# design 1

### src/rtl/wb_initiator.sv
// wb_initiator: Wishbone classic single-transfer initiator.
//
// Takes one command at a time on a valid/ready port, runs it as a single
// Wishbone classic cycle, waits for ack (bounded by TIMEOUT cycles) and
// returns read data or a timeout error on a valid/ready response port.
//
// Ports:
//   wb_clk_i, wb_rst_n_i     clock, asynchronous active-low reset
//   cmd_valid_i/cmd_ready_o  command handshake
//   cmd_we_i/adr_i/dat_i/sel_i  command fields (1 = write)
//   rsp_valid_o/rsp_ready_i  response handshake
//   rsp_dat_o/rsp_err_o      read data (0 for writes/timeouts), timeout flag
//   wbm_*                    Wishbone initiator signals
//   txn_count_o              completed transactions (wrapping)
//   err_count_o              timeouts (saturating)

`timescale 1ns/1ps

module wb_initiator #(
    parameter int unsigned TIMEOUT = 255
) (
    input  logic        wb_clk_i,
    input  logic        wb_rst_n_i,
    input  logic        cmd_valid_i,
    output logic        cmd_ready_o,
    input  logic        cmd_we_i,
    input  logic [31:0] cmd_adr_i,
    input  logic [31:0] cmd_dat_i,
    input  logic [3:0]  cmd_sel_i,
    output logic        rsp_valid_o,
    input  logic        rsp_ready_i,
    output logic [31:0] rsp_dat_o,
    output logic        rsp_err_o,
    output logic        wbm_cyc_o,
    output logic        wbm_stb_o,
    output logic        wbm_we_o,
    output logic [31:0] wbm_adr_o,
    output logic [31:0] wbm_dat_o,
    output logic [3:0]  wbm_sel_o,
    input  logic        wbm_ack_i,
    input  logic [31:0] wbm_dat_i,
    output logic [15:0] txn_count_o,
    output logic [7:0]  err_count_o
);

    typedef enum logic [1:0] {StIdle, StBus, StResp} state_e;

    // Last BUS-cycle index (0-based) before the transfer is abandoned.
    localparam logic [7:0] TmoLast = 8'(TIMEOUT - 1);

    state_e      state_q, state_d;
    logic        cmd_ready_q, cmd_ready_d;
    logic        cyc_q, cyc_d;
    logic        we_q, we_d;
    logic [31:0] adr_q, adr_d;
    logic [31:0] dat_q, dat_d;
    logic [3:0]  sel_q, sel_d;
    logic        rsp_valid_q, rsp_valid_d;
    logic [31:0] rsp_dat_q, rsp_dat_d;
    logic        rsp_err_q, rsp_err_d;
    logic [7:0]  tmo_q, tmo_d;
    logic [15:0] txn_q, txn_d;
    logic [7:0]  err_q, err_d;

    always_comb begin
        state_d     = state_q;
        cmd_ready_d = cmd_ready_q;
        cyc_d       = cyc_q;
        we_d        = we_q;
        adr_d       = adr_q;
        dat_d       = dat_q;
        sel_d       = sel_q;
        rsp_valid_d = rsp_valid_q;
        rsp_dat_d   = rsp_dat_q;
        rsp_err_d   = rsp_err_q;
        tmo_d       = tmo_q;
        txn_d       = txn_q;
        err_d       = err_q;

        unique case (state_q)
            StIdle: begin
                if (cmd_valid_i && cmd_ready_q) begin
                    state_d     = StBus;
                    cmd_ready_d = 1'b0;
                    cyc_d       = 1'b1;
                    we_d        = cmd_we_i;
                    adr_d       = cmd_adr_i;
                    dat_d       = cmd_dat_i;
                    sel_d       = cmd_sel_i;
                    tmo_d       = 8'd0;
                end
            end
            StBus: begin
                // Ack wins over timeout, so an ack in the last allowed cycle succeeds.
                if (wbm_ack_i) begin
                    state_d     = StResp;
                    cyc_d       = 1'b0;
                    rsp_valid_d = 1'b1;
                    rsp_dat_d   = we_q ? 32'd0 : wbm_dat_i;
                    rsp_err_d   = 1'b0;
                    txn_d       = txn_q + 16'd1;
                end else if (tmo_q == TmoLast) begin
                    state_d     = StResp;
                    cyc_d       = 1'b0;
                    rsp_valid_d = 1'b1;
                    rsp_dat_d   = 32'd0;
                    rsp_err_d   = 1'b1;
                    txn_d       = txn_q + 16'd1;
                    if (err_q != 8'hFF) begin
                        err_d = err_q + 8'd1;
                    end
                end else begin
                    tmo_d = tmo_q + 8'd1;
                end
            end
            StResp: begin
                if (rsp_ready_i) begin
                    state_d     = StIdle;
                    rsp_valid_d = 1'b0;
                    cmd_ready_d = 1'b1;
                end
            end
            default: begin
                state_d     = StIdle;
                cmd_ready_d = 1'b1;
                cyc_d       = 1'b0;
                rsp_valid_d = 1'b0;
            end
        endcase
    end

    always_ff @(posedge wb_clk_i or negedge wb_rst_n_i) begin
        if (!wb_rst_n_i) begin
            state_q     <= StIdle;
            cmd_ready_q <= 1'b1;
            cyc_q       <= 1'b0;
            we_q        <= 1'b0;
            adr_q       <= 32'd0;
            dat_q       <= 32'd0;
            sel_q       <= 4'd0;
            rsp_valid_q <= 1'b0;
            rsp_dat_q   <= 32'd0;
            rsp_err_q   <= 1'b0;
            tmo_q       <= 8'd0;
            txn_q       <= 16'd0;
            err_q       <= 8'd0;
        end else begin
            state_q     <= state_d;
            cmd_ready_q <= cmd_ready_d;
            cyc_q       <= cyc_d;
            we_q        <= we_d;
            adr_q       <= adr_d;
            dat_q       <= dat_d;
            sel_q       <= sel_d;
            rsp_valid_q <= rsp_valid_d;
            rsp_dat_q   <= rsp_dat_d;
            rsp_err_q   <= rsp_err_d;
            tmo_q       <= tmo_d;
            txn_q       <= txn_d;
            err_q       <= err_d;
        end
    end

    assign cmd_ready_o = cmd_ready_q;
    assign wbm_cyc_o   = cyc_q;
    assign wbm_stb_o   = cyc_q;
    assign wbm_we_o    = we_q;
    assign wbm_adr_o   = adr_q;
    assign wbm_dat_o   = dat_q;
    assign wbm_sel_o   = sel_q;
    assign rsp_valid_o = rsp_valid_q;
    assign rsp_dat_o   = rsp_dat_q;
    assign rsp_err_o   = rsp_err_q;
    assign txn_count_o = txn_q;
    assign err_count_o = err_q;

endmodule

### config.mk
export PLATFORM = sky130hd
export DESIGN_NAME = wb_initiator
export DESIGN_NICKNAME = d
export VERILOG_FILES = /design/src/rtl/wb_initiator.sv
export SDC_FILE = /design/constraint.sdc
export NUM_CORES = 1
export LEC_CHECK = 0
export ABC_AREA = 1
export CORE_AREA = 2 2 99 197
export DETAILED_ROUTE_END_ITERATION = 10
export DIE_AREA = 0 0 101 199
export PLACE_DENSITY = 0.61
export SETUP_SLACK_MARGIN = 0.2
export SLEW_MARGIN = 0
export SYNTH_ARGS = -nofsm -noshare
export SYNTH_HDL_FRONTEND = slang
export SYNTH_SLANG_ARGS = --single-unit
### constraint.sdc
create_clock -name wb_clk_i -period 1.91 [get_ports wb_clk_i]
set_input_delay 0.4775 -clock wb_clk_i [delete_from_list [all_inputs] [get_ports wb_clk_i]]
set_output_delay 0.4775 -clock wb_clk_i [all_outputs]
set_load 0.02 [all_outputs]
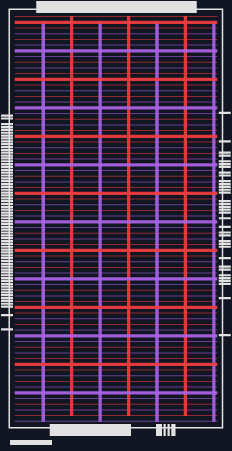
*PDN straps and rails, design 1*
Bar = 20 um. Pins as bars on the die edge.
Key: red = VDD; purple = VSS
72 met1 rails follow the rows. The core has 71 rows.
Core ar.: 18700 um^2
Die Ht: 199 um
die width: 101 um
Peak VDD IR: 0.000638 V

==> deck_impl_summary.md <==
Run Summary

Status
  – Outcome: complete, no violations

Routing
  – # DRC: 0
  – Post-DRT Antenna Nets: 0
  – Drt first-iter violations: 92

Die
  – Row Count: 71
  – Chip Area: 20100 um^2

Yosys
  – Post-synth net total: 829
  – Distinct cells, synth: 28
  – Ys flop type: dfrtp_1
  – Async SR Flop Fraction: 100%
  – Flip-flops with a built-in enable: 0
  – Top area contributor share: 56.9%

Finish
  – Final Instance Area: 9200 um^2
  – Area grow syn2layout: 51.5%

Setup path
  – WP buf/inv: 1
  – Slowest stage cell, crit path: dfrtp_1
  – Worst r2r path cells: 9
  – CP Launch Type: flip-flop
  – Worst setup path end: txn_count_o[6]
  – WS Path Type: flip-flop to primary output

Final timing
  – Setup TNS: 0 ps
  – Final setup skew: 6.72 ps
  – Worst Setup Slack, final: 248 ps
  – Fin crit share: 87.0%
  – Fmax achieved: 602 MHz

Clock tree
  – Clock sinks: 139
  – Number of CTS-inserted buffers: 17
  – Cts hold-fix bufs: 1
  – H-Tree Depth: 4
  – Root buffer cell: clkbuf_16

Worst hold path
  – Hold depth: 2
  – Hold EP: wbm_dat_o[26]$_DFFE_PN0P_

Run
  – Max Cap Violations: 0
  – OpenROAD warning count: 28

Place
  – DP Cell Count: 1161

GRT
  – Global-route usage over all layers: 18.0%
## metal layers
metal / part of all wire [%] / global-route usage (%) / vias up
li1: - / - / 2689
met2: 57 / 33.1 / 148
met5: 0 / 0 / -
met3: 4.4 / 4.22 / 28
met4: 2.8 / 8.21 / 0
met1: 36 / 19.1 / 2493
## cell type report
| class | count | area, um^2 | share of cell area (%) |
|---|---|---|---|
| clock inverters | 11 | 166 | 1.81 |
| repair buffers | 253 | 2380 | 25.9 |
| inverters | 62 | 233 | 2.53 |
| multi-input cells | 492 | 2190 | 23.8 |
| clock buffers | 21 | 470 | 5.11 |
| flip-flops and latches | 139 | 3480 | 37.8 |
| well taps | 219 | 274 | 2.98 |
## cells by family after synthesis
family                     count (synthesis)  share of synthesized area, %
and+or+nand+nor                          422                          27.7
DFF                                      139                          57.3
buffers and inverters                     88                          6.80
AOI/OAI and AO/OA                         53                          5.50
xor gates and xnor gates                  13                          1.87
adders and majority gates                  4                         0.824
## power by group
part           total (mW)  switching [mW]  internal, mW
clock network        3.56            1.28          2.29
registers            4.85           0.708          4.14
logic                5.72            3.56          2.16
total                14.1            5.55          8.59

# design 2

**config.mk**
```make
export PLATFORM = sky130hd
export DESIGN_NAME = tx_slv_master
export DESIGN_NICKNAME = d
export VERILOG_FILES = /design/src/rtl/tx_slv_pkg.sv /design/src/rtl/tx_slv_fifo.sv /design/src/rtl/tx_slv_master.sv
export SDC_FILE = /design/constraint.sdc
export NUM_CORES = 1
export LEC_CHECK = 0
export CORE_ASPECT_RATIO = 1.25
export CORE_MARGIN = 3
export CORE_UTILIZATION = 55
export CTS_CLUSTER_SIZE = 25
export DETAILED_ROUTE_END_ITERATION = 7
export HOLD_SLACK_MARGIN = 0.12
export PLACE_DENSITY = 0.76
export SLEW_MARGIN = 5
export SYNTH_ARGS = -nofsm -noshare
export SYNTH_HDL_FRONTEND = slang
export SYNTH_SLANG_ARGS = --single-unit
```
**constraint.sdc**
```tcl
create_clock -name clk -period 4.4 [get_ports clk]
set_clock_uncertainty 0.05 [all_clocks]
set_input_delay 0.44 -clock clk [delete_from_list [all_inputs] [get_ports clk]]
set_output_delay 0.44 -clock clk [all_outputs]
set_load 0.005 [all_outputs]
```
**src/rtl/tx_slv_pkg.sv**
```systemverilog
// tx_slv_pkg: shared types and default constants for the PPE tx slave master.
package tx_slv_pkg;

    // Default data width used by the stock FIFO entry type.
    localparam int TX_DW = 32;

    // Default idle cycles forced after each EOP transfer.
    localparam int DEFAULT_IPG = 2;

    // Default consecutive stalled cycles before a timeout pulse.
    localparam int DEFAULT_TIMEOUT = 256;

    // Master handshake state.
    typedef enum logic [1:0] {
        IDLE,
        XFER,
        GAP
    } tx_mst_state_e;

    // One buffered packet word with its framing flags.
    typedef struct packed {
        logic [TX_DW-1:0] data;
        logic             sop;
        logic             eop;
    } tx_word_t;

endpackage

```
**src/rtl/tx_slv_fifo.sv**
```systemverilog
// tx_slv_fifo: synchronous FIFO of packet words. Pointers carry one extra
// wrap bit so full and empty are told apart without a separate counter.
module tx_slv_fifo import tx_slv_pkg::*; #(
    parameter int  DEPTH = 8,
    parameter type T     = tx_word_t
) (
    input  logic                     clk_i,
    input  logic                     rst_i,
    input  logic                     push_i,
    input  T                         push_word_i,
    input  logic                     pop_i,
    output logic                     full_o,
    output logic                     empty_o,
    output logic [$clog2(DEPTH):0]   count_o,
    output T                         head_o
);

    localparam int AW = $clog2(DEPTH);

    T             mem_q [DEPTH];
    logic [AW:0]  wr_ptr_q;
    logic [AW:0]  rd_ptr_q;
    logic         do_push;
    logic         do_pop;

    // A full FIFO refuses a push even when a pop happens on the same edge.
    assign do_push = push_i && !full_o;
    assign do_pop  = pop_i && !empty_o;

    assign empty_o = (wr_ptr_q == rd_ptr_q);
    assign full_o  = (wr_ptr_q[AW] != rd_ptr_q[AW]) &&
                     (wr_ptr_q[AW-1:0] == rd_ptr_q[AW-1:0]);
    assign count_o = wr_ptr_q - rd_ptr_q;
    assign head_o  = mem_q[rd_ptr_q[AW-1:0]];

    // Storage: cleared on reset so the presented head reads as zero.
    always_ff @(posedge clk_i) begin
        if (rst_i) begin
            for (int i = 0; i < DEPTH; i++) begin
                mem_q[i] <= '0;
            end
        end else if (do_push) begin
            mem_q[wr_ptr_q[AW-1:0]] <= push_word_i;
        end
    end

    // Read and write pointers with wrap bit.
    always_ff @(posedge clk_i) begin
        if (rst_i) begin
            wr_ptr_q <= '0;
            rd_ptr_q <= '0;
        end else begin
            if (do_push) begin
                wr_ptr_q <= wr_ptr_q + (AW+1)'(1);
            end
            if (do_pop) begin
                rd_ptr_q <= rd_ptr_q + (AW+1)'(1);
            end
        end
    end

endmodule

```
**src/rtl/tx_slv_master.sv**
```systemverilog
// tx_slv_master: buffers upstream packet words and presents them to the tx
// slave over en/rdy, enforcing an inter-packet gap and flagging long stalls.
module tx_slv_master import tx_slv_pkg::*; #(
    parameter int DW      = TX_DW,
    parameter int DEPTH   = 8,
    parameter int IPG     = DEFAULT_IPG,
    parameter int TIMEOUT = DEFAULT_TIMEOUT,
    parameter int CW      = 16
) (
    input  logic          clk,
    input  logic          rst,
    input  logic          in_valid,
    output logic          in_ready,
    input  logic [DW-1:0] in_data,
    input  logic          in_sop,
    input  logic          in_eop,
    output logic          tx_en,
    input  logic          tx_rdy,
    output logic [DW-1:0] tx_data,
    output logic          tx_sop,
    output logic          tx_eop,
    output logic [CW-1:0] pkt_cnt,
    output logic          timeout_err
);

    localparam int AW = $clog2(DEPTH);
    localparam int GW = (IPG > 0) ? $clog2(IPG + 1) : 1;
    localparam int SW = $clog2(TIMEOUT + 1);

    typedef struct packed {
        logic [DW-1:0] data;
        logic          sop;
        logic          eop;
    } word_t;

    word_t          push_word;
    word_t          head;
    logic           full;
    logic           empty;
    logic [AW:0]    count;
    logic           push;
    logic           xfer;
    logic           more_nxt;

    tx_mst_state_e  state_q;
    logic           tx_en_q;
    logic [GW-1:0]  gap_q;
    logic [SW-1:0]  stall_q;
    logic           err_q;
    logic [CW-1:0]  pkt_q;

    assign push_word = '{data: in_data, sop: in_sop, eop: in_eop};
    assign push      = in_valid && !full;
    assign xfer      = tx_en_q && tx_rdy;
    // FIFO still holds a word after this edge's push/pop.
    assign more_nxt  = push || (count > {{AW{1'b0}}, xfer});

    tx_slv_fifo #(
        .DEPTH (DEPTH),
        .T     (word_t)
    ) u_fifo (
        .clk_i       (clk),
        .rst_i       (rst),
        .push_i      (push),
        .push_word_i (push_word),
        .pop_i       (xfer),
        .full_o      (full),
        .empty_o     (empty),
        .count_o     (count),
        .head_o      (head)
    );

    assign in_ready    = !full;
    assign tx_en       = tx_en_q;
    assign tx_data     = head.data;
    assign tx_sop      = head.sop;
    assign tx_eop      = head.eop;
    assign pkt_cnt     = pkt_q;
    assign timeout_err = err_q;

    // Handshake FSM; tx_en is registered and only drops after a transfer.
    always_ff @(posedge clk) begin
        if (rst) begin
            state_q <= IDLE;
            tx_en_q <= 1'b0;
            gap_q   <= '0;
        end else begin
            case (state_q)
                IDLE: begin
                    if (!empty) begin
                        state_q <= XFER;
                        tx_en_q <= 1'b1;
                    end
                end
                XFER: begin
                    if (xfer && head.eop && (IPG > 0)) begin
                        state_q <= GAP;
                        tx_en_q <= 1'b0;
                        gap_q   <= GW'(IPG);
                    end else if (!more_nxt) begin
                        state_q <= IDLE;
                        tx_en_q <= 1'b0;
                    end else begin
                        tx_en_q <= 1'b1;
                    end
                end
                GAP: begin
                    if (gap_q == GW'(1)) begin
                        gap_q <= '0;
                        if (!empty) begin
                            state_q <= XFER;
                            tx_en_q <= 1'b1;
                        end else begin
                            state_q <= IDLE;
                        end
                    end else begin
                        gap_q <= gap_q - GW'(1);
                    end
                end
                default: begin
                    state_q <= IDLE;
                    tx_en_q <= 1'b0;
                    gap_q   <= '0;
                end
            endcase
        end
    end

    // Stall watchdog: pulses every TIMEOUT consecutive stalled cycles.
    always_ff @(posedge clk) begin
        if (rst) begin
            stall_q <= '0;
            err_q   <= 1'b0;
        end else if (tx_en_q && !tx_rdy) begin
            if (stall_q == SW'(TIMEOUT - 1)) begin
                stall_q <= '0;
                err_q   <= 1'b1;
            end else begin
                stall_q <= stall_q + SW'(1);
                err_q   <= 1'b0;
            end
        end else begin
            stall_q <= '0;
            err_q   <= 1'b0;
        end
    end

    // Completed-packet counter, wrapping naturally at 2^CW.
    always_ff @(posedge clk) begin
        if (rst) begin
            pkt_q <= '0;
        end else if (xfer && head.eop) begin
            pkt_q <= pkt_q + CW'(1);
        end
    end

endmodule

```
==> deck_impl_summary.md <==
Run Summary

Status
  – Outcome: complete, no violations

Clock tree
  – Clock sinks: 314
  – Clock tree buffer depth: 3
  – CTS tree: done

Power
  – Combinational share of power: 8.9%
  – Pwr Density: 395 nW/um^2
  – Static Leak: 5.91 nW
  – Psw: 1.40 mW
  – Seq group: 3.42 mW

Finish
  – Layout cells sized above 1: 18.4%

Yosys
  – Post-synth net total: 1011
  – Sequential area share after synthesis: 63.0%
  – Cell with the most instances after synthesis: and2_1
  – Distinct cells, synth: 49
  – Ys flop type: edfxtp_1

Setup path
  – Crit-path max FO: 32
  – Worst reg2reg endpoint: u_fifo.mem_q[0][10]$_SDFFCE_PN0P_
  – Worst r2r path cells: 6
  – CP Launch Type: flip-flop
  – Critical register-to-register path startpoint: u_fifo.wr_ptr_q[1]$_SDFFE_PP0P_
  – Worst EP arrival: 3080 ps

Final timing
  – RSZ-0062 raised after global routing: false
  – Slew headroom: 35.1%

Run
  – Max Cap Violations: 0

Worst hold path
  – Hold EP: pkt_cnt[2]$_SDFFE_PP0P_

Routing
  – Via/cell ratio: 5.69
  – DRT Wirelength: 28800 um

Die
  – I/O pin cnt: 91
[area by class of cell]
class / instances / area (um^2)
sequential: 314 / 9010
fill: 1839 / 8780
multi-input combinational: 574 / 5030
timing repair buffer: 112 / 1090
clock buffer: 43 / 881
tap: 335 / 419
clock inverter: 13 / 108
inverter: 15 / 56.3
[critical path, stage by stage (launching register included)]
cell	delay [ps]
dfxtp_4	780
buf_4	440
mux4_2	560
mux2_2	290
clkdlybuf4s50_1	450
[layer usage]
| layer | up-vias | track usage [%] | part of all wire [%] |
|---|---|---|---|
| li1 | 3693 | - | - |
| met1 | 4056 | 26.6 | 40 |
| met2 | 206 | 38.4 | 53 |
| met3 | 50 | 3.10 | 5.1 |
| met4 | 0 | 5.86 | 2.2 |
| met5 | - | 0 | 0 |
[stage by stage]
step	instance area, um^2	setup WS (ps)	utilization (%)	cells
finish	16600	826	65.4	1406
global route	16600	624	65.4	1406
CTS	16600	728	65.4	1406
detailed placement	15600	1210	61.5	1350
global placement	15600	1250	61.5	1350
floorplan	14300	1680	-	958
[cells by family after synthesis]
family,synth area share [%]
simple gates,16.6
flops,63.0
mux,13.4
buf+inv,1.99
compound gates,2.69
xor+xnor,0.919
fa+ha+maj,1.37
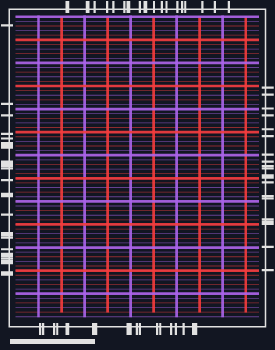
*PDN straps and rails, design 2*
Bar = 50 um. Pins as bars on the die edge.
Key: purple = VSS; red = VDD
13 straps on met5. 10 straps on met4.
Die Ht: 186 um
die width: 150 um
Peak VDD IR: 0.000304 V

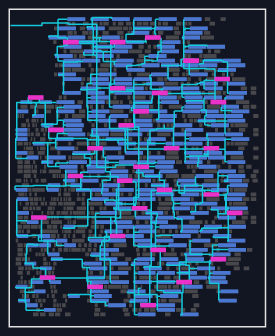
*Clock wires, drivers and flops, design 2*
Key: blue = flip-flops [count 314]; magenta = cells driving clock nets [count 30]; cyan = clock wires [length 3480 um]
There are 31 routed clock nets. Position of the flops: all over the die.
later-pin clock latency in the skew report: 550 ps
clk pwr: 2.55 mW
Clk pwr share: 38.9%

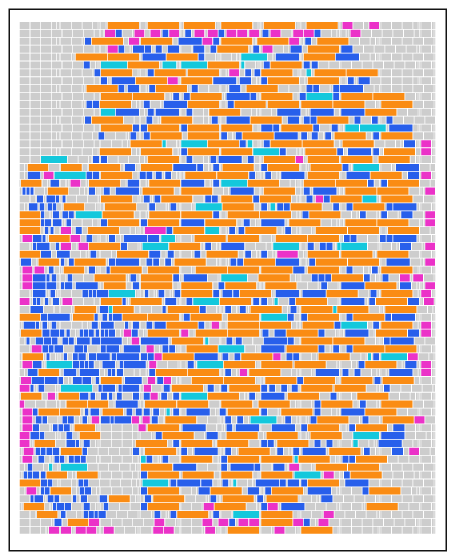
*Cell classes on the final placement, design 2*
Fill, decap, tap and diode cells in grey.
Key: orange = flip-flops [cells 314]; magenta = other buffers and delay cells [cells 112]; cyan = clock drivers and dummy loads [cells 56]; blue = all other logic [cells 589]
Row Count: 65
Core ar.: 25400 um^2
Final Instance Area: 16600 um^2
post-layout util: 65.4%
Seq/total area: 54.3%


# design 3

### Cell classes on the final placement, design 3

Fill, decap, tap and diode cells in grey.
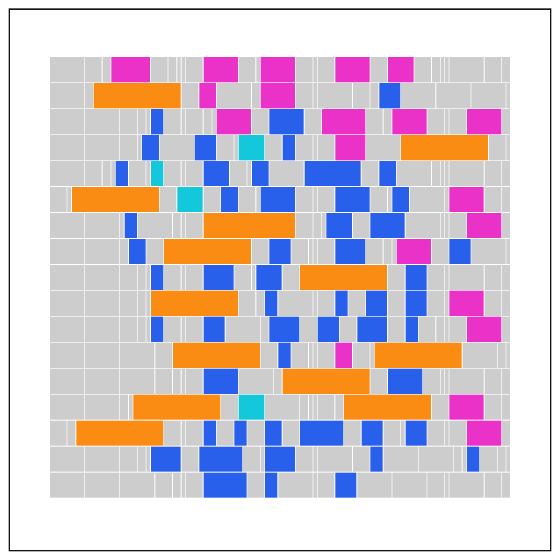
### PDN straps and rails, design 3

Bar = 20 um. Pins as bars on the die edge.
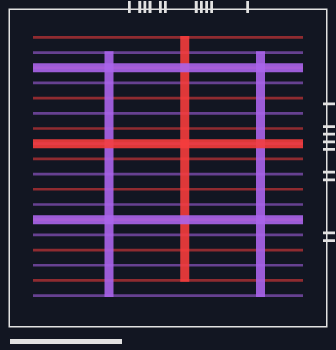
### Clock wires, drivers and flops, design 3

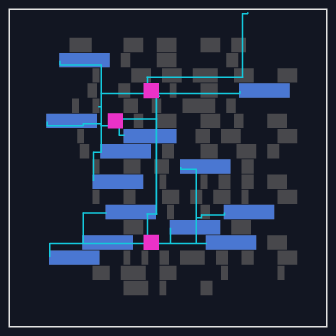
--- src/rtl/piso_tx_scheduler.sv ---
// Two-requester round-robin scheduler feeding a PISO shift register.
// Accepted words go out MSB-first, framed by sframe and followed by GAP idle cycles.
module piso_tx_scheduler #(
    parameter int WIDTH = 4,
    parameter int GAP   = 1
) (
    input  logic             clk,
    input  logic             rst,
    input  logic             req0_valid,
    input  logic [WIDTH-1:0] req0_data,
    output logic             req0_ready,
    input  logic             req1_valid,
    input  logic [WIDTH-1:0] req1_data,
    output logic             req1_ready,
    output logic             sl,
    output logic             dout,
    output logic             sframe,
    output logic             grant_id,
    output logic             busy,
    output logic             done
);
    localparam int BCW = $clog2(WIDTH + 1);
    localparam int GCW = (GAP > 0) ? $clog2(GAP + 1) : 1;

    typedef enum logic [1:0] {S_IDLE, S_SHIFT, S_GAP} state_t;

    state_t           state_q, state_d;
    logic [WIDTH-1:0] shreg_q, shreg_d;
    logic [BCW-1:0]   bit_cnt_q, bit_cnt_d;
    logic [GCW-1:0]   gap_cnt_q, gap_cnt_d;
    logic             last_grant_q, last_grant_d;
    logic             grant_id_q, grant_id_d;
    logic             dout_q, dout_d;
    logic             sframe_q, sframe_d;
    logic             done_q, done_d;
    logic             grant0, grant1;
    logic [WIDTH-1:0] sel_data;

    always_ff @(posedge clk or posedge rst) begin
        if (rst) begin
            state_q      <= S_IDLE;
            shreg_q      <= '0;
            bit_cnt_q    <= '0;
            gap_cnt_q    <= '0;
            last_grant_q <= 1'b1;
            grant_id_q   <= 1'b0;
            dout_q       <= 1'b0;
            sframe_q     <= 1'b0;
            done_q       <= 1'b0;
        end else begin
            state_q      <= state_d;
            shreg_q      <= shreg_d;
            bit_cnt_q    <= bit_cnt_d;
            gap_cnt_q    <= gap_cnt_d;
            last_grant_q <= last_grant_d;
            grant_id_q   <= grant_id_d;
            dout_q       <= dout_d;
            sframe_q     <= sframe_d;
            done_q       <= done_d;
        end
    end

    always_comb begin
        state_d      = state_q;
        shreg_d      = shreg_q;
        bit_cnt_d    = bit_cnt_q;
        gap_cnt_d    = gap_cnt_q;
        last_grant_d = last_grant_q;
        grant_id_d   = grant_id_q;
        dout_d       = dout_q;
        sframe_d     = sframe_q;
        done_d       = 1'b0;
        grant0       = 1'b0;
        grant1       = 1'b0;
        sel_data     = '0;
        case (state_q)
            S_IDLE: begin
                grant0   = req0_valid && (!req1_valid || last_grant_q);
                grant1   = req1_valid && (!req0_valid || !last_grant_q);
                sel_data = grant1 ? req1_data : req0_data;
                if (grant0 || grant1) begin
                    // The MSB leaves on the load edge so the first bit appears one cycle after accept.
                    dout_d       = sel_data[WIDTH-1];
                    shreg_d      = sel_data << 1;
                    sframe_d     = 1'b1;
                    bit_cnt_d    = BCW'(1);
                    last_grant_d = grant1;
                    grant_id_d   = grant1;
                    state_d      = S_SHIFT;
                end
            end
            S_SHIFT: begin
                if (bit_cnt_q == BCW'(WIDTH)) begin
                    dout_d    = 1'b0;
                    sframe_d  = 1'b0;
                    gap_cnt_d = '0;
                    state_d   = (GAP > 0) ? S_GAP : S_IDLE;
                end else begin
                    dout_d    = shreg_q[WIDTH-1];
                    shreg_d   = shreg_q << 1;
                    bit_cnt_d = bit_cnt_q + BCW'(1);
                    done_d    = (bit_cnt_q == BCW'(WIDTH - 1));
                end
            end
            S_GAP: begin
                if (gap_cnt_q == GCW'(GAP - 1)) begin
                    gap_cnt_d = '0;
                    state_d   = S_IDLE;
                end else begin
                    gap_cnt_d = gap_cnt_q + GCW'(1);
                end
            end
            default: state_d = S_IDLE;
        endcase
    end

    assign req0_ready = grant0;
    assign req1_ready = grant1;
    assign sl         = grant0 | grant1;
    assign dout       = dout_q;
    assign sframe     = sframe_q;
    assign grant_id   = grant_id_q;
    assign busy       = (state_q != S_IDLE);
    assign done       = done_q;
endmodule

--- config.mk ---
export PLATFORM = sky130hd
export DESIGN_NAME = piso_tx_scheduler
export DESIGN_NICKNAME = d
export VERILOG_FILES = /design/src/rtl/piso_tx_scheduler.sv
export SDC_FILE = /design/constraint.sdc
export NUM_CORES = 1
export LEC_CHECK = 0
export CAP_MARGIN = 40
export CELL_PAD_IN_SITES_DETAIL_PLACEMENT = 2
export CELL_PAD_IN_SITES_GLOBAL_PLACEMENT = 2
export CORE_MARGIN = 4
export CORE_UTILIZATION = 29
export DETAILED_ROUTE_END_ITERATION = 6
export GPL_TIMING_DRIVEN = 0
export HOLD_SLACK_MARGIN = 0.06
export PLACE_DENSITY = 0.83
export SYNTH_ARGS = -nofsm -noshare
export SYNTH_HDL_FRONTEND = slang
export SYNTH_SLANG_ARGS = --single-unit
--- constraint.sdc ---
create_clock -name clk -period 2.27 [get_ports clk]
set_input_delay 0.454 -clock clk [delete_from_list [all_inputs] [get_ports clk]]
set_output_delay 0.454 -clock clk [all_outputs]
set_load 0.05 [all_outputs]
==> deck_impl_summary.md <==
Run Summary

Status
  – Outcome: complete, no violations

Place
  – DP HPWL: 1520 um
  – Setup WS pre-CTS: -506 ps
  – Placer Congestion: 0.744

Clock tree
  – Post-CTS Setup Bufs: 0
  – Clock tree buffer depth: 2
  – Clock sinks: 13
  – Post-cts resize count: 16

Worst hold path
  – Hold path startpoint: shreg_q[2]$_DFFE_PP0P_
  – Hold depth: 1

Final timing
  – WHS: 500 ps
  – Slew of the pin with the lowest slew margin: 511 ps
  – RSZ-0062 raised after global routing: false
  – Worst Setup Slack, final: 124 ps

Setup path
  – Slowest stage cell, crit path: clkdlybuf4s50_1
  – Reg2reg setup slack: 590 ps
  – Beginning of the critical path: req0_valid
  – CP Launch Type: input port
  – Max incr delay on CP: 540 ps
  – Critical path endpoint category: primary output

Finish
  – Non-filler cells, final: 118
  – Number of antenna repair diodes: 0
  – Most frequent cells in the layout: clkdlybuf4s50_1 (14), dfrtp_1 (12), inv_1 (10), or3_1 (5), clkbuf_4 (4)
  – Comb area: 318 um^2
  – Reg area: 327 um^2

Yosys
  – Ys flop type: dfrtp_1
  – Chip Area, Yosys: 684 um^2
  – Avg Cell Area, Syn: 10.2 um^2
  – Cell with the most instances after synthesis: dfrtp_1
  – Flops after synth: 13
  – Basic Gates by Area: 16.6%
  – Logic family by area: AND-OR/OR-AND gates
  – Top area cell types: dfrtp_1 (44%), ha_1 (5.5%), inv_1 (5.5%)

Routing
  – Post-DRT Antenna Nets: 0
  – DRT Wirelength: 1950 um
  – Drt first-iter violations: 15
  – Via/cell ratio: 5.18

GRT
  – Largest net degree at the start of global routing: 14

Die
  – I/O pin cnt: 20
  – Chip Area: 3200 um^2

Power
  – Static Leak: 0.432 nW
  – Pwr Density: 1330 nW/um^2
  – Total power: 1.24 mW

Run
  – OpenROAD warning count: 27
## Picture notes: 'Cell classes on the final placement' of design 3
Key: orange = flip-flops [cells 13]; cyan = clock drivers and dummy loads [cells 4]; blue = all other logic [cells 53]; magenta = other buffers and delay cells [cells 20]
Row Count: 17
post-layout util: 41.8%
Core ar.: 2230 um^2

## Picture notes: 'PDN straps and rails' of design 3
Key: red = VDD; purple = VSS
The core has 17 rows. 3 straps on met5. 20 signal pins sit on the boundary. 3 straps on met4. 18 met1 rails follow the rows.
Die Ht: 56.6 um
die width: 56.6 um

## Picture notes: 'Clock wires, drivers and flops' of design 3
Key: blue = flip-flops [count 13]; magenta = cells driving clock nets [count 3]; cyan = clock wires [length 206 um]
There are 4 routed clock nets.
final setup skew: 6.51 ps
later-pin clock latency in the skew report: 280 ps
Clk pwr share: 11.9%

## routing by layer
layer | wire (um) | track usage (%)
met5 | 0 | 0
met2 | 983 | 22.6
met3 | 83 | 3.91
met1 | 858 | 16.0
met4 | 21 | 4.07
## worst max-delay path by stage
stage                 endpoint  slack, ps  cells past startpoint
finish                      sl        120                      4
global route                sl         20                      4
CTS                 req1_ready         40                      4
detailed placement  req1_ready       -510                      4
global placement    req1_ready       -410                      4
floorplan           req1_ready        160                      3
## registers in the layout (all words and copies together), names as in the netlist
register and cells:
bit_cnt_q 3, shreg_q 3, state_q 2, done 1, dout 1, grant_id 1
last_grant_q 1, sframe 1
## where the power goes
| part | total, mW | switching [mW] | internal, mW | leakage, nW |
|---|---|---|---|---|
| sequential | 0.423 | 0.0842 | 0.338 | 0.158 |
| clock | 0.147 | 0.0791 | 0.0682 | 0.0150 |
| combinational | 0.673 | 0.407 | 0.266 | 0.259 |
| total | 1.24 | 0.570 | 0.673 | 0.432 |
## final cells by class
class,instances,area share [%]
tap,28,3.75
sequential,13,35.0
multi-input combinational,43,34.0
buffer,1,0.536
timing repair buffer,19,19.8
clock buffer,4,2.82
inverter,10,4.02

# design 4

### PDN straps and rails, design 4

Bar = 100 um. Pins as bars on the die edge.
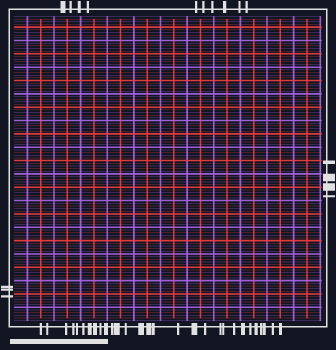
### Cell classes on the final placement, design 4

Fill, decap, tap and diode cells in grey.
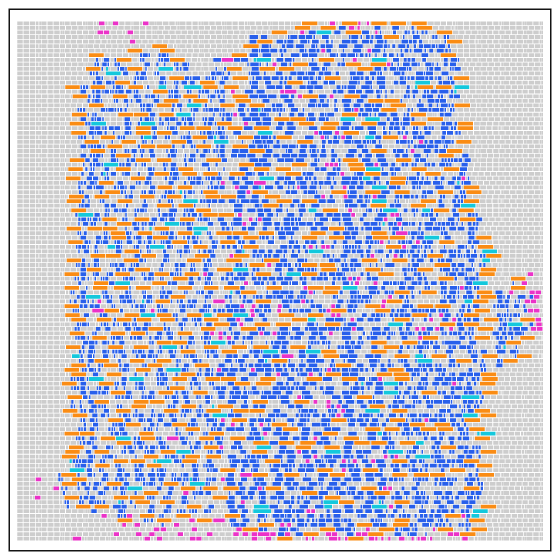
### Clock wires, drivers and flops, design 4

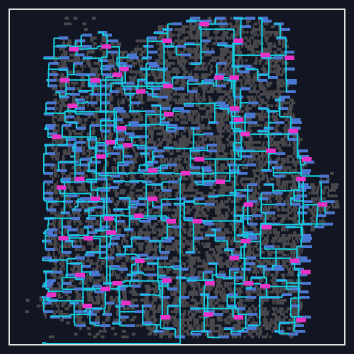
===== src/rtl/heap_pkg.sv =====
// Purpose: shared ordering helpers for the heap sorter and the streaming top-K selector.
// Latency: combinational functions only.
// Backpressure: not applicable.
// Contents: flag encodings, cell mode and FSM state enums, sentinel builder,
// and flag-aware cmp_lt/better. Entries are passed zero-extended to 64 bits,
// together with the real entry and key widths.
package heap_pkg;

  localparam logic [1:0] FLAG_NORMAL   = 2'b00;
  localparam logic [1:0] FLAG_MIN_SENT = 2'b01;
  localparam logic [1:0] FLAG_MAX_SENT = 2'b11;

  typedef enum logic [2:0] {
    CELL_HOLD,
    CELL_LOAD_NEW,
    CELL_LOAD_LEFT,
    CELL_SHIFT_RIGHT,
    CELL_CLEAR
  } cell_mode_e;

  typedef enum logic {
    ST_FILL,
    ST_DRAIN
  } state_e;

  function automatic logic [1:0] flag_of(input logic [63:0] e, input int dw);
    return 2'((e >> (dw - 2)) & 64'h3);
  endfunction

  function automatic logic [63:0] key_mask(input int kw);
    return (kw >= 64) ? '1 : ((64'd1 << kw) - 64'd1);
  endfunction

  // Position on the ascending axis: min-sentinel < any normal entry < max-sentinel.
  // The unused flag encoding 10 is ranked like a normal entry.
  function automatic logic [1:0] flag_rank(input logic [1:0] f);
    case (f)
      FLAG_MIN_SENT: return 2'd0;
      FLAG_MAX_SENT: return 2'd2;
      default:       return 2'd1;
    endcase
  endfunction

  // Strict ascending order; two sentinels of the same kind compare equal.
  function automatic logic cmp_lt(input logic [63:0] a, input logic [63:0] b,
                                  input int dw, input int kw);
    logic [1:0] ra;
    logic [1:0] rb;
    ra = flag_rank(flag_of(a, dw));
    rb = flag_rank(flag_of(b, dw));
    if (ra != rb) return ra < rb;
    return (ra == 2'd1) && ((a & key_mask(kw)) < (b & key_mask(kw)));
  endfunction

  // a ranks strictly ahead of b in drain order; equal keys are never better.
  function automatic logic better(input logic [63:0] a, input logic [63:0] b,
                                  input int dw, input int kw, input logic keep_max);
    return keep_max ? cmp_lt(b, a, dw, kw) : cmp_lt(a, b, dw, kw);
  endfunction

  // Worst possible entry for the mode: loses against every normal entry.
  function automatic logic [63:0] sentinel(input logic keep_max, input int dw, input int kw);
    logic [63:0] s;
    if (keep_max) begin
      s = 64'(FLAG_MIN_SENT) << (dw - 2);
    end else begin
      s = (64'(FLAG_MAX_SENT) << (dw - 2)) | key_mask(kw);
    end
    return s;
  endfunction

endpackage


===== src/rtl/heap_topk_stream_cell.sv =====
// Purpose: one slot of the sorted insertion array (module topk_cell).
// Latency: register loads on the edge after mode is presented; new_better is combinational.
// Backpressure: none; the parent decides the mode each cycle.
// Ports: mode selects hold/load-new/load-left/shift-right/clear; new_data is the
// incoming entry, left_data the better neighbour, right_data the worse neighbour;
// data is the held entry; new_better = better(new_data, data).
module topk_cell
  import heap_pkg::*;
#(
  parameter int DW       = 32,
  parameter int KW       = 16,
  parameter int KEEP_MAX = 0
) (
  input  logic          clk,
  input  logic          rstn,
  input  cell_mode_e    mode,
  input  logic [DW-1:0] new_data,
  input  logic [DW-1:0] left_data,
  input  logic [DW-1:0] right_data,
  output logic [DW-1:0] data,
  output logic          new_better
);

  localparam logic [DW-1:0] SENT = DW'(sentinel(KEEP_MAX != 0, DW, KW));

  always_ff @(posedge clk or negedge rstn) begin
    if (!rstn) begin
      data <= SENT;
    end else begin
      case (mode)
        CELL_LOAD_NEW:    data <= new_data;
        CELL_LOAD_LEFT:   data <= left_data;
        CELL_SHIFT_RIGHT: data <= right_data;
        CELL_CLEAR:       data <= SENT;
        default:          data <= data;
      endcase
    end
  end

  assign new_better = better(64'(new_data), 64'(data), DW, KW, KEEP_MAX != 0);

endmodule


===== src/rtl/heap_topk_stream.sv =====
// Purpose: streaming top-K selector; keeps the DEPTH best entries, drains them best-first.
// Latency: insert visible 1 cycle after acceptance; first out_valid the cycle after flush.
// Backpressure: in_ready low while draining or in init; out_data held while out_valid & ~out_ready.
// Ports: clk/rstn; init synchronous clear; in_valid/in_ready/in_data input stream;
// flush starts a drain; out_valid/out_ready/out_data/out_last drain stream;
// count = entries held; drop pulses after a discard/eviction; drain_done pulses when a drain ends.
module heap_topk_stream
  import heap_pkg::*;
#(
  parameter  int DATA_WIDTH = 32,
  parameter  int KEY_WIDTH  = 16,
  parameter  int DEPTH      = 16,
  parameter  int KEEP_MAX   = 0,
  localparam int CW         = $clog2(DEPTH + 1)
) (
  input  logic                  clk,
  input  logic                  rstn,
  input  logic                  init,
  input  logic                  in_valid,
  output logic                  in_ready,
  input  logic [DATA_WIDTH-1:0] in_data,
  input  logic                  flush,
  output logic                  out_valid,
  input  logic                  out_ready,
  output logic [DATA_WIDTH-1:0] out_data,
  output logic                  out_last,
  output logic [CW-1:0]         count,
  output logic                  drop,
  output logic                  drain_done
);

  localparam int DW = DATA_WIDTH;
  localparam logic [DW-1:0] SENT = DW'(sentinel(KEEP_MAX != 0, DW, KEY_WIDTH));

  state_e          state;
  state_e          state_nxt;
  logic [DW-1:0]   cell_q [DEPTH];
  cell_mode_e      cell_mode [DEPTH];
  logic [DEPTH-1:0] new_better;
  logic [DEPTH-1:0] prev_better;
  logic            in_normal;
  logic            insert;
  logic            pop;
  logic            full;

  assign in_normal = (flag_of(64'(in_data), DW) == FLAG_NORMAL);
  assign full      = (count == CW'(DEPTH));
  assign insert    = in_valid & in_ready & in_normal;
  assign pop       = out_valid & out_ready & ~init;
  assign out_data  = cell_q[0];
  assign out_last  = out_valid & (count == CW'(1));

  // Cell i takes its left neighbour when the new entry outranks that neighbour,
  // so prev_better[i] is new_better[i-1] with a constant 0 feeding cell 0.
  assign prev_better = {new_better[DEPTH-2:0], 1'b0};

  always_comb begin
    state_nxt = state;
    in_ready  = 1'b0;
    out_valid = 1'b0;
    case (state)
      ST_FILL: begin
        in_ready = ~init;
        if (flush) state_nxt = ST_DRAIN;
      end
      ST_DRAIN: begin
        out_valid = (count != '0);
        // Leave on the edge that removes the final entry, or at once if entered empty.
        if ((count == '0) || (pop && (count == CW'(1)))) state_nxt = ST_FILL;
      end
      default: state_nxt = ST_FILL;
    endcase
    if (init) state_nxt = ST_FILL;
  end

  always_comb begin
    for (int i = 0; i < DEPTH; i++) begin
      cell_mode[i] = CELL_HOLD;
      if (init) begin
        cell_mode[i] = CELL_CLEAR;
      end else if (pop) begin
        cell_mode[i] = CELL_SHIFT_RIGHT;
      end else if (insert) begin
        if (prev_better[i])     cell_mode[i] = CELL_LOAD_LEFT;
        else if (new_better[i]) cell_mode[i] = CELL_LOAD_NEW;
      end
    end
  end

  for (genvar g = 0; g < DEPTH; g++) begin : g_cell
    logic [DW-1:0] left_d;
    logic [DW-1:0] right_d;
    if (g == 0) begin : g_first
      assign left_d = in_data;
    end else begin : g_mid_l
      assign left_d = cell_q[g-1];
    end
    if (g == DEPTH - 1) begin : g_last
      assign right_d = SENT;
    end else begin : g_mid_r
      assign right_d = cell_q[g+1];
    end
    topk_cell #(
      .DW      (DW),
      .KW      (KEY_WIDTH),
      .KEEP_MAX(KEEP_MAX)
    ) u_cell (
      .clk       (clk),
      .rstn      (rstn),
      .mode      (cell_mode[g]),
      .new_data  (in_data),
      .left_data (left_d),
      .right_data(right_d),
      .data      (cell_q[g]),
      .new_better(new_better[g])
    );
  end

  always_ff @(posedge clk or negedge rstn) begin
    if (!rstn) begin
      state      <= ST_FILL;
      count      <= '0;
      drop       <= 1'b0;
      drain_done <= 1'b0;
    end else begin
      state      <= state_nxt;
      drop       <= ~init & insert & full;
      drain_done <= ~init & (state == ST_DRAIN) & (state_nxt == ST_FILL);
      if (init) begin
        count <= '0;
      end else if (insert && !full) begin
        count <= count + CW'(1);
      end else if (pop) begin
        count <= count - CW'(1);
      end
    end
  end

endmodule


===== config.mk =====
export PLATFORM = sky130hd
export DESIGN_NAME = heap_topk_stream
export DESIGN_NICKNAME = d
export VERILOG_FILES = /design/src/rtl/heap_pkg.sv /design/src/rtl/heap_topk_stream_cell.sv /design/src/rtl/heap_topk_stream.sv
export SDC_FILE = /design/constraint.sdc
export NUM_CORES = 2
export LEC_CHECK = 0
export CAP_MARGIN = 5
export CORE_MARGIN = 4
export CORE_UTILIZATION = 45
export DETAILED_ROUTE_END_ITERATION = 6
export PLACE_DENSITY = 0.63
export SYNTH_ARGS = -nofsm -noshare
export SYNTH_HDL_FRONTEND = slang
export SYNTH_HIERARCHICAL = 1
export SYNTH_SLANG_ARGS = --single-unit

===== constraint.sdc =====
create_clock -name clk -period 6 [get_ports clk]
set_input_delay 0.9 -clock clk [delete_from_list [all_inputs] [get_ports clk]]
set_output_delay 0.9 -clock clk [all_outputs]
set_load 0.01 [all_outputs]

==> deck_impl_summary.md <==
Run Summary

Finish
  – Logic share of the area: 57.6%
  – Clock network area share: 4.50%
  – Final nets: 4856
  – Biggest Area Class: multi-input combinational cells
  – Most frequent cells in the layout: nor2_1 (528), a21oi_1 (336), dfstp_2 (288), inv_1 (276), ha_1 (276)
  – Inverters: 276
  – Flops: 520

Setup path
  – WP buf/inv: 3
  – Critical path endpoint category: flip-flop
  – Reg2reg setup slack: 1760 ps
  – Critical register-to-register path startpoint: g_cell[6].u_cell/data[31]$_DFFE_PN1P_
  – Beginning of the critical path: in_data[11]
  – Cells along the critical path: clkdlybuf4s50_1 -> buf_4 -> ha_1 -> nand4_1 -> nor4_1 -> o41ai_1 -> nand3b_1 -> a21oi_4 -> or2_1 -> buf_4 -> nand2b_1 -> a21oi_1 -> o21ai_0

GRT
  – Largest net degree at the start of global routing: 230
  – Initial antenna violation count: 7
  – Global-route usage over all layers: 23.2%
  – Met3 Track Usage GR: 2.94%

Place
  – PortBufs: 79
  – Placer Congestion: 0.824

Routing
  – Drt first-iter violations: 2907
  – DRT Wirelength: 123000 um

Die
  – I/O pin cnt: 80
  – Die width: 322 um
  – Tap Count: 1276

Final timing
  – Worst Setup Slack, final: 1100 ps
  – Fin crit share: 81.6%
  – Slew headroom: 25.9%
  – Final Slew Violations: 0
  – Endpoints failing setup: 0

Power
  – Combinational share of power: 22.3%
  – Total power: 10.6 mW
  – Switch share: 31.7%

Clock tree
  – H-Tree Depth: 3
  – Clock sinks: 520
  – Number of CTS-inserted buffers: 66

Yosys
  – Leading area contributor after synthesis: dfstp_2
  – Top area contributor share: 17.0%
  – Sequential area share after synthesis: 30.1%

Status
  – Outcome: complete, no violations
About 'PDN straps and rails' of design 4:
Key: purple = VSS; red = VDD
115 met1 rails follow the rows. 22 straps on met5. 23 straps on met4. The core has 114 rows. 80 signal pins sit on the boundary.
Die Ht: 322 um
Core ar.: 97300 um^2

About 'Cell classes on the final placement' of design 4:
Key: cyan = clock drivers and dummy loads [cells 115]; orange = flip-flops [cells 520]; blue = all other logic [cells 3723]; magenta = other buffers and delay cells [cells 231]
Row Count: 114
Seq/total area: 28.1%
post-layout util: 48.9%

About 'Clock wires, drivers and flops' of design 4:
Key: magenta = cells driving clock nets [count 66]; blue = flip-flops [count 520]; cyan = clock wires [length 8740 um]
Position of the flops: all over the die.
Clk pwr share: 38.0%
clk pwr: 4.03 mW

power by group through the flow:
stage                     Sequential [mW]  Clock [mW]  Combinational (mW)
after global routing                 4.24        4.28                2.62
after global placement               4.26           0                2.28
after CTS                            4.21        4.14                2.34
after detailed placement             4.27           0                2.34
after floorplan                      4.11           0                1.77
final                                4.21        4.03                2.36
kinds of logic (layout without fill, tap and decap cells):
kind of cell	Yosys count	count (layout)	synth area share, %
AOI/OAI and AO/OA	1403	1403	25.2
adders and majority gates	276	276	7.78
buffers and inverters	683	622	8.80
DFF	520	520	30.1
muxes	515	515	13.3
other	2	33	0.0169
and+or+nand+nor	1221	1221	14.8
registers in the layout, indices dropped and copies added (netlist names):
signal              count
count                   5
drain_done              1
drop                    1
g_cell.u_cell/data    512
state                   1
cells in the mapped netlist (68+ instances only):
master and instances:
a211o_1 183, a21oi_1 338, a221oi_1 72, a221oi_2 104, a22oi_1 112, a31oi_1 68, and3_1 69, and3_4 108
buf_2 78, buf_6 154, clkbuf_1 139, dfrtp_1 232, dfstp_2 288, ha_1 276, inv_1 276, mux2_1 175
mux2_4 105, mux2i_1 224, nand2_1 101, nand3_1 202, nor2_1 528, o21ai_1 76, o22ai_2 140

# design 5

### PDN straps and rails, design 5

Bar = 20 um. Pins as bars on the die edge.
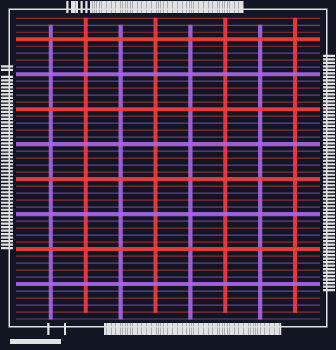
### Cell classes on the final placement, design 5

Fill, decap, tap and diode cells in grey.
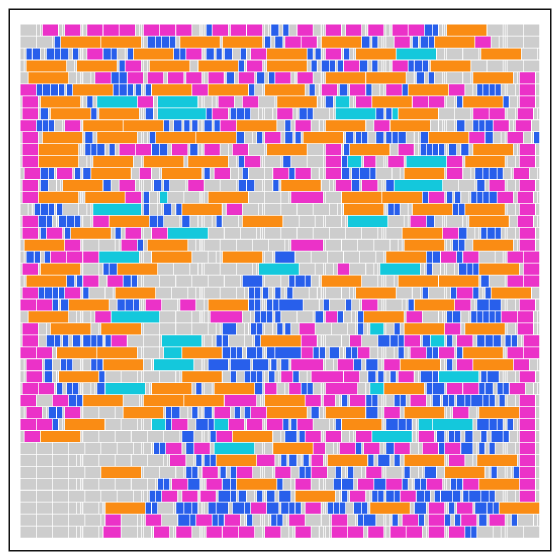
### Clock wires, drivers and flops, design 5

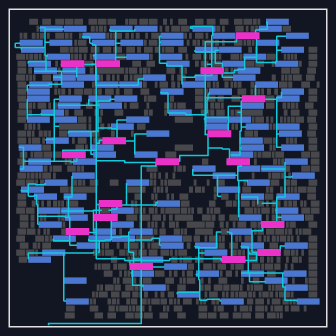
$ cat src/rtl/mem_port_arbiter_if.sv
// Bus bundle between the fetch / load-store requesters, the arbiter and memory.
// The slave modport is the arbiter's view; master is the environment's view.
interface mem_port_arbiter_if #(
  parameter int ADDR_W = 32,
  parameter int DATA_W = 32
);
  logic              if_req;
  logic [ADDR_W-1:0] if_addr;
  logic              if_ack;
  logic [DATA_W-1:0] if_rdata;
  logic              d_req;
  logic              d_we;
  logic [ADDR_W-1:0] d_addr;
  logic [DATA_W-1:0] d_wdata;
  logic              d_ack;
  logic [DATA_W-1:0] d_rdata;
  logic              err;
  logic              mem_req;
  logic              mem_we;
  logic [ADDR_W-1:0] mem_addr;
  logic [DATA_W-1:0] mem_wdata;
  logic              mem_ready;
  logic [DATA_W-1:0] mem_rdata;
  logic              busy;

  modport slave (
    input  if_req, if_addr, d_req, d_we, d_addr, d_wdata, mem_ready, mem_rdata,
    output if_ack, if_rdata, d_ack, d_rdata, err, mem_req, mem_we, mem_addr, mem_wdata, busy
  );
  modport master (
    output if_req, if_addr, d_req, d_we, d_addr, d_wdata, mem_ready, mem_rdata,
    input  if_ack, if_rdata, d_ack, d_rdata, err, mem_req, mem_we, mem_addr, mem_wdata, busy
  );
endinterface

$ cat src/rtl/mem_port_arbiter.sv
// Shares one memory port between instruction fetch and load/store, D-priority with IF anti-starvation.
// Define MEM_ARB_TIMEOUT_EN to abort a grant (ack+err) after TIMEOUT_CYC cycles without mem_ready.
module mem_port_arbiter #(
  parameter int ADDR_W      = 32,
  parameter int DATA_W      = 32,
  parameter int STARVE_MAX  = 4,
  parameter int TIMEOUT_CYC = 255
) (
  input  logic              CLK,
  input  logic              RST_X,
  mem_port_arbiter_if.slave bus
);
  localparam int SW = (STARVE_MAX < 1) ? 1 : $clog2(STARVE_MAX + 1);
  localparam logic [SW-1:0] SMAX = SW'(STARVE_MAX);

  typedef enum logic [1:0] {IDLE, GNT_IF, GNT_D, DONE} state_e;

  state_e            state_q, state_d;
  logic [ADDR_W-1:0] addr_q, addr_d;
  logic              we_q, we_d;
  logic [DATA_W-1:0] wdata_q, wdata_d;
  logic [SW-1:0]     streak_q, streak_d;
  logic              mem_req_q, mem_req_d;
  logic              if_ack_q, if_ack_d;
  logic              d_ack_q, d_ack_d;
  logic [DATA_W-1:0] if_rdata_q, if_rdata_d;
  logic [DATA_W-1:0] d_rdata_q, d_rdata_d;
`ifdef MEM_ARB_TIMEOUT_EN
  localparam int CW = (TIMEOUT_CYC > 255) ? $clog2(TIMEOUT_CYC + 1) : 8;
  logic [CW-1:0] cnt_q, cnt_d;
  logic          err_q, err_d;
`endif

  always_comb begin
    state_d    = state_q;
    addr_d     = addr_q;
    we_d       = we_q;
    wdata_d    = wdata_q;
    streak_d   = streak_q;
    mem_req_d  = 1'b0;
    if_ack_d   = 1'b0;
    d_ack_d    = 1'b0;
    if_rdata_d = if_rdata_q;
    d_rdata_d  = d_rdata_q;
`ifdef MEM_ARB_TIMEOUT_EN
    cnt_d      = cnt_q;
    err_d      = 1'b0;
`endif
    // The streak only counts D grants made while IF is actually waiting.
    if (!bus.if_req) streak_d = '0;
    case (state_q)
      IDLE: begin
        if (bus.d_req && !(bus.if_req && streak_q == SMAX)) begin
          state_d   = GNT_D;
          addr_d    = bus.d_addr;
          we_d      = bus.d_we;
          wdata_d   = bus.d_wdata;
          mem_req_d = 1'b1;
          if (bus.if_req && streak_q != SMAX) streak_d = streak_q + 1'b1;
        end else if (bus.if_req) begin
          state_d   = GNT_IF;
          addr_d    = bus.if_addr;
          we_d      = 1'b0;
          wdata_d   = '0;
          mem_req_d = 1'b1;
          streak_d  = '0;
        end
`ifdef MEM_ARB_TIMEOUT_EN
        cnt_d = '0;
`endif
      end
      GNT_IF, GNT_D: begin
        if (bus.mem_ready) begin
          state_d = DONE;
          if (state_q == GNT_IF) begin
            if_ack_d   = 1'b1;
            if_rdata_d = bus.mem_rdata;
          end else begin
            d_ack_d = 1'b1;
            if (!we_q) d_rdata_d = bus.mem_rdata;
          end
`ifdef MEM_ARB_TIMEOUT_EN
        end else if (cnt_q == CW'(TIMEOUT_CYC - 1)) begin
          // Abort: complete with err, read data left untouched.
          state_d  = DONE;
          err_d    = 1'b1;
          if_ack_d = (state_q == GNT_IF);
          d_ack_d  = (state_q == GNT_D);
        end else begin
          cnt_d     = cnt_q + 1'b1;
          mem_req_d = 1'b1;
        end
`else
        end else begin
          mem_req_d = 1'b1;
        end
`endif
      end
      default: state_d = IDLE;
    endcase
  end

  always_ff @(posedge CLK or negedge RST_X) begin
    if (!RST_X) begin
      state_q    <= IDLE;
      addr_q     <= '0;
      we_q       <= 1'b0;
      wdata_q    <= '0;
      streak_q   <= '0;
      mem_req_q  <= 1'b0;
      if_ack_q   <= 1'b0;
      d_ack_q    <= 1'b0;
      if_rdata_q <= '0;
      d_rdata_q  <= '0;
`ifdef MEM_ARB_TIMEOUT_EN
      cnt_q      <= '0;
      err_q      <= 1'b0;
`endif
    end else begin
      state_q    <= state_d;
      addr_q     <= addr_d;
      we_q       <= we_d;
      wdata_q    <= wdata_d;
      streak_q   <= streak_d;
      mem_req_q  <= mem_req_d;
      if_ack_q   <= if_ack_d;
      d_ack_q    <= d_ack_d;
      if_rdata_q <= if_rdata_d;
      d_rdata_q  <= d_rdata_d;
`ifdef MEM_ARB_TIMEOUT_EN
      cnt_q      <= cnt_d;
      err_q      <= err_d;
`endif
    end
  end

  assign bus.mem_req   = mem_req_q;
  assign bus.mem_we    = we_q;
  assign bus.mem_addr  = addr_q;
  assign bus.mem_wdata = wdata_q;
  assign bus.if_ack    = if_ack_q;
  assign bus.d_ack     = d_ack_q;
  assign bus.if_rdata  = if_rdata_q;
  assign bus.d_rdata   = d_rdata_q;
  assign bus.busy      = (state_q != IDLE);
`ifdef MEM_ARB_TIMEOUT_EN
  assign bus.err       = err_q;
`else
  assign bus.err       = 1'b0;
`endif
endmodule
$ cat src/flat_wrapper.sv
// flat-port wrapper written by rule: the top's interface ports become plain ports
module mem_port_arbiter_flat 
#(
  parameter int ADDR_W      = 32,
  parameter int DATA_W      = 32,
  parameter int STARVE_MAX  = 4,
  parameter int TIMEOUT_CYC = 255
)
  (CLK, RST_X, bus_if_req, bus_if_addr, bus_d_req, bus_d_we, bus_d_addr, bus_d_wdata, bus_mem_ready, bus_mem_rdata, bus_if_ack, bus_if_rdata, bus_d_ack, bus_d_rdata, bus_err, bus_mem_req, bus_mem_we, bus_mem_addr, bus_mem_wdata, bus_busy);
  mem_port_arbiter_if #(.ADDR_W(ADDR_W), .DATA_W(DATA_W)) bus_i ();
  input  logic CLK;
  input  logic RST_X;
  input wire logic [$bits(bus_i.if_req)-1:0] bus_if_req;
  input wire logic [$bits(bus_i.if_addr)-1:0] bus_if_addr;
  input wire logic [$bits(bus_i.d_req)-1:0] bus_d_req;
  input wire logic [$bits(bus_i.d_we)-1:0] bus_d_we;
  input wire logic [$bits(bus_i.d_addr)-1:0] bus_d_addr;
  input wire logic [$bits(bus_i.d_wdata)-1:0] bus_d_wdata;
  input wire logic [$bits(bus_i.mem_ready)-1:0] bus_mem_ready;
  input wire logic [$bits(bus_i.mem_rdata)-1:0] bus_mem_rdata;
  output wire logic [$bits(bus_i.if_ack)-1:0] bus_if_ack;
  output wire logic [$bits(bus_i.if_rdata)-1:0] bus_if_rdata;
  output wire logic [$bits(bus_i.d_ack)-1:0] bus_d_ack;
  output wire logic [$bits(bus_i.d_rdata)-1:0] bus_d_rdata;
  output wire logic [$bits(bus_i.err)-1:0] bus_err;
  output wire logic [$bits(bus_i.mem_req)-1:0] bus_mem_req;
  output wire logic [$bits(bus_i.mem_we)-1:0] bus_mem_we;
  output wire logic [$bits(bus_i.mem_addr)-1:0] bus_mem_addr;
  output wire logic [$bits(bus_i.mem_wdata)-1:0] bus_mem_wdata;
  output wire logic [$bits(bus_i.busy)-1:0] bus_busy;
  assign bus_i.if_req = bus_if_req;
  assign bus_i.if_addr = bus_if_addr;
  assign bus_i.d_req = bus_d_req;
  assign bus_i.d_we = bus_d_we;
  assign bus_i.d_addr = bus_d_addr;
  assign bus_i.d_wdata = bus_d_wdata;
  assign bus_i.mem_ready = bus_mem_ready;
  assign bus_i.mem_rdata = bus_mem_rdata;
  assign bus_if_ack = bus_i.if_ack;
  assign bus_if_rdata = bus_i.if_rdata;
  assign bus_d_ack = bus_i.d_ack;
  assign bus_d_rdata = bus_i.d_rdata;
  assign bus_err = bus_i.err;
  assign bus_mem_req = bus_i.mem_req;
  assign bus_mem_we = bus_i.mem_we;
  assign bus_mem_addr = bus_i.mem_addr;
  assign bus_mem_wdata = bus_i.mem_wdata;
  assign bus_busy = bus_i.busy;
  mem_port_arbiter #(.ADDR_W(ADDR_W), .DATA_W(DATA_W), .STARVE_MAX(STARVE_MAX), .TIMEOUT_CYC(TIMEOUT_CYC)) u_core (.CLK(CLK), .RST_X(RST_X), .bus(bus_i));
endmodule
$ cat config.mk
export PLATFORM = sky130hd
export DESIGN_NAME = mem_port_arbiter_flat
export DESIGN_NICKNAME = d
export VERILOG_FILES = /design/src/rtl/mem_port_arbiter_if.sv /design/src/rtl/mem_port_arbiter.sv /design/src/flat_wrapper.sv
export SDC_FILE = /design/constraint.sdc
export NUM_CORES = 1
export LEC_CHECK = 0
export ABC_AREA = 1
export ABC_CLOCK_PERIOD_IN_PS = 2000
export CORE_MARGIN = 2
export CORE_UTILIZATION = 42
export CTS_BUF_LIST = sky130_fd_sc_hd__clkbuf_16
export CTS_CLUSTER_SIZE = 30
export DETAILED_ROUTE_END_ITERATION = 6
export PLACE_DENSITY = 0.79
export SLEW_MARGIN = 20
export SYNTH_ARGS = -nofsm -noshare
export SYNTH_HDL_FRONTEND = slang
export SYNTH_SLANG_ARGS = --single-unit
$ cat constraint.sdc
create_clock -name CLK -period 2 [get_ports CLK]
set_input_delay 0.4 -clock CLK [delete_from_list [all_inputs] [get_ports CLK]]
set_output_delay 0.4 -clock CLK [all_outputs]
set_load 0.03 [all_outputs]
==> deck_impl_summary.md <==
Run Summary

Run
  – Max Cap Violations: 0

Yosys
  – Chip Area, Yosys: 5940 um^2
  – Synth Area in XOR/XNOR: 0.148%

Finish
  – Final nets: 1088

Setup path
  – WP buf/inv: 1
  – Critical register-to-register path startpoint: u_core.state_q[1]$_DFFE_PN0P_
  – Data required, critical path: 1600 ps
  – Worst setup path end: bus_mem_wdata[26]
  – Crit-path max FO: 2

Routing
  – # DRC: 0
  – Vias: 5463

Clock tree
  – Clock tree buffer depth: 2

Die
  – Core ar.: 13800 um^2

Final timing
  – Setup TNS: 0 ps

Status
  – Outcome: complete, no violations
About 'PDN straps and rails' of design 5:
Key: purple = VSS; red = VDD
268 signal pins sit on the boundary. 8 straps on met4.
Peak VDD IR: 0.000976 V
Die Ht: 123 um

About 'Cell classes on the final placement' of design 5:
Key: blue = all other logic [cells 506]; orange = flip-flops [cells 137]; magenta = other buffers and delay cells [cells 287]; cyan = clock drivers and dummy loads [cells 32]
Final Instance Area: 9470 um^2
Seq/total area: 36.2%
post-layout util: 68.5%

About 'Clock wires, drivers and flops' of design 5:
Key: magenta = cells driving clock nets [count 17]; cyan = clock wires [length 1670 um]; blue = flip-flops [count 137]
There are 18 routed clock nets.
final setup skew: 5.86 ps
Clk pwr share: 20.4%
later-pin clock latency in the skew report: 420 ps

## what timing repair did
item                       in CTS  in global routing
hold endpoints to repair       33                  0
setup endpoints to repair       1                  1
gates resized                   3                  1
pin swaps                       0                  0
hold buffers                    1                  0
buffers inserted                0                  0
## layer usage
layer	vias to the layer above	global-route usage, %	wire [um]
li1	2664	-	-
met1	2545	27.4	6760
met2	223	38.6	8480
met3	31	8.39	1560
met4	0	9.12	436
met5	-	0	0
## power by group
part           leakage, nW  internal, mW  switching (mW)  total (mW)
registers             1.73          4.09           0.721        4.81
logic                 2.62          3.33            4.98        8.31
clock network        0.313          2.11            1.26        3.37
## Yosys cell counts (all sizes together)
cell	count	area, um^2
dfrtp	137	3430
inv	79	297
xor2	1	8.76
a21oi	2	21.3
buf	26	190
ha	5	62.6
nand3	68	345
o22ai	1	6.26
clkbuf	15	56.3
nand3b	32	240
nor2	3	11.3
o21ai	66	330
conb	1	3.75
nand2	248	936
## cell type report
type	count	area, um^2
clock buffer	17	425
clock inverter	15	210
fill	1117	4360
inverter	79	297
multi-input combinational	427	1970
sequential	137	3430
tap	180	225
timing repair buffer	287	2910

# design 6

<file path="src/rtl/mips_defs.sv">
`default_nettype none
`timescale 1ns/1ps
// ---------------------------------------------------------------------------
// mips_defs : opcode, funct, FSM state and ALU-operation constants
// Rev 1.0
// ---------------------------------------------------------------------------
package mips_defs;

  typedef enum logic [2:0] {
    ST_IF  = 3'd0,
    ST_ID  = 3'd1,
    ST_EX  = 3'd2,
    ST_MEM = 3'd3,
    ST_WB  = 3'd4
  } state_t;

  localparam logic [5:0] OP_RTYPE = 6'b000000;
  localparam logic [5:0] OP_LW    = 6'b100011;
  localparam logic [5:0] OP_SW    = 6'b101011;
  localparam logic [5:0] OP_BEQ   = 6'b000100;
  localparam logic [5:0] OP_J     = 6'b000010;

  localparam logic [5:0] FN_ADD = 6'b100000;
  localparam logic [5:0] FN_SUB = 6'b100010;
  localparam logic [5:0] FN_AND = 6'b100100;
  localparam logic [5:0] FN_OR  = 6'b100101;
  localparam logic [5:0] FN_SLT = 6'b101010;

  localparam logic [2:0] ALU_AND = 3'b000;
  localparam logic [2:0] ALU_OR  = 3'b001;
  localparam logic [2:0] ALU_ADD = 3'b010;
  localparam logic [2:0] ALU_SUB = 3'b110;
  localparam logic [2:0] ALU_SLT = 3'b111;

  function automatic logic [31:0] sign_ext16(input logic [15:0] v);
    return {{16{v[15]}}, v};
  endfunction

endpackage
`default_nettype wire

</file>
<file path="src/rtl/alu_decoder.sv">
`default_nettype none
`timescale 1ns/1ps
// ---------------------------------------------------------------------------
// alu_decoder : combinational opcode/funct to ALU-operation decode
// Rev 1.0
// ---------------------------------------------------------------------------
module alu_decoder
  import mips_defs::*;
(
  input  logic [5:0] opcode,
  input  logic [5:0] funct,
  output logic [2:0] alu_op,
  output logic       funct_ok
);

  always_comb begin
    alu_op   = ALU_ADD;
    funct_ok = 1'b1;
    case (opcode)
      OP_RTYPE: begin
        case (funct)
          FN_ADD:  alu_op = ALU_ADD;
          FN_SUB:  alu_op = ALU_SUB;
          FN_AND:  alu_op = ALU_AND;
          FN_OR:   alu_op = ALU_OR;
          FN_SLT:  alu_op = ALU_SLT;
          // Unknown funct still computes an ADD but must never reach the register file
          default: funct_ok = 1'b0;
        endcase
      end
      OP_BEQ:  alu_op = ALU_SUB;
      default: alu_op = ALU_ADD;
    endcase
  end

endmodule
`default_nettype wire

</file>
<file path="src/rtl/multicycle_ctrl.sv">
`default_nettype none
`timescale 1ns/1ps
// ---------------------------------------------------------------------------
// multicycle_ctrl : five-state multicycle MIPS-subset controller and datapath regs
// Rev 1.0
// ---------------------------------------------------------------------------
module multicycle_ctrl
  import mips_defs::*;
#(
  parameter logic [31:0] RESET_PC = 32'h0000_0000
) (
  input  logic        clock_in,
  input  logic        reset,
  input  logic [31:0] instr_in,
  input  logic [31:0] rf_rdata1,
  input  logic [31:0] rf_rdata2,
  input  logic [31:0] alu_result,
  input  logic        alu_zero,
  input  logic [31:0] mem_rdata,
  output logic [31:0] pc,
  output logic [31:0] ir,
  output logic [4:0]  readReg1,
  output logic [4:0]  readReg2,
  output logic        regWrite,
  output logic [4:0]  writeReg,
  output logic [31:0] writeData,
  output logic [2:0]  alu_op,
  output logic        alu_src_imm,
  output logic [31:0] imm_ext,
  output logic [31:0] alu_a,
  output logic [31:0] alu_b,
  output logic        memRead,
  output logic        memWrite,
  output logic [31:0] mem_addr,
  output logic [31:0] mem_wdata,
  output logic [2:0]  state
);

  state_t      cur_state;
  state_t      next_state;
  logic [31:0] a_reg;
  logic [31:0] b_reg;
  logic [31:0] alu_out;
  logic [31:0] mdr;
  logic [5:0]  opcode;
  logic [5:0]  funct;
  logic        funct_ok;
  logic        reg_write_raw;
  logic        mem_read_raw;
  logic        mem_write_raw;
  logic [31:0] jump_target;
  logic [31:0] branch_target;

  assign opcode   = ir[31:26];
  assign funct    = ir[5:0];
  assign readReg1 = ir[25:21];
  assign readReg2 = ir[20:16];
  assign imm_ext  = sign_ext16(ir[15:0]);
  assign state    = cur_state;

  // pc already holds the sequential address here, having advanced during IF
  assign jump_target   = {pc[31:28], ir[25:0], 2'b00};
  assign branch_target = pc + {imm_ext[29:0], 2'b00};

  alu_decoder u_alu_decoder (
    .opcode   (opcode),
    .funct    (funct),
    .alu_op   (alu_op),
    .funct_ok (funct_ok)
  );

  always_comb begin
    next_state    = ST_IF;
    reg_write_raw = 1'b0;
    mem_read_raw  = 1'b0;
    mem_write_raw = 1'b0;
    alu_src_imm   = 1'b0;
    case (cur_state)
      ST_IF: next_state = ST_ID;
      ST_ID: begin
        if (opcode == OP_RTYPE || opcode == OP_LW || opcode == OP_SW || opcode == OP_BEQ)
          next_state = ST_EX;
      end
      ST_EX: begin
        if (opcode == OP_LW || opcode == OP_SW) begin
          alu_src_imm = 1'b1;
          next_state  = ST_MEM;
        end else if (opcode == OP_RTYPE) begin
          next_state = ST_WB;
        end
      end
      ST_MEM: begin
        if (opcode == OP_LW) begin
          mem_read_raw = 1'b1;
          next_state   = ST_WB;
        end else if (opcode == OP_SW) begin
          mem_write_raw = 1'b1;
        end
      end
      ST_WB: reg_write_raw = (opcode == OP_RTYPE && funct_ok) || (opcode == OP_LW);
      default: next_state = ST_IF;
    endcase
  end

  assign writeReg  = (opcode == OP_LW) ? ir[20:16] : ir[15:11];
  assign writeData = (opcode == OP_LW) ? mdr : alu_out;
  assign regWrite  = reg_write_raw & ~reset & (writeReg != 5'd0);
  assign memRead   = mem_read_raw & ~reset;
  assign memWrite  = mem_write_raw & ~reset;

  assign alu_a     = a_reg;
  assign alu_b     = alu_src_imm ? imm_ext : b_reg;
  assign mem_addr  = alu_out;
  assign mem_wdata = b_reg;

  always_ff @(posedge clock_in) begin
    if (reset) begin
      cur_state <= ST_IF;
      pc        <= RESET_PC;
      ir        <= '0;
      a_reg     <= '0;
      b_reg     <= '0;
      alu_out   <= '0;
      mdr       <= '0;
    end else begin
      cur_state <= next_state;
      case (cur_state)
        ST_IF: begin
          ir <= instr_in;
          pc <= pc + 32'd4;
        end
        ST_ID: begin
          a_reg <= rf_rdata1;
          b_reg <= rf_rdata2;
          if (opcode == OP_J) pc <= jump_target;
        end
        ST_EX: begin
          alu_out <= alu_result;
          if (opcode == OP_BEQ && alu_zero) pc <= branch_target;
        end
        ST_MEM: if (opcode == OP_LW) mdr <= mem_rdata;
        default: ;
      endcase
    end
  end

endmodule
`default_nettype wire

</file>
<file path="config.mk">
export PLATFORM = sky130hd
export DESIGN_NAME = multicycle_ctrl
export DESIGN_NICKNAME = d
export VERILOG_FILES = /design/src/rtl/mips_defs.sv /design/src/rtl/alu_decoder.sv /design/src/rtl/multicycle_ctrl.sv
export SDC_FILE = /design/constraint.sdc
export NUM_CORES = 1
export LEC_CHECK = 0
export ABC_AREA = 1
export CAP_MARGIN = 0
export CORE_AREA = 2 2 172 174
export CTS_CLUSTER_DIAMETER = 80
export DETAILED_ROUTE_END_ITERATION = 10
export DIE_AREA = 0 0 174 176
export PLACE_DENSITY_LB_ADDON = 0.2
export SKIP_LAST_GASP = 1
export SLEW_MARGIN = 0
export SYNTH_ARGS = -nofsm -noshare
export SYNTH_HDL_FRONTEND = slang
export SYNTH_SLANG_ARGS = --single-unit
</file>
<file path="constraint.sdc">
create_clock -name clock_in -period 3.9 [get_ports clock_in]
set_input_delay 0.975 -clock clock_in [delete_from_list [all_inputs] [get_ports clock_in]]
set_output_delay 0.975 -clock clock_in [all_outputs]
set_load 0.01 [all_outputs]
</file>
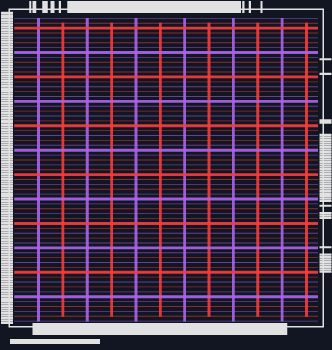
*PDN straps and rails, design 6*
Bar = 50 um. Pins as bars on the die edge.
Key: red = VDD; purple = VSS
The core has 62 rows. 12 straps on met4. 63 met1 rails follow the rows. 12 straps on met5. 444 signal pins sit on the boundary.
Peak VDD IR: 0.000214 V
Die Ht: 176 um
Core ar.: 28500 um^2

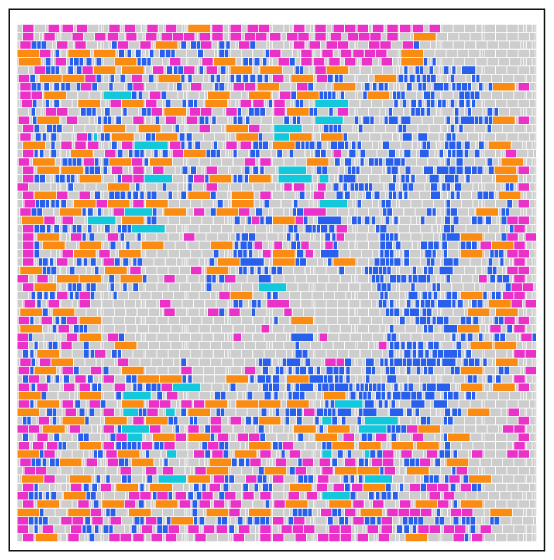
*Cell classes on the final placement, design 6*
Fill, decap, tap and diode cells in grey.
Key: blue = all other logic [cells 1142]; orange = flip-flops [cells 193]; cyan = clock drivers and dummy loads [cells 32]; magenta = other buffers and delay cells [cells 462]
Final Instance Area: 15000 um^2
Row Count: 62
Seq/total area: 25.8%
post-layout util: 52.5%

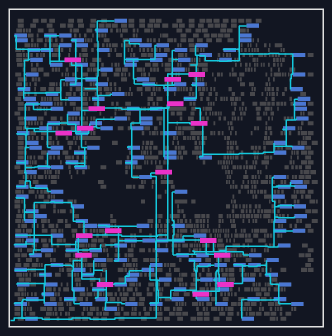
*Clock wires, drivers and flops, design 6*
Key: blue = flip-flops [count 193]; cyan = clock wires [length 2660 um]; magenta = cells driving clock nets [count 17]
Position of the flops: all over the die.
clk pwr: 2.02 mW
final setup skew: 10.7 ps
Clk pwr share: 35.0%

==> deck_impl_summary.md <==
Run Summary

Status
  – Outcome: complete, no violations

Finish
  – Logic share of the area: 32.2%
  – Top logic cell by instance count in the layout: clkdlybuf4s50_1
  – Biggest Area Class: multi-input combinational cells
  – Layout filler cell count: 2888
  – Layout cells sized above 1: 4.81%
  – Inverters: 149
  – Flops: 193
  – Non-clock buffering overhead: 30.7%
  – Clkbuf count: 21

GRT
  – Global Route met1 Usage: 29.1%
  – Met2 Usage GRT: 45.4%
  – Vias in the first global route: 10500
  – Initial antenna violation count: 2
  – Global route overflow: 0

Setup path
  – Cells along the critical path: clkdlybuf4s50_1 -> nor4_1 -> clkdlybuf4s50_1
  – Max incr delay on CP: 650 ps
  – WP buf/inv: 2
  – CP Launch Type: input port
  – Slowest stage cell, crit path: clkdlybuf4s50_1
  – Critical register-to-register path startpoint: state[1]$_SDFF_PP0_
  – CP most frequent cell: clkdlybuf4s50_1
  – Worst setup path end: memWrite

Final timing
  – Final Hold Fails: 0
  – Fmax achieved: 264 MHz
  – WHS: 463 ps
  – RSZ-0062 raised after global routing: false

Yosys
  – Leading area contributor after synthesis: dfxtp_1
  – Proportion of synthesized area in mux cells: 0%
  – Ys Warns: 0
  – Ao+oa area frac: 23.3%
  – Flops after synth: 193
  – Distinct cells, synth: 41
  – Cell total in the yosys stat output: 1461
  – Adder share: 2.35%

Routing
  – Routed len/inst: 17.7 um
  – Vias: 10800
  – First-pass DRT Iterations: 5
  – # DRC: 0
  – Routed length on met3: 2520 um

Die
  – Die width: 174 um

Place
  – Placed cell area: 14300 um^2

Clock tree
  – Clock tree buffer depth: 2

Run
  – Max Cap Violations: 0
-- report_power, final --
group          leakage [nW]  internal (mW)  switching (mW)
combinational          4.03          0.740           0.739
sequential             1.58           2.13           0.143
clock                 0.329           1.20           0.822
-- per-stage QoR --
step / setup slack, ps / cells
4_1_cts: 137 / 2213
3_3_place_gp: 171 / 2181
6_report: 118 / 2213
5_1_grt: 57.0 / 2213
3_5_place_dp: 145 / 2181
2_1_floorplan: 787 / 1462
-- how the worst min path moves through the flow --
stage,slack (ps),end,depth (start not counted),start
floorplan,470,mdr[10]$_SDFFE_PP0P_,2,mdr[10]$_SDFFE_PP0P_
global placement,450,mem_addr[11]$_SDFFE_PP0N_,2,mem_addr[11]$_SDFFE_PP0N_
detailed placement,460,mem_addr[3]$_SDFFE_PP0N_,2,mem_addr[3]$_SDFFE_PP0N_
CTS,470,mem_addr[3]$_SDFFE_PP0N_,2,mem_addr[3]$_SDFFE_PP0N_
global route,490,mem_wdata[15]$_SDFFE_PP0P_,2,mem_wdata[15]$_SDFFE_PP0P_
finish,460,mem_addr[3]$_SDFFE_PP0N_,2,mem_addr[3]$_SDFFE_PP0N_

# design 7

## src/rtl/multi_priority_encoder.sv

```systemverilog
// Handshaked multi-slot priority encoder: accepts an N-bit request vector and
// extracts up to K highest-priority set bits, one per clock, as 1-based indices.
module multi_priority_encoder #(
  parameter  int N  = 12,
  parameter  int K  = 2,
  localparam int IW = $clog2(N + 1),
  localparam int CW = $clog2(K + 1)
) (
  input  logic            clk,
  input  logic            reset_n,
  input  logic            in_valid,
  output logic            in_ready,
  input  logic [N-1:0]    r,
  input  logic            lsb_first,
  output logic            out_valid,
  input  logic            out_ready,
  output logic [K*IW-1:0] p,
  output logic [CW-1:0]   found,
  output logic            more
);

  typedef enum logic [1:0] {IDLE, SCAN, DONE} state_e;

  state_e          state_q;
  logic [N-1:0]    work_q;
  logic            mode_q;
  logic [CW-1:0]   k_q;
  logic [K*IW-1:0] p_q;
  logic [CW-1:0]   found_q;
  logic            more_q;

  logic [IW-1:0]   sel_idx;
  logic [N-1:0]    sel_oh;
  logic [N-1:0]    work_clr;
  logic [CW-1:0]   k_inc;

  // Later hits overwrite earlier ones, so the scan order puts the
  // highest-priority bit last for the selected direction.
  always_comb begin
    sel_idx = '0;
    sel_oh  = '0;
    for (int unsigned i = 0; i < N; i++) begin
      if (mode_q) begin
        if (work_q[N-1-i]) begin
          sel_idx         = IW'(N - 1 - i);
          sel_oh          = '0;
          sel_oh[N-1-i]   = 1'b1;
        end
      end else if (work_q[i]) begin
        sel_idx   = IW'(i);
        sel_oh    = '0;
        sel_oh[i] = 1'b1;
      end
    end
    work_clr = work_q & ~sel_oh;
    k_inc    = k_q + 1'b1;
  end

  always_ff @(posedge clk or negedge reset_n) begin
    if (!reset_n) begin
      state_q <= IDLE;
      work_q  <= '0;
      mode_q  <= 1'b0;
      k_q     <= '0;
      p_q     <= '0;
      found_q <= '0;
      more_q  <= 1'b0;
    end else begin
      case (state_q)
        IDLE: begin
          if (in_valid) begin
            work_q  <= r;
            mode_q  <= lsb_first;
            k_q     <= '0;
            p_q     <= '0;
            found_q <= '0;
            more_q  <= 1'b0;
            state_q <= (r != '0) ? SCAN : DONE;
          end
        end
        SCAN: begin
          for (int unsigned s = 0; s < K; s++) begin
            if (k_q == CW'(s)) p_q[s*IW +: IW] <= sel_idx + 1'b1;
          end
          work_q  <= work_clr;
          k_q     <= k_inc;
          found_q <= k_inc;
          if (k_inc == CW'(K) || work_clr == '0) begin
            state_q <= DONE;
            more_q  <= (work_clr != '0);
          end
        end
        DONE: begin
          if (out_ready) state_q <= IDLE;
        end
        default: state_q <= IDLE;
      endcase
    end
  end

  assign in_ready  = (state_q == IDLE);
  assign out_valid = (state_q == DONE);
  assign p         = p_q;
  assign found     = found_q;
  assign more      = more_q;

endmodule

```

## config.mk

```make
export PLATFORM = sky130hd
export DESIGN_NAME = multi_priority_encoder
export DESIGN_NICKNAME = d
export VERILOG_FILES = /design/src/rtl/multi_priority_encoder.sv
export SDC_FILE = /design/constraint.sdc
export NUM_CORES = 1
export LEC_CHECK = 0
export CAP_MARGIN = 5
export CORE_ASPECT_RATIO = 1.1
export CORE_MARGIN = 8
export CORE_UTILIZATION = 49
export CTS_BUF_LIST = sky130_fd_sc_hd__clkbuf_4
export DETAILED_ROUTE_END_ITERATION = 8
export GPL_ROUTABILITY_DRIVEN = 0
export PLACE_DENSITY = 0.82
export SKIP_CTS_REPAIR_TIMING = 1
export SYNTH_ARGS = -nofsm -noshare
export SYNTH_HDL_FRONTEND = slang
export SYNTH_SLANG_ARGS = --single-unit
```

## constraint.sdc

```tcl
create_clock -name clk -period 5.8 [get_ports clk]
set_clock_uncertainty 0.2 [all_clocks]
set_input_delay 1.45 -clock clk [delete_from_list [all_inputs] [get_ports clk]]
set_output_delay 1.45 -clock clk [all_outputs]
set_load 0.05 [all_outputs]
```

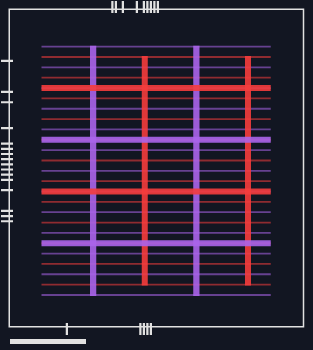
*PDN straps and rails, design 7*
Bar = 20 um. Pins as bars on the die edge.
Key: purple = VSS; red = VDD
4 straps on met4. 30 signal pins sit on the boundary.
Peak VDD IR: 0.000406 V
Core ar.: 3930 um^2
Die Ht: 83.1 um
die width: 77.0 um

## cell usage in the layout (no fill, tap or decap), types with 3 or more instances in the layout
master / synthesis / layout
clkdlybuf4s50_1: 0 / 29
ha_1: 3 / 3
nor2b_1: 6 / 6
nor3_1: 6 / 6
mux2_2: 5 / 5
a32oi_1: 3 / 3
a21oi_1: 28 / 28
a22oi_1: 3 / 3
nor3b_1: 5 / 5
nand3_1: 4 / 4
a22o_1: 3 / 3
nand2_1: 23 / 23
dfrtp_1: 26 / 26
o22a_1: 3 / 3
inv_1: 16 / 16
nor4b_2: 3 / 3
nor2_1: 25 / 25
clkbuf_4: 1 / 3
o21ai_0: 26 / 26
o31ai_1: 3 / 3
o22ai_1: 3 / 3
nor4_1: 6 / 6
## state kept, by name, indices dropped and copies added (netlist names)
| name | count |
|---|---|
| work_q | 12 |
| more | 1 |
| state_q | 2 |
| found | 2 |
| mode_q | 1 |
| p | 8 |
## metal layers
metal  wire (um)  vias to the layer above  GRT usage, %
met3         542                       18          3.34
met5           0                        -             0
met1        2380                      970          23.2
met2        2780                      134          28.8
li1            -                      948             -
met4         163                        0          6.87
==> deck_impl_summary.md <==
Run Summary

Status
  – Outcome: complete, no violations

Yosys
  – Mapped Area: 2000 um^2
  – Ao+oa area frac: 27.8%
  – Top area cell types: dfrtp_1 (32%), a21oi_1 (7.0%), o21ai_0 (6.5%)
  – Ys flop type: dfrtp_1
  – Async SR Flop Fraction: 100%
  – Synth top cells by count: a21oi_1 (28), dfrtp_1 (26), o21ai_0 (26)
  – Mapped Cells: 252
  – Cell total in the yosys stat output: 252

Finish
  – Logic share of the area: 50.8%
  – Final Instance Area: 2340 um^2
  – Flops: 26
  – Non-filler cells, final: 320
  – Comb area: 1190 um^2

Place
  – DP HPWL: 4300 um
  – PortBufs: 29

Setup path
  – Crit path depth: 3
  – Worst reg2reg endpoint: p[6]$_DFFE_PN0P_
  – Critical path endpoint category: primary output

GRT
  – Vias in the first global route: 1960
  – Global route overflow: 0

Run
  – OpenROAD warning count: 27

Routing
  – Drt first-iter violations: 390
  – Post-DRT Antenna Nets: 0

Die
  – Tap Count: 52
  – Row Count: 24

Power
  – Top power group: combinational logic
  – Switch share: 54.2%
  – Clk pwr share: 8.8%

Clock tree
  – Clk slew on worst S/H paths: 140 ps

Worst hold path
  – Hold WC Path Type: flip-flop to flip-flop

Final timing
  – Slew of the pin with the lowest slew margin: 868 ps

# design 8

===== config.mk =====
export PLATFORM = sky130hd
export DESIGN_NAME = dq_decode_queue
export DESIGN_NICKNAME = d
export VERILOG_FILES = /design/src/rtl/dq_decode_queue.sv
export SDC_FILE = /design/constraint.sdc
export NUM_CORES = 1
export LEC_CHECK = 0
export CELL_PAD_IN_SITES_DETAIL_PLACEMENT = 1
export CELL_PAD_IN_SITES_GLOBAL_PLACEMENT = 1
export CORE_UTILIZATION = 30
export DETAILED_ROUTE_END_ITERATION = 7
export HOLD_SLACK_MARGIN = 0.05
export PLACE_DENSITY = 0.56
export SYNTH_ARGS = -nofsm -noshare
export SYNTH_HDL_FRONTEND = slang
export SYNTH_SLANG_ARGS = --single-unit

===== constraint.sdc =====
create_clock -name clock_i -period 4.8 [get_ports clock_i]
set_clock_uncertainty 0.2 [all_clocks]
set_input_delay 1.44 -clock clock_i [delete_from_list [all_inputs] [get_ports clock_i]]
set_output_delay 1.44 -clock clock_i [all_outputs]
set_load 0.005 [all_outputs]

===== src/rtl/dq_decode_queue.sv =====
// dq_decode_queue: decodes DQ-form lq / lxv / stxv into uops and buffers them
// in an in-order FIFO between predecode and load-store issue.
// Optional build macro: DQ_CRACK_QUAD_EN (split a legal lq into two uops).
module dq_decode_queue #(
    parameter int instructionWidth = 32,
    parameter int addressSize      = 64,
    parameter int opcodeWidth      = 6,
    parameter int regWidth         = 5,
    parameter int DEPTH            = 4
) (
    input  logic                        clock_i,
    input  logic                        reset_n_i,
    input  logic                        flush_i,
    input  logic                        valid_i,
    output logic                        ready_o,
    input  logic [instructionWidth-1:0] instruction_i,
    input  logic [addressSize-1:0]      address_i,
    output logic                        valid_o,
    input  logic                        ready_i,
    output logic [opcodeWidth-1:0]      opcode_o,
    output logic [1:0]                  kind_o,
    output logic [regWidth:0]           reg1_o,
    output logic [regWidth-1:0]         reg2_o,
    output logic                        reg2ValOrZero_o,
    output logic [63:0]                 imm_o,
    output logic [addressSize-1:0]      address_o,
    output logic                        illegal_o,
    output logic                        last_o
);

    localparam int PW = $clog2(DEPTH);
    localparam int CW = $clog2(DEPTH) + 1;
    // Instruction bits are numbered 0..31 MSB-first; bit k lives at [IM-k].
    localparam int IM = instructionWidth - 1;

    typedef enum logic {IDLE, SECOND} state_e;

    typedef struct packed {
        logic [opcodeWidth-1:0] opcode;
        logic [1:0]             kind;
        logic [regWidth:0]      reg1;
        logic [regWidth-1:0]    reg2;
        logic [63:0]            imm;
        logic [addressSize-1:0] address;
        logic                   illegal;
        logic                   last;
    } uop_t;

    state_e          state_q, state_d;
    logic [PW-1:0]   wr_ptr_q, wr_ptr_d;
    logic [PW-1:0]   rd_ptr_q, rd_ptr_d;
    logic [CW-1:0]   count_q, count_d;
    uop_t            mem_q [DEPTH];
    uop_t            mem_d [DEPTH];
`ifdef DQ_CRACK_QUAD_EN
    uop_t            pend_q, pend_d;
`endif

    logic [opcodeWidth-1:0] dec_opc;
    logic [regWidth-1:0]    dec_rt;
    logic [regWidth-1:0]    dec_ra;
    logic [11:0]            dec_dq;
    logic [3:0]             dec_low;
    logic [15:0]            dec_imm16;
    logic                   dec_is_lq;
    logic                   dec_is_stxv;
    logic                   dec_hit;
    uop_t                   dec_uop;

    uop_t                   head;
    logic                   head_valid;
    logic                   push;
    logic                   pop;
    uop_t                   push_uop;

    // Decode the offered instruction into a single candidate uop.
    always_comb begin
        dec_opc     = instruction_i[IM -: opcodeWidth];
        dec_rt      = instruction_i[IM-6 -: regWidth];
        dec_ra      = instruction_i[IM-11 -: regWidth];
        dec_dq      = instruction_i[IM-16 -: 12];
        dec_low     = instruction_i[IM-28 -: 4];
        dec_imm16   = {dec_dq, 4'b0000};
        dec_is_lq   = (dec_opc == opcodeWidth'(56));
        dec_is_stxv = (dec_opc == opcodeWidth'(61)) && (dec_low[2:0] == 3'd5);
        dec_hit     = dec_is_lq || dec_is_stxv ||
                      ((dec_opc == opcodeWidth'(61)) && (dec_low[2:0] == 3'd1));
        dec_uop         = '0;
        dec_uop.opcode  = dec_opc;
        dec_uop.reg2    = dec_ra;
        dec_uop.imm     = {{48{dec_imm16[15]}}, dec_imm16};
        dec_uop.address = address_i;
        dec_uop.last    = 1'b1;
        if (dec_is_lq) begin
            dec_uop.kind    = 2'd0;
            dec_uop.reg1    = {1'b0, dec_rt};
            dec_uop.illegal = dec_rt[0] || (dec_rt == dec_ra) || (dec_low != 4'b0000);
        end else begin
            dec_uop.kind = dec_is_stxv ? 2'd2 : 2'd1;
            dec_uop.reg1 = {dec_low[3], dec_rt};
        end
    end

    // Present the FIFO head; data outputs read as zero while empty.
    always_comb begin
        head_valid      = (count_q != '0);
        head            = mem_q[rd_ptr_q];
        valid_o         = head_valid;
        reg2ValOrZero_o = 1'b1;
        opcode_o        = '0;
        kind_o          = '0;
        reg1_o          = '0;
        reg2_o          = '0;
        imm_o           = '0;
        address_o       = '0;
        illegal_o       = 1'b0;
        last_o          = 1'b0;
        if (head_valid) begin
            opcode_o  = head.opcode;
            kind_o    = head.kind;
            reg1_o    = head.reg1;
            reg2_o    = head.reg2;
            imm_o     = head.imm;
            address_o = head.address;
            illegal_o = head.illegal;
            last_o    = head.last;
        end
    end

    // Handshake, crack sequencing and FIFO pointer/count next-state.
    always_comb begin
        state_d  = state_q;
        wr_ptr_d = wr_ptr_q;
        rd_ptr_d = rd_ptr_q;
        count_d  = count_q;
        mem_d    = mem_q;
        push     = 1'b0;
        push_uop = dec_uop;
`ifdef DQ_CRACK_QUAD_EN
        pend_d   = pend_q;
`endif
        ready_o = (state_q == IDLE) && (count_q < CW'(DEPTH)) && !flush_i;
        pop     = head_valid && ready_i;

        if (valid_i && ready_o && dec_hit) begin
            push = 1'b1;
`ifdef DQ_CRACK_QUAD_EN
            if (dec_is_lq && !dec_uop.illegal) begin
                push_uop.last = 1'b0;
                pend_d        = dec_uop;
                pend_d.reg1   = dec_uop.reg1 + (regWidth+1)'(1);
                pend_d.imm    = dec_uop.imm + 64'd8;
                state_d       = SECOND;
            end
`endif
        end

`ifdef DQ_CRACK_QUAD_EN
        // ready_o is low in SECOND, so this never collides with an accept.
        if ((state_q == SECOND) && (count_q < CW'(DEPTH))) begin
            push     = 1'b1;
            push_uop = pend_q;
            state_d  = IDLE;
        end
`endif

        if (push) begin
            mem_d[wr_ptr_q] = push_uop;
            wr_ptr_d        = wr_ptr_q + PW'(1);
        end
        if (pop) begin
            rd_ptr_d = rd_ptr_q + PW'(1);
        end
        count_d = count_q + CW'(push) - CW'(pop);

        if (flush_i) begin
            wr_ptr_d = '0;
            rd_ptr_d = '0;
            count_d  = '0;
            state_d  = IDLE;
        end
    end

    // Control state with asynchronous active-low reset.
    always_ff @(posedge clock_i or negedge reset_n_i) begin
        if (!reset_n_i) begin
            state_q  <= IDLE;
            wr_ptr_q <= '0;
            rd_ptr_q <= '0;
            count_q  <= '0;
        end else begin
            state_q  <= state_d;
            wr_ptr_q <= wr_ptr_d;
            rd_ptr_q <= rd_ptr_d;
            count_q  <= count_d;
        end
    end

`ifdef DQ_CRACK_QUAD_EN
    // Pending second uop of a cracked lq.
    always_ff @(posedge clock_i or negedge reset_n_i) begin
        if (!reset_n_i) begin
            pend_q <= '0;
        end else begin
            pend_q <= pend_d;
        end
    end
`endif

    // FIFO storage; contents are only observed through a valid head.
    always_ff @(posedge clock_i) begin
        mem_q <= mem_d;
    end

endmodule


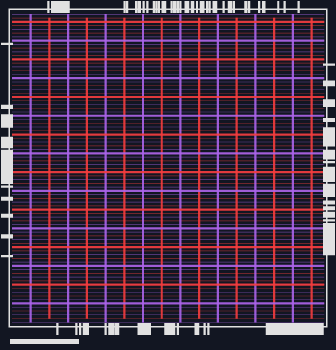
*PDN straps and rails, design 8*
Bar = 50 um. Pins as bars on the die edge.
Key: red = VDD; purple = VSS
16 straps on met4. 253 signal pins sit on the boundary.
Core ar.: 50500 um^2
Die Ht: 229 um
die width: 229 um
Peak VDD IR: 0.000210 V

==> deck_impl_summary.md <==
Run Summary

Status
  – Outcome: complete, no violations

Run
  – Max Cap Violations: 0

Finish
  – Most frequent cells in the layout: edfxtp_1 (384), clkdlybuf4s50_1 (247), and2_1 (98), mux4_2 (96), clkbuf_16 (45)
  – Biggest Area Class: flip-flops and latches
  – Bufs w/o clock: 271
  – Seq/total area: 59.2%
  – Top logic cell by instance count in the layout: edfxtp_1
  – Area grow syn2layout: 28.1%
  – Comb area: 3160 um^2

Clock tree
  – Cts hold-fix bufs: 0
  – Later-pin clock latency in the skew report: 550 ps
  – Post-CTS Setup Bufs: 0
  – Clk slew on worst S/H paths: 60 ps
  – Root buffer cell: clkbuf_16
  – Clock tree buffer depth: 3

Final timing
  – Final Hold Fails: 0
  – Final Slew Violations: 0
  – WHS: 355 ps
  – Slew of the pin with the lowest slew margin: 543 ps

Yosys
  – Ys Warns: 0
  – Ys flop type: edfxtp_1
  – Synth Area in XOR/XNOR: 0.397%
  – Mapped Cells: 726
  – Ao+oa area frac: 0.267%
  – Cell total in the yosys stat output: 726
  – Async SR Flop Fraction: 1.79%

Setup path
  – Critical path endpoint category: primary output
  – WS Path Type: flip-flop to primary output
  – Crit-path max FO: 49

Place
  – DP HPWL: 21500 um
  – Placer Congestion: 0.677
  – Placed cell area: 18500 um^2
  – PortBufs: 247
  – DP Cell Count: 1584

Routing
  – Routed len/inst: 21.2 um
  – Top Metal Used: met5
  – Met2 wire len: 17100 um
  – Met1 wire length: 15900 um
  – Routed length on met3: 1510 um
  – First-pass DRT Iterations: 4

Power
  – Static Leak: 6.21 nW
  – Pwr Density: 503 nW/um^2

Die
  – Chip Area: 52400 um^2

GRT
  – Global route overflow: 0
  – Vias in the first global route: 8343
==> critical path, stage by stage (launching register included) <==
cell             delay (ps)
dfrtp_1                 460
or3_4                   500
and2_1                  200
buf_4                   370
clkdlybuf4s50_1         610
==> flip-flops by register name, summed over array words and instances (netlist names) <==
name / flops
mem_q: 384
count_q: 3
rd_ptr_q: 2
wr_ptr_q: 2
==> final timing paths <==
path                                              start                 endpoint  slack (ps)  cells after the start
max in group asynchronous                     reset_n_i  rd_ptr_q[1]$_DFFE_PN0P_        3130                      1
worst max register to register     count_q[2]$_DFF_PN0_     count_q[2]$_DFF_PN0_        2000                     11
worst min-delay path            wr_ptr_q[0]$_DFFE_PN0P_  wr_ptr_q[0]$_DFFE_PN0P_         360                      1
worst max-delay path               count_q[1]$_DFF_PN0_                imm_o[44]         420                      4
min in group asynchronous                     reset_n_i  wr_ptr_q[0]$_DFFE_PN0P_         970                      1
worst min register to register  wr_ptr_q[0]$_DFFE_PN0P_  wr_ptr_q[0]$_DFFE_PN0P_         360                      1
==> where the power goes <==
group / internal [mW] / switching (mW)
clock: 1.72 / 1.27
combinational: 1.92 / 1.22
sequential: 3.77 / 0.0633

# design 9

File: config.mk
export PLATFORM = sky130hd
export DESIGN_NAME = alu_md_unit
export DESIGN_NICKNAME = d
export VERILOG_FILES = /design/src/rtl/alu_md_pkg.sv /design/src/rtl/alu_md_unit_div.sv /design/src/rtl/alu_md_unit.sv
export SDC_FILE = /design/constraint.sdc
export NUM_CORES = 2
export LEC_CHECK = 0
export ABC_CLOCK_PERIOD_IN_PS = 11100
export CORE_UTILIZATION = 51
export DETAILED_ROUTE_END_ITERATION = 12
export HOLD_SLACK_MARGIN = 0.15
export PLACE_DENSITY = 0.67
export SETUP_SLACK_MARGIN = 0.2
export SLEW_MARGIN = 20
export SYNTH_ARGS = -nofsm -noshare
export SYNTH_HDL_FRONTEND = slang
export SYNTH_SLANG_ARGS = --single-unit
File: constraint.sdc
create_clock -name clk -period 11.1 [get_ports clk]
set_input_delay 2.22 -clock clk [delete_from_list [all_inputs] [get_ports clk]]
set_output_delay 2.22 -clock clk [all_outputs]
set_load 0.05 [all_outputs]
File: src/rtl/alu_md_pkg.sv
// Shared types for the RV32IM execute unit: base ALU codes, M-extension funct3 codes,
// controller states and the op bit that selects the M group.
package alu_md_pkg;

  localparam int M_SEL_BIT = 4;

  typedef enum logic [3:0] {
    ALU_ADD  = 4'b0000,
    ALU_SUB  = 4'b0001,
    ALU_SLL  = 4'b0010,
    ALU_LUI  = 4'b0011,
    ALU_SLT  = 4'b0100,
    ALU_SLTU = 4'b0110,
    ALU_XOR  = 4'b1000,
    ALU_SRL  = 4'b1010,
    ALU_SRA  = 4'b1011,
    ALU_OR   = 4'b1100,
    ALU_AND  = 4'b1110
  } alu_op_e;

  typedef enum logic [2:0] {
    MD_MUL    = 3'b000,
    MD_MULH   = 3'b001,
    MD_MULHSU = 3'b010,
    MD_MULHU  = 3'b011,
    MD_DIV    = 3'b100,
    MD_DIVU   = 3'b101,
    MD_REM    = 3'b110,
    MD_REMU   = 3'b111
  } md_op_e;

  typedef enum logic [1:0] {
    IDLE = 2'd0,
    MUL  = 2'd1,
    DIV  = 2'd2,
    DONE = 2'd3
  } state_e;

endpackage

File: src/rtl/alu_md_unit_div.sv
// Radix-2 restoring divider on operand magnitudes with a final sign fix-up, plus
// detection of the divide-by-zero and signed-overflow cases that bypass iteration.
module div_iter
  import alu_md_pkg::*;
#(
  parameter int XLEN = 32
) (
  input  logic            clk,
  input  logic            rst,
  input  logic            abort,
  input  logic            start,
  input  logic            is_signed,
  input  logic [XLEN-1:0] dividend,
  input  logic [XLEN-1:0] divisor,
  output logic            special,
  output logic [XLEN-1:0] special_q,
  output logic [XLEN-1:0] special_r,
  output logic            done,
  output logic [XLEN-1:0] quotient,
  output logic [XLEN-1:0] remainder
);

  localparam int CW = $clog2(XLEN) + 1;

  logic [CW-1:0]   cnt;
  logic [XLEN-1:0] rem_r, quot_r, dsr_r;
  logic            neg_q, neg_r;
  logic [XLEN:0]   shifted, diff;
  logic [XLEN-1:0] rem_next, quot_next, abs_a, abs_b;
  logic            div_zero, most_neg;

  // done is asserted during the final iteration so the fixed-up result is ready on that edge
  always_comb begin
    abs_a     = (is_signed && dividend[XLEN-1]) ? -dividend : dividend;
    abs_b     = (is_signed && divisor[XLEN-1]) ? -divisor : divisor;
    div_zero  = (divisor == '0);
    most_neg  = (dividend == {1'b1, {(XLEN-1){1'b0}}});
    special   = div_zero || (is_signed && most_neg && (divisor == '1));
    special_q = div_zero ? '1 : dividend;
    special_r = div_zero ? dividend : '0;
    shifted   = {rem_r, quot_r[XLEN-1]};
    diff      = shifted - {1'b0, dsr_r};
    rem_next  = diff[XLEN] ? shifted[XLEN-1:0] : diff[XLEN-1:0];
    quot_next = {quot_r[XLEN-2:0], ~diff[XLEN]};
    done      = (cnt == CW'(1));
    quotient  = neg_q ? -quot_next : quot_next;
    remainder = neg_r ? -rem_next : rem_next;
  end

  always_ff @(posedge clk) begin
    if (rst || abort) begin
      cnt    <= '0;
      rem_r  <= '0;
      quot_r <= '0;
      dsr_r  <= '0;
      neg_q  <= 1'b0;
      neg_r  <= 1'b0;
    end else if (start) begin
      cnt    <= CW'(XLEN);
      rem_r  <= '0;
      quot_r <= abs_a;
      dsr_r  <= abs_b;
      neg_q  <= is_signed && (dividend[XLEN-1] ^ divisor[XLEN-1]);
      neg_r  <= is_signed && dividend[XLEN-1];
    end else if (cnt != '0) begin
      cnt    <= cnt - CW'(1);
      rem_r  <= rem_next;
      quot_r <= quot_next;
    end
  end

endmodule

File: src/rtl/alu_md_unit.sv
// RV32IM execute unit: single-cycle base ALU, multi-cycle multiply and iterative divide,
// one op in flight behind valid/ready. Define ALU_MD_FLUSH_EN to add the flush port.
module alu_md_unit
  import alu_md_pkg::*;
#(
  parameter int XLEN       = 32,
  parameter int MUL_STAGES = 2
) (
  input  logic            clk,
  input  logic            rst,
`ifdef ALU_MD_FLUSH_EN
  input  logic            flush,
`endif
  input  logic            in_valid,
  output logic            in_ready,
  input  logic [4:0]      op,
  input  logic [XLEN-1:0] rs1,
  input  logic [XLEN-1:0] rs2,
  output logic            out_valid,
  input  logic            out_ready,
  output logic [XLEN-1:0] rd
);

  localparam int SHW = $clog2(XLEN);

  state_e            state;
  md_op_e            md_r, mul_f;
  logic [XLEN-1:0]   a_r, b_r, alu_res, mul_res, mul_a, mul_b;
  logic [2:0]        mul_cnt;
  logic              kill, accept, is_m, is_div, a_sgn, b_sgn;
  logic [2*XLEN-1:0] a_ext, b_ext, prod;
  logic [SHW-1:0]    shamt;
  logic              div_special, div_done;
  logic [XLEN-1:0]   div_sq, div_sr, div_quot, div_rem;

`ifdef ALU_MD_FLUSH_EN
  assign kill = flush;
`else
  assign kill = 1'b0;
`endif

  assign in_ready = !kill && ((state == IDLE) || (state == DONE && out_ready));
  assign accept   = in_valid && in_ready;
  assign is_m     = op[M_SEL_BIT];
  assign is_div   = is_m && op[2];

  always_comb begin
    shamt = rs2[SHW-1:0];
    case (op[3:0])
      ALU_ADD:  alu_res = rs1 + rs2;
      ALU_SUB:  alu_res = rs1 - rs2;
      ALU_SLL:  alu_res = rs1 << shamt;
      ALU_LUI:  alu_res = rs2;
      ALU_SLT:  alu_res = {{(XLEN-1){1'b0}}, $signed(rs1) < $signed(rs2)};
      ALU_SLTU: alu_res = {{(XLEN-1){1'b0}}, rs1 < rs2};
      ALU_XOR:  alu_res = rs1 ^ rs2;
      ALU_SRL:  alu_res = rs1 >> shamt;
      ALU_SRA:  alu_res = $signed(rs1) >>> shamt;
      ALU_OR:   alu_res = rs1 | rs2;
      ALU_AND:  alu_res = rs1 & rs2;
      default:  alu_res = '0;
    endcase
  end

  // Operands come straight from the inputs on accept, from the captured copy while in MUL
  always_comb begin
    mul_f   = (state == MUL) ? md_r : md_op_e'(op[2:0]);
    mul_a   = (state == MUL) ? a_r : rs1;
    mul_b   = (state == MUL) ? b_r : rs2;
    a_sgn   = (mul_f == MD_MULH) || (mul_f == MD_MULHSU);
    b_sgn   = (mul_f == MD_MULH);
    a_ext   = {{XLEN{a_sgn & mul_a[XLEN-1]}}, mul_a};
    b_ext   = {{XLEN{b_sgn & mul_b[XLEN-1]}}, mul_b};
    prod    = a_ext * b_ext;
    mul_res = (mul_f == MD_MUL) ? prod[XLEN-1:0] : prod[2*XLEN-1:XLEN];
  end

  div_iter #(.XLEN(XLEN)) u_div (
    .clk       (clk),
    .rst       (rst),
    .abort     (kill),
    .start     (accept && is_div && !div_special),
    .is_signed (!op[0]),
    .dividend  (rs1),
    .divisor   (rs2),
    .special   (div_special),
    .special_q (div_sq),
    .special_r (div_sr),
    .done      (div_done),
    .quotient  (div_quot),
    .remainder (div_rem)
  );

  // A new accept in DONE overrides the return to IDLE, so back-to-back ops see no bubble
  always_ff @(posedge clk) begin
    if (rst) begin
      state     <= IDLE;
      out_valid <= 1'b0;
      rd        <= '0;
      md_r      <= MD_MUL;
      a_r       <= '0;
      b_r       <= '0;
      mul_cnt   <= '0;
    end else if (kill) begin
      state     <= IDLE;
      out_valid <= 1'b0;
    end else begin
      case (state)
        IDLE, DONE: begin
          if (state == DONE && out_ready) begin
            state     <= IDLE;
            out_valid <= 1'b0;
          end
          if (accept) begin
            md_r <= md_op_e'(op[2:0]);
            a_r  <= rs1;
            b_r  <= rs2;
            if (!is_m) begin
              rd        <= alu_res;
              out_valid <= 1'b1;
              state     <= DONE;
            end else if (!op[2]) begin
              if (MUL_STAGES == 1) begin
                rd        <= mul_res;
                out_valid <= 1'b1;
                state     <= DONE;
              end else begin
                mul_cnt   <= 3'(MUL_STAGES - 2);
                out_valid <= 1'b0;
                state     <= MUL;
              end
            end else if (div_special) begin
              rd        <= op[1] ? div_sr : div_sq;
              out_valid <= 1'b1;
              state     <= DONE;
            end else begin
              out_valid <= 1'b0;
              state     <= DIV;
            end
          end
        end
        MUL: begin
          if (mul_cnt == 3'd0) begin
            rd        <= mul_res;
            out_valid <= 1'b1;
            state     <= DONE;
          end else begin
            mul_cnt <= mul_cnt - 3'd1;
          end
        end
        DIV: begin
          if (div_done) begin
            rd        <= md_r[1] ? div_rem : div_quot;
            out_valid <= 1'b1;
            state     <= DONE;
          end
        end
        default: state <= IDLE;
      endcase
    end
  end

endmodule
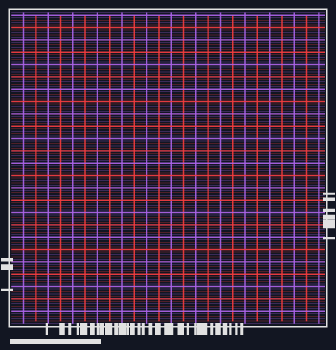
*PDN straps and rails, design 9*
Bar = 100 um. Pins as bars on the die edge.
Key: red = VDD; purple = VSS
107 signal pins sit on the boundary. 25 straps on met5. 127 met1 rails follow the rows.
die width: 348 um
Die Ht: 348 um
Core ar.: 119000 um^2

==> deck_impl_summary.md <==
Run Summary

Status
  – Outcome: complete, no violations

Setup path
  – Crit-path max FO: 15
  – Worst reg2reg endpoint: rd[6]$_SDFFE_PP0P_
  – Slowest stage cell, crit path: clkdlybuf4s50_1
  – Crit path depth: 35
  – CP Launch Type: input port
  – Worst setup path end: rd[4]$_SDFFE_PP0P_

Final timing
  – Endpoints failing setup: 0
  – Slew of the pin with the lowest slew margin: 1450 ps
  – Fmax achieved: 93.1 MHz
  – RSZ-0062 raised after global routing: true
  – Setup TNS: 0 ps

Yosys
  – Async SR Flop Fraction: 0%
  – Ys flop type: dfxtp_1
  – Flops after synth: 209
  – Avg Cell Area, Syn: 7.97 um^2

Finish
  – Final nets: 9591

Clock tree
  – Post-CTS Setup Bufs: 1
  – Clock tree buffer depth: 3
  – Number of CTS-inserted buffers: 24

Routing
  – Via/cell ratio: 6.17
  – DRT Wirelength: 276000 um
  – Post-DRT Antenna Nets: 0

Worst hold path
  – Hold depth: 2

GRT
  – Vias in the first global route: 58200

Die
  – Chip Area: 121000 um^2
  – FP Util: 51.6%
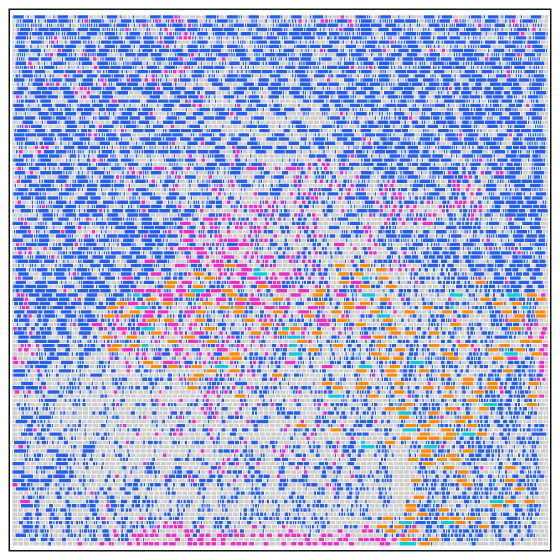
*Cell classes on the final placement, design 9*
Fill, decap, tap and diode cells in grey.
Key: orange = flip-flops [cells 209]; blue = all other logic [cells 6981]; magenta = other buffers and delay cells [cells 820]; cyan = clock drivers and dummy loads [cells 42]
Row Count: 126
Seq/total area: 5.97%
post-layout util: 59.1%

[routing by layer]
metal,GRT usage [%],wire length [um]
met1,59.9,104000
met5,0,168
met3,13.0,35200
met2,67.6,118000
met4,24.1,19000
[synth_stat cells (42+ instances only)]
cell type and count:
xor2_1 48, inv_1 1324, dfxtp_1 209, nor3_1 74, a21o_1 52, xnor2_1 168, a221oi_1 61, and2_1 51
mux4_2 48, o21ai_0 268, clkbuf_1 446, o211ai_1 45, fa_1 1128, nor2_1 714, a211oi_1 96, mux2i_1 77
nand3_1 66, ha_1 354, o21ai_1 46, a21oi_1 355, nand2_1 1272, a31oi_1 42, a311oi_1 42
[final cells by class]
type,count,area [um^2]
timing repair buffer,820,7360
antenna,6,15.0
inverter,1334,5010
tap,1600,2000
clock buffer,35,702
multi-input combinational,5647,50700
fill,11100,48500
clock inverter,7,77.6
sequential,209,4180
[cell families after synthesis]
logic type | Yosys count | synth area share, %
simple gates | 2431 | 16.6
buf+inv | 1824 | 11.2
fa+ha+maj | 1502 | 44.4
compound gates | 1363 | 14.6
xor+xnor | 216 | 3.09
flops | 209 | 6.83
mux | 135 | 3.21

# design 10

[src/rtl/cpu_pkg.sv]
`default_nettype none
// ============================================================================
// cpu_pkg : shared state enum, control-bit indices and opcodes.  Rev 1.0
// ============================================================================
package cpu_pkg;

   typedef enum logic [3:0] {
      S_F0  = 4'd0,
      S_F1  = 4'd1,
      S_F2  = 4'd2,
      S_F3  = 4'd3,
      S_DEC = 4'd4,
      S_O0  = 4'd5,
      S_O1  = 4'd6,
      S_O2  = 4'd7,
      S_O3  = 4'd8,
      S_E0  = 4'd9,
      S_E1  = 4'd10,
      S_E2  = 4'd11,
      S_E3  = 4'd12,
      S_HLT = 4'd13
   } state_t;

   localparam int C0  = 0;
   localparam int C1  = 1;
   localparam int C2  = 2;
   localparam int C3  = 3;
   localparam int C4  = 4;
   localparam int C5  = 5;
   localparam int C6  = 6;
   localparam int C7  = 7;
   localparam int C8  = 8;
   localparam int C9  = 9;
   localparam int C10 = 10;
   localparam int C11 = 11;
   localparam int C12 = 12;

   localparam logic [7:0] OP_LOAD   = 8'h01;
   localparam logic [7:0] OP_STORE  = 8'h02;
   localparam logic [7:0] OP_ADD    = 8'h03;
   localparam logic [7:0] OP_SUB    = 8'h04;
   localparam logic [7:0] OP_JMP    = 8'h05;
   localparam logic [7:0] OP_JMPGEZ = 8'h06;
   localparam logic [7:0] OP_HALT   = 8'h07;

   // Opcodes that carry an address byte after the opcode byte.
   function automatic logic is_two_byte(input logic [7:0] op);
      return (op >= OP_LOAD) && (op <= OP_JMPGEZ);
   endfunction

endpackage
`default_nettype wire

[src/rtl/control_decode.sv]
`default_nettype none
// ============================================================================
// control_decode : combinational map of state/opcode/sign to control bus.  Rev 1.0
// ============================================================================
module control_decode
   import cpu_pkg::*;
(
   input  state_t      state,
   input  logic [7:0]  ir_opcode,
   input  logic        acc_neg,
   output logic [31:0] control_signal
);

   always_comb begin
      control_signal = '0;
      case (state)
         S_F0, S_O0: control_signal[C2] = 1'b1;
         S_F1, S_O1: control_signal[C0] = 1'b1;
         S_F2, S_O2: control_signal[C1] = 1'b1;
         S_F3: begin
            control_signal[C5] = 1'b1;
            control_signal[C4] = 1'b1;
         end
         S_O3: begin
            if (ir_opcode == OP_JMP) begin
               control_signal[C6] = 1'b1;
            end else if (ir_opcode == OP_JMPGEZ) begin
               // Not taken: skip the address byte instead of loading PC.
               if (acc_neg) control_signal[C4] = 1'b1;
               else         control_signal[C6] = 1'b1;
            end else begin
               control_signal[C8] = 1'b1;
               control_signal[C4] = 1'b1;
            end
         end
         S_E0: begin
            control_signal[C0] = 1'b1;
            if (ir_opcode == OP_STORE) control_signal[C9] = 1'b1;
         end
         S_E1: begin
            if (ir_opcode == OP_STORE) control_signal[C3] = 1'b1;
            else                       control_signal[C1] = 1'b1;
         end
         S_E2: control_signal[C7] = 1'b1;
         S_E3: begin
            if (ir_opcode == OP_LOAD)     control_signal[C10] = 1'b1;
            else if (ir_opcode == OP_ADD) control_signal[C11] = 1'b1;
            else if (ir_opcode == OP_SUB) control_signal[C12] = 1'b1;
         end
         default: control_signal = '0;
      endcase
   end

endmodule
`default_nettype wire

[src/rtl/control_sequencer.sv]
`default_nettype none
// ============================================================================
// control_sequencer : hardwired fetch/operand/execute FSM for the accumulator CPU.
// Define CU_MEM_WAIT_EN to stall F2/O2/E1 on mem_ready.  Rev 1.0
// ============================================================================
module control_sequencer
   import cpu_pkg::*;
(
   input  logic        clk,
   input  logic        rst,
   input  logic [7:0]  ir_opcode,
   input  logic        acc_neg,
   input  logic        mem_ready,
   output logic [31:0] control_signal,
   output logic        halted,
   output logic [3:0]  state_dbg
);

   state_t      state;
   state_t      state_next;
   logic        started;
   logic        mem_go;
   logic [31:0] decoded;

`ifdef CU_MEM_WAIT_EN
   assign mem_go = mem_ready;
`else
   logic unused_mem_ready;
   assign unused_mem_ready = mem_ready;
   assign mem_go           = 1'b1;
`endif

   // The first edge after reset release only arms the bus; F0 is held one extra cycle.
   always_ff @(posedge clk or negedge rst) begin
      if (!rst) begin
         state   <= S_F0;
         started <= 1'b0;
      end else begin
         started <= 1'b1;
         if (started) state <= state_next;
      end
   end

   always_comb begin
      state_next = state;
      case (state)
         S_F0:  state_next = S_F1;
         S_F1:  state_next = S_F2;
         S_F2:  if (mem_go) state_next = S_F3;
         S_F3:  state_next = S_DEC;
         S_DEC: begin
            if (ir_opcode == OP_HALT)      state_next = S_HLT;
            else if (is_two_byte(ir_opcode)) state_next = S_O0;
            else                           state_next = S_F0;
         end
         S_O0:  state_next = S_O1;
         S_O1:  state_next = S_O2;
         S_O2:  if (mem_go) state_next = S_O3;
         S_O3: begin
            if ((ir_opcode == OP_JMP) || (ir_opcode == OP_JMPGEZ)) state_next = S_F0;
            else                                                   state_next = S_E0;
         end
         S_E0:  state_next = S_E1;
         S_E1: begin
            if (mem_go) state_next = (ir_opcode == OP_STORE) ? S_F0 : S_E2;
         end
         S_E2:  state_next = S_E3;
         S_E3:  state_next = S_F0;
         S_HLT: state_next = S_HLT;
         default: state_next = S_F0;
      endcase
   end

   control_decode u_decode (
      .state          (state),
      .ir_opcode      (ir_opcode),
      .acc_neg        (acc_neg),
      .control_signal (decoded)
   );

   assign control_signal = started ? decoded : '0;
   assign halted         = (state == S_HLT);
   assign state_dbg      = state;

endmodule
`default_nettype wire

[config.mk]
export PLATFORM = sky130hd
export DESIGN_NAME = control_sequencer
export DESIGN_NICKNAME = d
export VERILOG_FILES = /design/src/rtl/cpu_pkg.sv /design/src/rtl/control_decode.sv /design/src/rtl/control_sequencer.sv
export SDC_FILE = /design/constraint.sdc
export NUM_CORES = 1
export LEC_CHECK = 0
export CORE_MARGIN = 8
export CORE_UTILIZATION = 37
export DETAILED_ROUTE_END_ITERATION = 6
export PLACE_DENSITY = 0.83
export SLEW_MARGIN = 40
export SYNTH_ARGS = -nofsm -noshare
export SYNTH_HDL_FRONTEND = slang
export SYNTH_SLANG_ARGS = --single-unit
export TNS_END_PERCENT = 5
[constraint.sdc]
create_clock -name clk -period 3.8 [get_ports clk]
set_clock_uncertainty 0.2 [all_clocks]
set_input_delay 1.14 -clock clk [delete_from_list [all_inputs] [get_ports clk]]
set_output_delay 1.14 -clock clk [all_outputs]
set_load 0.02 [all_outputs]
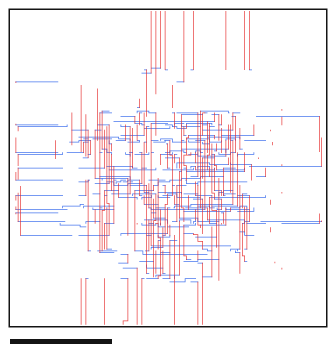
*Metal layers overlaid, design 10*
Bar = 20 um. Only two layers are drawn.
Key: red = met2 [wire length 1120 um]; blue = met1 [wire length 893 um]
global-route usage over all layers: 10.9%
DRT Wirelength: 2200 um
routed len/inst: 12.9 um

==> deck_impl_summary.md <==
Run Summary

Yosys
  – Logic family by area: simple AND/OR/NAND/NOR gates
  – Top area cell types: buf_4 (18%), dfrtp_1 (16%), nand2b_1 (5.5%)
  – Cell total in the yosys stat output: 106
  – Avg Cell Area, Syn: 7.47 um^2
  – Flip-flops with a built-in enable: 0

Routing
  – # DRC: 0
  – Drt first-iter violations: 16

Setup path
  – Worst r2r path cells: 4
  – Critical path endpoint category: primary output
  – Crit-path max FO: 3

Place
  – Placer Congestion: 0.923
  – PortBufs: 28

Status
  – Outcome: finished with violations
  – Failing checks: negative setup slack

Die
  – FP Util: 40.0%

Power
  – Peak VDD IR: 0.000389 V
  – Static Leak: 0.491 nW

Final timing
  – Worst Setup Slack, final: -173 ps
  – Final Hold Fails: 0
  – Endpoints failing setup: 5
  – WHS: 467 ps

Clock tree
  – Clock tree buffer depth: 2
  – Post-CTS Setup Bufs: 0

GRT
  – Vias in the first global route: 856

Run
  – OpenROAD warning count: 30

Finish
  – Number of antenna repair diodes: 0
  – Final nets: 157
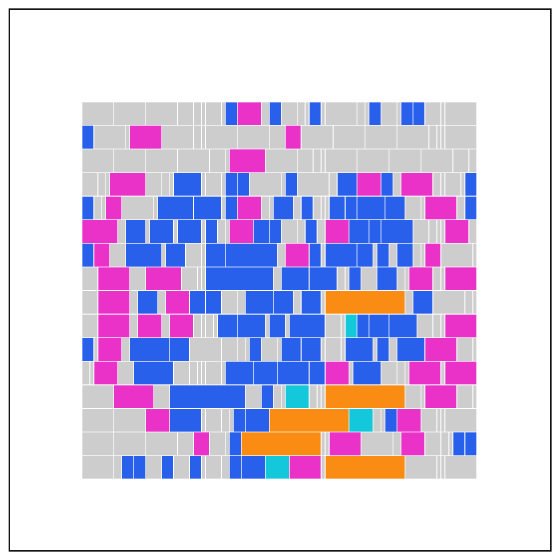
*Cell classes on the final placement, design 10*
Fill, decap, tap and diode cells in grey.
Key: blue = all other logic [cells 94]; magenta = other buffers and delay cells [cells 41]; orange = flip-flops [cells 5]; cyan = clock drivers and dummy loads [cells 4]
Row Count: 16
post-layout util: 57.3%
Seq/total area: 11.0%
Core ar.: 1980 um^2

[how the worst min path moves through the flow]
stage                               end  slack, ps  cells after the start
6_report       state_dbg[2]$_DFFE_PN0P_        470                      2
5_1_grt        state_dbg[2]$_DFFE_PN0P_        510                      2
3_3_place_gp   state_dbg[2]$_DFFE_PN0P_        470                      3
3_5_place_dp   state_dbg[2]$_DFFE_PN0P_        450                      2
2_1_floorplan  state_dbg[1]$_DFFE_PN0P_        430                      3
4_1_cts        state_dbg[2]$_DFFE_PN0P_        460                      2
[registers in the layout, summed over array words and instances, names as in the netlist]
name and count:
state_dbg 4, started 1
[power breakdown]
group          total (mW)  internal, mW  switching [mW]
clock              0.0602        0.0396          0.0205
combinational       0.428         0.187           0.241
sequential          0.107        0.0739          0.0330
total               0.595         0.301           0.294
[critical path, cell delays in order]
cell	delay [ps]
buf_6	90
or4_4	560
or4_4	540
nor3_2	130
buf_4	170
[area by class of cell]
cell class	instances	area, um^2	share of cell area, %
Sequential cell	5	125	11.0
Inverter	3	11.3	0.992
Timing Repair Buffer	41	350	30.9
Clock buffer	4	26.3	2.32
Multi-Input combinational cell	91	588	51.8
Tap cell	27	33.8	2.98

# design 11

### PDN straps and rails, design 11

Bar = 20 um. Pins as bars on the die edge.
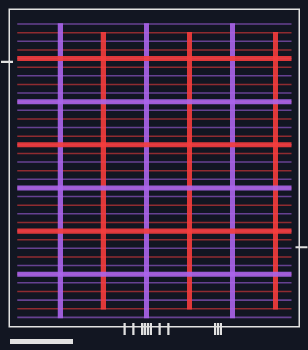
### Cell classes on the final placement, design 11

Fill, decap, tap and diode cells in grey.
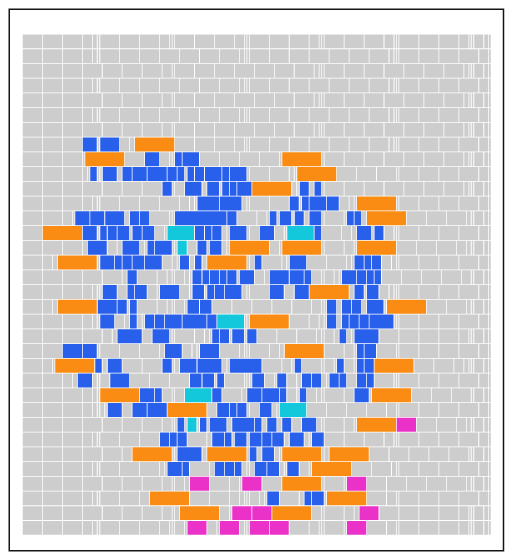
### src/rtl/dcm_pll_ctrl_pkg.sv
// dcm_pll_ctrl_pkg
//   Shared definitions for the dcm_pll reset/lock sequencer.
//   - state_t   : sequencer state encoding (also exported on dbg_state)
//   - cnt_width : bits needed to hold a counter's terminal value (minimum 1)
package dcm_pll_ctrl_pkg;

  typedef enum logic [2:0] {
    PLL_RST   = 3'd0,
    WAIT_LOCK = 3'd1,
    RELEASE   = 3'd2,
    RUN       = 3'd3,
    FAILED    = 3'd4
  } state_t;

  // Width of a counter that must be able to hold max_val.
  function automatic int cnt_width(input int max_val);
    int w;
    w = $clog2(max_val + 1);
    if (w < 1) w = 1;
    return w;
  endfunction

endpackage

### src/rtl/dcm_pll_ctrl_sync.sv
// dcm_pll_ctrl_sync
//   Two-flop synchroniser that brings the asynchronous PLL/DCM lock
//   indication into the reference clock domain. Fixed 2-cycle latency.
// Ports:
//   clk        in   reference clock
//   rst_n      in   synchronous active-low reset (clears both flops to 0)
//   pll_locked in   raw lock indication, asynchronous to clk
//   locked_s   out  synchronised lock
module dcm_pll_ctrl_sync (
  input  logic clk,
  input  logic rst_n,
  input  logic pll_locked,
  output logic locked_s
);

  logic meta;

  always_ff @(posedge clk) begin
    if (!rst_n) begin
      meta     <= 1'b0;
      locked_s <= 1'b0;
    end else begin
      meta     <= pll_locked;
      locked_s <= meta;
    end
  end

endmodule

### src/rtl/dcm_pll_ctrl.sv
// dcm_pll_ctrl
//   Reset and lock sequencer for the dcm_pll clock generator feeding the
//   memory controller. Pulses the PLL/DCM reset, waits for a stable lock
//   (with timeout and bounded retries), holds the memory-controller domain
//   in reset for a release delay, then runs. Lock loss re-sequences; retry
//   exhaustion parks in FAILED until restart or rst_n.
//
// Optional build macro: DCM_PLL_CTRL_LOSS_FILTER_EN
//   When defined, lock loss in RUN is only declared after LOSS_FILTER
//   consecutive cycles of locked_s=0. When undefined, one cycle suffices.
//
// Ports:
//   clk         in   free-running reference clock
//   rst_n       in   synchronous active-low reset
//   pll_locked  in   PLL/DCM lock (asynchronous, synchronised internally)
//   restart     in   one-cycle request to re-sequence from scratch
//   pll_rst     out  active-high PLL/DCM reset
//   dom_rst     out  active-high memory-controller domain reset
//   ready       out  high only in RUN
//   failed      out  high only in FAILED
//   retry_cnt   out  timeout retries used in the current sequence
//   dbg_state   out  current sequencer state
//
// Interface note: there is no valid/ready handshake here. restart is a
// level sampled on every clock edge; any cycle it is high forces PLL_RST.
module dcm_pll_ctrl
  import dcm_pll_ctrl_pkg::*;
#(
  parameter int PLL_RST_CYCLES = 8,
  parameter int LOCK_TIMEOUT   = 4096,
  parameter int LOCK_STABLE    = 64,
  parameter int RELEASE_DLY    = 16,
  parameter int MAX_RETRY      = 3,
  parameter int CNT_W          = 16,
  parameter int LOSS_FILTER    = 4
) (
  input  logic                           clk,
  input  logic                           rst_n,
  input  logic                           pll_locked,
  input  logic                           restart,
  output logic                           pll_rst,
  output logic                           dom_rst,
  output logic                           ready,
  output logic                           failed,
  output logic [$clog2(MAX_RETRY+1)-1:0] retry_cnt,
  output state_t                         dbg_state
);

  localparam int     RW      = $clog2(MAX_RETRY + 1);
  localparam int     SW      = cnt_width(LOCK_STABLE);
  localparam longint CNT_MAX = (longint'(1) << CNT_W) - longint'(1);

  // Reject parameter sets the counters cannot represent.
  if (CNT_W < 1 || CNT_W > 31 ||
      PLL_RST_CYCLES < 1 || LOCK_TIMEOUT < 1 || LOCK_STABLE < 1 ||
      RELEASE_DLY < 1 || MAX_RETRY < 1 || LOSS_FILTER < 1 ||
      longint'(PLL_RST_CYCLES) > CNT_MAX || longint'(LOCK_TIMEOUT) > CNT_MAX ||
      longint'(RELEASE_DLY) > CNT_MAX || longint'(LOCK_STABLE) > CNT_MAX ||
      longint'(LOSS_FILTER) > CNT_MAX) begin : g_param_error
    $error("dcm_pll_ctrl: parameter value out of range for CNT_W");
  end

  logic locked_s;

  dcm_pll_ctrl_sync u_sync (
    .clk        (clk),
    .rst_n      (rst_n),
    .pll_locked (pll_locked),
    .locked_s   (locked_s)
  );

  state_t            state_q, state_d;
  logic [CNT_W-1:0]  cnt_q, cnt_d, cnt_inc;     // shared: reset pulse / timeout / release
  logic [SW-1:0]     scnt_q, scnt_d, scnt_inc;  // consecutive locked_s cycles
  logic [RW-1:0]     retry_q, retry_d;
  logic              lock_lost;

  // Saturating increments: counters never wrap.
  assign cnt_inc  = (&cnt_q)  ? cnt_q  : cnt_q  + CNT_W'(1);
  assign scnt_inc = (&scnt_q) ? scnt_q : scnt_q + SW'(1);

`ifdef DCM_PLL_CTRL_LOSS_FILTER_EN
  localparam int LW = cnt_width(LOSS_FILTER);

  logic [LW-1:0] lcnt_q, lcnt_d, lcnt_inc;

  assign lcnt_inc  = (&lcnt_q) ? lcnt_q : lcnt_q + LW'(1);
  assign lock_lost = !locked_s && (lcnt_inc >= LW'(LOSS_FILTER));

  // Counts consecutive low cycles only while staying in RUN; any return
  // of locked_s or any state change clears it.
  always_comb begin
    lcnt_d = '0;
    if (state_q == RUN && state_d == RUN && !locked_s) lcnt_d = lcnt_inc;
  end

  always_ff @(posedge clk) begin
    if (!rst_n) lcnt_q <= '0;
    else        lcnt_q <= lcnt_d;
  end
`else
  assign lock_lost = !locked_s;
`endif

  // Next-state logic.
  always_comb begin
    state_d = state_q;
    cnt_d   = cnt_q;
    scnt_d  = scnt_q;
    retry_d = retry_q;

    case (state_q)
      PLL_RST: begin
        if (cnt_inc >= CNT_W'(PLL_RST_CYCLES)) state_d = WAIT_LOCK;
        else                                   cnt_d   = cnt_inc;
      end

      WAIT_LOCK: begin
        cnt_d  = cnt_inc;
        scnt_d = locked_s ? scnt_inc : '0;
        // Stable lock is checked first so it wins over a coincident timeout.
        if (locked_s && scnt_inc >= SW'(LOCK_STABLE)) begin
          state_d = RELEASE;
        end else if (cnt_inc >= CNT_W'(LOCK_TIMEOUT)) begin
          if (retry_q < RW'(MAX_RETRY)) begin
            retry_d = retry_q + RW'(1);
            state_d = PLL_RST;
          end else begin
            state_d = FAILED;
          end
        end
      end

      RELEASE: begin
        if (!locked_s) begin
          state_d = PLL_RST;
        end else if (cnt_inc >= CNT_W'(RELEASE_DLY)) begin
          state_d = RUN;
          retry_d = '0;
        end else begin
          cnt_d = cnt_inc;
        end
      end

      RUN: begin
        if (lock_lost) state_d = PLL_RST;
      end

      FAILED: begin
        state_d = FAILED;
      end

      default: begin
        state_d = PLL_RST;
      end
    endcase

    // Every state entry starts its counters from zero.
    if (state_d != state_q) begin
      cnt_d  = '0;
      scnt_d = '0;
    end

    if (restart) begin
      state_d = PLL_RST;
      cnt_d   = '0;
      scnt_d  = '0;
      retry_d = '0;
    end
  end

  // State and registered, state-decoded outputs. Outputs are decoded from
  // state_d so they line up with state_q on the same cycle.
  always_ff @(posedge clk) begin
    if (!rst_n) begin
      state_q <= PLL_RST;
      cnt_q   <= '0;
      scnt_q  <= '0;
      retry_q <= '0;
      pll_rst <= 1'b1;
      dom_rst <= 1'b1;
      ready   <= 1'b0;
      failed  <= 1'b0;
    end else begin
      state_q <= state_d;
      cnt_q   <= cnt_d;
      scnt_q  <= scnt_d;
      retry_q <= retry_d;
      pll_rst <= (state_d == PLL_RST) || (state_d == FAILED);
      dom_rst <= (state_d != RUN);
      ready   <= (state_d == RUN);
      failed  <= (state_d == FAILED);
    end
  end

  assign retry_cnt = retry_q;
  assign dbg_state = state_q;

endmodule
### config.mk
export PLATFORM = sky130hd
export DESIGN_NAME = dcm_pll_ctrl
export DESIGN_NICKNAME = d
export VERILOG_FILES = /design/src/rtl/dcm_pll_ctrl_pkg.sv /design/src/rtl/dcm_pll_ctrl_sync.sv /design/src/rtl/dcm_pll_ctrl.sv
export SDC_FILE = /design/constraint.sdc
export NUM_CORES = 1
export LEC_CHECK = 0
export ABC_AREA = 0
export CORE_ASPECT_RATIO = 1.1
export CORE_MARGIN = 2
export CORE_UTILIZATION = 25
export CTS_BUF_LIST = sky130_fd_sc_hd__clkbuf_4 sky130_fd_sc_hd__clkbuf_8 sky130_fd_sc_hd__clkbuf_16
export DETAILED_ROUTE_END_ITERATION = 10
export SYNTH_ARGS = -nofsm -noshare
export SYNTH_HDL_FRONTEND = slang
export SYNTH_HIERARCHICAL = 1
export SYNTH_SLANG_ARGS = --single-unit
### constraint.sdc
create_clock -name clk -period 5.88 [get_ports clk]
set_clock_uncertainty 0.15 [all_clocks]
set_input_delay 1.176 -clock clk [delete_from_list [all_inputs] [get_ports clk]]
set_output_delay 1.176 -clock clk [all_outputs]
set_load 0.1 [all_outputs]
==> deck_impl_summary.md <==
Run Summary

Die
  – FP Util: 26.0%

Yosys
  – Mapped Area: 2080 um^2
  – Adder share: 1.81%
  – Leading area contributor after synthesis: dfxtp_1
  – Async SR Flop Fraction: 0%
  – Logic family by area: AND-OR/OR-AND gates
  – Post-synth net total: 266
  – Ys Warns: 6

GRT
  – Global route overflow: 0

Routing
  – Post-DRT Antenna Nets: 0
  – Met1 wire length: 2290 um
  – Vias: 1940
  – Drt first-iter violations: 108
  – Met2 wire len: 2260 um

Finish
  – Clkbuf count: 5
  – Reg area: 681 um^2
  – Bufs w/o clock: 12
  – Area grow syn2layout: 11.6%
  – Layout filler cell count: 884
  – Final nets: 268
  – Flops: 34

Setup path
  – Critical path endpoint category: flip-flop
  – Crit-path max FO: 18
  – Data required, critical path: 5930 ps

Place
  – Placed cell area: 2240 um^2

Clock tree
  – Post-cts resize count: 0
  – Clk slew on worst S/H paths: 70 ps
  – H-Tree Depth: 2
  – Root buffer cell: clkbuf_8
  – Cts hold-fix bufs: 0

Power
  – Total power: 425 uW

Final timing
  – Final Slew Violations: 0
  – Endpoints failing setup: 0

Status
  – Outcome: complete, no violations
## Picture notes: 'PDN straps and rails' of design 11
Key: purple = VSS; red = VDD
6 straps on met4. 13 signal pins sit on the boundary. 6 straps on met5.
Peak VDD IR: 0.0000699 V
die width: 90.9 um

## Picture notes: 'Cell classes on the final placement' of design 11
Key: cyan = clock drivers and dummy loads [cells 7]; blue = all other logic [cells 208]; orange = flip-flops [cells 34]; magenta = other buffers and delay cells [cells 12]
Final Instance Area: 2320 um^2
Row Count: 34
Core ar.: 8000 um^2
Seq/total area: 29.3%

## critical path: stages (launching register included)
cell	delay [ps]
dfxtp_1	400
ha_1	270
nand4_2	180
or3_4	440
or4_4	440
a221oi_4	380
and3_1	670
o21ai_4	240
nor4_1	330
## worst paths after layout
check                              start                    endpoint  slack [ps]  cells past startpoint
hold / removal    u_sync/meta$_SDFF_PN0_  u_sync/locked_s$_SDFF_PN0_         300                      1
setup / recovery   cnt_q[0]$_SDFFE_PP0P_       cnt_q[2]$_SDFFE_PP0P_        2280                      8
setup reg to reg   cnt_q[0]$_SDFFE_PP0P_       cnt_q[2]$_SDFFE_PP0P_        2280                      8
hold reg to reg   u_sync/meta$_SDFF_PN0_  u_sync/locked_s$_SDFF_PN0_         300                      1
## sequential cells by signal (all words and copies together), names as in the netlist
| register | flops |
|---|---|
| cnt_q | 16 |
| retry_cnt | 2 |
| pll_rst | 1 |
| ready | 1 |
| scnt_q | 7 |
| u_sync/meta | 1 |
| dom_rst | 1 |
| failed | 1 |
| u_sync/locked_s | 1 |
| dbg_state | 3 |

# design 12

### PDN straps and rails, design 12

Bar = 50 um. Pins as bars on the die edge.
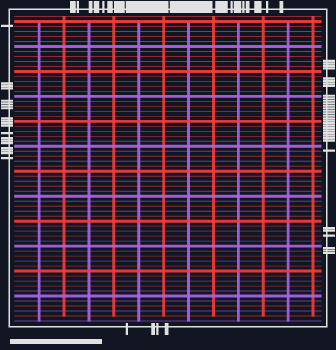
### Cell classes on the final placement, design 12

Fill, decap, tap and diode cells in grey.
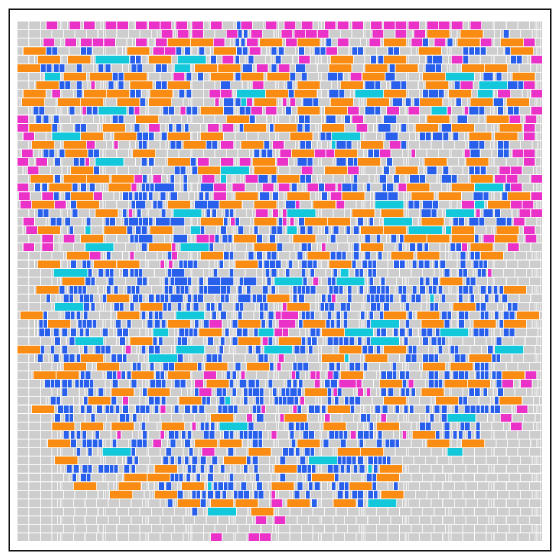
### Clock wires, drivers and flops, design 12

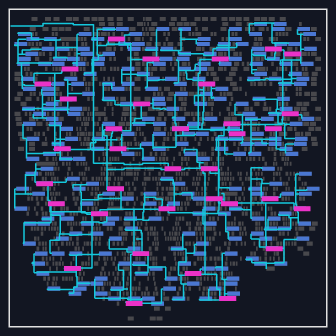
`config.mk`:
```
export PLATFORM = sky130hd
export DESIGN_NAME = conf_reg_bank
export DESIGN_NICKNAME = d
export VERILOG_FILES = /design/src/rtl/conf_reg_bank_pkg.sv /design/src/rtl/conf_reg_bank.sv
export SDC_FILE = /design/constraint.sdc
export NUM_CORES = 1
export LEC_CHECK = 0
export ABC_AREA = 1
export CORE_MARGIN = 2
export CORE_UTILIZATION = 40
export CTS_CLUSTER_DIAMETER = 50
export DETAILED_ROUTE_END_ITERATION = 16
export GPL_TIMING_DRIVEN = 0
export SYNTH_ARGS = -nofsm -noshare
export SYNTH_HDL_FRONTEND = slang
export SYNTH_SLANG_ARGS = --single-unit
```
`constraint.sdc`:
```
create_clock -name clk -period 3.1 [get_ports clk]
set_input_delay 0.62 -clock clk [delete_from_list [all_inputs] [get_ports clk]]
set_output_delay 0.62 -clock clk [all_outputs]
set_load 0.01 [all_outputs]
```
`src/rtl/conf_reg_bank_pkg.sv`:
```
// conf_reg_bank_pkg: shared CONF constants and commit state enum
package conf_reg_bank_pkg;
  localparam int C_ADDR_WIDTH = 8;
  localparam int C_DATA_WIDTH = 8;
  localparam int NUM_REGS = 16;
  localparam int IDX_W = $clog2(NUM_REGS);
  localparam logic [C_ADDR_WIDTH-1:0] COMMIT_ADDR = 8'hFF;
  typedef enum logic {CONF_IDLE, CONF_COMMIT} conf_state_e;
endpackage

```
`src/rtl/conf_reg_bank.sv`:
```
// conf_reg_bank: CONF shadow/active register bank; c_addr/c_data/c_valid in, c_ready back-pressure, cfg_regs active view, cfg_update/addr_err pulses, busy during serial commit
module conf_reg_bank
  import conf_reg_bank_pkg::*;
(
  input  logic                             clk,
  input  logic                             rst,
  input  logic [C_ADDR_WIDTH-1:0]          c_addr,
  input  logic [C_DATA_WIDTH-1:0]          c_data,
  input  logic                             c_valid,
  output logic                             c_ready,
  output logic [NUM_REGS*C_DATA_WIDTH-1:0] cfg_regs,
  output logic                             cfg_update,
  output logic                             addr_err,
  output logic                             busy
);
  localparam logic [C_ADDR_WIDTH-1:0] N_A = C_ADDR_WIDTH'(NUM_REGS);
  localparam logic [IDX_W-1:0] LAST = IDX_W'(NUM_REGS - 1);
  conf_state_e state;
  logic [IDX_W-1:0] idx;
  logic [C_DATA_WIDTH-1:0] shadow [NUM_REGS];
  logic [C_DATA_WIDTH-1:0] active [NUM_REGS];
  always_ff @(posedge clk) begin
    if (rst) begin
      state <= CONF_IDLE;
      c_ready <= 1'b0;
      busy <= 1'b0;
      cfg_update <= 1'b0;
      addr_err <= 1'b0;
      idx <= '0;
      shadow <= '{default: '0};
      active <= '{default: '0};
    end else begin
      cfg_update <= 1'b0;
      addr_err <= 1'b0;
      if (state == CONF_IDLE) begin
        c_ready <= 1'b1;
        if (c_valid && c_ready) begin
          if (c_addr < N_A) shadow[c_addr[IDX_W-1:0]] <= c_data;
          else if (c_addr == COMMIT_ADDR) begin
            state <= CONF_COMMIT;
            idx <= '0;
            c_ready <= 1'b0;
            busy <= 1'b1;
          end else addr_err <= 1'b1;
        end
      end else begin
        active[idx] <= shadow[idx];
        if (idx == LAST) begin
          state <= CONF_IDLE;
          c_ready <= 1'b1;
          busy <= 1'b0;
          cfg_update <= 1'b1;
        end else idx <= idx + 1'b1;
      end
    end
  end
  for (genvar i = 0; i < NUM_REGS; i++) begin : g_view
    assign cfg_regs[i*C_DATA_WIDTH +: C_DATA_WIDTH] = active[i];
  end
endmodule

```
==> deck_impl_summary.md <==
Run Summary

Yosys
  – Basic Gates by Area: 22.5%
  – Proportion of synthesized area in mux cells: 0%
  – Top area contributor share: 46.9%
  – Ys Warns: 0
  – Mapped Area: 11300 um^2
  – Top area cell types: dfxtp_1 (47%), nand2_1 (12%), a21oi_1 (9.7%)
  – Post-synth net total: 1535
  – Adder share: 0.442%
  – Chip Area, Yosys: 11300 um^2

Finish
  – Layout filler cell count: 2787
  – Bufs w/o clock: 251
  – Most frequent cells in the layout: nand2_1 (354), dfxtp_1 (265), a21oi_1 (219), nand3_1 (170), o21ai_0 (153)
  – Reg area: 5310 um^2
  – Comb gates: 1002
  – Clock network area share: 8.22%
  – Flops: 265

Final timing
  – Slew headroom: 42.8%
  – Final Slew Violations: 0
  – Worst Setup Slack, final: 620 ps
  – Fmax achieved: 403 MHz
  – WHS: 453 ps
  – Fin crit share: 80.0%

Clock tree
  – Number of CTS-inserted buffers: 35
  – Clk slew on worst S/H paths: 60 ps
  – Post-cts resize count: 0
  – Root buffer cell: clkbuf_16
  – Post-CTS Setup Bufs: 0

Worst hold path
  – Hold WC Path Type: flip-flop to flip-flop
  – Hold path startpoint: shadow[64]$_SDFFE_PP0P_

Routing
  – Drt first-iter violations: 876
  – Via/cell ratio: 5.20

Setup path
  – Crit path depth: 9
  – Worst EP arrival: 2920 ps
  – Worst reg2reg endpoint: cfg_regs[69]$_SDFFE_PP0P_
  – Worst r2r path cells: 9
  – Top Family by Delay on Critical Path: buffers and inverters

GRT
  – Global-route usage over all layers: 25.4%
  – Met3 Track Usage GR: 3.50%

Place
  – DP HPWL: 26400 um
  – Placer Congestion: 0.918

Status
  – Outcome: complete, no violations

Power
  – Combinational share of power: 2.7%
  – Internal Power: 6.05 mW
Notes on 'PDN straps and rails' of design 12 above:
Key: red = VDD; purple = VSS
12 straps on met5. 12 straps on met4. The core has 61 rows.
Peak VDD IR: 0.000356 V
Core ar.: 27800 um^2
die width: 172 um
Die Ht: 172 um

Notes on 'Cell classes on the final placement' of design 12 above:
Key: orange = flip-flops [cells 265]; magenta = other buffers and delay cells [cells 251]; cyan = clock drivers and dummy loads [cells 61]; blue = all other logic [cells 1146]
Row Count: 61
Seq/total area: 36.6%
Final Instance Area: 14500 um^2

Notes on 'Clock wires, drivers and flops' of design 12 above:
Key: cyan = clock wires [length 3520 um]; blue = flip-flops [count 265]; magenta = cells driving clock nets [count 35]
There are 36 routed clock nets. Position of the flops: all over the die.
Clk pwr share: 53.2%
clk pwr: 4.11 mW

## cell usage after synthesis, drive strengths merged
| master | n |
|---|---|
| nand2 | 355 |
| inv | 143 |
| clkbuf | 40 |
| nor3 | 1 |
| buf | 61 |
| nor2 | 52 |
| dfxtp | 265 |
| or2 | 2 |
| ha | 4 |
| xor2 | 1 |
| a21oi | 262 |
| clkinv | 1 |
| o21ai | 154 |
| nand3 | 171 |
## worst max-delay path by stage
stage / slack [ps] / startpoint / endpoint
2_1_floorplan: 1310 / idx[1]$_SDFFE_PP0P_ / cfg_regs[69]$_SDFFE_PP0P_
3_3_place_gp: 330 / c_addr[6] / shadow[15]$_SDFFE_PP0P_
3_5_place_dp: 270 / c_addr[5] / shadow[11]$_SDFFE_PP0P_
4_1_cts: 650 / idx[1]$_SDFFE_PP0P_ / cfg_regs[70]$_SDFFE_PP0P_
5_1_grt: 410 / idx[1]$_SDFFE_PP0P_ / cfg_regs[78]$_SDFFE_PP0P_
6_report: 620 / idx[1]$_SDFFE_PP0P_ / cfg_regs[69]$_SDFFE_PP0P_

# design 13

### config.mk
export PLATFORM = sky130hd
export DESIGN_NAME = spi_apb_master
export DESIGN_NICKNAME = d
export VERILOG_FILES = /design/src/rtl/spi_apb_master_pkg.sv /design/src/rtl/spi_apb_master.sv
export SDC_FILE = /design/constraint.sdc
export NUM_CORES = 1
export LEC_CHECK = 0
export CAP_MARGIN = 20
export CELL_PAD_IN_SITES_DETAIL_PLACEMENT = 0
export CELL_PAD_IN_SITES_GLOBAL_PLACEMENT = 1
export CORE_MARGIN = 5
export CORE_UTILIZATION = 35
export DETAILED_ROUTE_END_ITERATION = 16
export DONT_BUFFER_PORTS = 1
export PLACE_DENSITY_LB_ADDON = 0.1
export SLEW_MARGIN = 20
export SYNTH_ARGS = -nofsm -noshare
export SYNTH_HDL_FRONTEND = slang
export SYNTH_SLANG_ARGS = --single-unit
### constraint.sdc
create_clock -name P_clk -period 3.34 [get_ports P_clk]
set_input_delay 0.668 -clock P_clk [delete_from_list [all_inputs] [get_ports P_clk]]
set_output_delay 0.668 -clock P_clk [all_outputs]
set_load 0.1 [all_outputs]
### src/rtl/spi_apb_master_pkg.sv
// Shared definitions for the SPI-facing APB requester: FSM codes, SPI register map
// and the default access timeout.
package spi_apb_master_pkg;

    // Codes match the existing completer FSM so traces line up across blocks.
    typedef enum logic [1:0] {
        IDLE   = 2'b00,
        SETUP  = 2'b01,
        ACCESS = 2'b10
    } apb_state_t;

    localparam logic [2:0] REG_CR1 = 3'd0;
    localparam logic [2:0] REG_CR2 = 3'd1;
    localparam logic [2:0] REG_BR  = 3'd2;
    localparam logic [2:0] REG_SR  = 3'd3;
    localparam logic [2:0] REG_DR  = 3'd5;

    localparam int TIMEOUT_DEF = 16;

endpackage

### src/rtl/spi_apb_master.sv
// APB requester that turns one command into one SETUP/ACCESS transfer and returns
// a held response; a stuck completer is cut off after TIMEOUT ACCESS cycles.
module spi_apb_master
    import spi_apb_master_pkg::*;
#(
    parameter int ADDR_W  = 3,
    parameter int DATA_W  = 8,
    parameter int TIMEOUT = TIMEOUT_DEF
) (
    input  logic              P_clk,
    input  logic              P_rst,
    input  logic              cmd_valid,
    output logic              cmd_ready,
    input  logic              cmd_write,
    input  logic [ADDR_W-1:0] cmd_addr,
    input  logic [DATA_W-1:0] cmd_wdata,
    output logic              rsp_valid,
    input  logic              rsp_ready,
    output logic [DATA_W-1:0] rsp_rdata,
    output logic              rsp_err,
    output logic              rsp_timeout,
    output logic              P_sel,
    output logic              P_enable,
    output logic              P_write,
    output logic [ADDR_W-1:0] P_addr,
    output logic [DATA_W-1:0] P_wdata,
    input  logic              P_ready,
    input  logic [DATA_W-1:0] P_rdata,
    input  logic              P_slverr
);

    localparam logic [7:0] WAIT_LAST = 8'(TIMEOUT - 1);

    apb_state_t        state_q;
    apb_state_t        state_d;
    logic              wr_q;
    logic [ADDR_W-1:0] addr_q;
    logic [DATA_W-1:0] wdata_q;
    logic [7:0]        wait_cnt_q;
    logic              rsp_valid_q;
    logic [DATA_W-1:0] rsp_rdata_q;
    logic              rsp_err_q;
    logic              rsp_to_q;

    logic cmd_hs;
    logic xfer_done;
    logic timeout_hit;

    assign cmd_ready   = P_rst && (state_q == IDLE) && !rsp_valid_q;
    assign cmd_hs      = cmd_valid && cmd_ready;
    assign xfer_done   = (state_q == ACCESS) && P_ready;
    // P_ready in the last allowed cycle still completes normally.
    assign timeout_hit = (state_q == ACCESS) && !P_ready && (wait_cnt_q == WAIT_LAST);

    always_comb begin
        state_d = state_q;
        case (state_q)
            IDLE:    if (cmd_hs) state_d = SETUP;
            SETUP:   state_d = ACCESS;
            ACCESS:  if (xfer_done || timeout_hit) state_d = IDLE;
            default: state_d = IDLE;
        endcase
    end

    always_ff @(posedge P_clk or negedge P_rst) begin
        if (!P_rst) begin
            state_q <= IDLE;
        end else begin
            state_q <= state_d;
        end
    end

    always_ff @(posedge P_clk or negedge P_rst) begin
        if (!P_rst) begin
            wr_q    <= 1'b0;
            addr_q  <= '0;
            wdata_q <= '0;
        end else if (cmd_hs) begin
            wr_q    <= cmd_write;
            addr_q  <= cmd_addr;
            wdata_q <= cmd_wdata;
        end
    end

    // Cleared in SETUP so it reads 0 on the first ACCESS cycle.
    always_ff @(posedge P_clk or negedge P_rst) begin
        if (!P_rst) begin
            wait_cnt_q <= 8'd0;
        end else if (state_q == SETUP) begin
            wait_cnt_q <= 8'd0;
        end else if ((state_q == ACCESS) && !P_ready && !timeout_hit) begin
            wait_cnt_q <= wait_cnt_q + 8'd1;
        end
    end

    always_ff @(posedge P_clk or negedge P_rst) begin
        if (!P_rst) begin
            rsp_valid_q <= 1'b0;
            rsp_rdata_q <= '0;
            rsp_err_q   <= 1'b0;
            rsp_to_q    <= 1'b0;
        end else if (xfer_done) begin
            rsp_valid_q <= 1'b1;
            rsp_rdata_q <= wr_q ? '0 : P_rdata;
            rsp_err_q   <= P_slverr;
            rsp_to_q    <= 1'b0;
        end else if (timeout_hit) begin
            rsp_valid_q <= 1'b1;
            rsp_rdata_q <= '0;
            rsp_err_q   <= 1'b1;
            rsp_to_q    <= 1'b1;
        end else if (rsp_valid_q && rsp_ready) begin
            rsp_valid_q <= 1'b0;
        end
    end

    assign rsp_valid   = rsp_valid_q;
    assign rsp_rdata   = rsp_rdata_q;
    assign rsp_err     = rsp_err_q;
    assign rsp_timeout = rsp_to_q;

    // Bus outputs decode straight from state so reset silences them without a clock.
    assign P_sel    = (state_q != IDLE);
    assign P_enable = (state_q == ACCESS);
    assign P_write  = P_sel && wr_q;
    assign P_addr   = P_sel ? addr_q  : '0;
    assign P_wdata  = P_sel ? wdata_q : '0;

endmodule
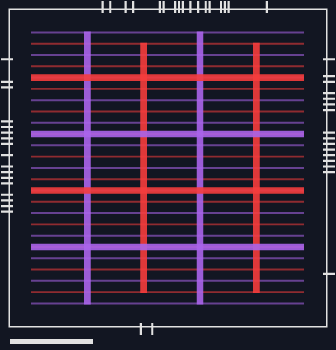
*PDN straps and rails, design 13*
Bar = 20 um. Pins as bars on the die edge.
Key: red = VDD; purple = VSS
52 signal pins sit on the boundary. 4 straps on met5. 4 straps on met4.
Core ar.: 4290 um^2
die width: 76.1 um
Peak VDD IR: 0.000567 V

==> deck_impl_summary.md <==
Run Summary

Setup path
  – Crit-path max FO: 10
  – Max incr delay on CP: 680 ps
  – Slowest stage cell, crit path: inv_1
  – Beginning of the critical path: state_q[0]$_DFFE_PN0P_

Routing
  – Via/cell ratio: 5.30
  – Routed length on met3: 318 um

Status
  – Outcome: complete, no violations

Final timing
  – Final Slew Violations: 0
  – Fin crit share: 74.7%

Run
  – OpenROAD warning count: 26

Finish
  – Bufs w/o clock: 19
  – Clkbuf count: 7

GRT
  – Global Route met1 Usage: 14.6%
  – First-pass GRT wire length: 5710 um
  – Met2 Usage GRT: 18.8%

Clock tree
  – Number of CTS-inserted buffers: 5
  – H-Tree Depth: 2

Yosys
  – Mapped Area: 1530 um^2

Die
  – Chip Area: 5790 um^2
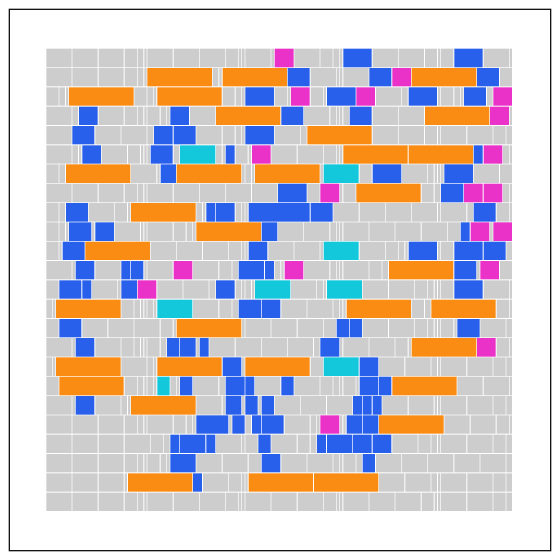
*Cell classes on the final placement, design 13*
Fill, decap, tap and diode cells in grey.
Key: cyan = clock drivers and dummy loads [cells 8]; blue = all other logic [cells 96]; magenta = other buffers and delay cells [cells 19]; orange = flip-flops [cells 33]
post-layout util: 43.2%
Seq/total area: 44.5%
Final Instance Area: 1860 um^2
Row Count: 24

## worst max-delay path, delay by kind of cell (launching register included)
| family | cells | cell delay [ps] |
|---|---|---|
| flops | 1 | 480 |
| simple gates | 1 | 390 |
| buf+inv | 1 | 680 |
## logic make-up after synthesis
logic type / Yosys count / synth area share [%]
flops: 33 / 54.0
simple gates: 40 / 15.7
compound gates: 33 / 15.2
mux: 15 / 10.8
fa+ha+maj: 1 / 0.818
buf+inv: 12 / 3.52
## flip-flops by register name (all words and copies together), names as in the netlist
signal / count
rsp_rdata: 8
wait_cnt_q: 8
wdata_q: 8
addr_q: 3
state_q: 2
rsp_err: 1
rsp_timeout: 1
rsp_valid: 1
wr_q: 1
## power groups by stage
stage | combinational, mW | sequential [mW] | clock, mW
global route | 0.844 | 0.896 | 0.353
finish | 0.804 | 0.875 | 0.325
detailed placement | 0.815 | 0.884 | 0
CTS | 0.815 | 0.878 | 0.339
global placement | 0.803 | 0.876 | 0
floorplan | 0.651 | 0.876 | 0
## through the flow
step	instances	worst slack (ps)	power (mW)
finish	208	846	2.00
global route	208	761	2.09
CTS	208	819	2.03
detailed placement	200	1130	1.70
global placement	200	1150	1.68
floorplan	134	452	1.53

# design 14

--- src/rtl/spi_memory_fsm.sv ---
// spi_memory_fsm: SPI memory transaction controller.
// Counts conditioned SCLK edges inside a chip-select frame and issues the
// address-latch, shift-register-load, memory-write and MISO-enable controls.
module spi_memory_fsm #(
    parameter int unsigned ADDR_BITS = 7,
    parameter int unsigned DATA_BITS = 8
) (
    input  logic clk,
    input  logic rst_n,
    input  logic cs_n,
    input  logic sclk_rise,
    input  logic sclk_fall,
    input  logic rw_bit,
    output logic addr_we,
    output logic sr_we,
    output logic dm_we,
    output logic miso_en,
    output logic busy
);

    localparam int unsigned HDR_BITS = ADDR_BITS + 1;
    localparam int unsigned MAX_CNT  = (HDR_BITS > DATA_BITS) ? HDR_BITS : DATA_BITS;
    localparam int unsigned CNT_W    = $clog2(MAX_CNT + 1);
    localparam logic [CNT_W-1:0] HDR_TC  = CNT_W'(HDR_BITS);
    localparam logic [CNT_W-1:0] DATA_TC = CNT_W'(DATA_BITS);

    typedef enum logic [3:0] {
        IDLE,
        GET_ADDR,
        GOT_ADDR,
        READ_WAIT,
        READ_LOAD,
        READ_SHIFT,
        WRITE_SHIFT,
        WRITE_COMMIT,
        DONE
    } state_t;

    state_t           state, state_next;
    logic [CNT_W-1:0] cnt, cnt_next;
    logic             rw_q, rw_next;

    // Next-state and counter logic; chip-select release overrides everything.
    always_comb begin
        state_next = state;
        cnt_next   = cnt;
        rw_next    = rw_q;
        if (state != IDLE && cs_n) begin
            state_next = IDLE;
        end else begin
            case (state)
                IDLE: begin
                    if (!cs_n) state_next = GET_ADDR;
                end
                GET_ADDR: begin
                    if (cnt == HDR_TC)  state_next = GOT_ADDR;
                    else if (sclk_rise) cnt_next = cnt + CNT_W'(1);
                end
                GOT_ADDR: begin
                    rw_next    = rw_bit;
                    state_next = rw_bit ? READ_WAIT : WRITE_SHIFT;
                end
                READ_WAIT: state_next = READ_LOAD;
                READ_LOAD: state_next = READ_SHIFT;
                READ_SHIFT: begin
                    if (cnt == DATA_TC) state_next = DONE;
                    else if (sclk_fall) cnt_next = cnt + CNT_W'(1);
                end
                WRITE_SHIFT: begin
                    if (cnt == DATA_TC) state_next = WRITE_COMMIT;
                    else if (sclk_rise) cnt_next = cnt + CNT_W'(1);
                end
                WRITE_COMMIT: state_next = DONE;
                DONE: state_next = DONE;
                default: state_next = IDLE;
            endcase
        end
        // Every state entry starts with a clean count.
        if (state_next != state) cnt_next = '0;
    end

    // State, counter, rw latch and Moore outputs decoded from the next state.
    always_ff @(posedge clk or negedge rst_n) begin
        if (!rst_n) begin
            state   <= IDLE;
            cnt     <= '0;
            rw_q    <= 1'b0;
            addr_we <= 1'b0;
            sr_we   <= 1'b0;
            dm_we   <= 1'b0;
            miso_en <= 1'b0;
            busy    <= 1'b0;
        end else begin
            state   <= state_next;
            cnt     <= cnt_next;
            rw_q    <= rw_next;
            addr_we <= (state_next == GOT_ADDR);
            sr_we   <= (state_next == READ_LOAD);
            dm_we   <= (state_next == WRITE_COMMIT);
            miso_en <= (state_next == READ_SHIFT);
            busy    <= (state_next != IDLE);
        end
    end

endmodule

--- config.mk ---
export PLATFORM = sky130hd
export DESIGN_NAME = spi_memory_fsm
export DESIGN_NICKNAME = d
export VERILOG_FILES = /design/src/rtl/spi_memory_fsm.sv
export SDC_FILE = /design/constraint.sdc
export NUM_CORES = 1
export LEC_CHECK = 0
export ABC_AREA = 1
export CORE_UTILIZATION = 55
export CTS_CLUSTER_SIZE = 8
export DETAILED_ROUTE_END_ITERATION = 7
export PLACE_DENSITY = 0.83
export SLEW_MARGIN = 25
export SYNTH_ARGS = -nofsm -noshare
export SYNTH_HDL_FRONTEND = slang
export SYNTH_SLANG_ARGS = --single-unit
--- constraint.sdc ---
create_clock -name clk -period 4.6 [get_ports clk]
set_input_delay 0.46 -clock clk [delete_from_list [all_inputs] [get_ports clk]]
set_output_delay 0.46 -clock clk [all_outputs]
set_load 0.005 [all_outputs]
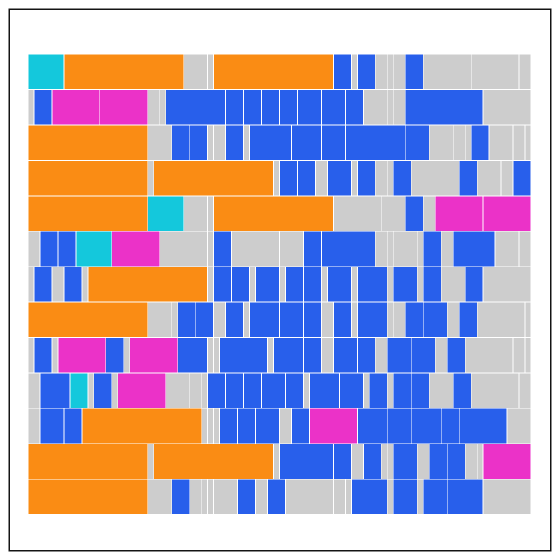
*Cell classes on the final placement, design 14*
Fill, decap, tap and diode cells in grey.
Key: magenta = other buffers and delay cells [cells 10]; orange = flip-flops [cells 13]; blue = all other logic [cells 108]; cyan = clock drivers and dummy loads [cells 4]
Core ar.: 1370 um^2
Row Count: 13
Final Instance Area: 1000 um^2

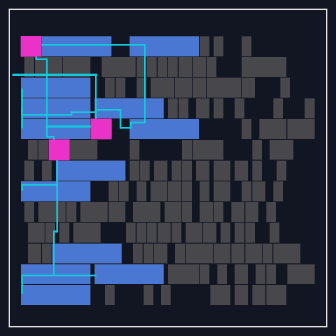
*Clock wires, drivers and flops, design 14*
Key: cyan = clock wires [length 126 um]; blue = flip-flops [count 13]; magenta = cells driving clock nets [count 3]
There are 4 routed clock nets.
Clk pwr share: 17.8%
later-pin clock latency in the skew report: 260 ps
final setup skew: 3.82 ps
clk pwr: 65.9 uW

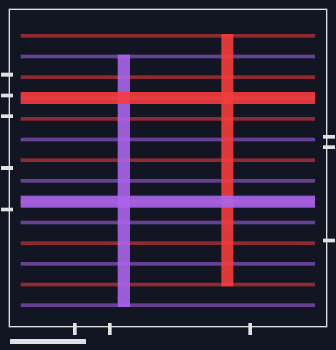
*PDN straps and rails, design 14*
Bar = 10 um. Pins as bars on the die edge.
Key: purple = VSS; red = VDD
11 signal pins sit on the boundary. 2 straps on met5. The core has 13 rows.
Peak VDD IR: 0.000246 V
die width: 41.5 um

==> deck_impl_summary.md <==
Run Summary

Final timing
  – Fin crit share: 38.0%
  – Setup TNS: 0 ps
  – Min cycle time layout: 1750 ps
  – Fmax achieved: 572 MHz
  – WHS: 561 ps
  – Endpoints failing setup: 0

Yosys
  – Leading area contributor after synthesis: dfrtp_1
  – Mapped Area: 857 um^2
  – Cell total in the yosys stat output: 121
  – Post-synth net total: 129

Routing
  – # DRC: 0
  – Met1 wire length: 782 um
  – DRT Wirelength: 1730 um
  – Via/cell ratio: 5.30
  – Vias: 795
  – Routed len/inst: 11.5 um

Setup path
  – Critical register-to-register path startpoint: cnt[0]$_DFFE_PN0P_
  – Crit-path max FO: 4

GRT
  – Largest net degree at the start of global routing: 14
  – Initial antenna violation count: 0

Place
  – Placer Congestion: 0.898
  – PortBufs: 10
  – Setup WS pre-CTS: 2780 ps
  – DP HPWL: 1420 um

Clock tree
  – CTS tree: done

Die
  – Chip Area: 1720 um^2

Finish
  – Biggest Area Class: multi-input combinational cells
  – Flops: 13
  – Post-layout util: 73.4%
  – Comb area: 468 um^2

Status
  – Outcome: complete, no violations

Worst hold path
  – Hold WC Path Type: input port to async pin
-- logic make-up (layout without fill, tap and decap cells) --
family	Yosys count	after routing	share of synthesized area [%]
AOI/OAI and AO/OA	4	4	2.77
xor gates and xnor gates	1	1	1.02
adders and majority gates	2	2	2.92
buffers and inverters	17	31	7.45
DFF	13	13	38.0
and+or+nand+nor	84	84	47.9
-- cells in the final DEF, fill, tap and decap left out, types with 3 or more instances in the layout --
| cell type | instances |
|---|---|
| nor2_2 | 3 |
| inv_2 | 5 |
| dfrtp_1 | 13 |
| nand3_1 | 17 |
| inv_1 | 11 |
| nand2_1 | 34 |
| clkbuf_4 | 3 |
| nor2_1 | 15 |
| nand2_2 | 5 |
| clkdlybuf4s50_1 | 10 |
-- stage by stage --
step	total power, mW	instances
3_3_place_gp	0.303	146
5_1_grt	0.401	150
3_5_place_dp	0.307	146
4_1_cts	0.373	150
2_1_floorplan	0.263	121
6_report	0.371	150
-- worst max-delay path, stage by stage (launching register included) --
cell     delay (ps)
dfrtp_1         380
inv_1           110
ha_1            170
nand2_1          50
nor2_1          190
nand3_1         100
nand2_1         110
nand2_2          90
nand2_1          70
nand2_1          60
nor2_2          110
nand3_2         110
nor2_1          110

# design 15

## config.mk

```make
export PLATFORM = sky130hd
export DESIGN_NAME = rca_reconfig_scheduler
export DESIGN_NICKNAME = d
export VERILOG_FILES = /design/src/rtl/rca_reconfig_scheduler.sv
export SDC_FILE = /design/constraint.sdc
export NUM_CORES = 1
export LEC_CHECK = 0
export ABC_AREA = 0
export CORE_MARGIN = 2
export CORE_UTILIZATION = 35
export CTS_CLUSTER_SIZE = 28
export DETAILED_ROUTE_END_ITERATION = 8
export PLACE_DENSITY = 0.68
export REMOVE_ABC_BUFFERS = 1
export SETUP_SLACK_MARGIN = 0.02
export SLEW_MARGIN = 20
export SYNTH_ARGS = -nofsm -noshare
export SYNTH_HDL_FRONTEND = slang
export SYNTH_SLANG_ARGS = --single-unit
```

## constraint.sdc

```tcl
create_clock -name clk -period 1.95 [get_ports clk]
set_input_delay 0.2925 -clock clk [delete_from_list [all_inputs] [get_ports clk]]
set_output_delay 0.2925 -clock clk [all_outputs]
set_load 0.1 [all_outputs]
```

## src/rtl/rca_reconfig_scheduler.sv

```systemverilog
// Test-sweep scheduler for the reconfigurable ripple-carry adder: steps 8 LUT patterns,
// accumulates per-cell fault flags and publishes a spare-cell map. Optional macro: PERIODIC_RETEST_EN.
module rca_reconfig_scheduler #(
    parameter int SETTLE          = 2,
    parameter int RETEST_INTERVAL = 1024
) (
    input  logic       clk,
    input  logic       clr_n,
    input  logic       start,
    input  logic [3:0] sf,
    input  logic [3:0] cf,
    output logic [2:0] lut_o,
    output logic       test_en,
    output logic [3:0] cfg_sf,
    output logic [3:0] cfg_cf,
    output logic       cfg_valid,
    output logic       done,
    output logic       uncorrectable
);

    // state   | meaning
    // IDLE    | waiting for start (or retest timer expiry)
    // APPLY   | pattern index on lut_o, settle down-counter running
    // SAMPLE  | fault flags ORed into the accumulators
    // EVAL    | faulty-cell count compared against the single spare
    // PUBLISH | cfg maps loaded when correctable, done raised
    typedef enum logic [2:0] {
        IDLE    = 3'd0,
        APPLY   = 3'd1,
        SAMPLE  = 3'd2,
        EVAL    = 3'd3,
        PUBLISH = 3'd4
    } state_t;

    localparam logic [3:0] SETTLE_LD = 4'(SETTLE - 1);

    state_t     state;
    state_t     state_nxt;
    logic [2:0] idx;
    logic [3:0] settle_cnt;
    logic [3:0] acc_sf;
    logic [3:0] acc_cf;
    logic [3:0] faulty;
    logic       sweep_go;
    logic       settle_tc;
    logic       last_pat;
    logic       retest_tc;

    assign settle_tc = (settle_cnt == 4'd0);
    assign last_pat  = (idx == 3'd7);
    assign faulty    = acc_sf | acc_cf;
    assign lut_o     = idx;

`ifdef PERIODIC_RETEST_EN
    localparam logic [15:0] RETEST_LD = 16'(RETEST_INTERVAL - 1);

    logic [15:0] retest_cnt;

    // Loaded as done rises, so the IDLE cycle that sees zero is the RETEST_INTERVAL-th idle cycle.
    assign retest_tc = done && (retest_cnt == 16'd0);

    always_ff @(posedge clk or negedge clr_n) begin
        if (!clr_n) begin
            retest_cnt <= 16'd0;
        end else if (sweep_go || state == PUBLISH) begin
            retest_cnt <= RETEST_LD;
        end else if (state == IDLE && done && retest_cnt != 16'd0) begin
            retest_cnt <= retest_cnt - 16'd1;
        end
    end
`else
    assign retest_tc = 1'b0;
`endif

    always_ff @(posedge clk or negedge clr_n) begin
        if (!clr_n) begin
            state <= IDLE;
        end else begin
            state <= state_nxt;
        end
    end

    always_comb begin
        state_nxt = state;
        sweep_go  = 1'b0;
        test_en   = 1'b0;
        case (state)
            IDLE: begin
                if (start || retest_tc) begin
                    sweep_go  = 1'b1;
                    state_nxt = APPLY;
                end
            end
            APPLY: begin
                test_en = 1'b1;
                if (settle_tc) begin
                    state_nxt = SAMPLE;
                end
            end
            SAMPLE: begin
                test_en   = 1'b1;
                state_nxt = last_pat ? EVAL : APPLY;
            end
            EVAL:    state_nxt = PUBLISH;
            PUBLISH: state_nxt = IDLE;
            default: state_nxt = IDLE;
        endcase
    end

    always_ff @(posedge clk or negedge clr_n) begin
        if (!clr_n) begin
            idx           <= 3'd0;
            settle_cnt    <= 4'd0;
            acc_sf        <= 4'd0;
            acc_cf        <= 4'd0;
            cfg_sf        <= 4'd0;
            cfg_cf        <= 4'd0;
            cfg_valid     <= 1'b0;
            done          <= 1'b0;
            uncorrectable <= 1'b0;
        end else begin
            cfg_valid <= 1'b0;
            case (state)
                IDLE: begin
                    if (sweep_go) begin
                        idx           <= 3'd0;
                        settle_cnt    <= SETTLE_LD;
                        acc_sf        <= 4'd0;
                        acc_cf        <= 4'd0;
                        done          <= 1'b0;
                        uncorrectable <= 1'b0;
                    end
                end
                APPLY: begin
                    if (!settle_tc) begin
                        settle_cnt <= settle_cnt - 4'd1;
                    end
                end
                SAMPLE: begin
                    acc_sf <= acc_sf | sf;
                    acc_cf <= acc_cf | cf;
                    if (!last_pat) begin
                        idx        <= idx + 3'd1;
                        settle_cnt <= SETTLE_LD;
                    end
                end
                EVAL: begin
                    // more than one bit set: clearing the lowest set bit leaves something
                    uncorrectable <= |(faulty & (faulty - 4'd1));
                end
                PUBLISH: begin
                    done <= 1'b1;
                    if (!uncorrectable) begin
                        cfg_sf    <= acc_sf;
                        cfg_cf    <= acc_cf;
                        cfg_valid <= 1'b1;
                    end
                end
                default: ;
            endcase
        end
    end

endmodule

```

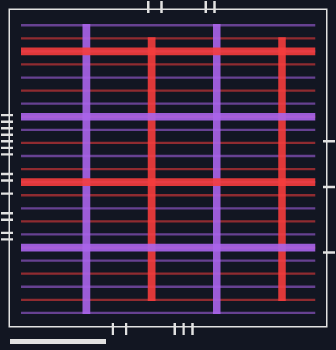
*PDN straps and rails, design 15*
Bar = 20 um. Pins as bars on the die edge.
Key: purple = VSS; red = VDD
The core has 22 rows. 4 straps on met4.
Core ar.: 3660 um^2
die width: 65.7 um

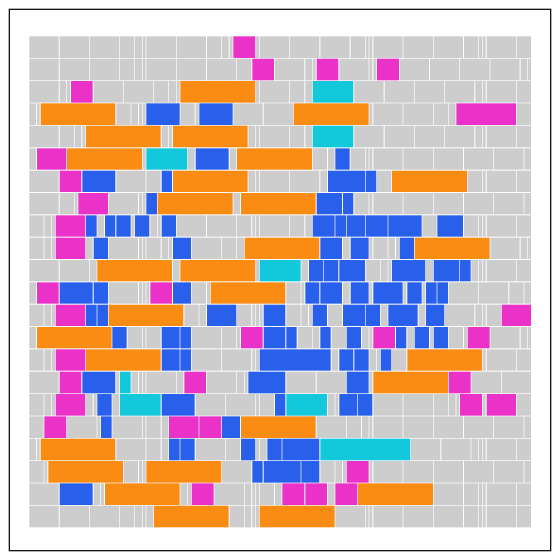
*Cell classes on the final placement, design 15*
Fill, decap, tap and diode cells in grey.
Key: magenta = other buffers and delay cells [cells 33]; cyan = clock drivers and dummy loads [cells 8]; blue = all other logic [cells 87]; orange = flip-flops [cells 29]
Row Count: 22
Seq/total area: 41.0%
Final Instance Area: 1770 um^2
post-layout util: 48.4%

[routing by layer]
metal	wire length, um	global-route usage, %	vias to the layer above	share of wire [%]
met5	0	0	-	0
met4	32	4.69	0	1.1
met3	173	5.82	4	6.0
met2	1370	24.6	30	48
met1	1290	18.8	509	45
li1	-	-	505	-
[synth_stat cells (2+ instances only)]
library cell and instances:
nor3_1 4, o22ai_1 2, nor2_1 11, nand2_1 7, buf_2 2, mux2_2 9
nor4_1 3, ha_1 3, a21oi_1 11, or3_1 2, o21ai_0 7, inv_1 4
dfrtp_1 29, nand3_1 2, nand2b_1 4, or4_1 2
[final cells by class]
class / count / area [um^2] / share of cell area, %
sequential: 29 / 726 / 41.0
multi-input combinational: 83 / 568 / 32.1
timing repair buffer: 33 / 285 / 16.1
clock buffer: 7 / 86.3 / 4.88
tap: 48 / 60.1 / 3.39
clock inverter: 1 / 30.0 / 1.70
inverter: 4 / 15.0 / 0.848
[sequential cells by signal (all words and copies together) (netlist names)]
signal         flops
cfg_valid          1
acc_cf             4
settle_cnt         4
lut_o              3
uncorrectable      1
done               1
cfg_sf             4
state              3
cfg_cf             4
acc_sf             4
==> deck_impl_summary.md <==
Run Summary

Run
  – OpenROAD warning count: 25

GRT
  – Global route overflow: 0
  – Vias in the first global route: 1038

Yosys
  – Ys Warns: 0
  – Cell total in the yosys stat output: 120
  – Proportion of synthesized area in mux cells: 7.60%
  – Async SR Flop Fraction: 100%
  – Sequential area share after synthesis: 54.4%

Final timing
  – WHS: 400 ps
  – Fmax achieved: 559 MHz
  – Min cycle time layout: 1790 ps
  – Endpoints failing setup: 0
  – Worst Setup Slack, final: 161 ps

Routing
  – Drt first-iter violations: 49
  – Routed len/inst: 14.0 um
  – # DRC: 0
  – Post-DRT Antenna Nets: 0
  – DRT Wirelength: 2870 um

Die
  – FP Util: 36.4%
  – I/O pin cnt: 26

Setup path
  – Critical path endpoint category: flip-flop
  – CP Launch Type: flip-flop
  – Crit-path max FO: 6

Finish
  – Top logic cell by instance count in the layout: dfrtp_1
  – Number of antenna repair diodes: 0
  – Non-filler cells, final: 205
  – Layout filler cell count: 347
  – Final nets: 170

Worst hold path
  – Hold WC Path Type: input port to async pin

Clock tree
  – Clk slew on worst S/H paths: 60 ps
  – Later-pin clock latency in the skew report: 270 ps

Status
  – Outcome: complete, no violations

Place
  – PortBufs: 25

# design 16

--- src/rtl/bbox_traverser_pkg.sv ---
// Shared types and helpers for the bounding-box traverser.
//   traversal_mode_t : walk order of a box (raster or serpentine)
//   pixel_box_t      : signed inclusive box corners (default width)
//   scissor_t        : unsigned inclusive scissor rectangle (default width)
//   sample_group_t   : one output beat (x, y, mask, last, id) at default widths,
//                      handy for software models of the default configuration
//   lane_hit()       : one bit of a group coverage mask
package bbox_traverser_pkg;

   localparam int MAX_LANES       = 16;
   localparam int DEF_COORD_WIDTH = 10;
   localparam int DEF_LANES       = 4;
   localparam int DEF_ID_WIDTH    = 4;

   typedef enum logic {RASTER = 1'b0, SERPENTINE = 1'b1} traversal_mode_t;

   typedef struct packed {
      logic signed [DEF_COORD_WIDTH:0] x0;
      logic signed [DEF_COORD_WIDTH:0] y0;
      logic signed [DEF_COORD_WIDTH:0] x1;
      logic signed [DEF_COORD_WIDTH:0] y1;
   } pixel_box_t;

   typedef struct packed {
      logic [DEF_COORD_WIDTH-1:0] x0;
      logic [DEF_COORD_WIDTH-1:0] y0;
      logic [DEF_COORD_WIDTH-1:0] x1;
      logic [DEF_COORD_WIDTH-1:0] y1;
   } scissor_t;

   typedef struct packed {
      logic [DEF_COORD_WIDTH-1:0] x;
      logic [DEF_COORD_WIDTH-1:0] y;
      logic [DEF_LANES-1:0]       mask;
      logic                       last;
      logic [DEF_ID_WIDTH-1:0]    id;
   } sample_group_t;

   // Pixel (base+lane) lies inside the inclusive span [lo, hi].
   function automatic logic lane_hit(input int lo, input int hi, input int base, input int lane);
      return (lane < MAX_LANES) && (base + lane >= lo) && (base + lane <= hi);
   endfunction

endpackage

--- src/rtl/bbox_traverser_box_clipper.sv ---
// box_clipper: CLIP-stage registers of the traverser.
// Clamps the incoming box against the scissor and the viewport on the
// accepting handshake and registers the clipped span, the lane-aligned
// group range [gs, ge], the empty flag, walk mode and triangle tag.
//   clk, rst           : clock, async active-high reset
//   load               : box handshake strobe
//   box_*              : signed box corners, mode and tag
//   scissor_*          : inclusive scissor rectangle
//   cx0..cy1, gs, ge   : clipped span and aligned group range
//   empty, mode, id    : captured box attributes
module box_clipper
   import bbox_traverser_pkg::*;
#(
   parameter int VIEWPORT_WIDTH  = 64,
   parameter int VIEWPORT_HEIGHT = 64,
   parameter int COORD_WIDTH     = 10,
   parameter int LANES           = 4,
   parameter int ID_WIDTH        = 4
) (
   input  logic                          clk,
   input  logic                          rst,
   input  logic                          load,
   input  logic signed [COORD_WIDTH:0]   box_x0,
   input  logic signed [COORD_WIDTH:0]   box_y0,
   input  logic signed [COORD_WIDTH:0]   box_x1,
   input  logic signed [COORD_WIDTH:0]   box_y1,
   input  logic                          box_serpentine,
   input  logic [ID_WIDTH-1:0]           box_id,
   input  logic [COORD_WIDTH-1:0]        scissor_x0,
   input  logic [COORD_WIDTH-1:0]        scissor_y0,
   input  logic [COORD_WIDTH-1:0]        scissor_x1,
   input  logic [COORD_WIDTH-1:0]        scissor_y1,
   output logic [COORD_WIDTH-1:0]        cx0,
   output logic [COORD_WIDTH-1:0]        cx1,
   output logic [COORD_WIDTH-1:0]        cy0,
   output logic [COORD_WIDTH-1:0]        cy1,
   output logic [COORD_WIDTH-1:0]        gs,
   output logic [COORD_WIDTH-1:0]        ge,
   output logic                          empty,
   output traversal_mode_t               mode,
   output logic [ID_WIDTH-1:0]           id
);

   // Two guard bits: one for the box sign, one so unsigned scissor values
   // and the viewport limits compare correctly against negative corners.
   localparam int SW = COORD_WIDTH + 2;
   typedef logic signed [SW-1:0] sc_t;

   localparam sc_t XMAX = sc_t'(VIEWPORT_WIDTH - 1);
   localparam sc_t YMAX = sc_t'(VIEWPORT_HEIGHT - 1);
   localparam logic [COORD_WIDTH-1:0] ALIGN = ~(COORD_WIDTH'(LANES - 1));

   function automatic sc_t smax(input sc_t a, input sc_t b);
      return (a > b) ? a : b;
   endfunction

   function automatic sc_t smin(input sc_t a, input sc_t b);
      return (a < b) ? a : b;
   endfunction

   sc_t  nx0, nx1, ny0, ny1;
   logic nempty;

   assign nx0 = smax(smax(sc_t'(box_x0), sc_t'({2'b00, scissor_x0})), '0);
   assign nx1 = smin(smin(sc_t'(box_x1), sc_t'({2'b00, scissor_x1})), XMAX);
   assign ny0 = smax(smax(sc_t'(box_y0), sc_t'({2'b00, scissor_y0})), '0);
   assign ny1 = smin(smin(sc_t'(box_y1), sc_t'({2'b00, scissor_y1})), YMAX);
   assign nempty = (nx0 > nx1) || (ny0 > ny1);

   // Truncation is safe whenever the box is non-empty: the span then lies
   // inside the viewport. Empty boxes never use the span values.
   always_ff @(posedge clk or posedge rst) begin
      if (rst) begin
         cx0   <= '0;
         cx1   <= '0;
         cy0   <= '0;
         cy1   <= '0;
         gs    <= '0;
         ge    <= '0;
         empty <= 1'b0;
         mode  <= RASTER;
         id    <= '0;
      end else if (load) begin
         cx0   <= nx0[COORD_WIDTH-1:0];
         cx1   <= nx1[COORD_WIDTH-1:0];
         cy0   <= ny0[COORD_WIDTH-1:0];
         cy1   <= ny1[COORD_WIDTH-1:0];
         gs    <= nx0[COORD_WIDTH-1:0] & ALIGN;
         ge    <= nx1[COORD_WIDTH-1:0] & ALIGN;
         empty <= nempty;
         mode  <= traversal_mode_t'(box_serpentine);
         id    <= box_id;
      end
   end

endmodule

--- src/rtl/bbox_traverser.sv ---
// bbox_traverser: clips one bounding box per triangle to the viewport and
// scissor, then streams it as LANES-wide lane-aligned pixel groups in
// raster or serpentine order, one group per cycle.
//   clk, rst        : clock, async active-high reset
//   box_s_*         : box input stream (valid/ready), corners, mode, tag
//   scissor_*       : scissor rectangle, sampled at box acceptance
//   sample_m_*      : group output stream (valid/ready), x, y, mask, last, id
//   busy            : a box is being clipped or walked
module bbox_traverser
   import bbox_traverser_pkg::*;
#(
   parameter int VIEWPORT_WIDTH  = 64,
   parameter int VIEWPORT_HEIGHT = 64,
   parameter int COORD_WIDTH     = 10,
   parameter int LANES           = 4,
   parameter int ID_WIDTH        = 4
) (
   input  logic                          clk,
   input  logic                          rst,
   output logic                          box_s_ready,
   input  logic                          box_s_valid,
   input  logic signed [COORD_WIDTH:0]   box_s_x0,
   input  logic signed [COORD_WIDTH:0]   box_s_y0,
   input  logic signed [COORD_WIDTH:0]   box_s_x1,
   input  logic signed [COORD_WIDTH:0]   box_s_y1,
   input  logic                          box_s_serpentine,
   input  logic [ID_WIDTH-1:0]           box_s_id,
   input  logic [COORD_WIDTH-1:0]        scissor_x0,
   input  logic [COORD_WIDTH-1:0]        scissor_y0,
   input  logic [COORD_WIDTH-1:0]        scissor_x1,
   input  logic [COORD_WIDTH-1:0]        scissor_y1,
   input  logic                          sample_m_ready,
   output logic                          sample_m_valid,
   output logic [COORD_WIDTH-1:0]        sample_m_x,
   output logic [COORD_WIDTH-1:0]        sample_m_y,
   output logic [LANES-1:0]              sample_m_mask,
   output logic                          sample_m_last,
   output logic [ID_WIDTH-1:0]           sample_m_id,
   output logic                          busy
);

   localparam logic [1:0] S_IDLE = 2'd0;
   localparam logic [1:0] S_CLIP = 2'd1;
   localparam logic [1:0] S_RUN  = 2'd2;

   localparam logic [COORD_WIDTH-1:0] STEP = COORD_WIDTH'(LANES);

   logic [1:0]             state;
   logic                   odd_row;   // (y - cy0) is odd for the current beat

   logic [COORD_WIDTH-1:0] c_cx0, c_cx1, c_cy0, c_cy1, c_gs, c_ge;
   logic                   c_empty;
   traversal_mode_t        c_mode;
   logic [ID_WIDTH-1:0]    c_id;

   logic                   box_hs;

   assign box_s_ready = !rst && (state == S_IDLE);
   assign box_hs      = box_s_valid && box_s_ready;
   assign busy        = (state == S_CLIP) || (state == S_RUN);

   box_clipper #(
      .VIEWPORT_WIDTH (VIEWPORT_WIDTH),
      .VIEWPORT_HEIGHT(VIEWPORT_HEIGHT),
      .COORD_WIDTH    (COORD_WIDTH),
      .LANES          (LANES),
      .ID_WIDTH       (ID_WIDTH)
   ) u_clip (
      .clk           (clk),
      .rst           (rst),
      .load          (box_hs),
      .box_x0        (box_s_x0),
      .box_y0        (box_s_y0),
      .box_x1        (box_s_x1),
      .box_y1        (box_s_y1),
      .box_serpentine(box_s_serpentine),
      .box_id        (box_s_id),
      .scissor_x0    (scissor_x0),
      .scissor_y0    (scissor_y0),
      .scissor_x1    (scissor_x1),
      .scissor_y1    (scissor_y1),
      .cx0           (c_cx0),
      .cx1           (c_cx1),
      .cy0           (c_cy0),
      .cy1           (c_cy1),
      .gs            (c_gs),
      .ge            (c_ge),
      .empty         (c_empty),
      .mode          (c_mode),
      .id            (c_id)
   );

   // Next group position. In CLIP this is the first group of the box;
   // in RUN it steps from the group currently held in the output register.
   logic [COORD_WIDTH-1:0] nx, ny;
   logic                   nodd, fwd, nfwd, nlast;
   logic [LANES-1:0]       nmask;

   always_comb begin
      nx   = sample_m_x;
      ny   = sample_m_y;
      nodd = odd_row;
      fwd  = (c_mode == RASTER) || !odd_row;
      if (state == S_CLIP) begin
         nx   = c_gs;
         ny   = c_cy0;
         nodd = 1'b0;
      end else if (fwd && (sample_m_x != c_ge)) begin
         nx = sample_m_x + STEP;
      end else if (!fwd && (sample_m_x != c_gs)) begin
         nx = sample_m_x - STEP;
      end else begin
         // Row done: an odd next row in serpentine mode starts from ge.
         ny   = sample_m_y + 1'b1;
         nodd = !odd_row;
         nx   = ((c_mode == SERPENTINE) && !odd_row) ? c_ge : c_gs;
      end
      nfwd  = (c_mode == RASTER) || !nodd;
      nlast = (ny == c_cy1) && (nx == (nfwd ? c_ge : c_gs));
   end

   for (genvar i = 0; i < LANES; i++) begin : g_mask
      assign nmask[i] = lane_hit(int'(c_cx0), int'(c_cx1), int'(nx), i);
   end

   always_ff @(posedge clk or posedge rst) begin
      if (rst) begin
         state          <= S_IDLE;
         odd_row        <= 1'b0;
         sample_m_valid <= 1'b0;
         sample_m_x     <= '0;
         sample_m_y     <= '0;
         sample_m_mask  <= '0;
         sample_m_last  <= 1'b0;
         sample_m_id    <= '0;
      end else begin
         case (state)
            S_IDLE: if (box_hs) state <= S_CLIP;
            S_CLIP: begin
               state          <= S_RUN;
               sample_m_valid <= 1'b1;
               sample_m_id    <= c_id;
               if (c_empty) begin
                  // Single closing beat so downstream still retires the triangle.
                  sample_m_x    <= '0;
                  sample_m_y    <= '0;
                  sample_m_mask <= '0;
                  sample_m_last <= 1'b1;
                  odd_row       <= 1'b0;
               end else begin
                  sample_m_x    <= nx;
                  sample_m_y    <= ny;
                  sample_m_mask <= nmask;
                  sample_m_last <= nlast;
                  odd_row       <= nodd;
               end
            end
            S_RUN: if (sample_m_ready) begin
               if (sample_m_last) begin
                  sample_m_valid <= 1'b0;
                  state          <= S_IDLE;
               end else begin
                  sample_m_x    <= nx;
                  sample_m_y    <= ny;
                  sample_m_mask <= nmask;
                  sample_m_last <= nlast;
                  odd_row       <= nodd;
               end
            end
            default: state <= S_IDLE;
         endcase
      end
   end

endmodule
--- config.mk ---
export PLATFORM = sky130hd
export DESIGN_NAME = bbox_traverser
export DESIGN_NICKNAME = d
export VERILOG_FILES = /design/src/rtl/bbox_traverser_pkg.sv /design/src/rtl/bbox_traverser_box_clipper.sv /design/src/rtl/bbox_traverser.sv
export SDC_FILE = /design/constraint.sdc
export NUM_CORES = 1
export LEC_CHECK = 0
export ABC_AREA = 1
export CORE_MARGIN = 4
export CORE_UTILIZATION = 45
export CTS_CLUSTER_DIAMETER = 150
export DETAILED_ROUTE_END_ITERATION = 7
export PLACE_DENSITY_LB_ADDON = 0.25
export SYNTH_ARGS = -nofsm -noshare
export SYNTH_HDL_FRONTEND = slang
export SYNTH_SLANG_ARGS = --single-unit
--- constraint.sdc ---
create_clock -name clk -period 3.9 [get_ports clk]
set_clock_uncertainty 0.15 [all_clocks]
set_input_delay 0.78 -clock clk [delete_from_list [all_inputs] [get_ports clk]]
set_output_delay 0.78 -clock clk [all_outputs]
set_load 0.005 [all_outputs]
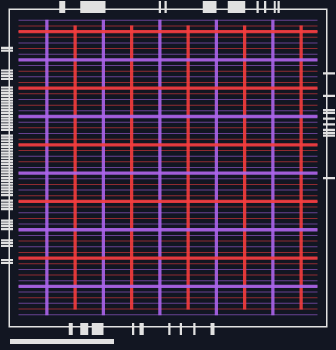
*PDN straps and rails, design 16*
Bar = 50 um. Pins as bars on the die edge.
Key: red = VDD; purple = VSS
125 signal pins sit on the boundary. The core has 52 rows. 53 met1 rails follow the rows. 10 straps on met4.
Peak VDD IR: 0.000375 V
die width: 152 um
Die Ht: 152 um

## cell usage after synthesis, drive strengths merged
cell | instances | share of area (%)
a211o | 1 | 0.094
a211oi | 8 | 0.65
a21boi | 4 | 0.48
a21o | 3 | 0.24
a21oi | 68 | 3.8
a221oi | 2 | 0.19
a31o | 1 | 0.094
a31oi | 1 | 0.067
a32o | 1 | 0.11
and3 | 1 | 0.067
buf | 12 | 1.2
clkbuf | 21 | 0.85
clkinv | 5 | 0.20
conb | 1 | 0.040
dfrtp | 79 | 21
ha | 150 | 20
inv | 178 | 7.2
nand2 | 390 | 17
nand3 | 76 | 4.7
nand3b | 9 | 0.73
nand4 | 29 | 1.9
nor2 | 107 | 4.7
nor3 | 17 | 1.2
nor4 | 1 | 0.067
o2111ai | 2 | 0.19
o211ai | 8 | 0.65
o21a | 7 | 0.56
o21ai | 102 | 5.5
o21bai | 8 | 0.65
o221a | 1 | 0.12
o221ai | 2 | 0.19
o22ai | 18 | 1.2
o31ai | 1 | 0.081
o41ai | 1 | 0.094
or2 | 7 | 0.47
xnor2 | 4 | 0.38
xor2 | 30 | 2.8
==> deck_impl_summary.md <==
Run Summary

Status
  – Outcome: finished with violations
  – Failing checks: negative setup slack

Setup path
  – Data required, critical path: 3990 ps
  – Top Family by Delay on Critical Path: simple AND/OR/NAND/NOR gates
  – Critical register-to-register path startpoint: sample_m_x[8]$_DFFE_PP0P_

Finish
  – Reg area: 1980 um^2
  – Most frequent cells in the layout: nand2_1 (352), buf_4 (236), inv_1 (151), ha_1 (128), clkdlybuf4s50_1 (105)
  – Inverters: 185
  – Top logic cell by instance count in the layout: nand2_1
  – Comb area: 7240 um^2

Routing
  – Met2 wire len: 16100 um

Clock tree
  – Clock tree buffer depth: 2
  – Number of CTS-inserted buffers: 9
  – Post-CTS Setup Bufs: 51

Power
  – Static Leak: 7.15 nW
  – Top power group: combinational logic
  – Psw: 5.42 mW
  – Clk pwr share: 9.2%
  – Combinational share of power: 76.8%

Final timing
  – Endpoints failing setup: 21
  – Fmax achieved: 188 MHz
  – Worst Setup Slack, final: -1410 ps

Worst hold path
  – Hold EP: sample_m_id[2]$_DFFE_PP0P_

Yosys
  – Post-synth net total: 1599

GRT
  – Vias in the first global route: 10500

# design 17

--- config.mk ---
export PLATFORM = sky130hd
export DESIGN_NAME = uart_tx_queue
export DESIGN_NICKNAME = d
export VERILOG_FILES = /design/src/rtl/uart_tx_queue_pkg.sv /design/src/rtl/txq_mem.sv /design/src/rtl/uart_tx_queue.sv
export SDC_FILE = /design/constraint.sdc
export NUM_CORES = 1
export LEC_CHECK = 0
export CORE_ASPECT_RATIO = 1.2
export CORE_MARGIN = 2
export CORE_UTILIZATION = 37
export CTS_CLUSTER_SIZE = 30
export DETAILED_ROUTE_END_ITERATION = 8
export PLACE_DENSITY = 0.63
export SETUP_SLACK_MARGIN = 0.4
export SYNTH_ARGS = -nofsm -noshare
export SYNTH_HDL_FRONTEND = slang
export SYNTH_HIERARCHICAL = 1
export SYNTH_SLANG_ARGS = --single-unit
--- constraint.sdc ---
create_clock -name clk -period 3.85 [get_ports clk]
set_input_delay 0.77 -clock clk [delete_from_list [all_inputs] [get_ports clk]]
set_output_delay 0.77 -clock clk [all_outputs]
set_load 0.02 [all_outputs]
--- src/rtl/uart_tx_queue_pkg.sv ---
// rtl/uart_tx_queue_pkg.sv - shared constants for the UART transmit byte queue
package uart_tx_queue_pkg;

    localparam int UART_TXQ_DEPTH   = 16;
    localparam int UART_TXQ_AW      = 4;
    localparam int UART_TXQ_DW      = 8;

    // IO map: word-address bits selecting the UART data/status words, busy bit in status
    localparam int IO_UART_DATA_BIT = 1;
    localparam int IO_UART_STAT_BIT = 2;
    localparam int IO_BUSY_BIT      = 9;

    typedef enum logic [1:0] {
        SRC_NONE  = 2'd0,
        SRC_MEM   = 2'd1,
        SRC_BYPASS = 2'd2
    } txq_src_e;

endpackage

--- src/rtl/txq_mem.sv ---
// rtl/txq_mem.sv - queue storage, synchronous write, asynchronous read
module txq_mem #(
    parameter int DEPTH = 16,
    parameter int AW    = 4,
    parameter int DW    = 8
) (
    input  logic          clk,
    input  logic          i_we,
    input  logic [AW-1:0] i_waddr,
    input  logic [DW-1:0] i_wdata,
    input  logic [AW-1:0] i_raddr,
    output logic [DW-1:0] o_rdata
);

    logic [DW-1:0] r_mem [DEPTH];

    always_ff @(posedge clk) begin
        if (i_we) begin
            r_mem[i_waddr] <= i_wdata;
        end
    end

    assign o_rdata = r_mem[i_raddr];

endmodule

--- src/rtl/uart_tx_queue.sv ---
// rtl/uart_tx_queue.sv - byte transmit queue feeding the UART over a valid/ready output stage
module uart_tx_queue
    import uart_tx_queue_pkg::*;
#(
    parameter int DEPTH = UART_TXQ_DEPTH,
    parameter int AW    = UART_TXQ_AW,
    parameter int DW    = UART_TXQ_DW
) (
    input  logic          clk,
    input  logic          resetn,
    input  logic          wr_valid,
    input  logic [DW-1:0] wr_data,
    output logic          full,
    output logic          empty,
    output logic [AW:0]   level,
    output logic          ovf,
    input  logic          ovf_clr,
    output logic [DW-1:0] tx_data,
    output logic          tx_valid,
    input  logic          tx_ready
);

    logic [AW:0]   r_wr_ptr;
    logic [AW:0]   r_rd_ptr;
    logic [DW-1:0] r_tx_data;
    logic          r_tx_valid;
    logic          r_ovf;

    logic          w_st_empty;
    logic          w_full;
    logic          w_refill;
    logic          w_bypass;
    logic          w_push;
    logic          w_drop;
    logic [DW-1:0] w_head;
    logic [AW:0]   w_st_count;
    txq_src_e      w_src;

    assign w_st_empty = (r_wr_ptr == r_rd_ptr);
    assign w_full     = (r_wr_ptr[AW] != r_rd_ptr[AW]) &&
                        (r_wr_ptr[AW-1:0] == r_rd_ptr[AW-1:0]);

    // Full is judged on this cycle's pointers, so a simultaneous pop never makes room for a push
    assign w_refill   = !r_tx_valid || tx_ready;
    assign w_bypass   = w_refill && w_st_empty && wr_valid;
    assign w_push     = wr_valid && !w_bypass && !w_full;
    assign w_drop     = wr_valid && !w_bypass && w_full;

    always_comb begin
        w_src = SRC_NONE;
        if (w_refill) begin
            if (!w_st_empty) begin
                w_src = SRC_MEM;
            end else if (wr_valid) begin
                w_src = SRC_BYPASS;
            end
        end
    end

    txq_mem #(
        .DEPTH (DEPTH),
        .AW    (AW),
        .DW    (DW)
    ) u_mem (
        .clk     (clk),
        .i_we    (w_push),
        .i_waddr (r_wr_ptr[AW-1:0]),
        .i_wdata (wr_data),
        .i_raddr (r_rd_ptr[AW-1:0]),
        .o_rdata (w_head)
    );

    always_ff @(posedge clk or negedge resetn) begin
        if (!resetn) begin
            r_wr_ptr   <= '0;
            r_rd_ptr   <= '0;
            r_tx_data  <= '0;
            r_tx_valid <= 1'b0;
            r_ovf      <= 1'b0;
        end else begin
            if (w_push) begin
                r_wr_ptr <= r_wr_ptr + 1'b1;
            end
            if (w_refill) begin
                case (w_src)
                    SRC_MEM: begin
                        r_tx_data  <= w_head;
                        r_tx_valid <= 1'b1;
                        r_rd_ptr   <= r_rd_ptr + 1'b1;
                    end
                    SRC_BYPASS: begin
                        r_tx_data  <= wr_data;
                        r_tx_valid <= 1'b1;
                    end
                    default: begin
                        r_tx_valid <= 1'b0;
                    end
                endcase
            end
            if (w_drop) begin
                r_ovf <= 1'b1;
            end else if (ovf_clr) begin
                r_ovf <= 1'b0;
            end
        end
    end

    assign w_st_count = r_wr_ptr - r_rd_ptr;

    assign full     = w_full;
    assign empty    = w_st_empty && !r_tx_valid;
    assign level    = w_st_count + {{AW{1'b0}}, r_tx_valid};
    assign ovf      = r_ovf;
    assign tx_data  = r_tx_data;
    assign tx_valid = r_tx_valid;

endmodule
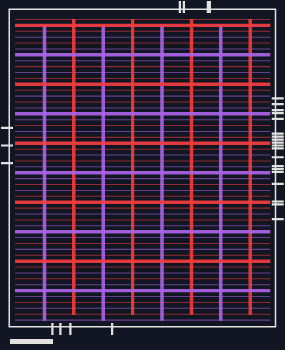
*PDN straps and rails, design 17*
Bar = 20 um. Pins as bars on the die edge.
Key: purple = VSS; red = VDD
10 straps on met5. The core has 51 rows. 52 met1 rails follow the rows.
Die Ht: 146 um
die width: 122 um
Peak VDD IR: 0.000476 V

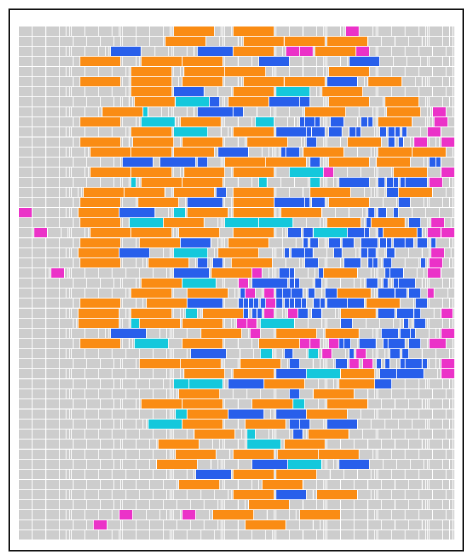
*Cell classes on the final placement, design 17*
Fill, decap, tap and diode cells in grey.
Key: cyan = clock drivers and dummy loads [cells 32]; blue = all other logic [cells 180]; orange = flip-flops [cells 148]; magenta = other buffers and delay cells [cells 47]
Row Count: 51
Final Instance Area: 7350 um^2
post-layout util: 45.0%
Core ar.: 16300 um^2
Seq/total area: 59.1%

==> deck_impl_summary.md <==
Run Summary

Setup path
  – WS Path Type: flip-flop to primary output
  – Worst setup path end: level[1]
  – Cells along the critical path: ha_1 -> inv_1 -> ha_1 -> inv_1 -> fa_1 -> inv_1 -> clkdlybuf4s50_1
  – Worst r2r path cells: 6
  – Crit-path max FO: 2

Yosys
  – Ys Warns: 6
  – Ao+oa area frac: 3.49%
  – Logic family by area: multiplexers
  – Avg Cell Area, Syn: 18.2 um^2
  – Synth Area in XOR/XNOR: 1.96%

Worst hold path
  – Hold WC Path Type: flip-flop to flip-flop
  – Hold path startpoint: tx_data[6]$_DFFE_PN0P_

Clock tree
  – Root buffer cell: clkbuf_16
  – CTS tree: done

Power
  – Psw: 2.12 mW
  – Clk pwr: 1.53 mW
  – Seq pwr share: 35.4%

Status
  – Outcome: complete, no violations

GRT
  – Met3 Track Usage GR: 4.08%

Routing
  – DRT Wirelength: 12400 um
  – Post-DRT Antenna Nets: 0
  – First-pass DRT Iterations: 5
  – Top Metal Used: met4
  – Via/cell ratio: 5.15
  – Routed len/inst: 20.1 um

Finish
  – Final nets: 420
  – Area grow syn2layout: 18.6%
  – Non-clock buffering overhead: 5.73%
  – Layout cells sized above 1: 18.9%
  – Clkbuf count: 21
  – Most frequent cells in the layout: edfxtp_1 (128), clkdlybuf4s50_1 (26), nand2_1 (22)

Place
  – Placer Congestion: 0.751
  – DP Cell Count: 587

Final timing
  – Min cycle time layout: 3290 ps
[worst reg2reg max path, stage by stage (launching register included)]
cell and delay, ps:
dfrtp_2 480, ha_1 370, nand4_2 170, a22oi_2 150
inv_1 150, nand3b_1 170, nor2_1 720
[cell usage after synthesis (4+ instances only)]
cell      count  share of area [%]
edfxtp_1    128                 62
xor2_1        5               0.71
mux4_1       14                5.9
o21ai_0      10               0.81
ha_1         12                2.4
a22oi_1      16                1.9
nand2_1      22                1.3
mux2i_1       8                1.3
buf_2         4               0.32
xnor2_1       7               0.99
nand3_1       4               0.32
nor2_1       18                1.1
nor3_1        4               0.32
inv_1        14               0.85
dfrtp_1      20                8.1
mux4_2       18                6.5
[cell families (layout without fill, tap and decap cells)]
family	count (synthesis)	count (layout)
flops	148	148
xor+xnor	13	13
buf+inv	26	93
fa+ha+maj	13	13
compound gates	32	32
simple gates	67	67
mux	41	41
[state kept, by name, summed over array words and instances (netlist names)]
name and flops:
u_mem/r_mem 128, tx_data 8, r_rd_ptr 5, r_wr_ptr 5, ovf 1, tx_valid 1

# design 18

### PDN straps and rails, design 18

Bar = 20 um. Pins as bars on the die edge.
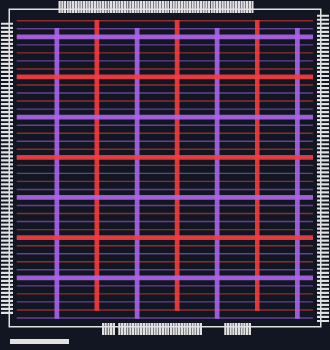
===== src/rtl/mem_port_arbiter_pkg.sv =====
// Shared types and defaults for the memory port arbiter and its latency counter.
// Holds the FSM/owner encodings and the width used by the small latency counter.
package core_pkg;

    typedef enum logic {
        ARB_IDLE = 1'b0,
        ARB_WAIT = 1'b1
    } arb_state_e;

    typedef enum logic {
        OWN_IF = 1'b0,
        OWN_D  = 1'b1
    } arb_owner_e;

    localparam int unsigned DEF_MEM_LAT    = 2;
    localparam int unsigned DEF_STARVE_MAX = 4;

    // Both MEM_LAT and STARVE_MAX are limited to 1..15, so 4 bits covers them.
    localparam int unsigned CNT_W = 4;

    function automatic logic [CNT_W-1:0] to_cnt(input int unsigned v);
        return CNT_W'(v);
    endfunction

endpackage


===== src/rtl/mem_port_arbiter_lat_cnt.sv =====
// Loadable down-counter with a zero flag; stops at zero instead of wrapping.
// Used to time fixed-latency responses from multi-cycle units.
module arb_latency_counter
    import core_pkg::*;
#(
    parameter int unsigned W = CNT_W
) (
    input  logic         clk,
    input  logic         rst_n,
    input  logic         load_i,
    input  logic [W-1:0] load_val_i,
    input  logic         dec_i,
    output logic         zero_o
);

    logic [W-1:0] cnt_q;
    logic [W-1:0] cnt_d;

    // Load wins over decrement so a new transaction always restarts the count.
    always_comb begin
        cnt_d = cnt_q;
        if (load_i) begin
            cnt_d = load_val_i;
        end else if (dec_i && (cnt_q != '0)) begin
            cnt_d = cnt_q - 1'b1;
        end
    end

    always_ff @(posedge clk or negedge rst_n) begin
        if (!rst_n) begin
            cnt_q <= '0;
        end else begin
            cnt_q <= cnt_d;
        end
    end

    assign zero_o = (cnt_q == '0);

endmodule


===== src/rtl/mem_port_arbiter.sv =====
// Shares one memory port between instruction fetch and load/store, one access at a time.
// Data side has priority; a starvation counter forces a fetch win after STARVE_MAX losses.
module mem_port_arbiter
    import core_pkg::*;
#(
    parameter int unsigned ADDR_W     = 32,
    parameter int unsigned DATA_W     = 32,
    parameter int unsigned MEM_LAT    = DEF_MEM_LAT,
    parameter int unsigned STARVE_MAX = DEF_STARVE_MAX
) (
    input  logic              clk,
    input  logic              reset,

    input  logic              if_req,
    input  logic [ADDR_W-1:0] if_addr,
    output logic              if_gnt,
    output logic              if_rvalid,
    output logic [DATA_W-1:0] if_rdata,

    input  logic              d_req,
    input  logic              d_we,
    input  logic [ADDR_W-1:0] d_addr,
    input  logic [DATA_W-1:0] d_wdata,
    output logic              d_gnt,
    output logic              d_rvalid,
    output logic [DATA_W-1:0] d_rdata,

    output logic              mem_en,
    output logic              mem_we,
    output logic [ADDR_W-1:0] mem_addr,
    output logic [DATA_W-1:0] mem_wdata,
    input  logic [DATA_W-1:0] mem_rdata,

    output arb_state_e        dbg_state_o
);

    localparam logic [CNT_W-1:0] STARVE_LIM = to_cnt(STARVE_MAX);
    localparam logic [CNT_W-1:0] LAT_LOAD   = to_cnt(MEM_LAT - 1);

    arb_state_e       state_q;
    arb_owner_e       owner_q;
    logic             we_q;
    logic [CNT_W-1:0] starve_q;

    logic in_idle;
    logic if_forced;
    logic if_win;
    logic d_win;
    logic grant;
    logic lat_zero;
    logic resp;

    // Gating with reset keeps every strobe low while reset is held, even with requests up.
    assign in_idle   = reset && (state_q == ARB_IDLE);
    assign if_forced = if_req && (starve_q == STARVE_LIM);
    assign if_win    = in_idle && if_req && (!d_req || if_forced);
    assign d_win     = in_idle && d_req && !if_forced;
    assign grant     = if_win || d_win;
    assign resp      = reset && (state_q == ARB_WAIT) && lat_zero;

    arb_latency_counter #(
        .W(CNT_W)
    ) u_lat_cnt (
        .clk       (clk),
        .rst_n     (reset),
        .load_i    (grant),
        .load_val_i(LAT_LOAD),
        .dec_i     (state_q == ARB_WAIT),
        .zero_o    (lat_zero)
    );

    always_ff @(posedge clk or negedge reset) begin
        if (!reset) begin
            state_q  <= ARB_IDLE;
            owner_q  <= OWN_IF;
            we_q     <= 1'b0;
            starve_q <= '0;
        end else begin
            case (state_q)
                ARB_IDLE: begin
                    if (grant) begin
                        state_q <= ARB_WAIT;
                        owner_q <= d_win ? OWN_D : OWN_IF;
                        we_q    <= d_win && d_we;
                        // Only a data win over a waiting fetch counts as a lost arbitration.
                        if (d_win && if_req) begin
                            if (starve_q != STARVE_LIM) begin
                                starve_q <= starve_q + 1'b1;
                            end
                        end else begin
                            starve_q <= '0;
                        end
                    end
                end
                ARB_WAIT: begin
                    if (lat_zero) begin
                        state_q <= ARB_IDLE;
                    end
                end
                default: begin
                    state_q <= ARB_IDLE;
                end
            endcase
        end
    end

    assign if_gnt    = if_win;
    assign d_gnt     = d_win;
    assign mem_en    = grant;
    assign mem_we    = d_win && d_we;
    assign mem_addr  = d_win ? d_addr : (if_win ? if_addr : '0);
    assign mem_wdata = grant ? d_wdata : '0;

    // Response data is only driven towards the owner, and only in its rvalid cycle.
    assign if_rvalid = resp && (owner_q == OWN_IF);
    assign d_rvalid  = resp && (owner_q == OWN_D);
    assign if_rdata  = if_rvalid ? mem_rdata : '0;
    assign d_rdata   = (d_rvalid && !we_q) ? mem_rdata : '0;

    assign dbg_state_o = state_q;

endmodule


===== config.mk =====
export PLATFORM = sky130hd
export DESIGN_NAME = mem_port_arbiter
export DESIGN_NICKNAME = d
export VERILOG_FILES = /design/src/rtl/mem_port_arbiter_pkg.sv /design/src/rtl/mem_port_arbiter_lat_cnt.sv /design/src/rtl/mem_port_arbiter.sv
export SDC_FILE = /design/constraint.sdc
export NUM_CORES = 1
export LEC_CHECK = 0
export CAP_MARGIN = 15
export CORE_AREA = 2 2 103 105
export DETAILED_ROUTE_END_ITERATION = 8
export DIE_AREA = 0 0 105 107
export HOLD_SLACK_MARGIN = 0.08
export MAX_ROUTING_LAYER = met4
export PLACE_DENSITY = 0.66
export SLEW_MARGIN = 25
export SYNTH_ARGS = -nofsm -noshare
export SYNTH_HDL_FRONTEND = slang
export SYNTH_SLANG_ARGS = --single-unit

===== constraint.sdc =====
create_clock -name clk -period 5.8 [get_ports clk]
set_input_delay 1.16 -clock clk [delete_from_list [all_inputs] [get_ports clk]]
set_output_delay 1.16 -clock clk [all_outputs]
set_load 0.01 [all_outputs]

==> deck_impl_summary.md <==
Run Summary

Status
  – Outcome: complete, no violations

Routing
  – Vias: 3059
  – # DRC: 0

Setup path
  – Crit-path max FO: 33
  – Slowest stage cell, crit path: clkdlybuf4s50_1
  – Worst setup path end: if_rdata[19]
  – WS Path Type: input port to primary output
  – CP Launch Type: input port

Finish
  – Comb gates: 239
  – Biggest Area Class: non-clock buffers
  – Reg area: 275 um^2
  – Seq/total area: 5.76%
  – Post-layout util: 47.3%
  – Bufs w/o clock: 274

Yosys
  – Chip Area, Yosys: 1970 um^2
  – Top area cell types: and2_1 (24%), dfrtp_1 (14%), o211ai_1 (13%)
  – Synth top cells by count: and2_1 (77), nand3_1 (35), a21oi_1 (34)
  – Adder share: 1.90%
  – Post-synth net total: 426
  – Mapped Cells: 290

Worst hold path
  – Hold depth: 1

GRT
  – Global-route usage over all layers: 17.9%
  – Initial antenna violation count: 2
  – Largest net degree at the start of global routing: 41

Power
  – Seq group: 159 uW
  – Psw: 334 uW
  – Internal Power: 474 uW
  – Pwr Density: 169 nW/um^2

Die
  – Chip Area: 11200 um^2

Final timing
  – Endpoints failing setup: 0
  – Final Hold Fails: 0
  – Slew of the pin with the lowest slew margin: 813 ps

Clock tree
  – Cts hold-fix bufs: 0

Run
  – OpenROAD warning count: 27
About 'PDN straps and rails' of design 18:
Key: purple = VSS; red = VDD
7 straps on met5. 7 straps on met4. 38 met1 rails follow the rows.
Die Ht: 107 um
Core ar.: 10100 um^2
die width: 105 um
Peak VDD IR: 0.000110 V

==> per-layer routing <==
layer / global-route usage [%] / part of all wire, % / vias up
li1: - / - / 1505
met4: 3.71 / 0.61 / 0
met1: 20.3 / 40 / 1373
met3: 4.32 / 9.5 / 4
met5: - / 0 / -
met2: 32.3 / 49 / 177
==> critical path: cells and delay by family <==
family	cells	cell delay (ps)
buffers and inverters	2	1430
AND/OR/NAND/NOR	3	1200
==> through the flow <==
| step | area [um^2] | worst slack (ps) |
|---|---|---|
| final | 4780 | 847 |
| after global routing | 4780 | 535 |
| after CTS | 4770 | 758 |
| after detailed placement | 4730 | 757 |
| after global placement | 4730 | 893 |
| after floorplan | 1970 | 2430 |
==> flip-flops by register name, indices dropped and copies added (netlist names) <==
register / cells
starve_q: 4
we_q: 1
dbg_state_o: 1
u_lat_cnt.cnt_q: 4
owner_q: 1
==> cells by family after synthesis <==
logic type / after synthesis
multiplexers: 3
flip-flops: 11
adder cells (fa/ha/maj): 3
AND/OR/NAND/NOR: 155
buffers and inverters: 40
AND-OR/OR-AND: 77
XOR/XNOR: 1

# design 19

==> config.mk <==
export PLATFORM = sky130hd
export DESIGN_NAME = calc_op_sequencer
export DESIGN_NICKNAME = d
export VERILOG_FILES = /design/src/rtl/calc_pkg.sv /design/src/rtl/seq_adder16.sv /design/src/rtl/calc_op_sequencer.sv
export SDC_FILE = /design/constraint.sdc
export NUM_CORES = 1
export LEC_CHECK = 0
export CORE_ASPECT_RATIO = 0.6
export CORE_MARGIN = 2
export CORE_UTILIZATION = 40
export DETAILED_ROUTE_END_ITERATION = 7
export SKIP_CTS_REPAIR_TIMING = 1
export SLEW_MARGIN = 10
export SYNTH_ARGS = -nofsm -noshare
export SYNTH_HDL_FRONTEND = slang
export SYNTH_SLANG_ARGS = --single-unit
==> constraint.sdc <==
create_clock -name clk -period 18.2 [get_ports clk]
set_input_delay 3.64 -clock clk [delete_from_list [all_inputs] [get_ports clk]]
set_output_delay 3.64 -clock clk [all_outputs]
set_load 0.01 [all_outputs]
==> src/rtl/calc_pkg.sv <==
// Shared constants, opcodes and state encoding for the calculator op sequencer.
package calc_pkg;

    localparam int DATA_W   = 16;
    localparam int RES_W    = 2 * DATA_W;
    localparam int MUL_ITER = 16;
    localparam int CNT_W    = 5;

    localparam logic [1:0] OP_ADD = 2'b00;
    localparam logic [1:0] OP_SUB = 2'b01;
    localparam logic [1:0] OP_MUL = 2'b10;
    localparam logic [1:0] OP_RSV = 2'b11;

    typedef enum logic [1:0] {
        ST_IDLE = 2'd0,
        ST_EXEC = 2'd1,
        ST_DONE = 2'd2
    } state_t;

endpackage

==> src/rtl/seq_adder16.sv <==
// 16-bit ripple-carry adder; each bit is a full-adder cell.
module seq_adder16 (
    input  logic [15:0] a,
    input  logic [15:0] b,
    input  logic        cin,
    output logic [15:0] sum,
    output logic        cout
);

    logic [16:0] carry;

    assign carry[0] = cin;

    // Full-adder cell per bit, carry rippling upward.
    for (genvar i = 0; i < 16; i++) begin : g_fa
        assign sum[i]       = a[i] ^ b[i] ^ carry[i];
        assign carry[i + 1] = (a[i] & b[i]) | (carry[i] & (a[i] ^ b[i]));
    end

    assign cout = carry[16];

endmodule

==> src/rtl/calc_op_sequencer.sv <==
// Multi-cycle ADD/SUB/MUL controller around one shared 16-bit adder.
// Optional macro CALC_SEQ_ERR_EN: reserved opcode yields Q=0 with err=1;
// otherwise the reserved opcode behaves as ADD and err stays low.
module calc_op_sequencer #(
    parameter int DATA_W = calc_pkg::DATA_W,
    parameter int RES_W  = calc_pkg::RES_W
) (
    input  logic              clk,
    input  logic              rst,
    input  logic              start,
    input  logic [1:0]        op,
    input  logic [DATA_W-1:0] A,
    input  logic [DATA_W-1:0] B,
    output logic              busy,
    output logic              done,
    output logic              err,
    output logic [RES_W-1:0]  Q
);
    import calc_pkg::*;

    localparam logic [CNT_W-1:0] MUL_LAST = CNT_W'(MUL_ITER);
    localparam logic [CNT_W-1:0] ONE_LAST = CNT_W'(1);

    state_t              state_q, state_d;
    logic [DATA_W-1:0]   a_q, a_d, b_q, b_d;
    logic [1:0]          op_q, op_d;
    logic [CNT_W-1:0]    cnt_q, cnt_d;
    logic [RES_W-1:0]    p_q, p_d, q_q, q_d;
    logic                err_q, err_d;

    logic                is_sub, is_mul, is_rsv;
    logic                wb;
    logic [DATA_W-1:0]   add_a, add_b, add_sum;
    logic                add_cin, add_cout;

    // Opcode decode of the captured operation.
    always_comb begin
        is_sub = 1'b0;
        is_mul = 1'b0;
        is_rsv = 1'b0;
        case (op_q)
            OP_ADD: ;
            OP_SUB: is_sub = 1'b1;
            OP_MUL: is_mul = 1'b1;
            OP_RSV: begin
`ifdef CALC_SEQ_ERR_EN
                is_rsv = 1'b1;
`else
                is_rsv = 1'b0;
`endif
            end
            default: ;
        endcase
    end

    // Writeback cycle: all iterations finished, result moves into Q next edge.
    assign wb = (cnt_q == (is_mul ? MUL_LAST : ONE_LAST));

    // Shared adder operand steering.
    always_comb begin
        add_a   = a_q;
        add_b   = b_q;
        add_cin = 1'b0;
        if (is_mul) begin
            add_a = p_q[RES_W-1:DATA_W];
            add_b = p_q[0] ? a_q : '0;
        end else if (is_sub) begin
            add_b   = ~b_q;
            add_cin = 1'b1;
        end
    end

    seq_adder16 u_adder (
        .a    (add_a),
        .b    (add_b),
        .cin  (add_cin),
        .sum  (add_sum),
        .cout (add_cout)
    );

    // Next-state, datapath update and handshake outputs.
    always_comb begin
        state_d = state_q;
        a_d     = a_q;
        b_d     = b_q;
        op_d    = op_q;
        cnt_d   = cnt_q;
        p_d     = p_q;
        q_d     = q_q;
        err_d   = err_q;
        busy    = 1'b0;
        done    = 1'b0;
        case (state_q)
            ST_IDLE, ST_DONE: begin
                done = (state_q == ST_DONE);
                if (start) begin
                    a_d     = A;
                    b_d     = B;
                    op_d    = op;
                    p_d     = {{(RES_W-DATA_W){1'b0}}, B};
                    cnt_d   = '0;
                    err_d   = 1'b0;
                    state_d = ST_EXEC;
                end else begin
                    state_d = ST_IDLE;
                end
            end
            ST_EXEC: begin
                if (!wb) begin
                    busy  = 1'b1;
                    cnt_d = cnt_q + 1'b1;
                    if (is_mul)
                        p_d = {add_cout, add_sum, p_q[DATA_W-1:1]};
                    else
                        p_d = {{(RES_W-DATA_W-1){1'b0}}, add_cout ^ is_sub, add_sum};
                end else begin
                    // start is not sampled here; the op is still retiring.
                    q_d     = is_rsv ? '0 : p_q;
                    err_d   = is_rsv;
                    state_d = ST_DONE;
                end
            end
            default: state_d = ST_IDLE;
        endcase
    end

    // State and datapath registers with asynchronous reset.
    always_ff @(posedge clk or posedge rst) begin
        if (rst) begin
            state_q <= ST_IDLE;
            a_q     <= '0;
            b_q     <= '0;
            op_q    <= '0;
            cnt_q   <= '0;
            p_q     <= '0;
            q_q     <= '0;
            err_q   <= 1'b0;
        end else begin
            state_q <= state_d;
            a_q     <= a_d;
            b_q     <= b_d;
            op_q    <= op_d;
            cnt_q   <= cnt_d;
            p_q     <= p_d;
            q_q     <= q_d;
            err_q   <= err_d;
        end
    end

    assign Q   = q_q;
    assign err = err_q;

endmodule

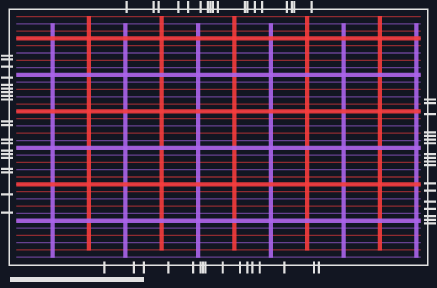
*PDN straps and rails, design 19*
Bar = 50 um. Pins as bars on the die edge.
Key: purple = VSS; red = VDD
34 met1 rails follow the rows. 72 signal pins sit on the boundary.
die width: 156 um
Core ar.: 13500 um^2
Die Ht: 94.9 um

==> deck_impl_summary.md <==
Run Summary

Final timing
  – Min cycle time layout: 8240 ps
  – Final setup skew: 8.13 ps
  – WHS: 504 ps
  – Fin crit share: 45.3%
  – Fmax achieved: 121 MHz

Yosys
  – Ys flop type: dfrtp_1
  – Logic family by area: simple AND/OR/NAND/NOR gates
  – Async SR Flop Fraction: 100%
  – Ys Warns: 0
  – Top area cell types: dfrtp_1 (48%), nand2_1 (13%), mux2_2 (6.5%)
  – Synth Area in XOR/XNOR: 2.70%

Routing
  – Drt first-iter violations: 176
  – Vias: 4030
  – Via/cell ratio: 5.09

Die
  – FP Util: 40.7%

Clock tree
  – Clk slew on worst S/H paths: 70 ps
  – Clock tree buffer depth: 2

Worst hold path
  – Hold WC Path Type: flip-flop to flip-flop

Setup path
  – WP buf/inv: 3
  – WS Path Type: flip-flop to flip-flop
  – Top Family by Delay on Critical Path: adder cells

Status
  – Outcome: complete, no violations

Finish
  – Comb gates: 399
  – Final nets: 666
  – Number of antenna repair diodes: 0
  – Final Instance Area: 6600 um^2
  – Biggest Area Class: flip-flops and latches
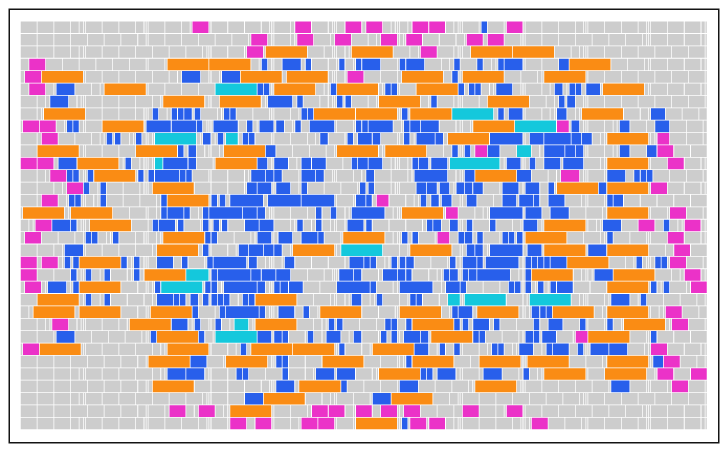
*Cell classes on the final placement, design 19*
Fill, decap, tap and diode cells in grey.
Key: orange = flip-flops [cells 105]; cyan = clock drivers and dummy loads [cells 16]; magenta = other buffers and delay cells [cells 78]; blue = all other logic [cells 418]
Seq/total area: 39.8%
Row Count: 33

path summary, 6_finish.rpt:
check,start,end,cells past startpoint
worst max register to register,op_q[1]$_DFFE_PP0P_,p_q[30]$_DFFE_PP0P_,23
min in group asynchronous,rst,Q[14]$_DFFE_PP0P_,2
worst max-delay path,op_q[1]$_DFFE_PP0P_,p_q[30]$_DFFE_PP0P_,23
worst min register to register,b_q[0]$_DFFE_PP0P_,b_q[0]$_DFFE_PP0P_,2
worst min-delay path,b_q[0]$_DFFE_PP0P_,b_q[0]$_DFFE_PP0P_,2
max in group asynchronous,rst,p_q[7]$_DFFE_PP0P_,3
logic make-up after synthesis:
family | after synthesis
flip-flops | 105
buffers and inverters | 57
adder cells (fa/ha/maj) | 17
multiplexers | 51
AND/OR/NAND/NOR | 239
XOR/XNOR | 17
AND-OR/OR-AND | 74
other | 1
power breakdown:
group	switching, mW	internal (mW)	total, mW
registers	0.0857	0.336	0.421
clock network	0.0887	0.111	0.199
logic	0.421	0.352	0.773
metal layers:
layer	track usage (%)	share of wire, %
met3	4.08	5.0
met5	0	0
met4	4.74	0.79
met2	28.7	44
met1	26.1	50

# design 20

### PDN straps and rails, design 20

Bar = 50 um. Pins as bars on the die edge.
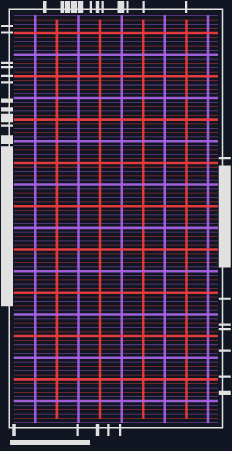
### Clock wires, drivers and flops, design 20

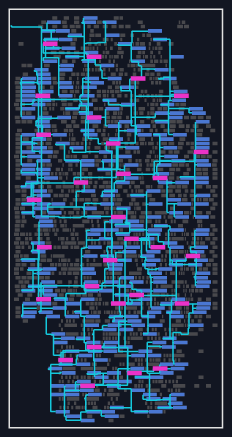
$ cat config.mk
export PLATFORM = sky130hd
export DESIGN_NAME = sram_confreg
export DESIGN_NICKNAME = d
export VERILOG_FILES = /design/src/rtl/confreg_pkg.sv /design/src/rtl/confreg_timer.sv /design/src/rtl/sram_confreg.sv
export SDC_FILE = /design/constraint.sdc
export NUM_CORES = 1
export LEC_CHECK = 0
export CORE_AREA = 2 2 131 260
export CTS_BUF_LIST = sky130_fd_sc_hd__clkbuf_8 sky130_fd_sc_hd__clkbuf_16
export DETAILED_ROUTE_END_ITERATION = 7
export DIE_AREA = 0 0 133 262
export PLACE_DENSITY = 0.71
export SLEW_MARGIN = 20
export SYNTH_ARGS = -nofsm -noshare
export SYNTH_HDL_FRONTEND = slang
export SYNTH_HIERARCHICAL = 1
export SYNTH_SLANG_ARGS = --single-unit
export TNS_END_PERCENT = 10
$ cat constraint.sdc
create_clock -name clk -period 25.8 [get_ports clk]
set_input_delay 3.87 -clock clk [delete_from_list [all_inputs] [get_ports clk]]
set_output_delay 3.87 -clock clk [all_outputs]
set_load 0.05 [all_outputs]
$ cat src/rtl/confreg_pkg.sv
// Shared definitions for the configuration-register window: register offsets,
// timer control bit positions, access kinds and the byte-lane write merge.
package confreg_pkg;

   localparam logic [15:0] CR0_OFF        = 16'h8000;
   localparam logic [15:0] CR1_OFF        = 16'h8004;
   localparam logic [15:0] CR2_OFF        = 16'h8008;
   localparam logic [15:0] CR3_OFF        = 16'h800C;
   localparam logic [15:0] TIMER_OFF      = 16'hE000;
   localparam logic [15:0] TIMER_CMP_OFF  = 16'hE004;
   localparam logic [15:0] TIMER_CTRL_OFF = 16'hE008;
   localparam logic [15:0] LED_OFF        = 16'hF000;
   localparam logic [15:0] LED_RG0_OFF    = 16'hF004;
   localparam logic [15:0] LED_RG1_OFF    = 16'hF008;
   localparam logic [15:0] NUM_OFF        = 16'hF010;
   localparam logic [15:0] SWITCH_OFF     = 16'hF020;
   localparam logic [15:0] BTN_KEY_OFF    = 16'hF024;

   localparam int CTRL_EN_BIT   = 0;
   localparam int CTRL_PEND_BIT = 1;

   typedef enum logic [1:0] {
      ACC_IDLE,
      ACC_READ,
      ACC_WRITE
   } access_e;

   // Each enabled byte lane takes the new data; the others keep the old value.
   function automatic logic [31:0] mergeBytes(input logic [31:0] oldVal,
                                              input logic [31:0] newVal,
                                              input logic [3:0]  wen);
      logic [31:0] result;
      for (int i = 0; i < 4; i++) begin
         result[i*8 +: 8] = wen[i] ? newVal[i*8 +: 8] : oldVal[i*8 +: 8];
      end
      return result;
   endfunction

endpackage

$ cat src/rtl/confreg_timer.sv
// Free-running 32-bit timer with compare register, enable bit and a sticky
// pending flag that drives the external interrupt.
module confreg_timer
   import confreg_pkg::*;
(
   input  logic        clk,
   input  logic        rst,
   input  logic        i_timerWe,
   input  logic        i_cmpWe,
   input  logic        i_ctrlWe,
   input  logic [3:0]  i_wen,
   input  logic [31:0] i_wdata,
   output logic [31:0] o_timer,
   output logic [31:0] o_cmp,
   output logic [31:0] o_ctrl,
   output logic        o_irq
);

   logic [31:0] r_timer;
   logic [31:0] r_cmp;
   logic        r_enable;
   logic        r_pending;
   logic        w_match;
   logic        w_clear;

   assign w_match = r_enable && (r_timer == r_cmp);
   assign w_clear = i_ctrlWe && i_wen[0] && i_wdata[CTRL_PEND_BIT];

   // A software load of the counter wins over the increment; a match wins over a clear.
   always_ff @(posedge clk or posedge rst) begin
      if (rst) begin
         r_timer   <= '0;
         r_cmp     <= '0;
         r_enable  <= 1'b0;
         r_pending <= 1'b0;
      end else begin
         if (i_timerWe) begin
            r_timer <= mergeBytes(r_timer, i_wdata, i_wen);
         end else if (r_enable) begin
            r_timer <= r_timer + 32'd1;
         end
         if (i_cmpWe) begin
            r_cmp <= mergeBytes(r_cmp, i_wdata, i_wen);
         end
         if (i_ctrlWe && i_wen[0]) begin
            r_enable <= i_wdata[CTRL_EN_BIT];
         end
         if (w_match) begin
            r_pending <= 1'b1;
         end else if (w_clear) begin
            r_pending <= 1'b0;
         end
      end
   end

   always_comb begin
      o_ctrl                = '0;
      o_ctrl[CTRL_EN_BIT]   = r_enable;
      o_ctrl[CTRL_PEND_BIT] = r_pending;
   end

   assign o_timer = r_timer;
   assign o_cmp   = r_cmp;
   assign o_irq   = r_pending;

endmodule

$ cat src/rtl/sram_confreg.sv
// Board configuration-register window on the data-SRAM port: scratch, LED and
// number outputs, synchronised switch/button inputs and the compare timer.
module sram_confreg
   import confreg_pkg::*;
#(
   parameter logic [31:0] BASE_ADDR = 32'hBFAF_0000,
   parameter int          LED_W     = 16,
   parameter int          SW_W      = 8,
   parameter int          BTN_W     = 16
) (
   input  logic             clk,
   input  logic             rst,
   input  logic             data_sram_en,
   input  logic [3:0]       data_sram_wen,
   input  logic [31:0]      data_sram_addr,
   input  logic [31:0]      data_sram_wdata,
   output logic [31:0]      data_sram_rdata,
   input  logic [SW_W-1:0]  switch_i,
   input  logic [BTN_W-1:0] btn_key_i,
   output logic [LED_W-1:0] led_o,
   output logic [1:0]       led_rg0_o,
   output logic [1:0]       led_rg1_o,
   output logic [31:0]      num_o,
   output logic             timer_irq_o
);

   logic [31:0]      r_cr [4];
   logic [LED_W-1:0] r_led;
   logic [1:0]       r_rg0;
   logic [1:0]       r_rg1;
   logic [31:0]      r_num;
   logic [SW_W-1:0]  r_swMeta;
   logic [SW_W-1:0]  r_swSync;
   logic [BTN_W-1:0] r_btnMeta;
   logic [BTN_W-1:0] r_btnSync;
   logic [31:0]      r_rdata;

   logic        w_hit;
   access_e     w_access;
   logic [15:0] w_off;
   logic        w_wr;
   logic        w_timerWe;
   logic        w_cmpWe;
   logic        w_ctrlWe;
   logic [31:0] w_timer;
   logic [31:0] w_cmp;
   logic [31:0] w_ctrl;
   logic        w_irq;
   logic [31:0] w_ledMerged;
   logic [31:0] w_rdNext;
   logic        w_unused;

   assign w_hit = data_sram_en && (data_sram_addr[31:16] == BASE_ADDR[31:16]);
   assign w_off = {data_sram_addr[15:2], 2'b00};

   always_comb begin
      w_access = ACC_IDLE;
      if (w_hit) begin
         w_access = (data_sram_wen == 4'b0000) ? ACC_READ : ACC_WRITE;
      end
   end

   assign w_wr      = (w_access == ACC_WRITE);
   assign w_timerWe = w_wr && (w_off == TIMER_OFF);
   assign w_cmpWe   = w_wr && (w_off == TIMER_CMP_OFF);
   assign w_ctrlWe  = w_wr && (w_off == TIMER_CTRL_OFF);

   confreg_timer u_timer (
      .clk       (clk),
      .rst       (rst),
      .i_timerWe (w_timerWe),
      .i_cmpWe   (w_cmpWe),
      .i_ctrlWe  (w_ctrlWe),
      .i_wen     (data_sram_wen),
      .i_wdata   (data_sram_wdata),
      .o_timer   (w_timer),
      .o_cmp     (w_cmp),
      .o_ctrl    (w_ctrl),
      .o_irq     (w_irq)
   );

   // Narrow registers merge at full width and keep only their own lanes.
   assign w_ledMerged = mergeBytes({{(32-LED_W){1'b0}}, r_led}, data_sram_wdata, data_sram_wen);
   assign w_unused    = ^{data_sram_addr[1:0], w_ledMerged[31:LED_W]};

   always_ff @(posedge clk or posedge rst) begin
      if (rst) begin
         for (int i = 0; i < 4; i++) begin
            r_cr[i] <= '0;
         end
         r_led <= '0;
         r_rg0 <= '0;
         r_rg1 <= '0;
         r_num <= '0;
      end else if (w_wr) begin
         case (w_off)
            CR0_OFF, CR1_OFF, CR2_OFF, CR3_OFF:
               r_cr[w_off[3:2]] <= mergeBytes(r_cr[w_off[3:2]], data_sram_wdata, data_sram_wen);
            LED_OFF:
               r_led <= w_ledMerged[LED_W-1:0];
            LED_RG0_OFF:
               if (data_sram_wen[0]) r_rg0 <= data_sram_wdata[1:0];
            LED_RG1_OFF:
               if (data_sram_wen[0]) r_rg1 <= data_sram_wdata[1:0];
            NUM_OFF:
               r_num <= mergeBytes(r_num, data_sram_wdata, data_sram_wen);
            default: ;
         endcase
      end
   end

   always_ff @(posedge clk or posedge rst) begin
      if (rst) begin
         r_swMeta  <= '0;
         r_swSync  <= '0;
         r_btnMeta <= '0;
         r_btnSync <= '0;
      end else begin
         r_swMeta  <= switch_i;
         r_swSync  <= r_swMeta;
         r_btnMeta <= btn_key_i;
         r_btnSync <= r_btnMeta;
      end
   end

   always_comb begin
      w_rdNext = '0;
      case (w_off)
         CR0_OFF, CR1_OFF, CR2_OFF, CR3_OFF: w_rdNext = r_cr[w_off[3:2]];
         TIMER_OFF:      w_rdNext = w_timer;
         TIMER_CMP_OFF:  w_rdNext = w_cmp;
         TIMER_CTRL_OFF: w_rdNext = w_ctrl;
         LED_OFF:        w_rdNext = {{(32-LED_W){1'b0}}, r_led};
         LED_RG0_OFF:    w_rdNext = {30'd0, r_rg0};
         LED_RG1_OFF:    w_rdNext = {30'd0, r_rg1};
         NUM_OFF:        w_rdNext = r_num;
         SWITCH_OFF:     w_rdNext = {{(32-SW_W){1'b0}}, r_swSync};
         BTN_KEY_OFF:    w_rdNext = {{(32-BTN_W){1'b0}}, r_btnSync};
         default:        w_rdNext = '0;
      endcase
   end

   // Read data only moves on a read hit; writes, misses and idle cycles hold it.
   always_ff @(posedge clk or posedge rst) begin
      if (rst) begin
         r_rdata <= '0;
      end else if (w_access == ACC_READ) begin
         r_rdata <= w_rdNext;
      end
   end

   assign data_sram_rdata = r_rdata;
   assign led_o           = r_led;
   assign led_rg0_o       = r_rg0;
   assign led_rg1_o       = r_rg1;
   assign num_o           = r_num;
   assign timer_irq_o     = w_irq;

endmodule

==> deck_impl_summary.md <==
Run Summary

Status
  – Outcome: complete, no violations

Yosys
  – Synth Area in XOR/XNOR: 1.73%
  – Distinct cells, synth: 82
  – Async SR Flop Fraction: 100%
  – Basic Gates by Area: 11.4%
  – Cell total in the yosys stat output: 1437
  – Mapped Area: 16200 um^2
  – Adder share: 0.0772%

Power
  – Pwr Density: 53.4 nW/um^2

Worst hold path
  – Hold depth: 0

Clock tree
  – Number of CTS-inserted buffers: 29
  – H-Tree Depth: 1
  – Clock sinks: 326

GRT
  – Largest net degree at the start of global routing: 102
  – Global-route usage over all layers: 31.0%
  – Vias in the first global route: 13300

Finish
  – Layout cells sized above 1: 16.6%

Place
  – DP HPWL: 37500 um
  – Setup WS pre-CTS: 18040 ps

Setup path
  – CP Launch Type: input port
  – Crit-path max FO: 36
  – Data required, critical path: 26290 ps

Die
  – FP Util: 49.4%
Notes on 'PDN straps and rails' of design 20 above:
Key: red = VDD; purple = VSS
9 straps on met4. 95 met1 rails follow the rows. 18 straps on met5.
die width: 133 um
Peak VDD IR: 0.0000480 V
Die Ht: 262 um

Notes on 'Clock wires, drivers and flops' of design 20 above:
Key: blue = flip-flops [count 326]; cyan = clock wires [length 3870 um]; magenta = cells driving clock nets [count 29]
Position of the flops: all over the die.
final setup skew: 9.32 ps
later-pin clock latency in the skew report: 570 ps
Clk pwr share: 43.0%

sequential cells by signal, summed over array words and instances (netlist names), 8 cells and up:
signal / count
u_timer/o_cmp: 32
r_swMeta: 8
data_sram_rdata: 32
r_btnMeta: 16
led_o: 16
num_o: 32
r_swSync: 8
r_btnSync: 16
u_timer/o_timer: 32
r_cr: 128
worst max-delay path, delay by kind of cell:
kind                   cells  cell delay (ps)
AOI/OAI and AO/OA          1              180
buffers and inverters      3             1210
and+or+nand+nor            4             2450
report_power, final:
group          total (mW)  switching (mW)  leakage, nW  internal, mW
clock network       0.438           0.196        0.483         0.242
logic              0.0644          0.0426         3.32        0.0218
registers           0.516         0.00115         4.42         0.515
total                1.02           0.240         8.22         0.779
logic make-up after synthesis:
family	after synthesis
AOI/OAI and AO/OA	438
DFF	326
and+or+nand+nor	305
muxes	191
buffers and inverters	143
xor gates and xnor gates	32
adders and majority gates	1
other	1
layout make-up:
type	count	share of cell area (%)
flip-flops and latches	326	42.8
inverters	6	0.158
clock buffers	35	4.24
repair buffers	203	10.3
multi-input cells	997	38.9
clock inverters	17	0.762
well taps	432	2.84

# design 21

### Clock wires, drivers and flops, design 21

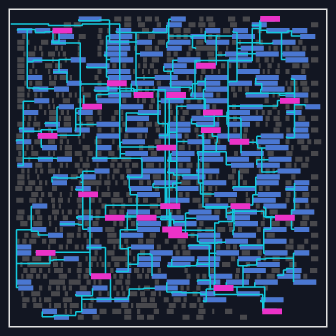
### Clock routing, design 21

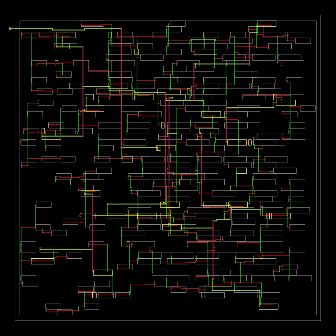
## config.mk

```make
export PLATFORM = sky130hd
export DESIGN_NAME = kf_host_io_ctrl
export DESIGN_NICKNAME = d
export VERILOG_FILES = /design/src/rtl/kf_pkg.sv /design/src/rtl/kf_word_buf.sv /design/src/rtl/kf_host_io_ctrl.sv
export SDC_FILE = /design/constraint.sdc
export NUM_CORES = 1
export LEC_CHECK = 0
export ABC_CLOCK_PERIOD_IN_PS = 9800
export CAP_MARGIN = 0
export CELL_PAD_IN_SITES_DETAIL_PLACEMENT = 1
export CELL_PAD_IN_SITES_GLOBAL_PLACEMENT = 1
export CORE_MARGIN = 2
export CORE_UTILIZATION = 48
export DETAILED_ROUTE_END_ITERATION = 16
export GPL_ROUTABILITY_DRIVEN = 1
export PLACE_DENSITY = 0.8
export SLEW_MARGIN = 20
export SYNTH_ARGS = -nofsm -noshare
export SYNTH_HDL_FRONTEND = slang
export SYNTH_SLANG_ARGS = --single-unit
```

## constraint.sdc

```tcl
create_clock -name clk -period 9.8 [get_ports clk]
set_clock_uncertainty 0.2 [all_clocks]
set_input_delay 1.47 -clock clk [delete_from_list [all_inputs] [get_ports clk]]
set_output_delay 1.47 -clock clk [all_outputs]
set_load 0.1 [all_outputs]
```

## src/rtl/kf_pkg.sv

```systemverilog
// Shared KF parameters, widths and controller state encoding.
// Used by kf_top, the host I/O controller and the benches.
package kf_pkg;
   localparam int W       = 24;
   localparam int FRAC    = 14;
   localparam int ADDRW   = 5;
   localparam int N_LOAD  = 6;
   localparam int N_RD    = 2;
   localparam int RD_BASE = 0;
   localparam int RD_LAT  = 1;
   localparam int GUARD   = 4;
   localparam int TMO     = 1023;

   localparam int CW  = $clog2(N_LOAD + 1);
   localparam int RCW = $clog2(TMO + 1);
   localparam int RW  = (N_RD > 1) ? $clog2(N_RD) : 1;
   localparam int WW  = (RD_LAT > 0) ? $clog2(RD_LAT + 1) : 1;

   typedef enum logic [1:0] {
      FILL,
      LOAD,
      RUN,
      READBACK
   } state_t;
endpackage

```

## src/rtl/kf_word_buf.sv

```systemverilog
// N_LOAD-deep load-word register file with an internal write pointer.
// Reads past the last entry return zero.
module kf_word_buf
   import kf_pkg::*;
(
   input  logic          clk,
   input  logic          rst_n,
   input  logic          clr,
   input  logic          we,
   input  logic [W-1:0]  wdata,
   input  logic [CW-1:0] ridx,
   output logic [CW-1:0] cnt,
   output logic [W-1:0]  rdata
);
   logic [W-1:0] mem [N_LOAD];

   always_ff @(posedge clk) begin
      if (!rst_n) begin
         cnt <= '0;
         for (int i = 0; i < N_LOAD; i++) mem[i] <= '0;
      end else if (clr) begin
         cnt <= '0;
      end else if (we) begin
         mem[cnt] <= wdata;
         cnt      <= cnt + CW'(1);
      end
   end

   assign rdata = (ridx < CW'(N_LOAD)) ? mem[ridx] : '0;
endmodule

```

## src/rtl/kf_host_io_ctrl.sv

```systemverilog
// Host front/back end for kf_top: buffers load words, streams them
// after START, waits for READY and returns result words.
module kf_host_io_ctrl
   import kf_pkg::*;
(
   input  logic             clk,
   input  logic             rst_n,
   input  logic             en,
   input  logic             in_valid,
   output logic             in_ready,
   input  logic [W-1:0]     in_data,
   output logic             START,
   output logic [W-1:0]     DATA_IN,
   output logic [ADDRW-1:0] DIR,
   output logic             WRITE,
   input  logic             READY,
   input  logic [W-1:0]     DATA_OUT,
   output logic             out_valid,
   input  logic             out_ready,
   output logic [W-1:0]     out_data,
   output logic             busy,
   output logic             err
);
   state_t           state, state_d;
   logic [CW-1:0]    k, k_d;
   logic [RCW-1:0]   run_cnt, run_cnt_d;
   logic [RW-1:0]    r, r_d;
   logic [WW-1:0]    w, w_d;
   logic             start_d, out_valid_d, err_d;
   logic [W-1:0]     data_in_d, out_data_d;
   logic [ADDRW-1:0] dir_d;
   logic [CW-1:0]    cnt, rd_idx;
   logic [W-1:0]     rd_data;
   logic             buf_clr;

   kf_word_buf u_buf (
      .clk   (clk),
      .rst_n (rst_n),
      .clr   (buf_clr),
      .we    (in_valid && in_ready),
      .wdata (in_data),
      .ridx  (rd_idx),
      .cnt   (cnt),
      .rdata (rd_data)
   );

   assign WRITE    = 1'b0;
   assign busy     = (state != FILL);
   assign in_ready = (state == FILL) && (cnt < CW'(N_LOAD));
   // Prefetch the word that DATA_IN must show on the following cycle.
   assign rd_idx   = (state == LOAD) ? k + CW'(1) : '0;

   always_ff @(posedge clk) begin
      if (!rst_n) begin
         state     <= FILL;
         k         <= '0;
         run_cnt   <= '0;
         r         <= '0;
         w         <= '0;
         START     <= 1'b0;
         DATA_IN   <= '0;
         DIR       <= ADDRW'(RD_BASE);
         out_valid <= 1'b0;
         out_data  <= '0;
         err       <= 1'b0;
      end else begin
         state     <= state_d;
         k         <= k_d;
         run_cnt   <= run_cnt_d;
         r         <= r_d;
         w         <= w_d;
         START     <= start_d;
         DATA_IN   <= data_in_d;
         DIR       <= dir_d;
         out_valid <= out_valid_d;
         out_data  <= out_data_d;
         err       <= err_d;
      end
   end

   always_comb begin
      state_d     = state;
      k_d         = k;
      run_cnt_d   = run_cnt;
      r_d         = r;
      w_d         = w;
      start_d     = 1'b0;
      data_in_d   = DATA_IN;
      dir_d       = DIR;
      out_valid_d = out_valid;
      out_data_d  = out_data;
      err_d       = err;
      buf_clr     = 1'b0;
      unique case (state)
         FILL: begin
            if (cnt == CW'(N_LOAD) && en && !err) begin
               state_d   = LOAD;
               k_d       = '0;
               start_d   = 1'b1;
               data_in_d = rd_data;
            end
         end
         LOAD: begin
            if (k == CW'(N_LOAD - 1)) begin
               state_d   = RUN;
               data_in_d = '0;
               run_cnt_d = '0;
            end else begin
               k_d       = k + CW'(1);
               data_in_d = rd_data;
            end
         end
         RUN: begin
            if (run_cnt >= RCW'(GUARD) && READY) begin
               state_d = READBACK;
               r_d     = '0;
               w_d     = '0;
               dir_d   = ADDRW'(RD_BASE);
            end else if (run_cnt == RCW'(TMO - 1)) begin
               err_d   = 1'b1;
               state_d = FILL;
               buf_clr = 1'b1;
            end else begin
               run_cnt_d = run_cnt + RCW'(1);
            end
         end
         READBACK: begin
            if (!out_valid) begin
               if (w == WW'(RD_LAT)) begin
                  out_data_d  = DATA_OUT;
                  out_valid_d = 1'b1;
               end else begin
                  w_d = w + WW'(1);
               end
            end else if (out_ready) begin
               out_valid_d = 1'b0;
               w_d         = '0;
               if (r == RW'(N_RD - 1)) begin
                  state_d = FILL;
                  buf_clr = 1'b1;
                  dir_d   = ADDRW'(RD_BASE);
               end else begin
                  r_d   = r + RW'(1);
                  dir_d = DIR + ADDRW'(1);
               end
            end
         end
         default: ;
      endcase
   end
endmodule
```

==> deck_impl_summary.md <==
Run Summary

GRT
  – Met2 Usage GRT: 47.6%
  – Vias in the first global route: 7661

Run
  – Max Cap Violations: 0

Clock tree
  – Post-cts resize count: 0
  – Clock tree buffer depth: 3

Yosys
  – Ys Warns: 0
  – Logic family by area: simple AND/OR/NAND/NOR gates
  – Top area contributor share: 44.1%
  – Sequential area share after synthesis: 59.6%
  – Ys flop type: edfxtp_1
  – Flops after synth: 220
  – Proportion of synthesized area in mux cells: 3.44%
  – Leading area contributor after synthesis: edfxtp_1

Setup path
  – Cells along the critical path: clkdlybuf4s50_1 -> buf_4 -> inv_1 -> buf_4 -> a21oi_1 -> and4_1 -> nand2b_2
  – WS Path Type: input port to flip-flop
  – CP Launch Type: input port
  – Worst EP arrival: 4390 ps
  – CP most frequent cell: buf_4
  – Max incr delay on CP: 760 ps
  – Slowest stage cell, crit path: and4_1

Routing
  – Post-DRT Antenna Nets: 0
  – # DRC: 0
  – Met1 wire length: 11400 um
  – Met2 wire len: 14800 um

Finish
  – Biggest regs: u_buf.mem: 144 flops, DATA_IN: 24 flops, out_data: 24 flops
  – Largest Register: u_buf.mem
  – Final nets: 1012
  – Post-layout util: 59.3%

Place
  – DP Cell Count: 1193
  – DP HPWL: 18200 um
  – Placer Congestion: 0.825

Status
  – Outcome: complete, no violations

Power
  – Static Leak: 4.17 nW
  – Seq group: 1.04 mW
  – Peak VDD IR: 0.000136 V

Die
  – Row Count: 52

Final timing
  – Slew headroom: 31.0%
  – Slew of the pin with the lowest slew margin: 1030 ps
## Picture notes: 'Clock wires, drivers and flops' of design 21
Key: cyan = clock wires [length 2910 um]; blue = flip-flops [count 220]; magenta = cells driving clock nets [count 25]
There are 26 routed clock nets. Position of the flops: all over the die.
later-pin clock latency in the skew report: 540 ps
Clk pwr share: 45.3%
clk pwr: 953 uW

## Picture notes: 'Clock routing' of design 21
Flops: 220
clkbuf count: 37
clock sinks: 220
number of CTS-inserted buffers: 25

## final timing paths
check / to / start / cells after the start / slack, ps
max: u_buf.mem[2][20]$_SDFFCE_PN0P_ / rst_n / 7 / 5360
min reg2reg: out_data[1]$_SDFFE_PN0P_ / out_data[1]$_SDFFE_PN0P_ / 2 / 250
min: out_data[1]$_SDFFE_PN0P_ / out_data[1]$_SDFFE_PN0P_ / 2 / 250
max reg2reg: u_buf.mem[5][4]$_DFFE_PP_ / state[1]$_SDFFE_PN0P_ / 6 / 6320
## cell type report
cell class                      instances  area, um^2  share of cell area [%]
Tap cell                              270         338                    2.82
Sequential cell                       220        5850                    48.9
Clock inverter                          9         128                    1.07
Multi-Input combinational cell        567        3690                    30.9
Inverter                               11        41.3                   0.345
Timing Repair Buffer                  125        1220                    10.2
Clock buffer                           37         701                    5.86
## metrics by stage
step                      worst slack, ps  power [mW]
after floorplan                      5600        1.11
after global placement               4640        1.16
after detailed placement             4510        1.17
after CTS                            5010        2.12
after global routing                 5140        2.16
final                                5360        2.11
## logic make-up after synthesis
logic type,Yosys count
AOI/OAI and AO/OA,135
xor gates and xnor gates,4
adders and majority gates,8
buffers and inverters,74
DFF,220
muxes,31
other,1
and+or+nand+nor,388

# design 22

### PDN straps and rails, design 22

Bar = 50 um. Pins as bars on the die edge.
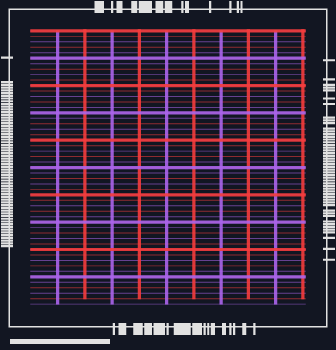
### Cell classes on the final placement, design 22

Fill, decap, tap and diode cells in grey.
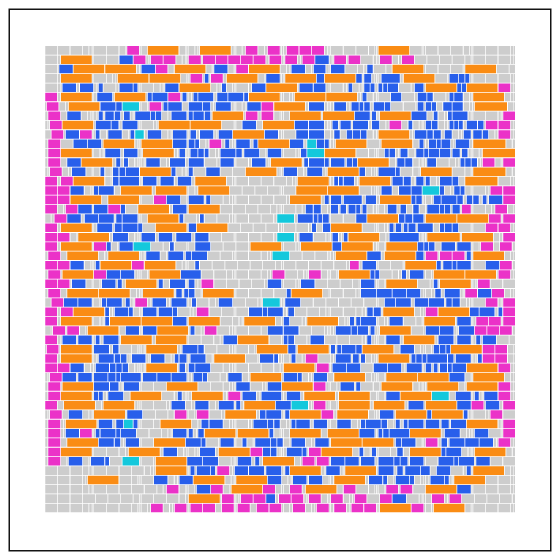
### Clock wires, drivers and flops, design 22

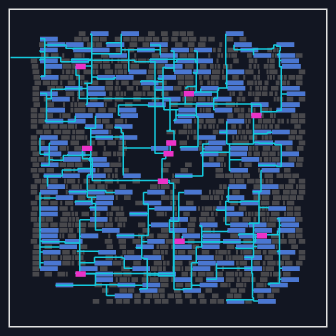
File: src/rtl/fighter_pkg.sv
// Shared fighter definitions: player states, box layout, winner codes.
package fighter_pkg;

    localparam int COORD_W = 10;
    localparam int BOX_W   = 4 * COORD_W;

    // Packed box layout is {x1, x2, y1, y2}
    localparam int X1_LSB = 3 * COORD_W;
    localparam int X2_LSB = 2 * COORD_W;
    localparam int Y1_LSB = COORD_W;
    localparam int Y2_LSB = 0;

    localparam logic [3:0] ST_IDLE     = 4'd0;
    localparam logic [3:0] ST_FWD      = 4'd1;
    localparam logic [3:0] ST_BACK     = 4'd2;
    localparam logic [3:0] ST_ATK_START = 4'd3;
    localparam logic [3:0] ST_ATK_END  = 4'd4;
    localparam logic [3:0] ST_ATK_PULL = 4'd5;

    localparam logic [1:0] WIN_NONE = 2'b00;
    localparam logic [1:0] WIN_P1   = 2'b01;
    localparam logic [1:0] WIN_P2   = 2'b10;
    localparam logic [1:0] WIN_DRAW = 2'b11;

    function automatic logic [6:0] sub_sat(input logic [6:0] h, input logic [6:0] d);
        return (h < d) ? 7'd0 : h - d;
    endfunction

endpackage

File: src/rtl/rect_overlap.sv
// Inclusive axis-aligned rectangle overlap test.
module rect_overlap
    import fighter_pkg::*;
(
    input  logic [BOX_W-1:0] a_box,
    input  logic [BOX_W-1:0] b_box,
    output logic             overlap
);

    always_comb begin
        overlap = (a_box[X1_LSB +: COORD_W] <= b_box[X2_LSB +: COORD_W])
               && (b_box[X1_LSB +: COORD_W] <= a_box[X2_LSB +: COORD_W])
               && (a_box[Y1_LSB +: COORD_W] <= b_box[Y2_LSB +: COORD_W])
               && (b_box[Y1_LSB +: COORD_W] <= a_box[Y2_LSB +: COORD_W]);
    end

endmodule

File: src/rtl/combat_resolver.sv
// Per-frame hit resolution: overlap, qualify, then apply damage and stun.
module combat_resolver
    import fighter_pkg::*;
#(
    parameter int         MAX_HEALTH     = 100,
    parameter int         DAMAGE         = 10,
    parameter int         HITSTUN_FRAMES = 20,
    parameter logic [3:0] ACTIVE_STATE   = ST_ATK_END
) (
    input  logic             clk,
    input  logic             rst,
    input  logic             frame_tick,
    input  logic [3:0]       p1_state,
    input  logic [3:0]       p2_state,
    input  logic [BOX_W-1:0] p1_hit_box,
    input  logic [BOX_W-1:0] p2_hit_box,
    input  logic [BOX_W-1:0] p1_hurt_box,
    input  logic [BOX_W-1:0] p2_hurt_box,
    output logic [6:0]       p1_health,
    output logic [6:0]       p2_health,
    output logic             p1_stunned,
    output logic             p2_stunned,
    output logic             p1_hit_pulse,
    output logic             p2_hit_pulse,
    output logic             game_over,
    output logic [1:0]       winner
);

    localparam logic [1:0] S_IDLE   = 2'd0;
    localparam logic [1:0] S_SAMPLE = 2'd1;
    localparam logic [1:0] S_EVAL   = 2'd2;
    localparam logic [1:0] S_APPLY  = 2'd3;

    localparam logic [6:0] MAX_H = 7'(MAX_HEALTH);
    localparam logic [6:0] DMG   = 7'(DAMAGE);
    localparam logic [4:0] STUN  = 5'(HITSTUN_FRAMES);

    logic [1:0]       fsm_q, fsm_d;
    logic [3:0]       st1_q, st1_d, st2_q, st2_d;
    logic [BOX_W-1:0] hit1_q, hit1_d, hit2_q, hit2_d;
    logic [BOX_W-1:0] hurt1_q, hurt1_d, hurt2_q, hurt2_d;
    logic             ov12_q, ov12_d, ov21_q, ov21_d;
    logic             q12_q, q12_d, q21_q, q21_d;
    logic             latch1_q, latch1_d, latch2_q, latch2_d;
    logic [6:0]       h1_q, h1_d, h2_q, h2_d;
    logic [4:0]       stun1_q, stun1_d, stun2_q, stun2_d;
    logic             pulse1_q, pulse1_d, pulse2_q, pulse2_d;
    logic             go_q, go_d;
    logic [1:0]       win_q, win_d;
    logic             ov12, ov21;
    logic [6:0]       nh1, nh2;

    rect_overlap u_ov12 (.a_box(hit1_q), .b_box(hurt2_q), .overlap(ov12));
    rect_overlap u_ov21 (.a_box(hit2_q), .b_box(hurt1_q), .overlap(ov21));

    always_comb begin
        fsm_d    = fsm_q;
        st1_d    = st1_q;
        st2_d    = st2_q;
        hit1_d   = hit1_q;
        hit2_d   = hit2_q;
        hurt1_d  = hurt1_q;
        hurt2_d  = hurt2_q;
        ov12_d   = ov12_q;
        ov21_d   = ov21_q;
        q12_d    = q12_q;
        q21_d    = q21_q;
        latch1_d = latch1_q;
        latch2_d = latch2_q;
        h1_d     = h1_q;
        h2_d     = h2_q;
        stun1_d  = stun1_q;
        stun2_d  = stun2_q;
        pulse1_d = 1'b0;
        pulse2_d = 1'b0;
        go_d     = go_q;
        win_d    = win_q;
        nh1      = h1_q;
        nh2      = h2_q;
        unique case (fsm_q)
            S_IDLE: begin
                if (frame_tick) begin
                    st1_d   = p1_state;
                    st2_d   = p2_state;
                    hit1_d  = p1_hit_box;
                    hit2_d  = p2_hit_box;
                    hurt1_d = p1_hurt_box;
                    hurt2_d = p2_hurt_box;
                    fsm_d   = S_SAMPLE;
                end
            end
            S_SAMPLE: begin
                ov12_d = ov12;
                ov21_d = ov21;
                fsm_d  = S_EVAL;
            end
            S_EVAL: begin
                q12_d = (st1_q == ACTIVE_STATE) && ov12_q && !latch1_q
                     && (stun2_q == 5'd0) && !go_q;
                q21_d = (st2_q == ACTIVE_STATE) && ov21_q && !latch2_q
                     && (stun1_q == 5'd0) && !go_q;
                // Latch holds for the whole swing so one attack lands once
                latch1_d = (st1_q == ACTIVE_STATE) && (latch1_q || q12_d);
                latch2_d = (st2_q == ACTIVE_STATE) && (latch2_q || q21_d);
                fsm_d = S_APPLY;
            end
            default: begin
                stun1_d = q21_q ? STUN : (stun1_q != 5'd0 ? stun1_q - 5'd1 : 5'd0);
                stun2_d = q12_q ? STUN : (stun2_q != 5'd0 ? stun2_q - 5'd1 : 5'd0);
                if (!go_q) begin
                    nh1      = q21_q ? sub_sat(h1_q, DMG) : h1_q;
                    nh2      = q12_q ? sub_sat(h2_q, DMG) : h2_q;
                    h1_d     = nh1;
                    h2_d     = nh2;
                    pulse1_d = q12_q;
                    pulse2_d = q21_q;
                    if (nh1 == 7'd0 || nh2 == 7'd0) begin
                        go_d  = 1'b1;
                        win_d = (nh1 == 7'd0 && nh2 == 7'd0) ? WIN_DRAW :
                                (nh2 == 7'd0) ? WIN_P1 : WIN_P2;
                    end
                end
                fsm_d = S_IDLE;
            end
        endcase
    end

    always_ff @(posedge clk or posedge rst) begin
        if (rst) begin
            fsm_q    <= S_IDLE;
            st1_q    <= '0;
            st2_q    <= '0;
            hit1_q   <= '0;
            hit2_q   <= '0;
            hurt1_q  <= '0;
            hurt2_q  <= '0;
            ov12_q   <= 1'b0;
            ov21_q   <= 1'b0;
            q12_q    <= 1'b0;
            q21_q    <= 1'b0;
            latch1_q <= 1'b0;
            latch2_q <= 1'b0;
            h1_q     <= MAX_H;
            h2_q     <= MAX_H;
            stun1_q  <= '0;
            stun2_q  <= '0;
            pulse1_q <= 1'b0;
            pulse2_q <= 1'b0;
            go_q     <= 1'b0;
            win_q    <= WIN_NONE;
        end else begin
            fsm_q    <= fsm_d;
            st1_q    <= st1_d;
            st2_q    <= st2_d;
            hit1_q   <= hit1_d;
            hit2_q   <= hit2_d;
            hurt1_q  <= hurt1_d;
            hurt2_q  <= hurt2_d;
            ov12_q   <= ov12_d;
            ov21_q   <= ov21_d;
            q12_q    <= q12_d;
            q21_q    <= q21_d;
            latch1_q <= latch1_d;
            latch2_q <= latch2_d;
            h1_q     <= h1_d;
            h2_q     <= h2_d;
            stun1_q  <= stun1_d;
            stun2_q  <= stun2_d;
            pulse1_q <= pulse1_d;
            pulse2_q <= pulse2_d;
            go_q     <= go_d;
            win_q    <= win_d;
        end
    end

    assign p1_health    = h1_q;
    assign p2_health    = h2_q;
    assign p1_stunned   = (stun1_q != 5'd0);
    assign p2_stunned   = (stun2_q != 5'd0);
    assign p1_hit_pulse = pulse1_q;
    assign p2_hit_pulse = pulse2_q;
    assign game_over    = go_q;
    assign winner       = win_q;

endmodule
File: config.mk
export PLATFORM = sky130hd
export DESIGN_NAME = combat_resolver
export DESIGN_NICKNAME = d
export VERILOG_FILES = /design/src/rtl/fighter_pkg.sv /design/src/rtl/rect_overlap.sv /design/src/rtl/combat_resolver.sv
export SDC_FILE = /design/constraint.sdc
export NUM_CORES = 1
export LEC_CHECK = 0
export ABC_CLOCK_PERIOD_IN_PS = 9690
export CORE_MARGIN = 10
export CORE_UTILIZATION = 55
export CTS_BUF_LIST = sky130_fd_sc_hd__clkbuf_4 sky130_fd_sc_hd__clkbuf_8
export CTS_CLUSTER_DIAMETER = 150
export CTS_CLUSTER_SIZE = 30
export DETAILED_ROUTE_END_ITERATION = 10
export PLACE_DENSITY = 0.83
export SYNTH_ARGS = -nofsm -noshare
export SYNTH_HDL_FRONTEND = slang
export SYNTH_HIERARCHICAL = 1
export SYNTH_SLANG_ARGS = --single-unit
File: constraint.sdc
create_clock -name clk -period 9.69 [get_ports clk]
set_input_delay 1.938 -clock clk [delete_from_list [all_inputs] [get_ports clk]]
set_output_delay 1.938 -clock clk [all_outputs]
set_load 0.01 [all_outputs]
==> deck_impl_summary.md <==
Run Summary

Status
  – Outcome: complete, no violations

Finish
  – Layout filler cell count: 1441
  – Clkbuf count: 13
  – Non-filler cells, final: 1278
  – Biggest Area Class: flip-flops and latches
  – Flops: 205

Worst hold path
  – Hold WC Path Type: flip-flop to flip-flop
  – Hold EP: st2_q[2]$_DFFE_PP0P_

Setup path
  – CP Launch Type: input port
  – Worst setup path end: hurt2_q[17]$_DFFE_PP0P_
  – Data required, critical path: 10110 ps
  – Worst EP arrival: 4680 ps

Die
  – Chip Area: 24700 um^2
  – I/O pin cnt: 192
  – Row Count: 50

Final timing
  – Fmax achieved: 235 MHz
  – Slew headroom: 23.9%
  – Final Slew Violations: 0
  – Fin crit share: 44.0%
  – Final Hold Fails: 0

Clock tree
  – CTS tree: done
  – Post-CTS Setup Bufs: 0
  – Post-cts resize count: 0
  – Number of CTS-inserted buffers: 10
  – Clock sinks: 205

Yosys
  – Basic Gates by Area: 6.66%
  – Synth Area in XOR/XNOR: 0%
  – Top area contributor share: 48.0%
  – Mapped Cells: 860
  – Logic family by area: multiplexers
  – Async SR Flop Fraction: 100%
  – Flip-flops with a built-in enable: 0
  – Proportion of synthesized area in mux cells: 19.0%

Place
  – DP Cell Count: 1261
  – Setup WS pre-CTS: 4860 ps

Power
  – Comb pwr: 1.55 mW
  – Pwr Density: 266 nW/um^2

GRT
  – Largest net degree at the start of global routing: 134

Routing
  – Drt first-iter violations: 314
Notes on 'PDN straps and rails' of design 22 above:
Key: purple = VSS; red = VDD
10 straps on met4. 192 signal pins sit on the boundary. The core has 50 rows.
Core ar.: 18600 um^2
Peak VDD IR: 0.000147 V
Die Ht: 157 um

Notes on 'Cell classes on the final placement' of design 22 above:
Key: orange = flip-flops [cells 205]; blue = all other logic [cells 629]; magenta = other buffers and delay cells [cells 193]; cyan = clock drivers and dummy loads [cells 14]
post-layout util: 67.9%
Final Instance Area: 12700 um^2

Notes on 'Clock wires, drivers and flops' of design 22 above:
Key: blue = flip-flops [count 205]; cyan = clock wires [length 2260 um]; magenta = cells driving clock nets [count 10]
There are 11 routed clock nets. Position of the flops: all over the die.
clk pwr: 365 uW
later-pin clock latency in the skew report: 510 ps
Clk pwr share: 10.8%
final setup skew: 14.3 ps

worst max-delay path, cell delays in order:
cell	delay, ps
clkdlybuf4s50_1	470
nand2_4	840
buf_4	880
mux2_2	420
state kept, by name, indices dropped and copies added, names as in the netlist:
| name | flops |
|---|---|
| ov21_q | 1 |
| fsm_q | 2 |
| hit1_q | 40 |
| ov12_q | 1 |
| p2_health | 7 |
| q12_q | 1 |
| p1_health | 7 |
| st1_q | 4 |
| p2_hit_pulse | 1 |
| p1_hit_pulse | 1 |
| q21_q | 1 |
| game_over | 1 |
| winner | 2 |
| st2_q | 4 |
| latch1_q | 1 |
| stun2_q | 5 |
| hurt2_q | 40 |
| latch2_q | 1 |
| stun1_q | 5 |
| hurt1_q | 40 |
| hit2_q | 40 |
layer usage:
layer	vias up	global-route usage, %	routed length (um)
met3	22	4.83	1550
met2	165	30.3	10900
met1	3387	21.2	9350
met5	-	0	0
met4	0	3.03	272
li1	3384	-	-
logic make-up after synthesis:
| kind of cell | after synthesis |
|---|---|
| AOI/OAI and AO/OA | 121 |
| adders and majority gates | 90 |
| buffers and inverters | 143 |
| DFF | 205 |
| muxes | 175 |
| and+or+nand+nor | 126 |

# design 23

$ cat config.mk
export PLATFORM = sky130hd
export DESIGN_NAME = imem_loader
export DESIGN_NICKNAME = d
export VERILOG_FILES = /design/src/rtl/imem_loader.sv
export SDC_FILE = /design/constraint.sdc
export NUM_CORES = 1
export LEC_CHECK = 0
export CAP_MARGIN = 20
export CORE_ASPECT_RATIO = 0.5
export CORE_MARGIN = 10
export CORE_UTILIZATION = 30
export DETAILED_ROUTE_END_ITERATION = 10
export GPL_ROUTABILITY_DRIVEN = 0
export GPL_TIMING_DRIVEN = 0
export SLEW_MARGIN = 30
export SYNTH_ARGS = -nofsm -noshare
export SYNTH_HDL_FRONTEND = slang
export SYNTH_SLANG_ARGS = --single-unit
$ cat constraint.sdc
create_clock -name clock -period 4.6 [get_ports clock]
set_input_delay 0.69 -clock clock [delete_from_list [all_inputs] [get_ports clock]]
set_output_delay 0.69 -clock clock [all_outputs]
set_load 0.02 [all_outputs]
$ cat src/rtl/imem_loader.sv
// Byte-serial instruction memory loader: assembles big-endian 32-bit words from a byte stream and writes them while holding the CPU.
// Optional IMEM_LOADER_CHECKSUM_EN adds a trailing modulo-256 checksum byte and the error flag.
module imem_loader #(
  parameter int ADDR_WIDTH = 8
) (
  input  logic                  clock,
  input  logic                  rst_n,
  input  logic                  start,
  input  logic [ADDR_WIDTH:0]   word_count,
  input  logic [7:0]            rx_data,
  input  logic                  rx_valid,
  output logic                  rx_ready,
  output logic                  mem_we,
  output logic [ADDR_WIDTH-1:0] mem_addr,
  output logic [31:0]           mem_wdata,
  output logic                  cpu_hold,
  output logic                  busy,
  output logic                  done,
  output logic                  error,
  output logic [2:0]            dbg_state
);

  // Byte handshake: a byte transfers on a rising edge where rx_valid and rx_ready are both 1.
  // rx_ready is 1 only in LOAD (and CHECK), and the sender may hold rx_valid low for any length of time.

  typedef enum logic [2:0] {
    S_IDLE  = 3'd0,
    S_LOAD  = 3'd1,
    S_WRITE = 3'd2,
`ifdef IMEM_LOADER_CHECKSUM_EN
    S_CHECK = 3'd3,
`endif
    S_DONE  = 3'd4
  } state_t;

  localparam logic [ADDR_WIDTH:0]   MAX_WORDS = {1'b1, {ADDR_WIDTH{1'b0}}};
  localparam logic [ADDR_WIDTH:0]   WORDS_ONE = (ADDR_WIDTH+1)'(1);
  localparam logic [ADDR_WIDTH-1:0] ADDR_ONE  = ADDR_WIDTH'(1);

  state_t              state;
  logic [ADDR_WIDTH:0] words_left;
  logic [1:0]          byte_idx;
  logic [23:0]         shift_q;

`ifdef IMEM_LOADER_CHECKSUM_EN
  logic [7:0] sum_q;
  logic [7:0] check_total;
  assign check_total = sum_q + rx_data;
`else
  assign error = 1'b0;
`endif

  assign dbg_state = state;

  always_ff @(posedge clock or negedge rst_n) begin
    if (!rst_n) begin
      state      <= S_IDLE;
      words_left <= '0;
      byte_idx   <= '0;
      shift_q    <= '0;
      rx_ready   <= 1'b0;
      mem_we     <= 1'b0;
      mem_addr   <= '0;
      mem_wdata  <= '0;
      cpu_hold   <= 1'b1;
      busy       <= 1'b0;
      done       <= 1'b0;
`ifdef IMEM_LOADER_CHECKSUM_EN
      sum_q      <= '0;
      error      <= 1'b0;
`endif
    end else begin
      mem_we <= 1'b0;
      done   <= 1'b0;
      case (state)
        S_IDLE: begin
          if (start) begin
            if (word_count != '0) begin
              state      <= S_LOAD;
              words_left <= (word_count > MAX_WORDS) ? MAX_WORDS : word_count;
              byte_idx   <= '0;
              mem_addr   <= '0;
              cpu_hold   <= 1'b1;
              rx_ready   <= 1'b1;
              busy       <= 1'b1;
`ifdef IMEM_LOADER_CHECKSUM_EN
              sum_q      <= '0;
              error      <= 1'b0;
`endif
            end else begin
              // Empty load: report completion only, leaving cpu_hold as it was.
              done <= 1'b1;
            end
          end
        end

        S_LOAD: begin
          if (rx_valid) begin
            shift_q  <= {shift_q[15:0], rx_data};
            byte_idx <= byte_idx + 2'd1;
`ifdef IMEM_LOADER_CHECKSUM_EN
            sum_q    <= sum_q + rx_data;
`endif
            if (byte_idx == 2'd3) begin
              mem_wdata <= {shift_q, rx_data};
              mem_we    <= 1'b1;
              rx_ready  <= 1'b0;
              state     <= S_WRITE;
            end
          end
        end

        S_WRITE: begin
          words_left <= words_left - WORDS_ONE;
          if (words_left != WORDS_ONE) begin
            mem_addr <= mem_addr + ADDR_ONE;
            rx_ready <= 1'b1;
            state    <= S_LOAD;
          end else begin
`ifdef IMEM_LOADER_CHECKSUM_EN
            rx_ready <= 1'b1;
            state    <= S_CHECK;
`else
            done     <= 1'b1;
            busy     <= 1'b0;
            state    <= S_DONE;
`endif
          end
        end

`ifdef IMEM_LOADER_CHECKSUM_EN
        S_CHECK: begin
          if (rx_valid) begin
            error    <= (check_total != 8'h00);
            rx_ready <= 1'b0;
            done     <= 1'b1;
            busy     <= 1'b0;
            state    <= S_DONE;
          end
        end
`endif

        S_DONE: begin
          cpu_hold <= 1'b0;
          state    <= S_IDLE;
        end

        default: begin
          rx_ready <= 1'b0;
          busy     <= 1'b0;
          state    <= S_IDLE;
        end
      endcase
    end
  end

endmodule

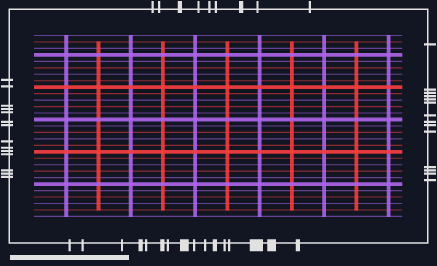
*PDN straps and rails, design 23*
Bar = 50 um. Pins as bars on the die edge.
Key: purple = VSS; red = VDD
5 straps on met5. The core has 28 rows. 70 signal pins sit on the boundary. 29 met1 rails follow the rows. 11 straps on met4.
Core ar.: 11800 um^2
Die Ht: 97.8 um
die width: 176 um

==> deck_impl_summary.md <==
Run Summary

Status
  – Outcome: complete, no violations

Setup path
  – Slowest stage cell, crit path: clkdlybuf4s50_1
  – Data required, critical path: 4820 ps
  – Cells along the critical path: clkdlybuf4s50_1 -> nor4_4 -> a31oi_1 -> o21ai_2 -> mux2_2
  – WS Path Type: input port to flip-flop

Finish
  – Most frequent cells in the layout: dfrtp_1 (82), clkdlybuf4s50_1 (67), mux2_2 (56), a21oi_1 (13), nand2_1 (11)
  – Biggest regs: mem_wdata: 32 flops, shift_q: 24 flops, words_left: 9 flops
  – Biggest Area Class: flip-flops and latches
  – Final nets: 383
  – Layout filler cell count: 1166
  – Comb area: 1420 um^2
  – Top logic cell by instance count in the layout: dfrtp_1
  – Reg area: 2080 um^2

Routing
  – Vias: 2491
  – Met1 wire length: 3720 um
  – Top Metal Used: met4

Final timing
  – Setup TNS: 0 ps

Yosys
  – Cell with the most instances after synthesis: dfrtp_1
  – Ys Warns: 0
  – Ys flop type: dfrtp_1
  – Logic family by area: multiplexers
  – Mapped Area: 3630 um^2

Run
  – OpenROAD warning count: 27

Clock tree
  – Later-pin clock latency in the skew report: 340 ps
  – Clock sinks: 83
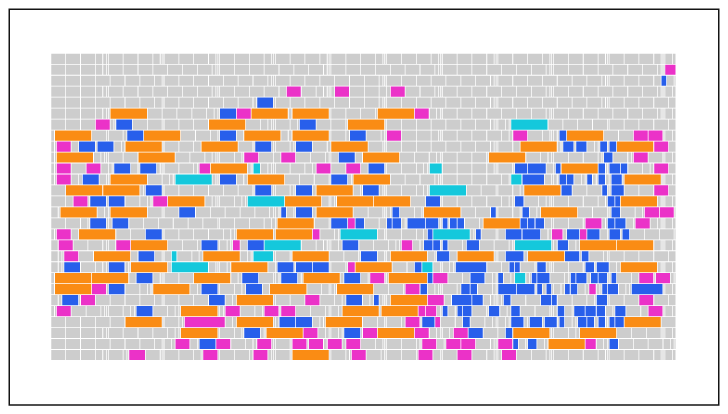
*Cell classes on the final placement, design 23*
Fill, decap, tap and diode cells in grey.
Key: magenta = other buffers and delay cells [cells 85]; orange = flip-flops [cells 83]; blue = all other logic [cells 179]; cyan = clock drivers and dummy loads [cells 16]
Seq/total area: 43.1%
Final Instance Area: 4820 um^2

[where the power goes]
group          switching [mW]  leakage (nW)  internal [mW]
Combinational           0.568         0.842          0.653
Sequential              0.193          1.02           1.05
Clock                   0.293         0.128          0.381
Total                    1.05          1.99           2.08
[cells by family (layout without fill, tap and decap cells)]
family	after synthesis	count (layout)
AND-OR/OR-AND	49	49
adder cells (fa/ha/maj)	4	4
buffers and inverters	24	109
flip-flops	83	83
multiplexers	60	60
other	1	1
AND/OR/NAND/NOR	57	57
[worst paths after layout]
path                                           from                   endpoint  slack, ps  depth (start not counted)
setup reg to reg           dbg_state[1]$_DFFE_PN0P_  mem_wdata[26]$_DFFE_PN0P_       2580                          8
min in group clock          shift_q[16]$_DFFE_PN0P_    shift_q[16]$_DFFE_PN0P_        500                          1
max in group asynchronous                     rst_n       cpu_hold$_DFFE_PN1P_       3780                          2
hold / removal                                rst_n   mem_wdata[5]$_DFFE_PN0P_        210                          1
setup / recovery                      word_count[4]  words_left[1]$_DFFE_PN0P_       2140                          5
hold reg to reg             shift_q[16]$_DFFE_PN0P_    shift_q[16]$_DFFE_PN0P_        500                          1


==> layout pictures side by side <==
Metal layers overlaid.
image #1
Bar = 50 um. Only two layers are drawn.
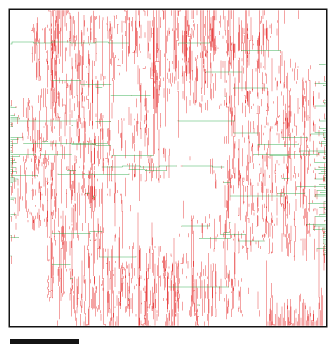
image #2
Bar = 50 um. Only two layers are drawn.
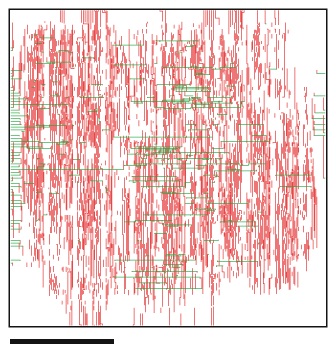
image #3
Bar = 50 um. Only two layers are drawn.
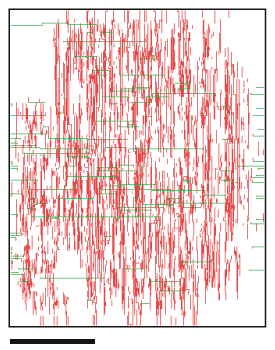
image #4
Bar = 20 um. Only two layers are drawn.
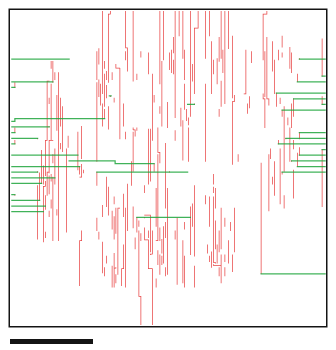
image #5
Bar = 20 um. Only two layers are drawn.
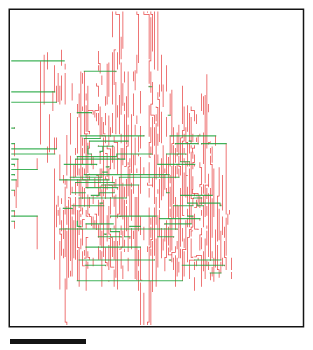
image #6
Bar = 50 um. Only two layers are drawn.
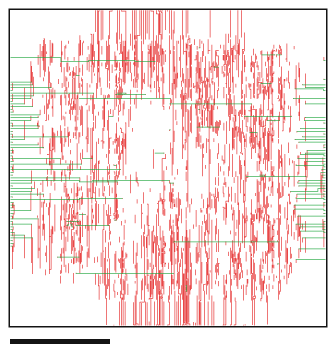
- largest die: image #1
- least wire: image #4
design 7 -> image #5
design 8 -> image #1
design 13 -> image #4
design 2 -> image #3
design 16 -> image #2
design 22 -> image #6

Key to image #2:
Key: green = met3 [wire length 1820 um]; red = met2 [wire length 16100 um]


==> screenshots <==
Cell classes on the final placement.
Fill, decap, tap and diode cells in grey.
Plate I
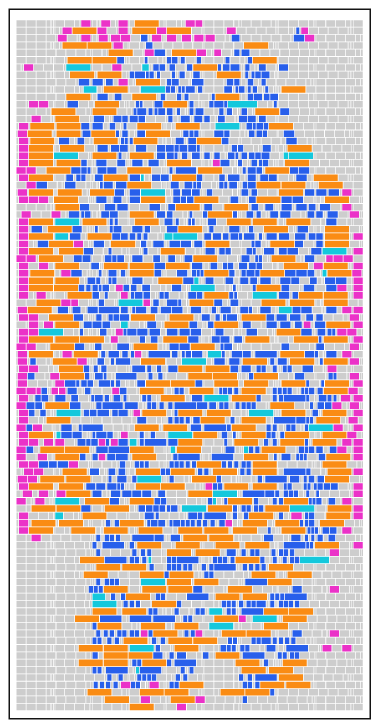
Plate II
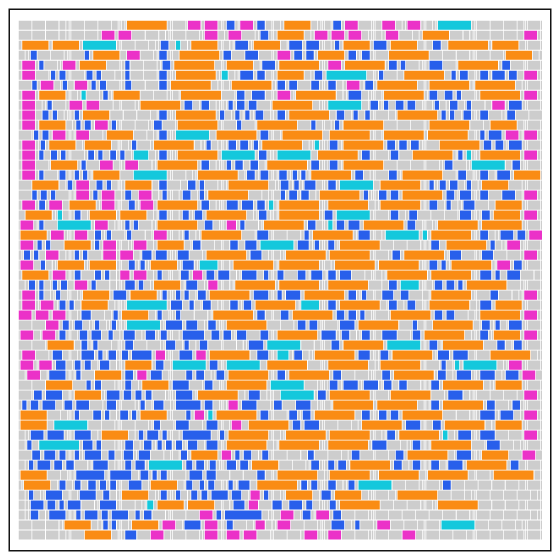
Plate III
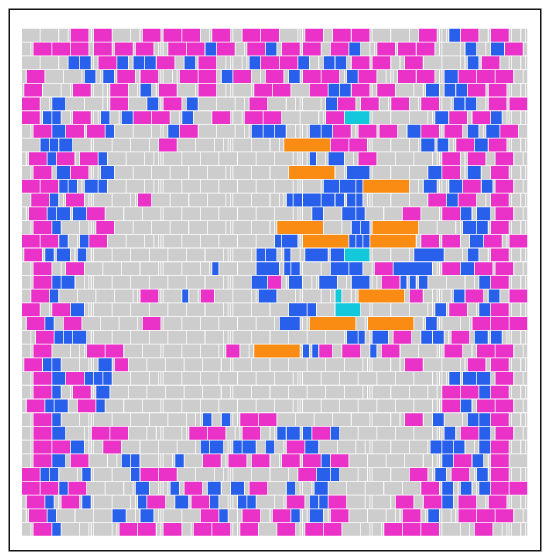
Plate IV
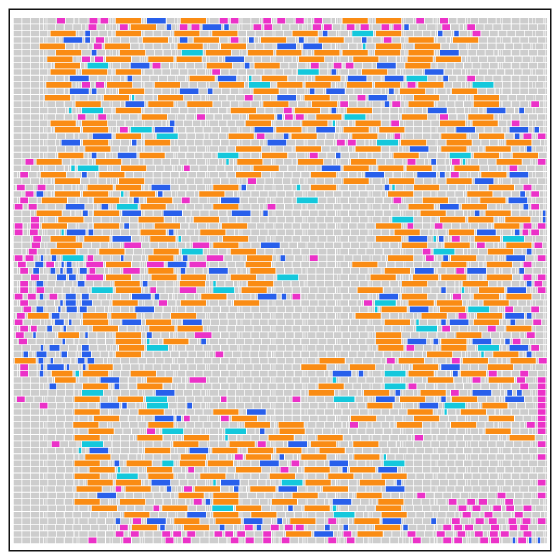
Plate V
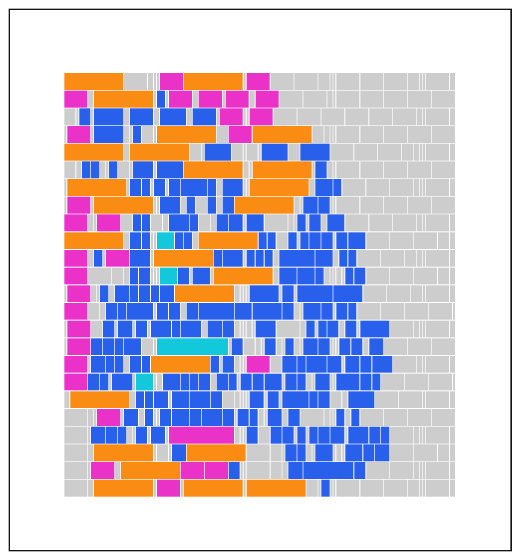
Plate VI
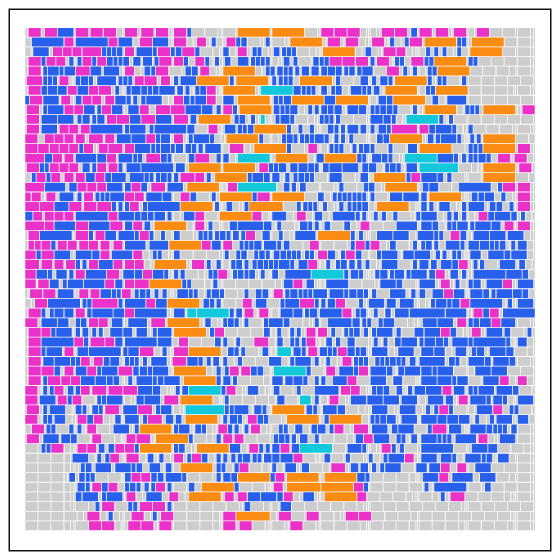
For design 18, see Plate III.
For design 20, see Plate I.
For design 21, see Plate II.
For design 7, see Plate V.
For design 8, see Plate IV.
For design 16, see Plate VI.
- lowest utilization: Plate IV
- most sequential cells: Plate IV

Key to Plate I:
Key: cyan = clock drivers and dummy loads [cells 52]; blue = all other logic [cells 1003]; orange = flip-flops [cells 326]; magenta = other buffers and delay cells [cells 203]

Power is estimated from default activity; no workload was simulated.
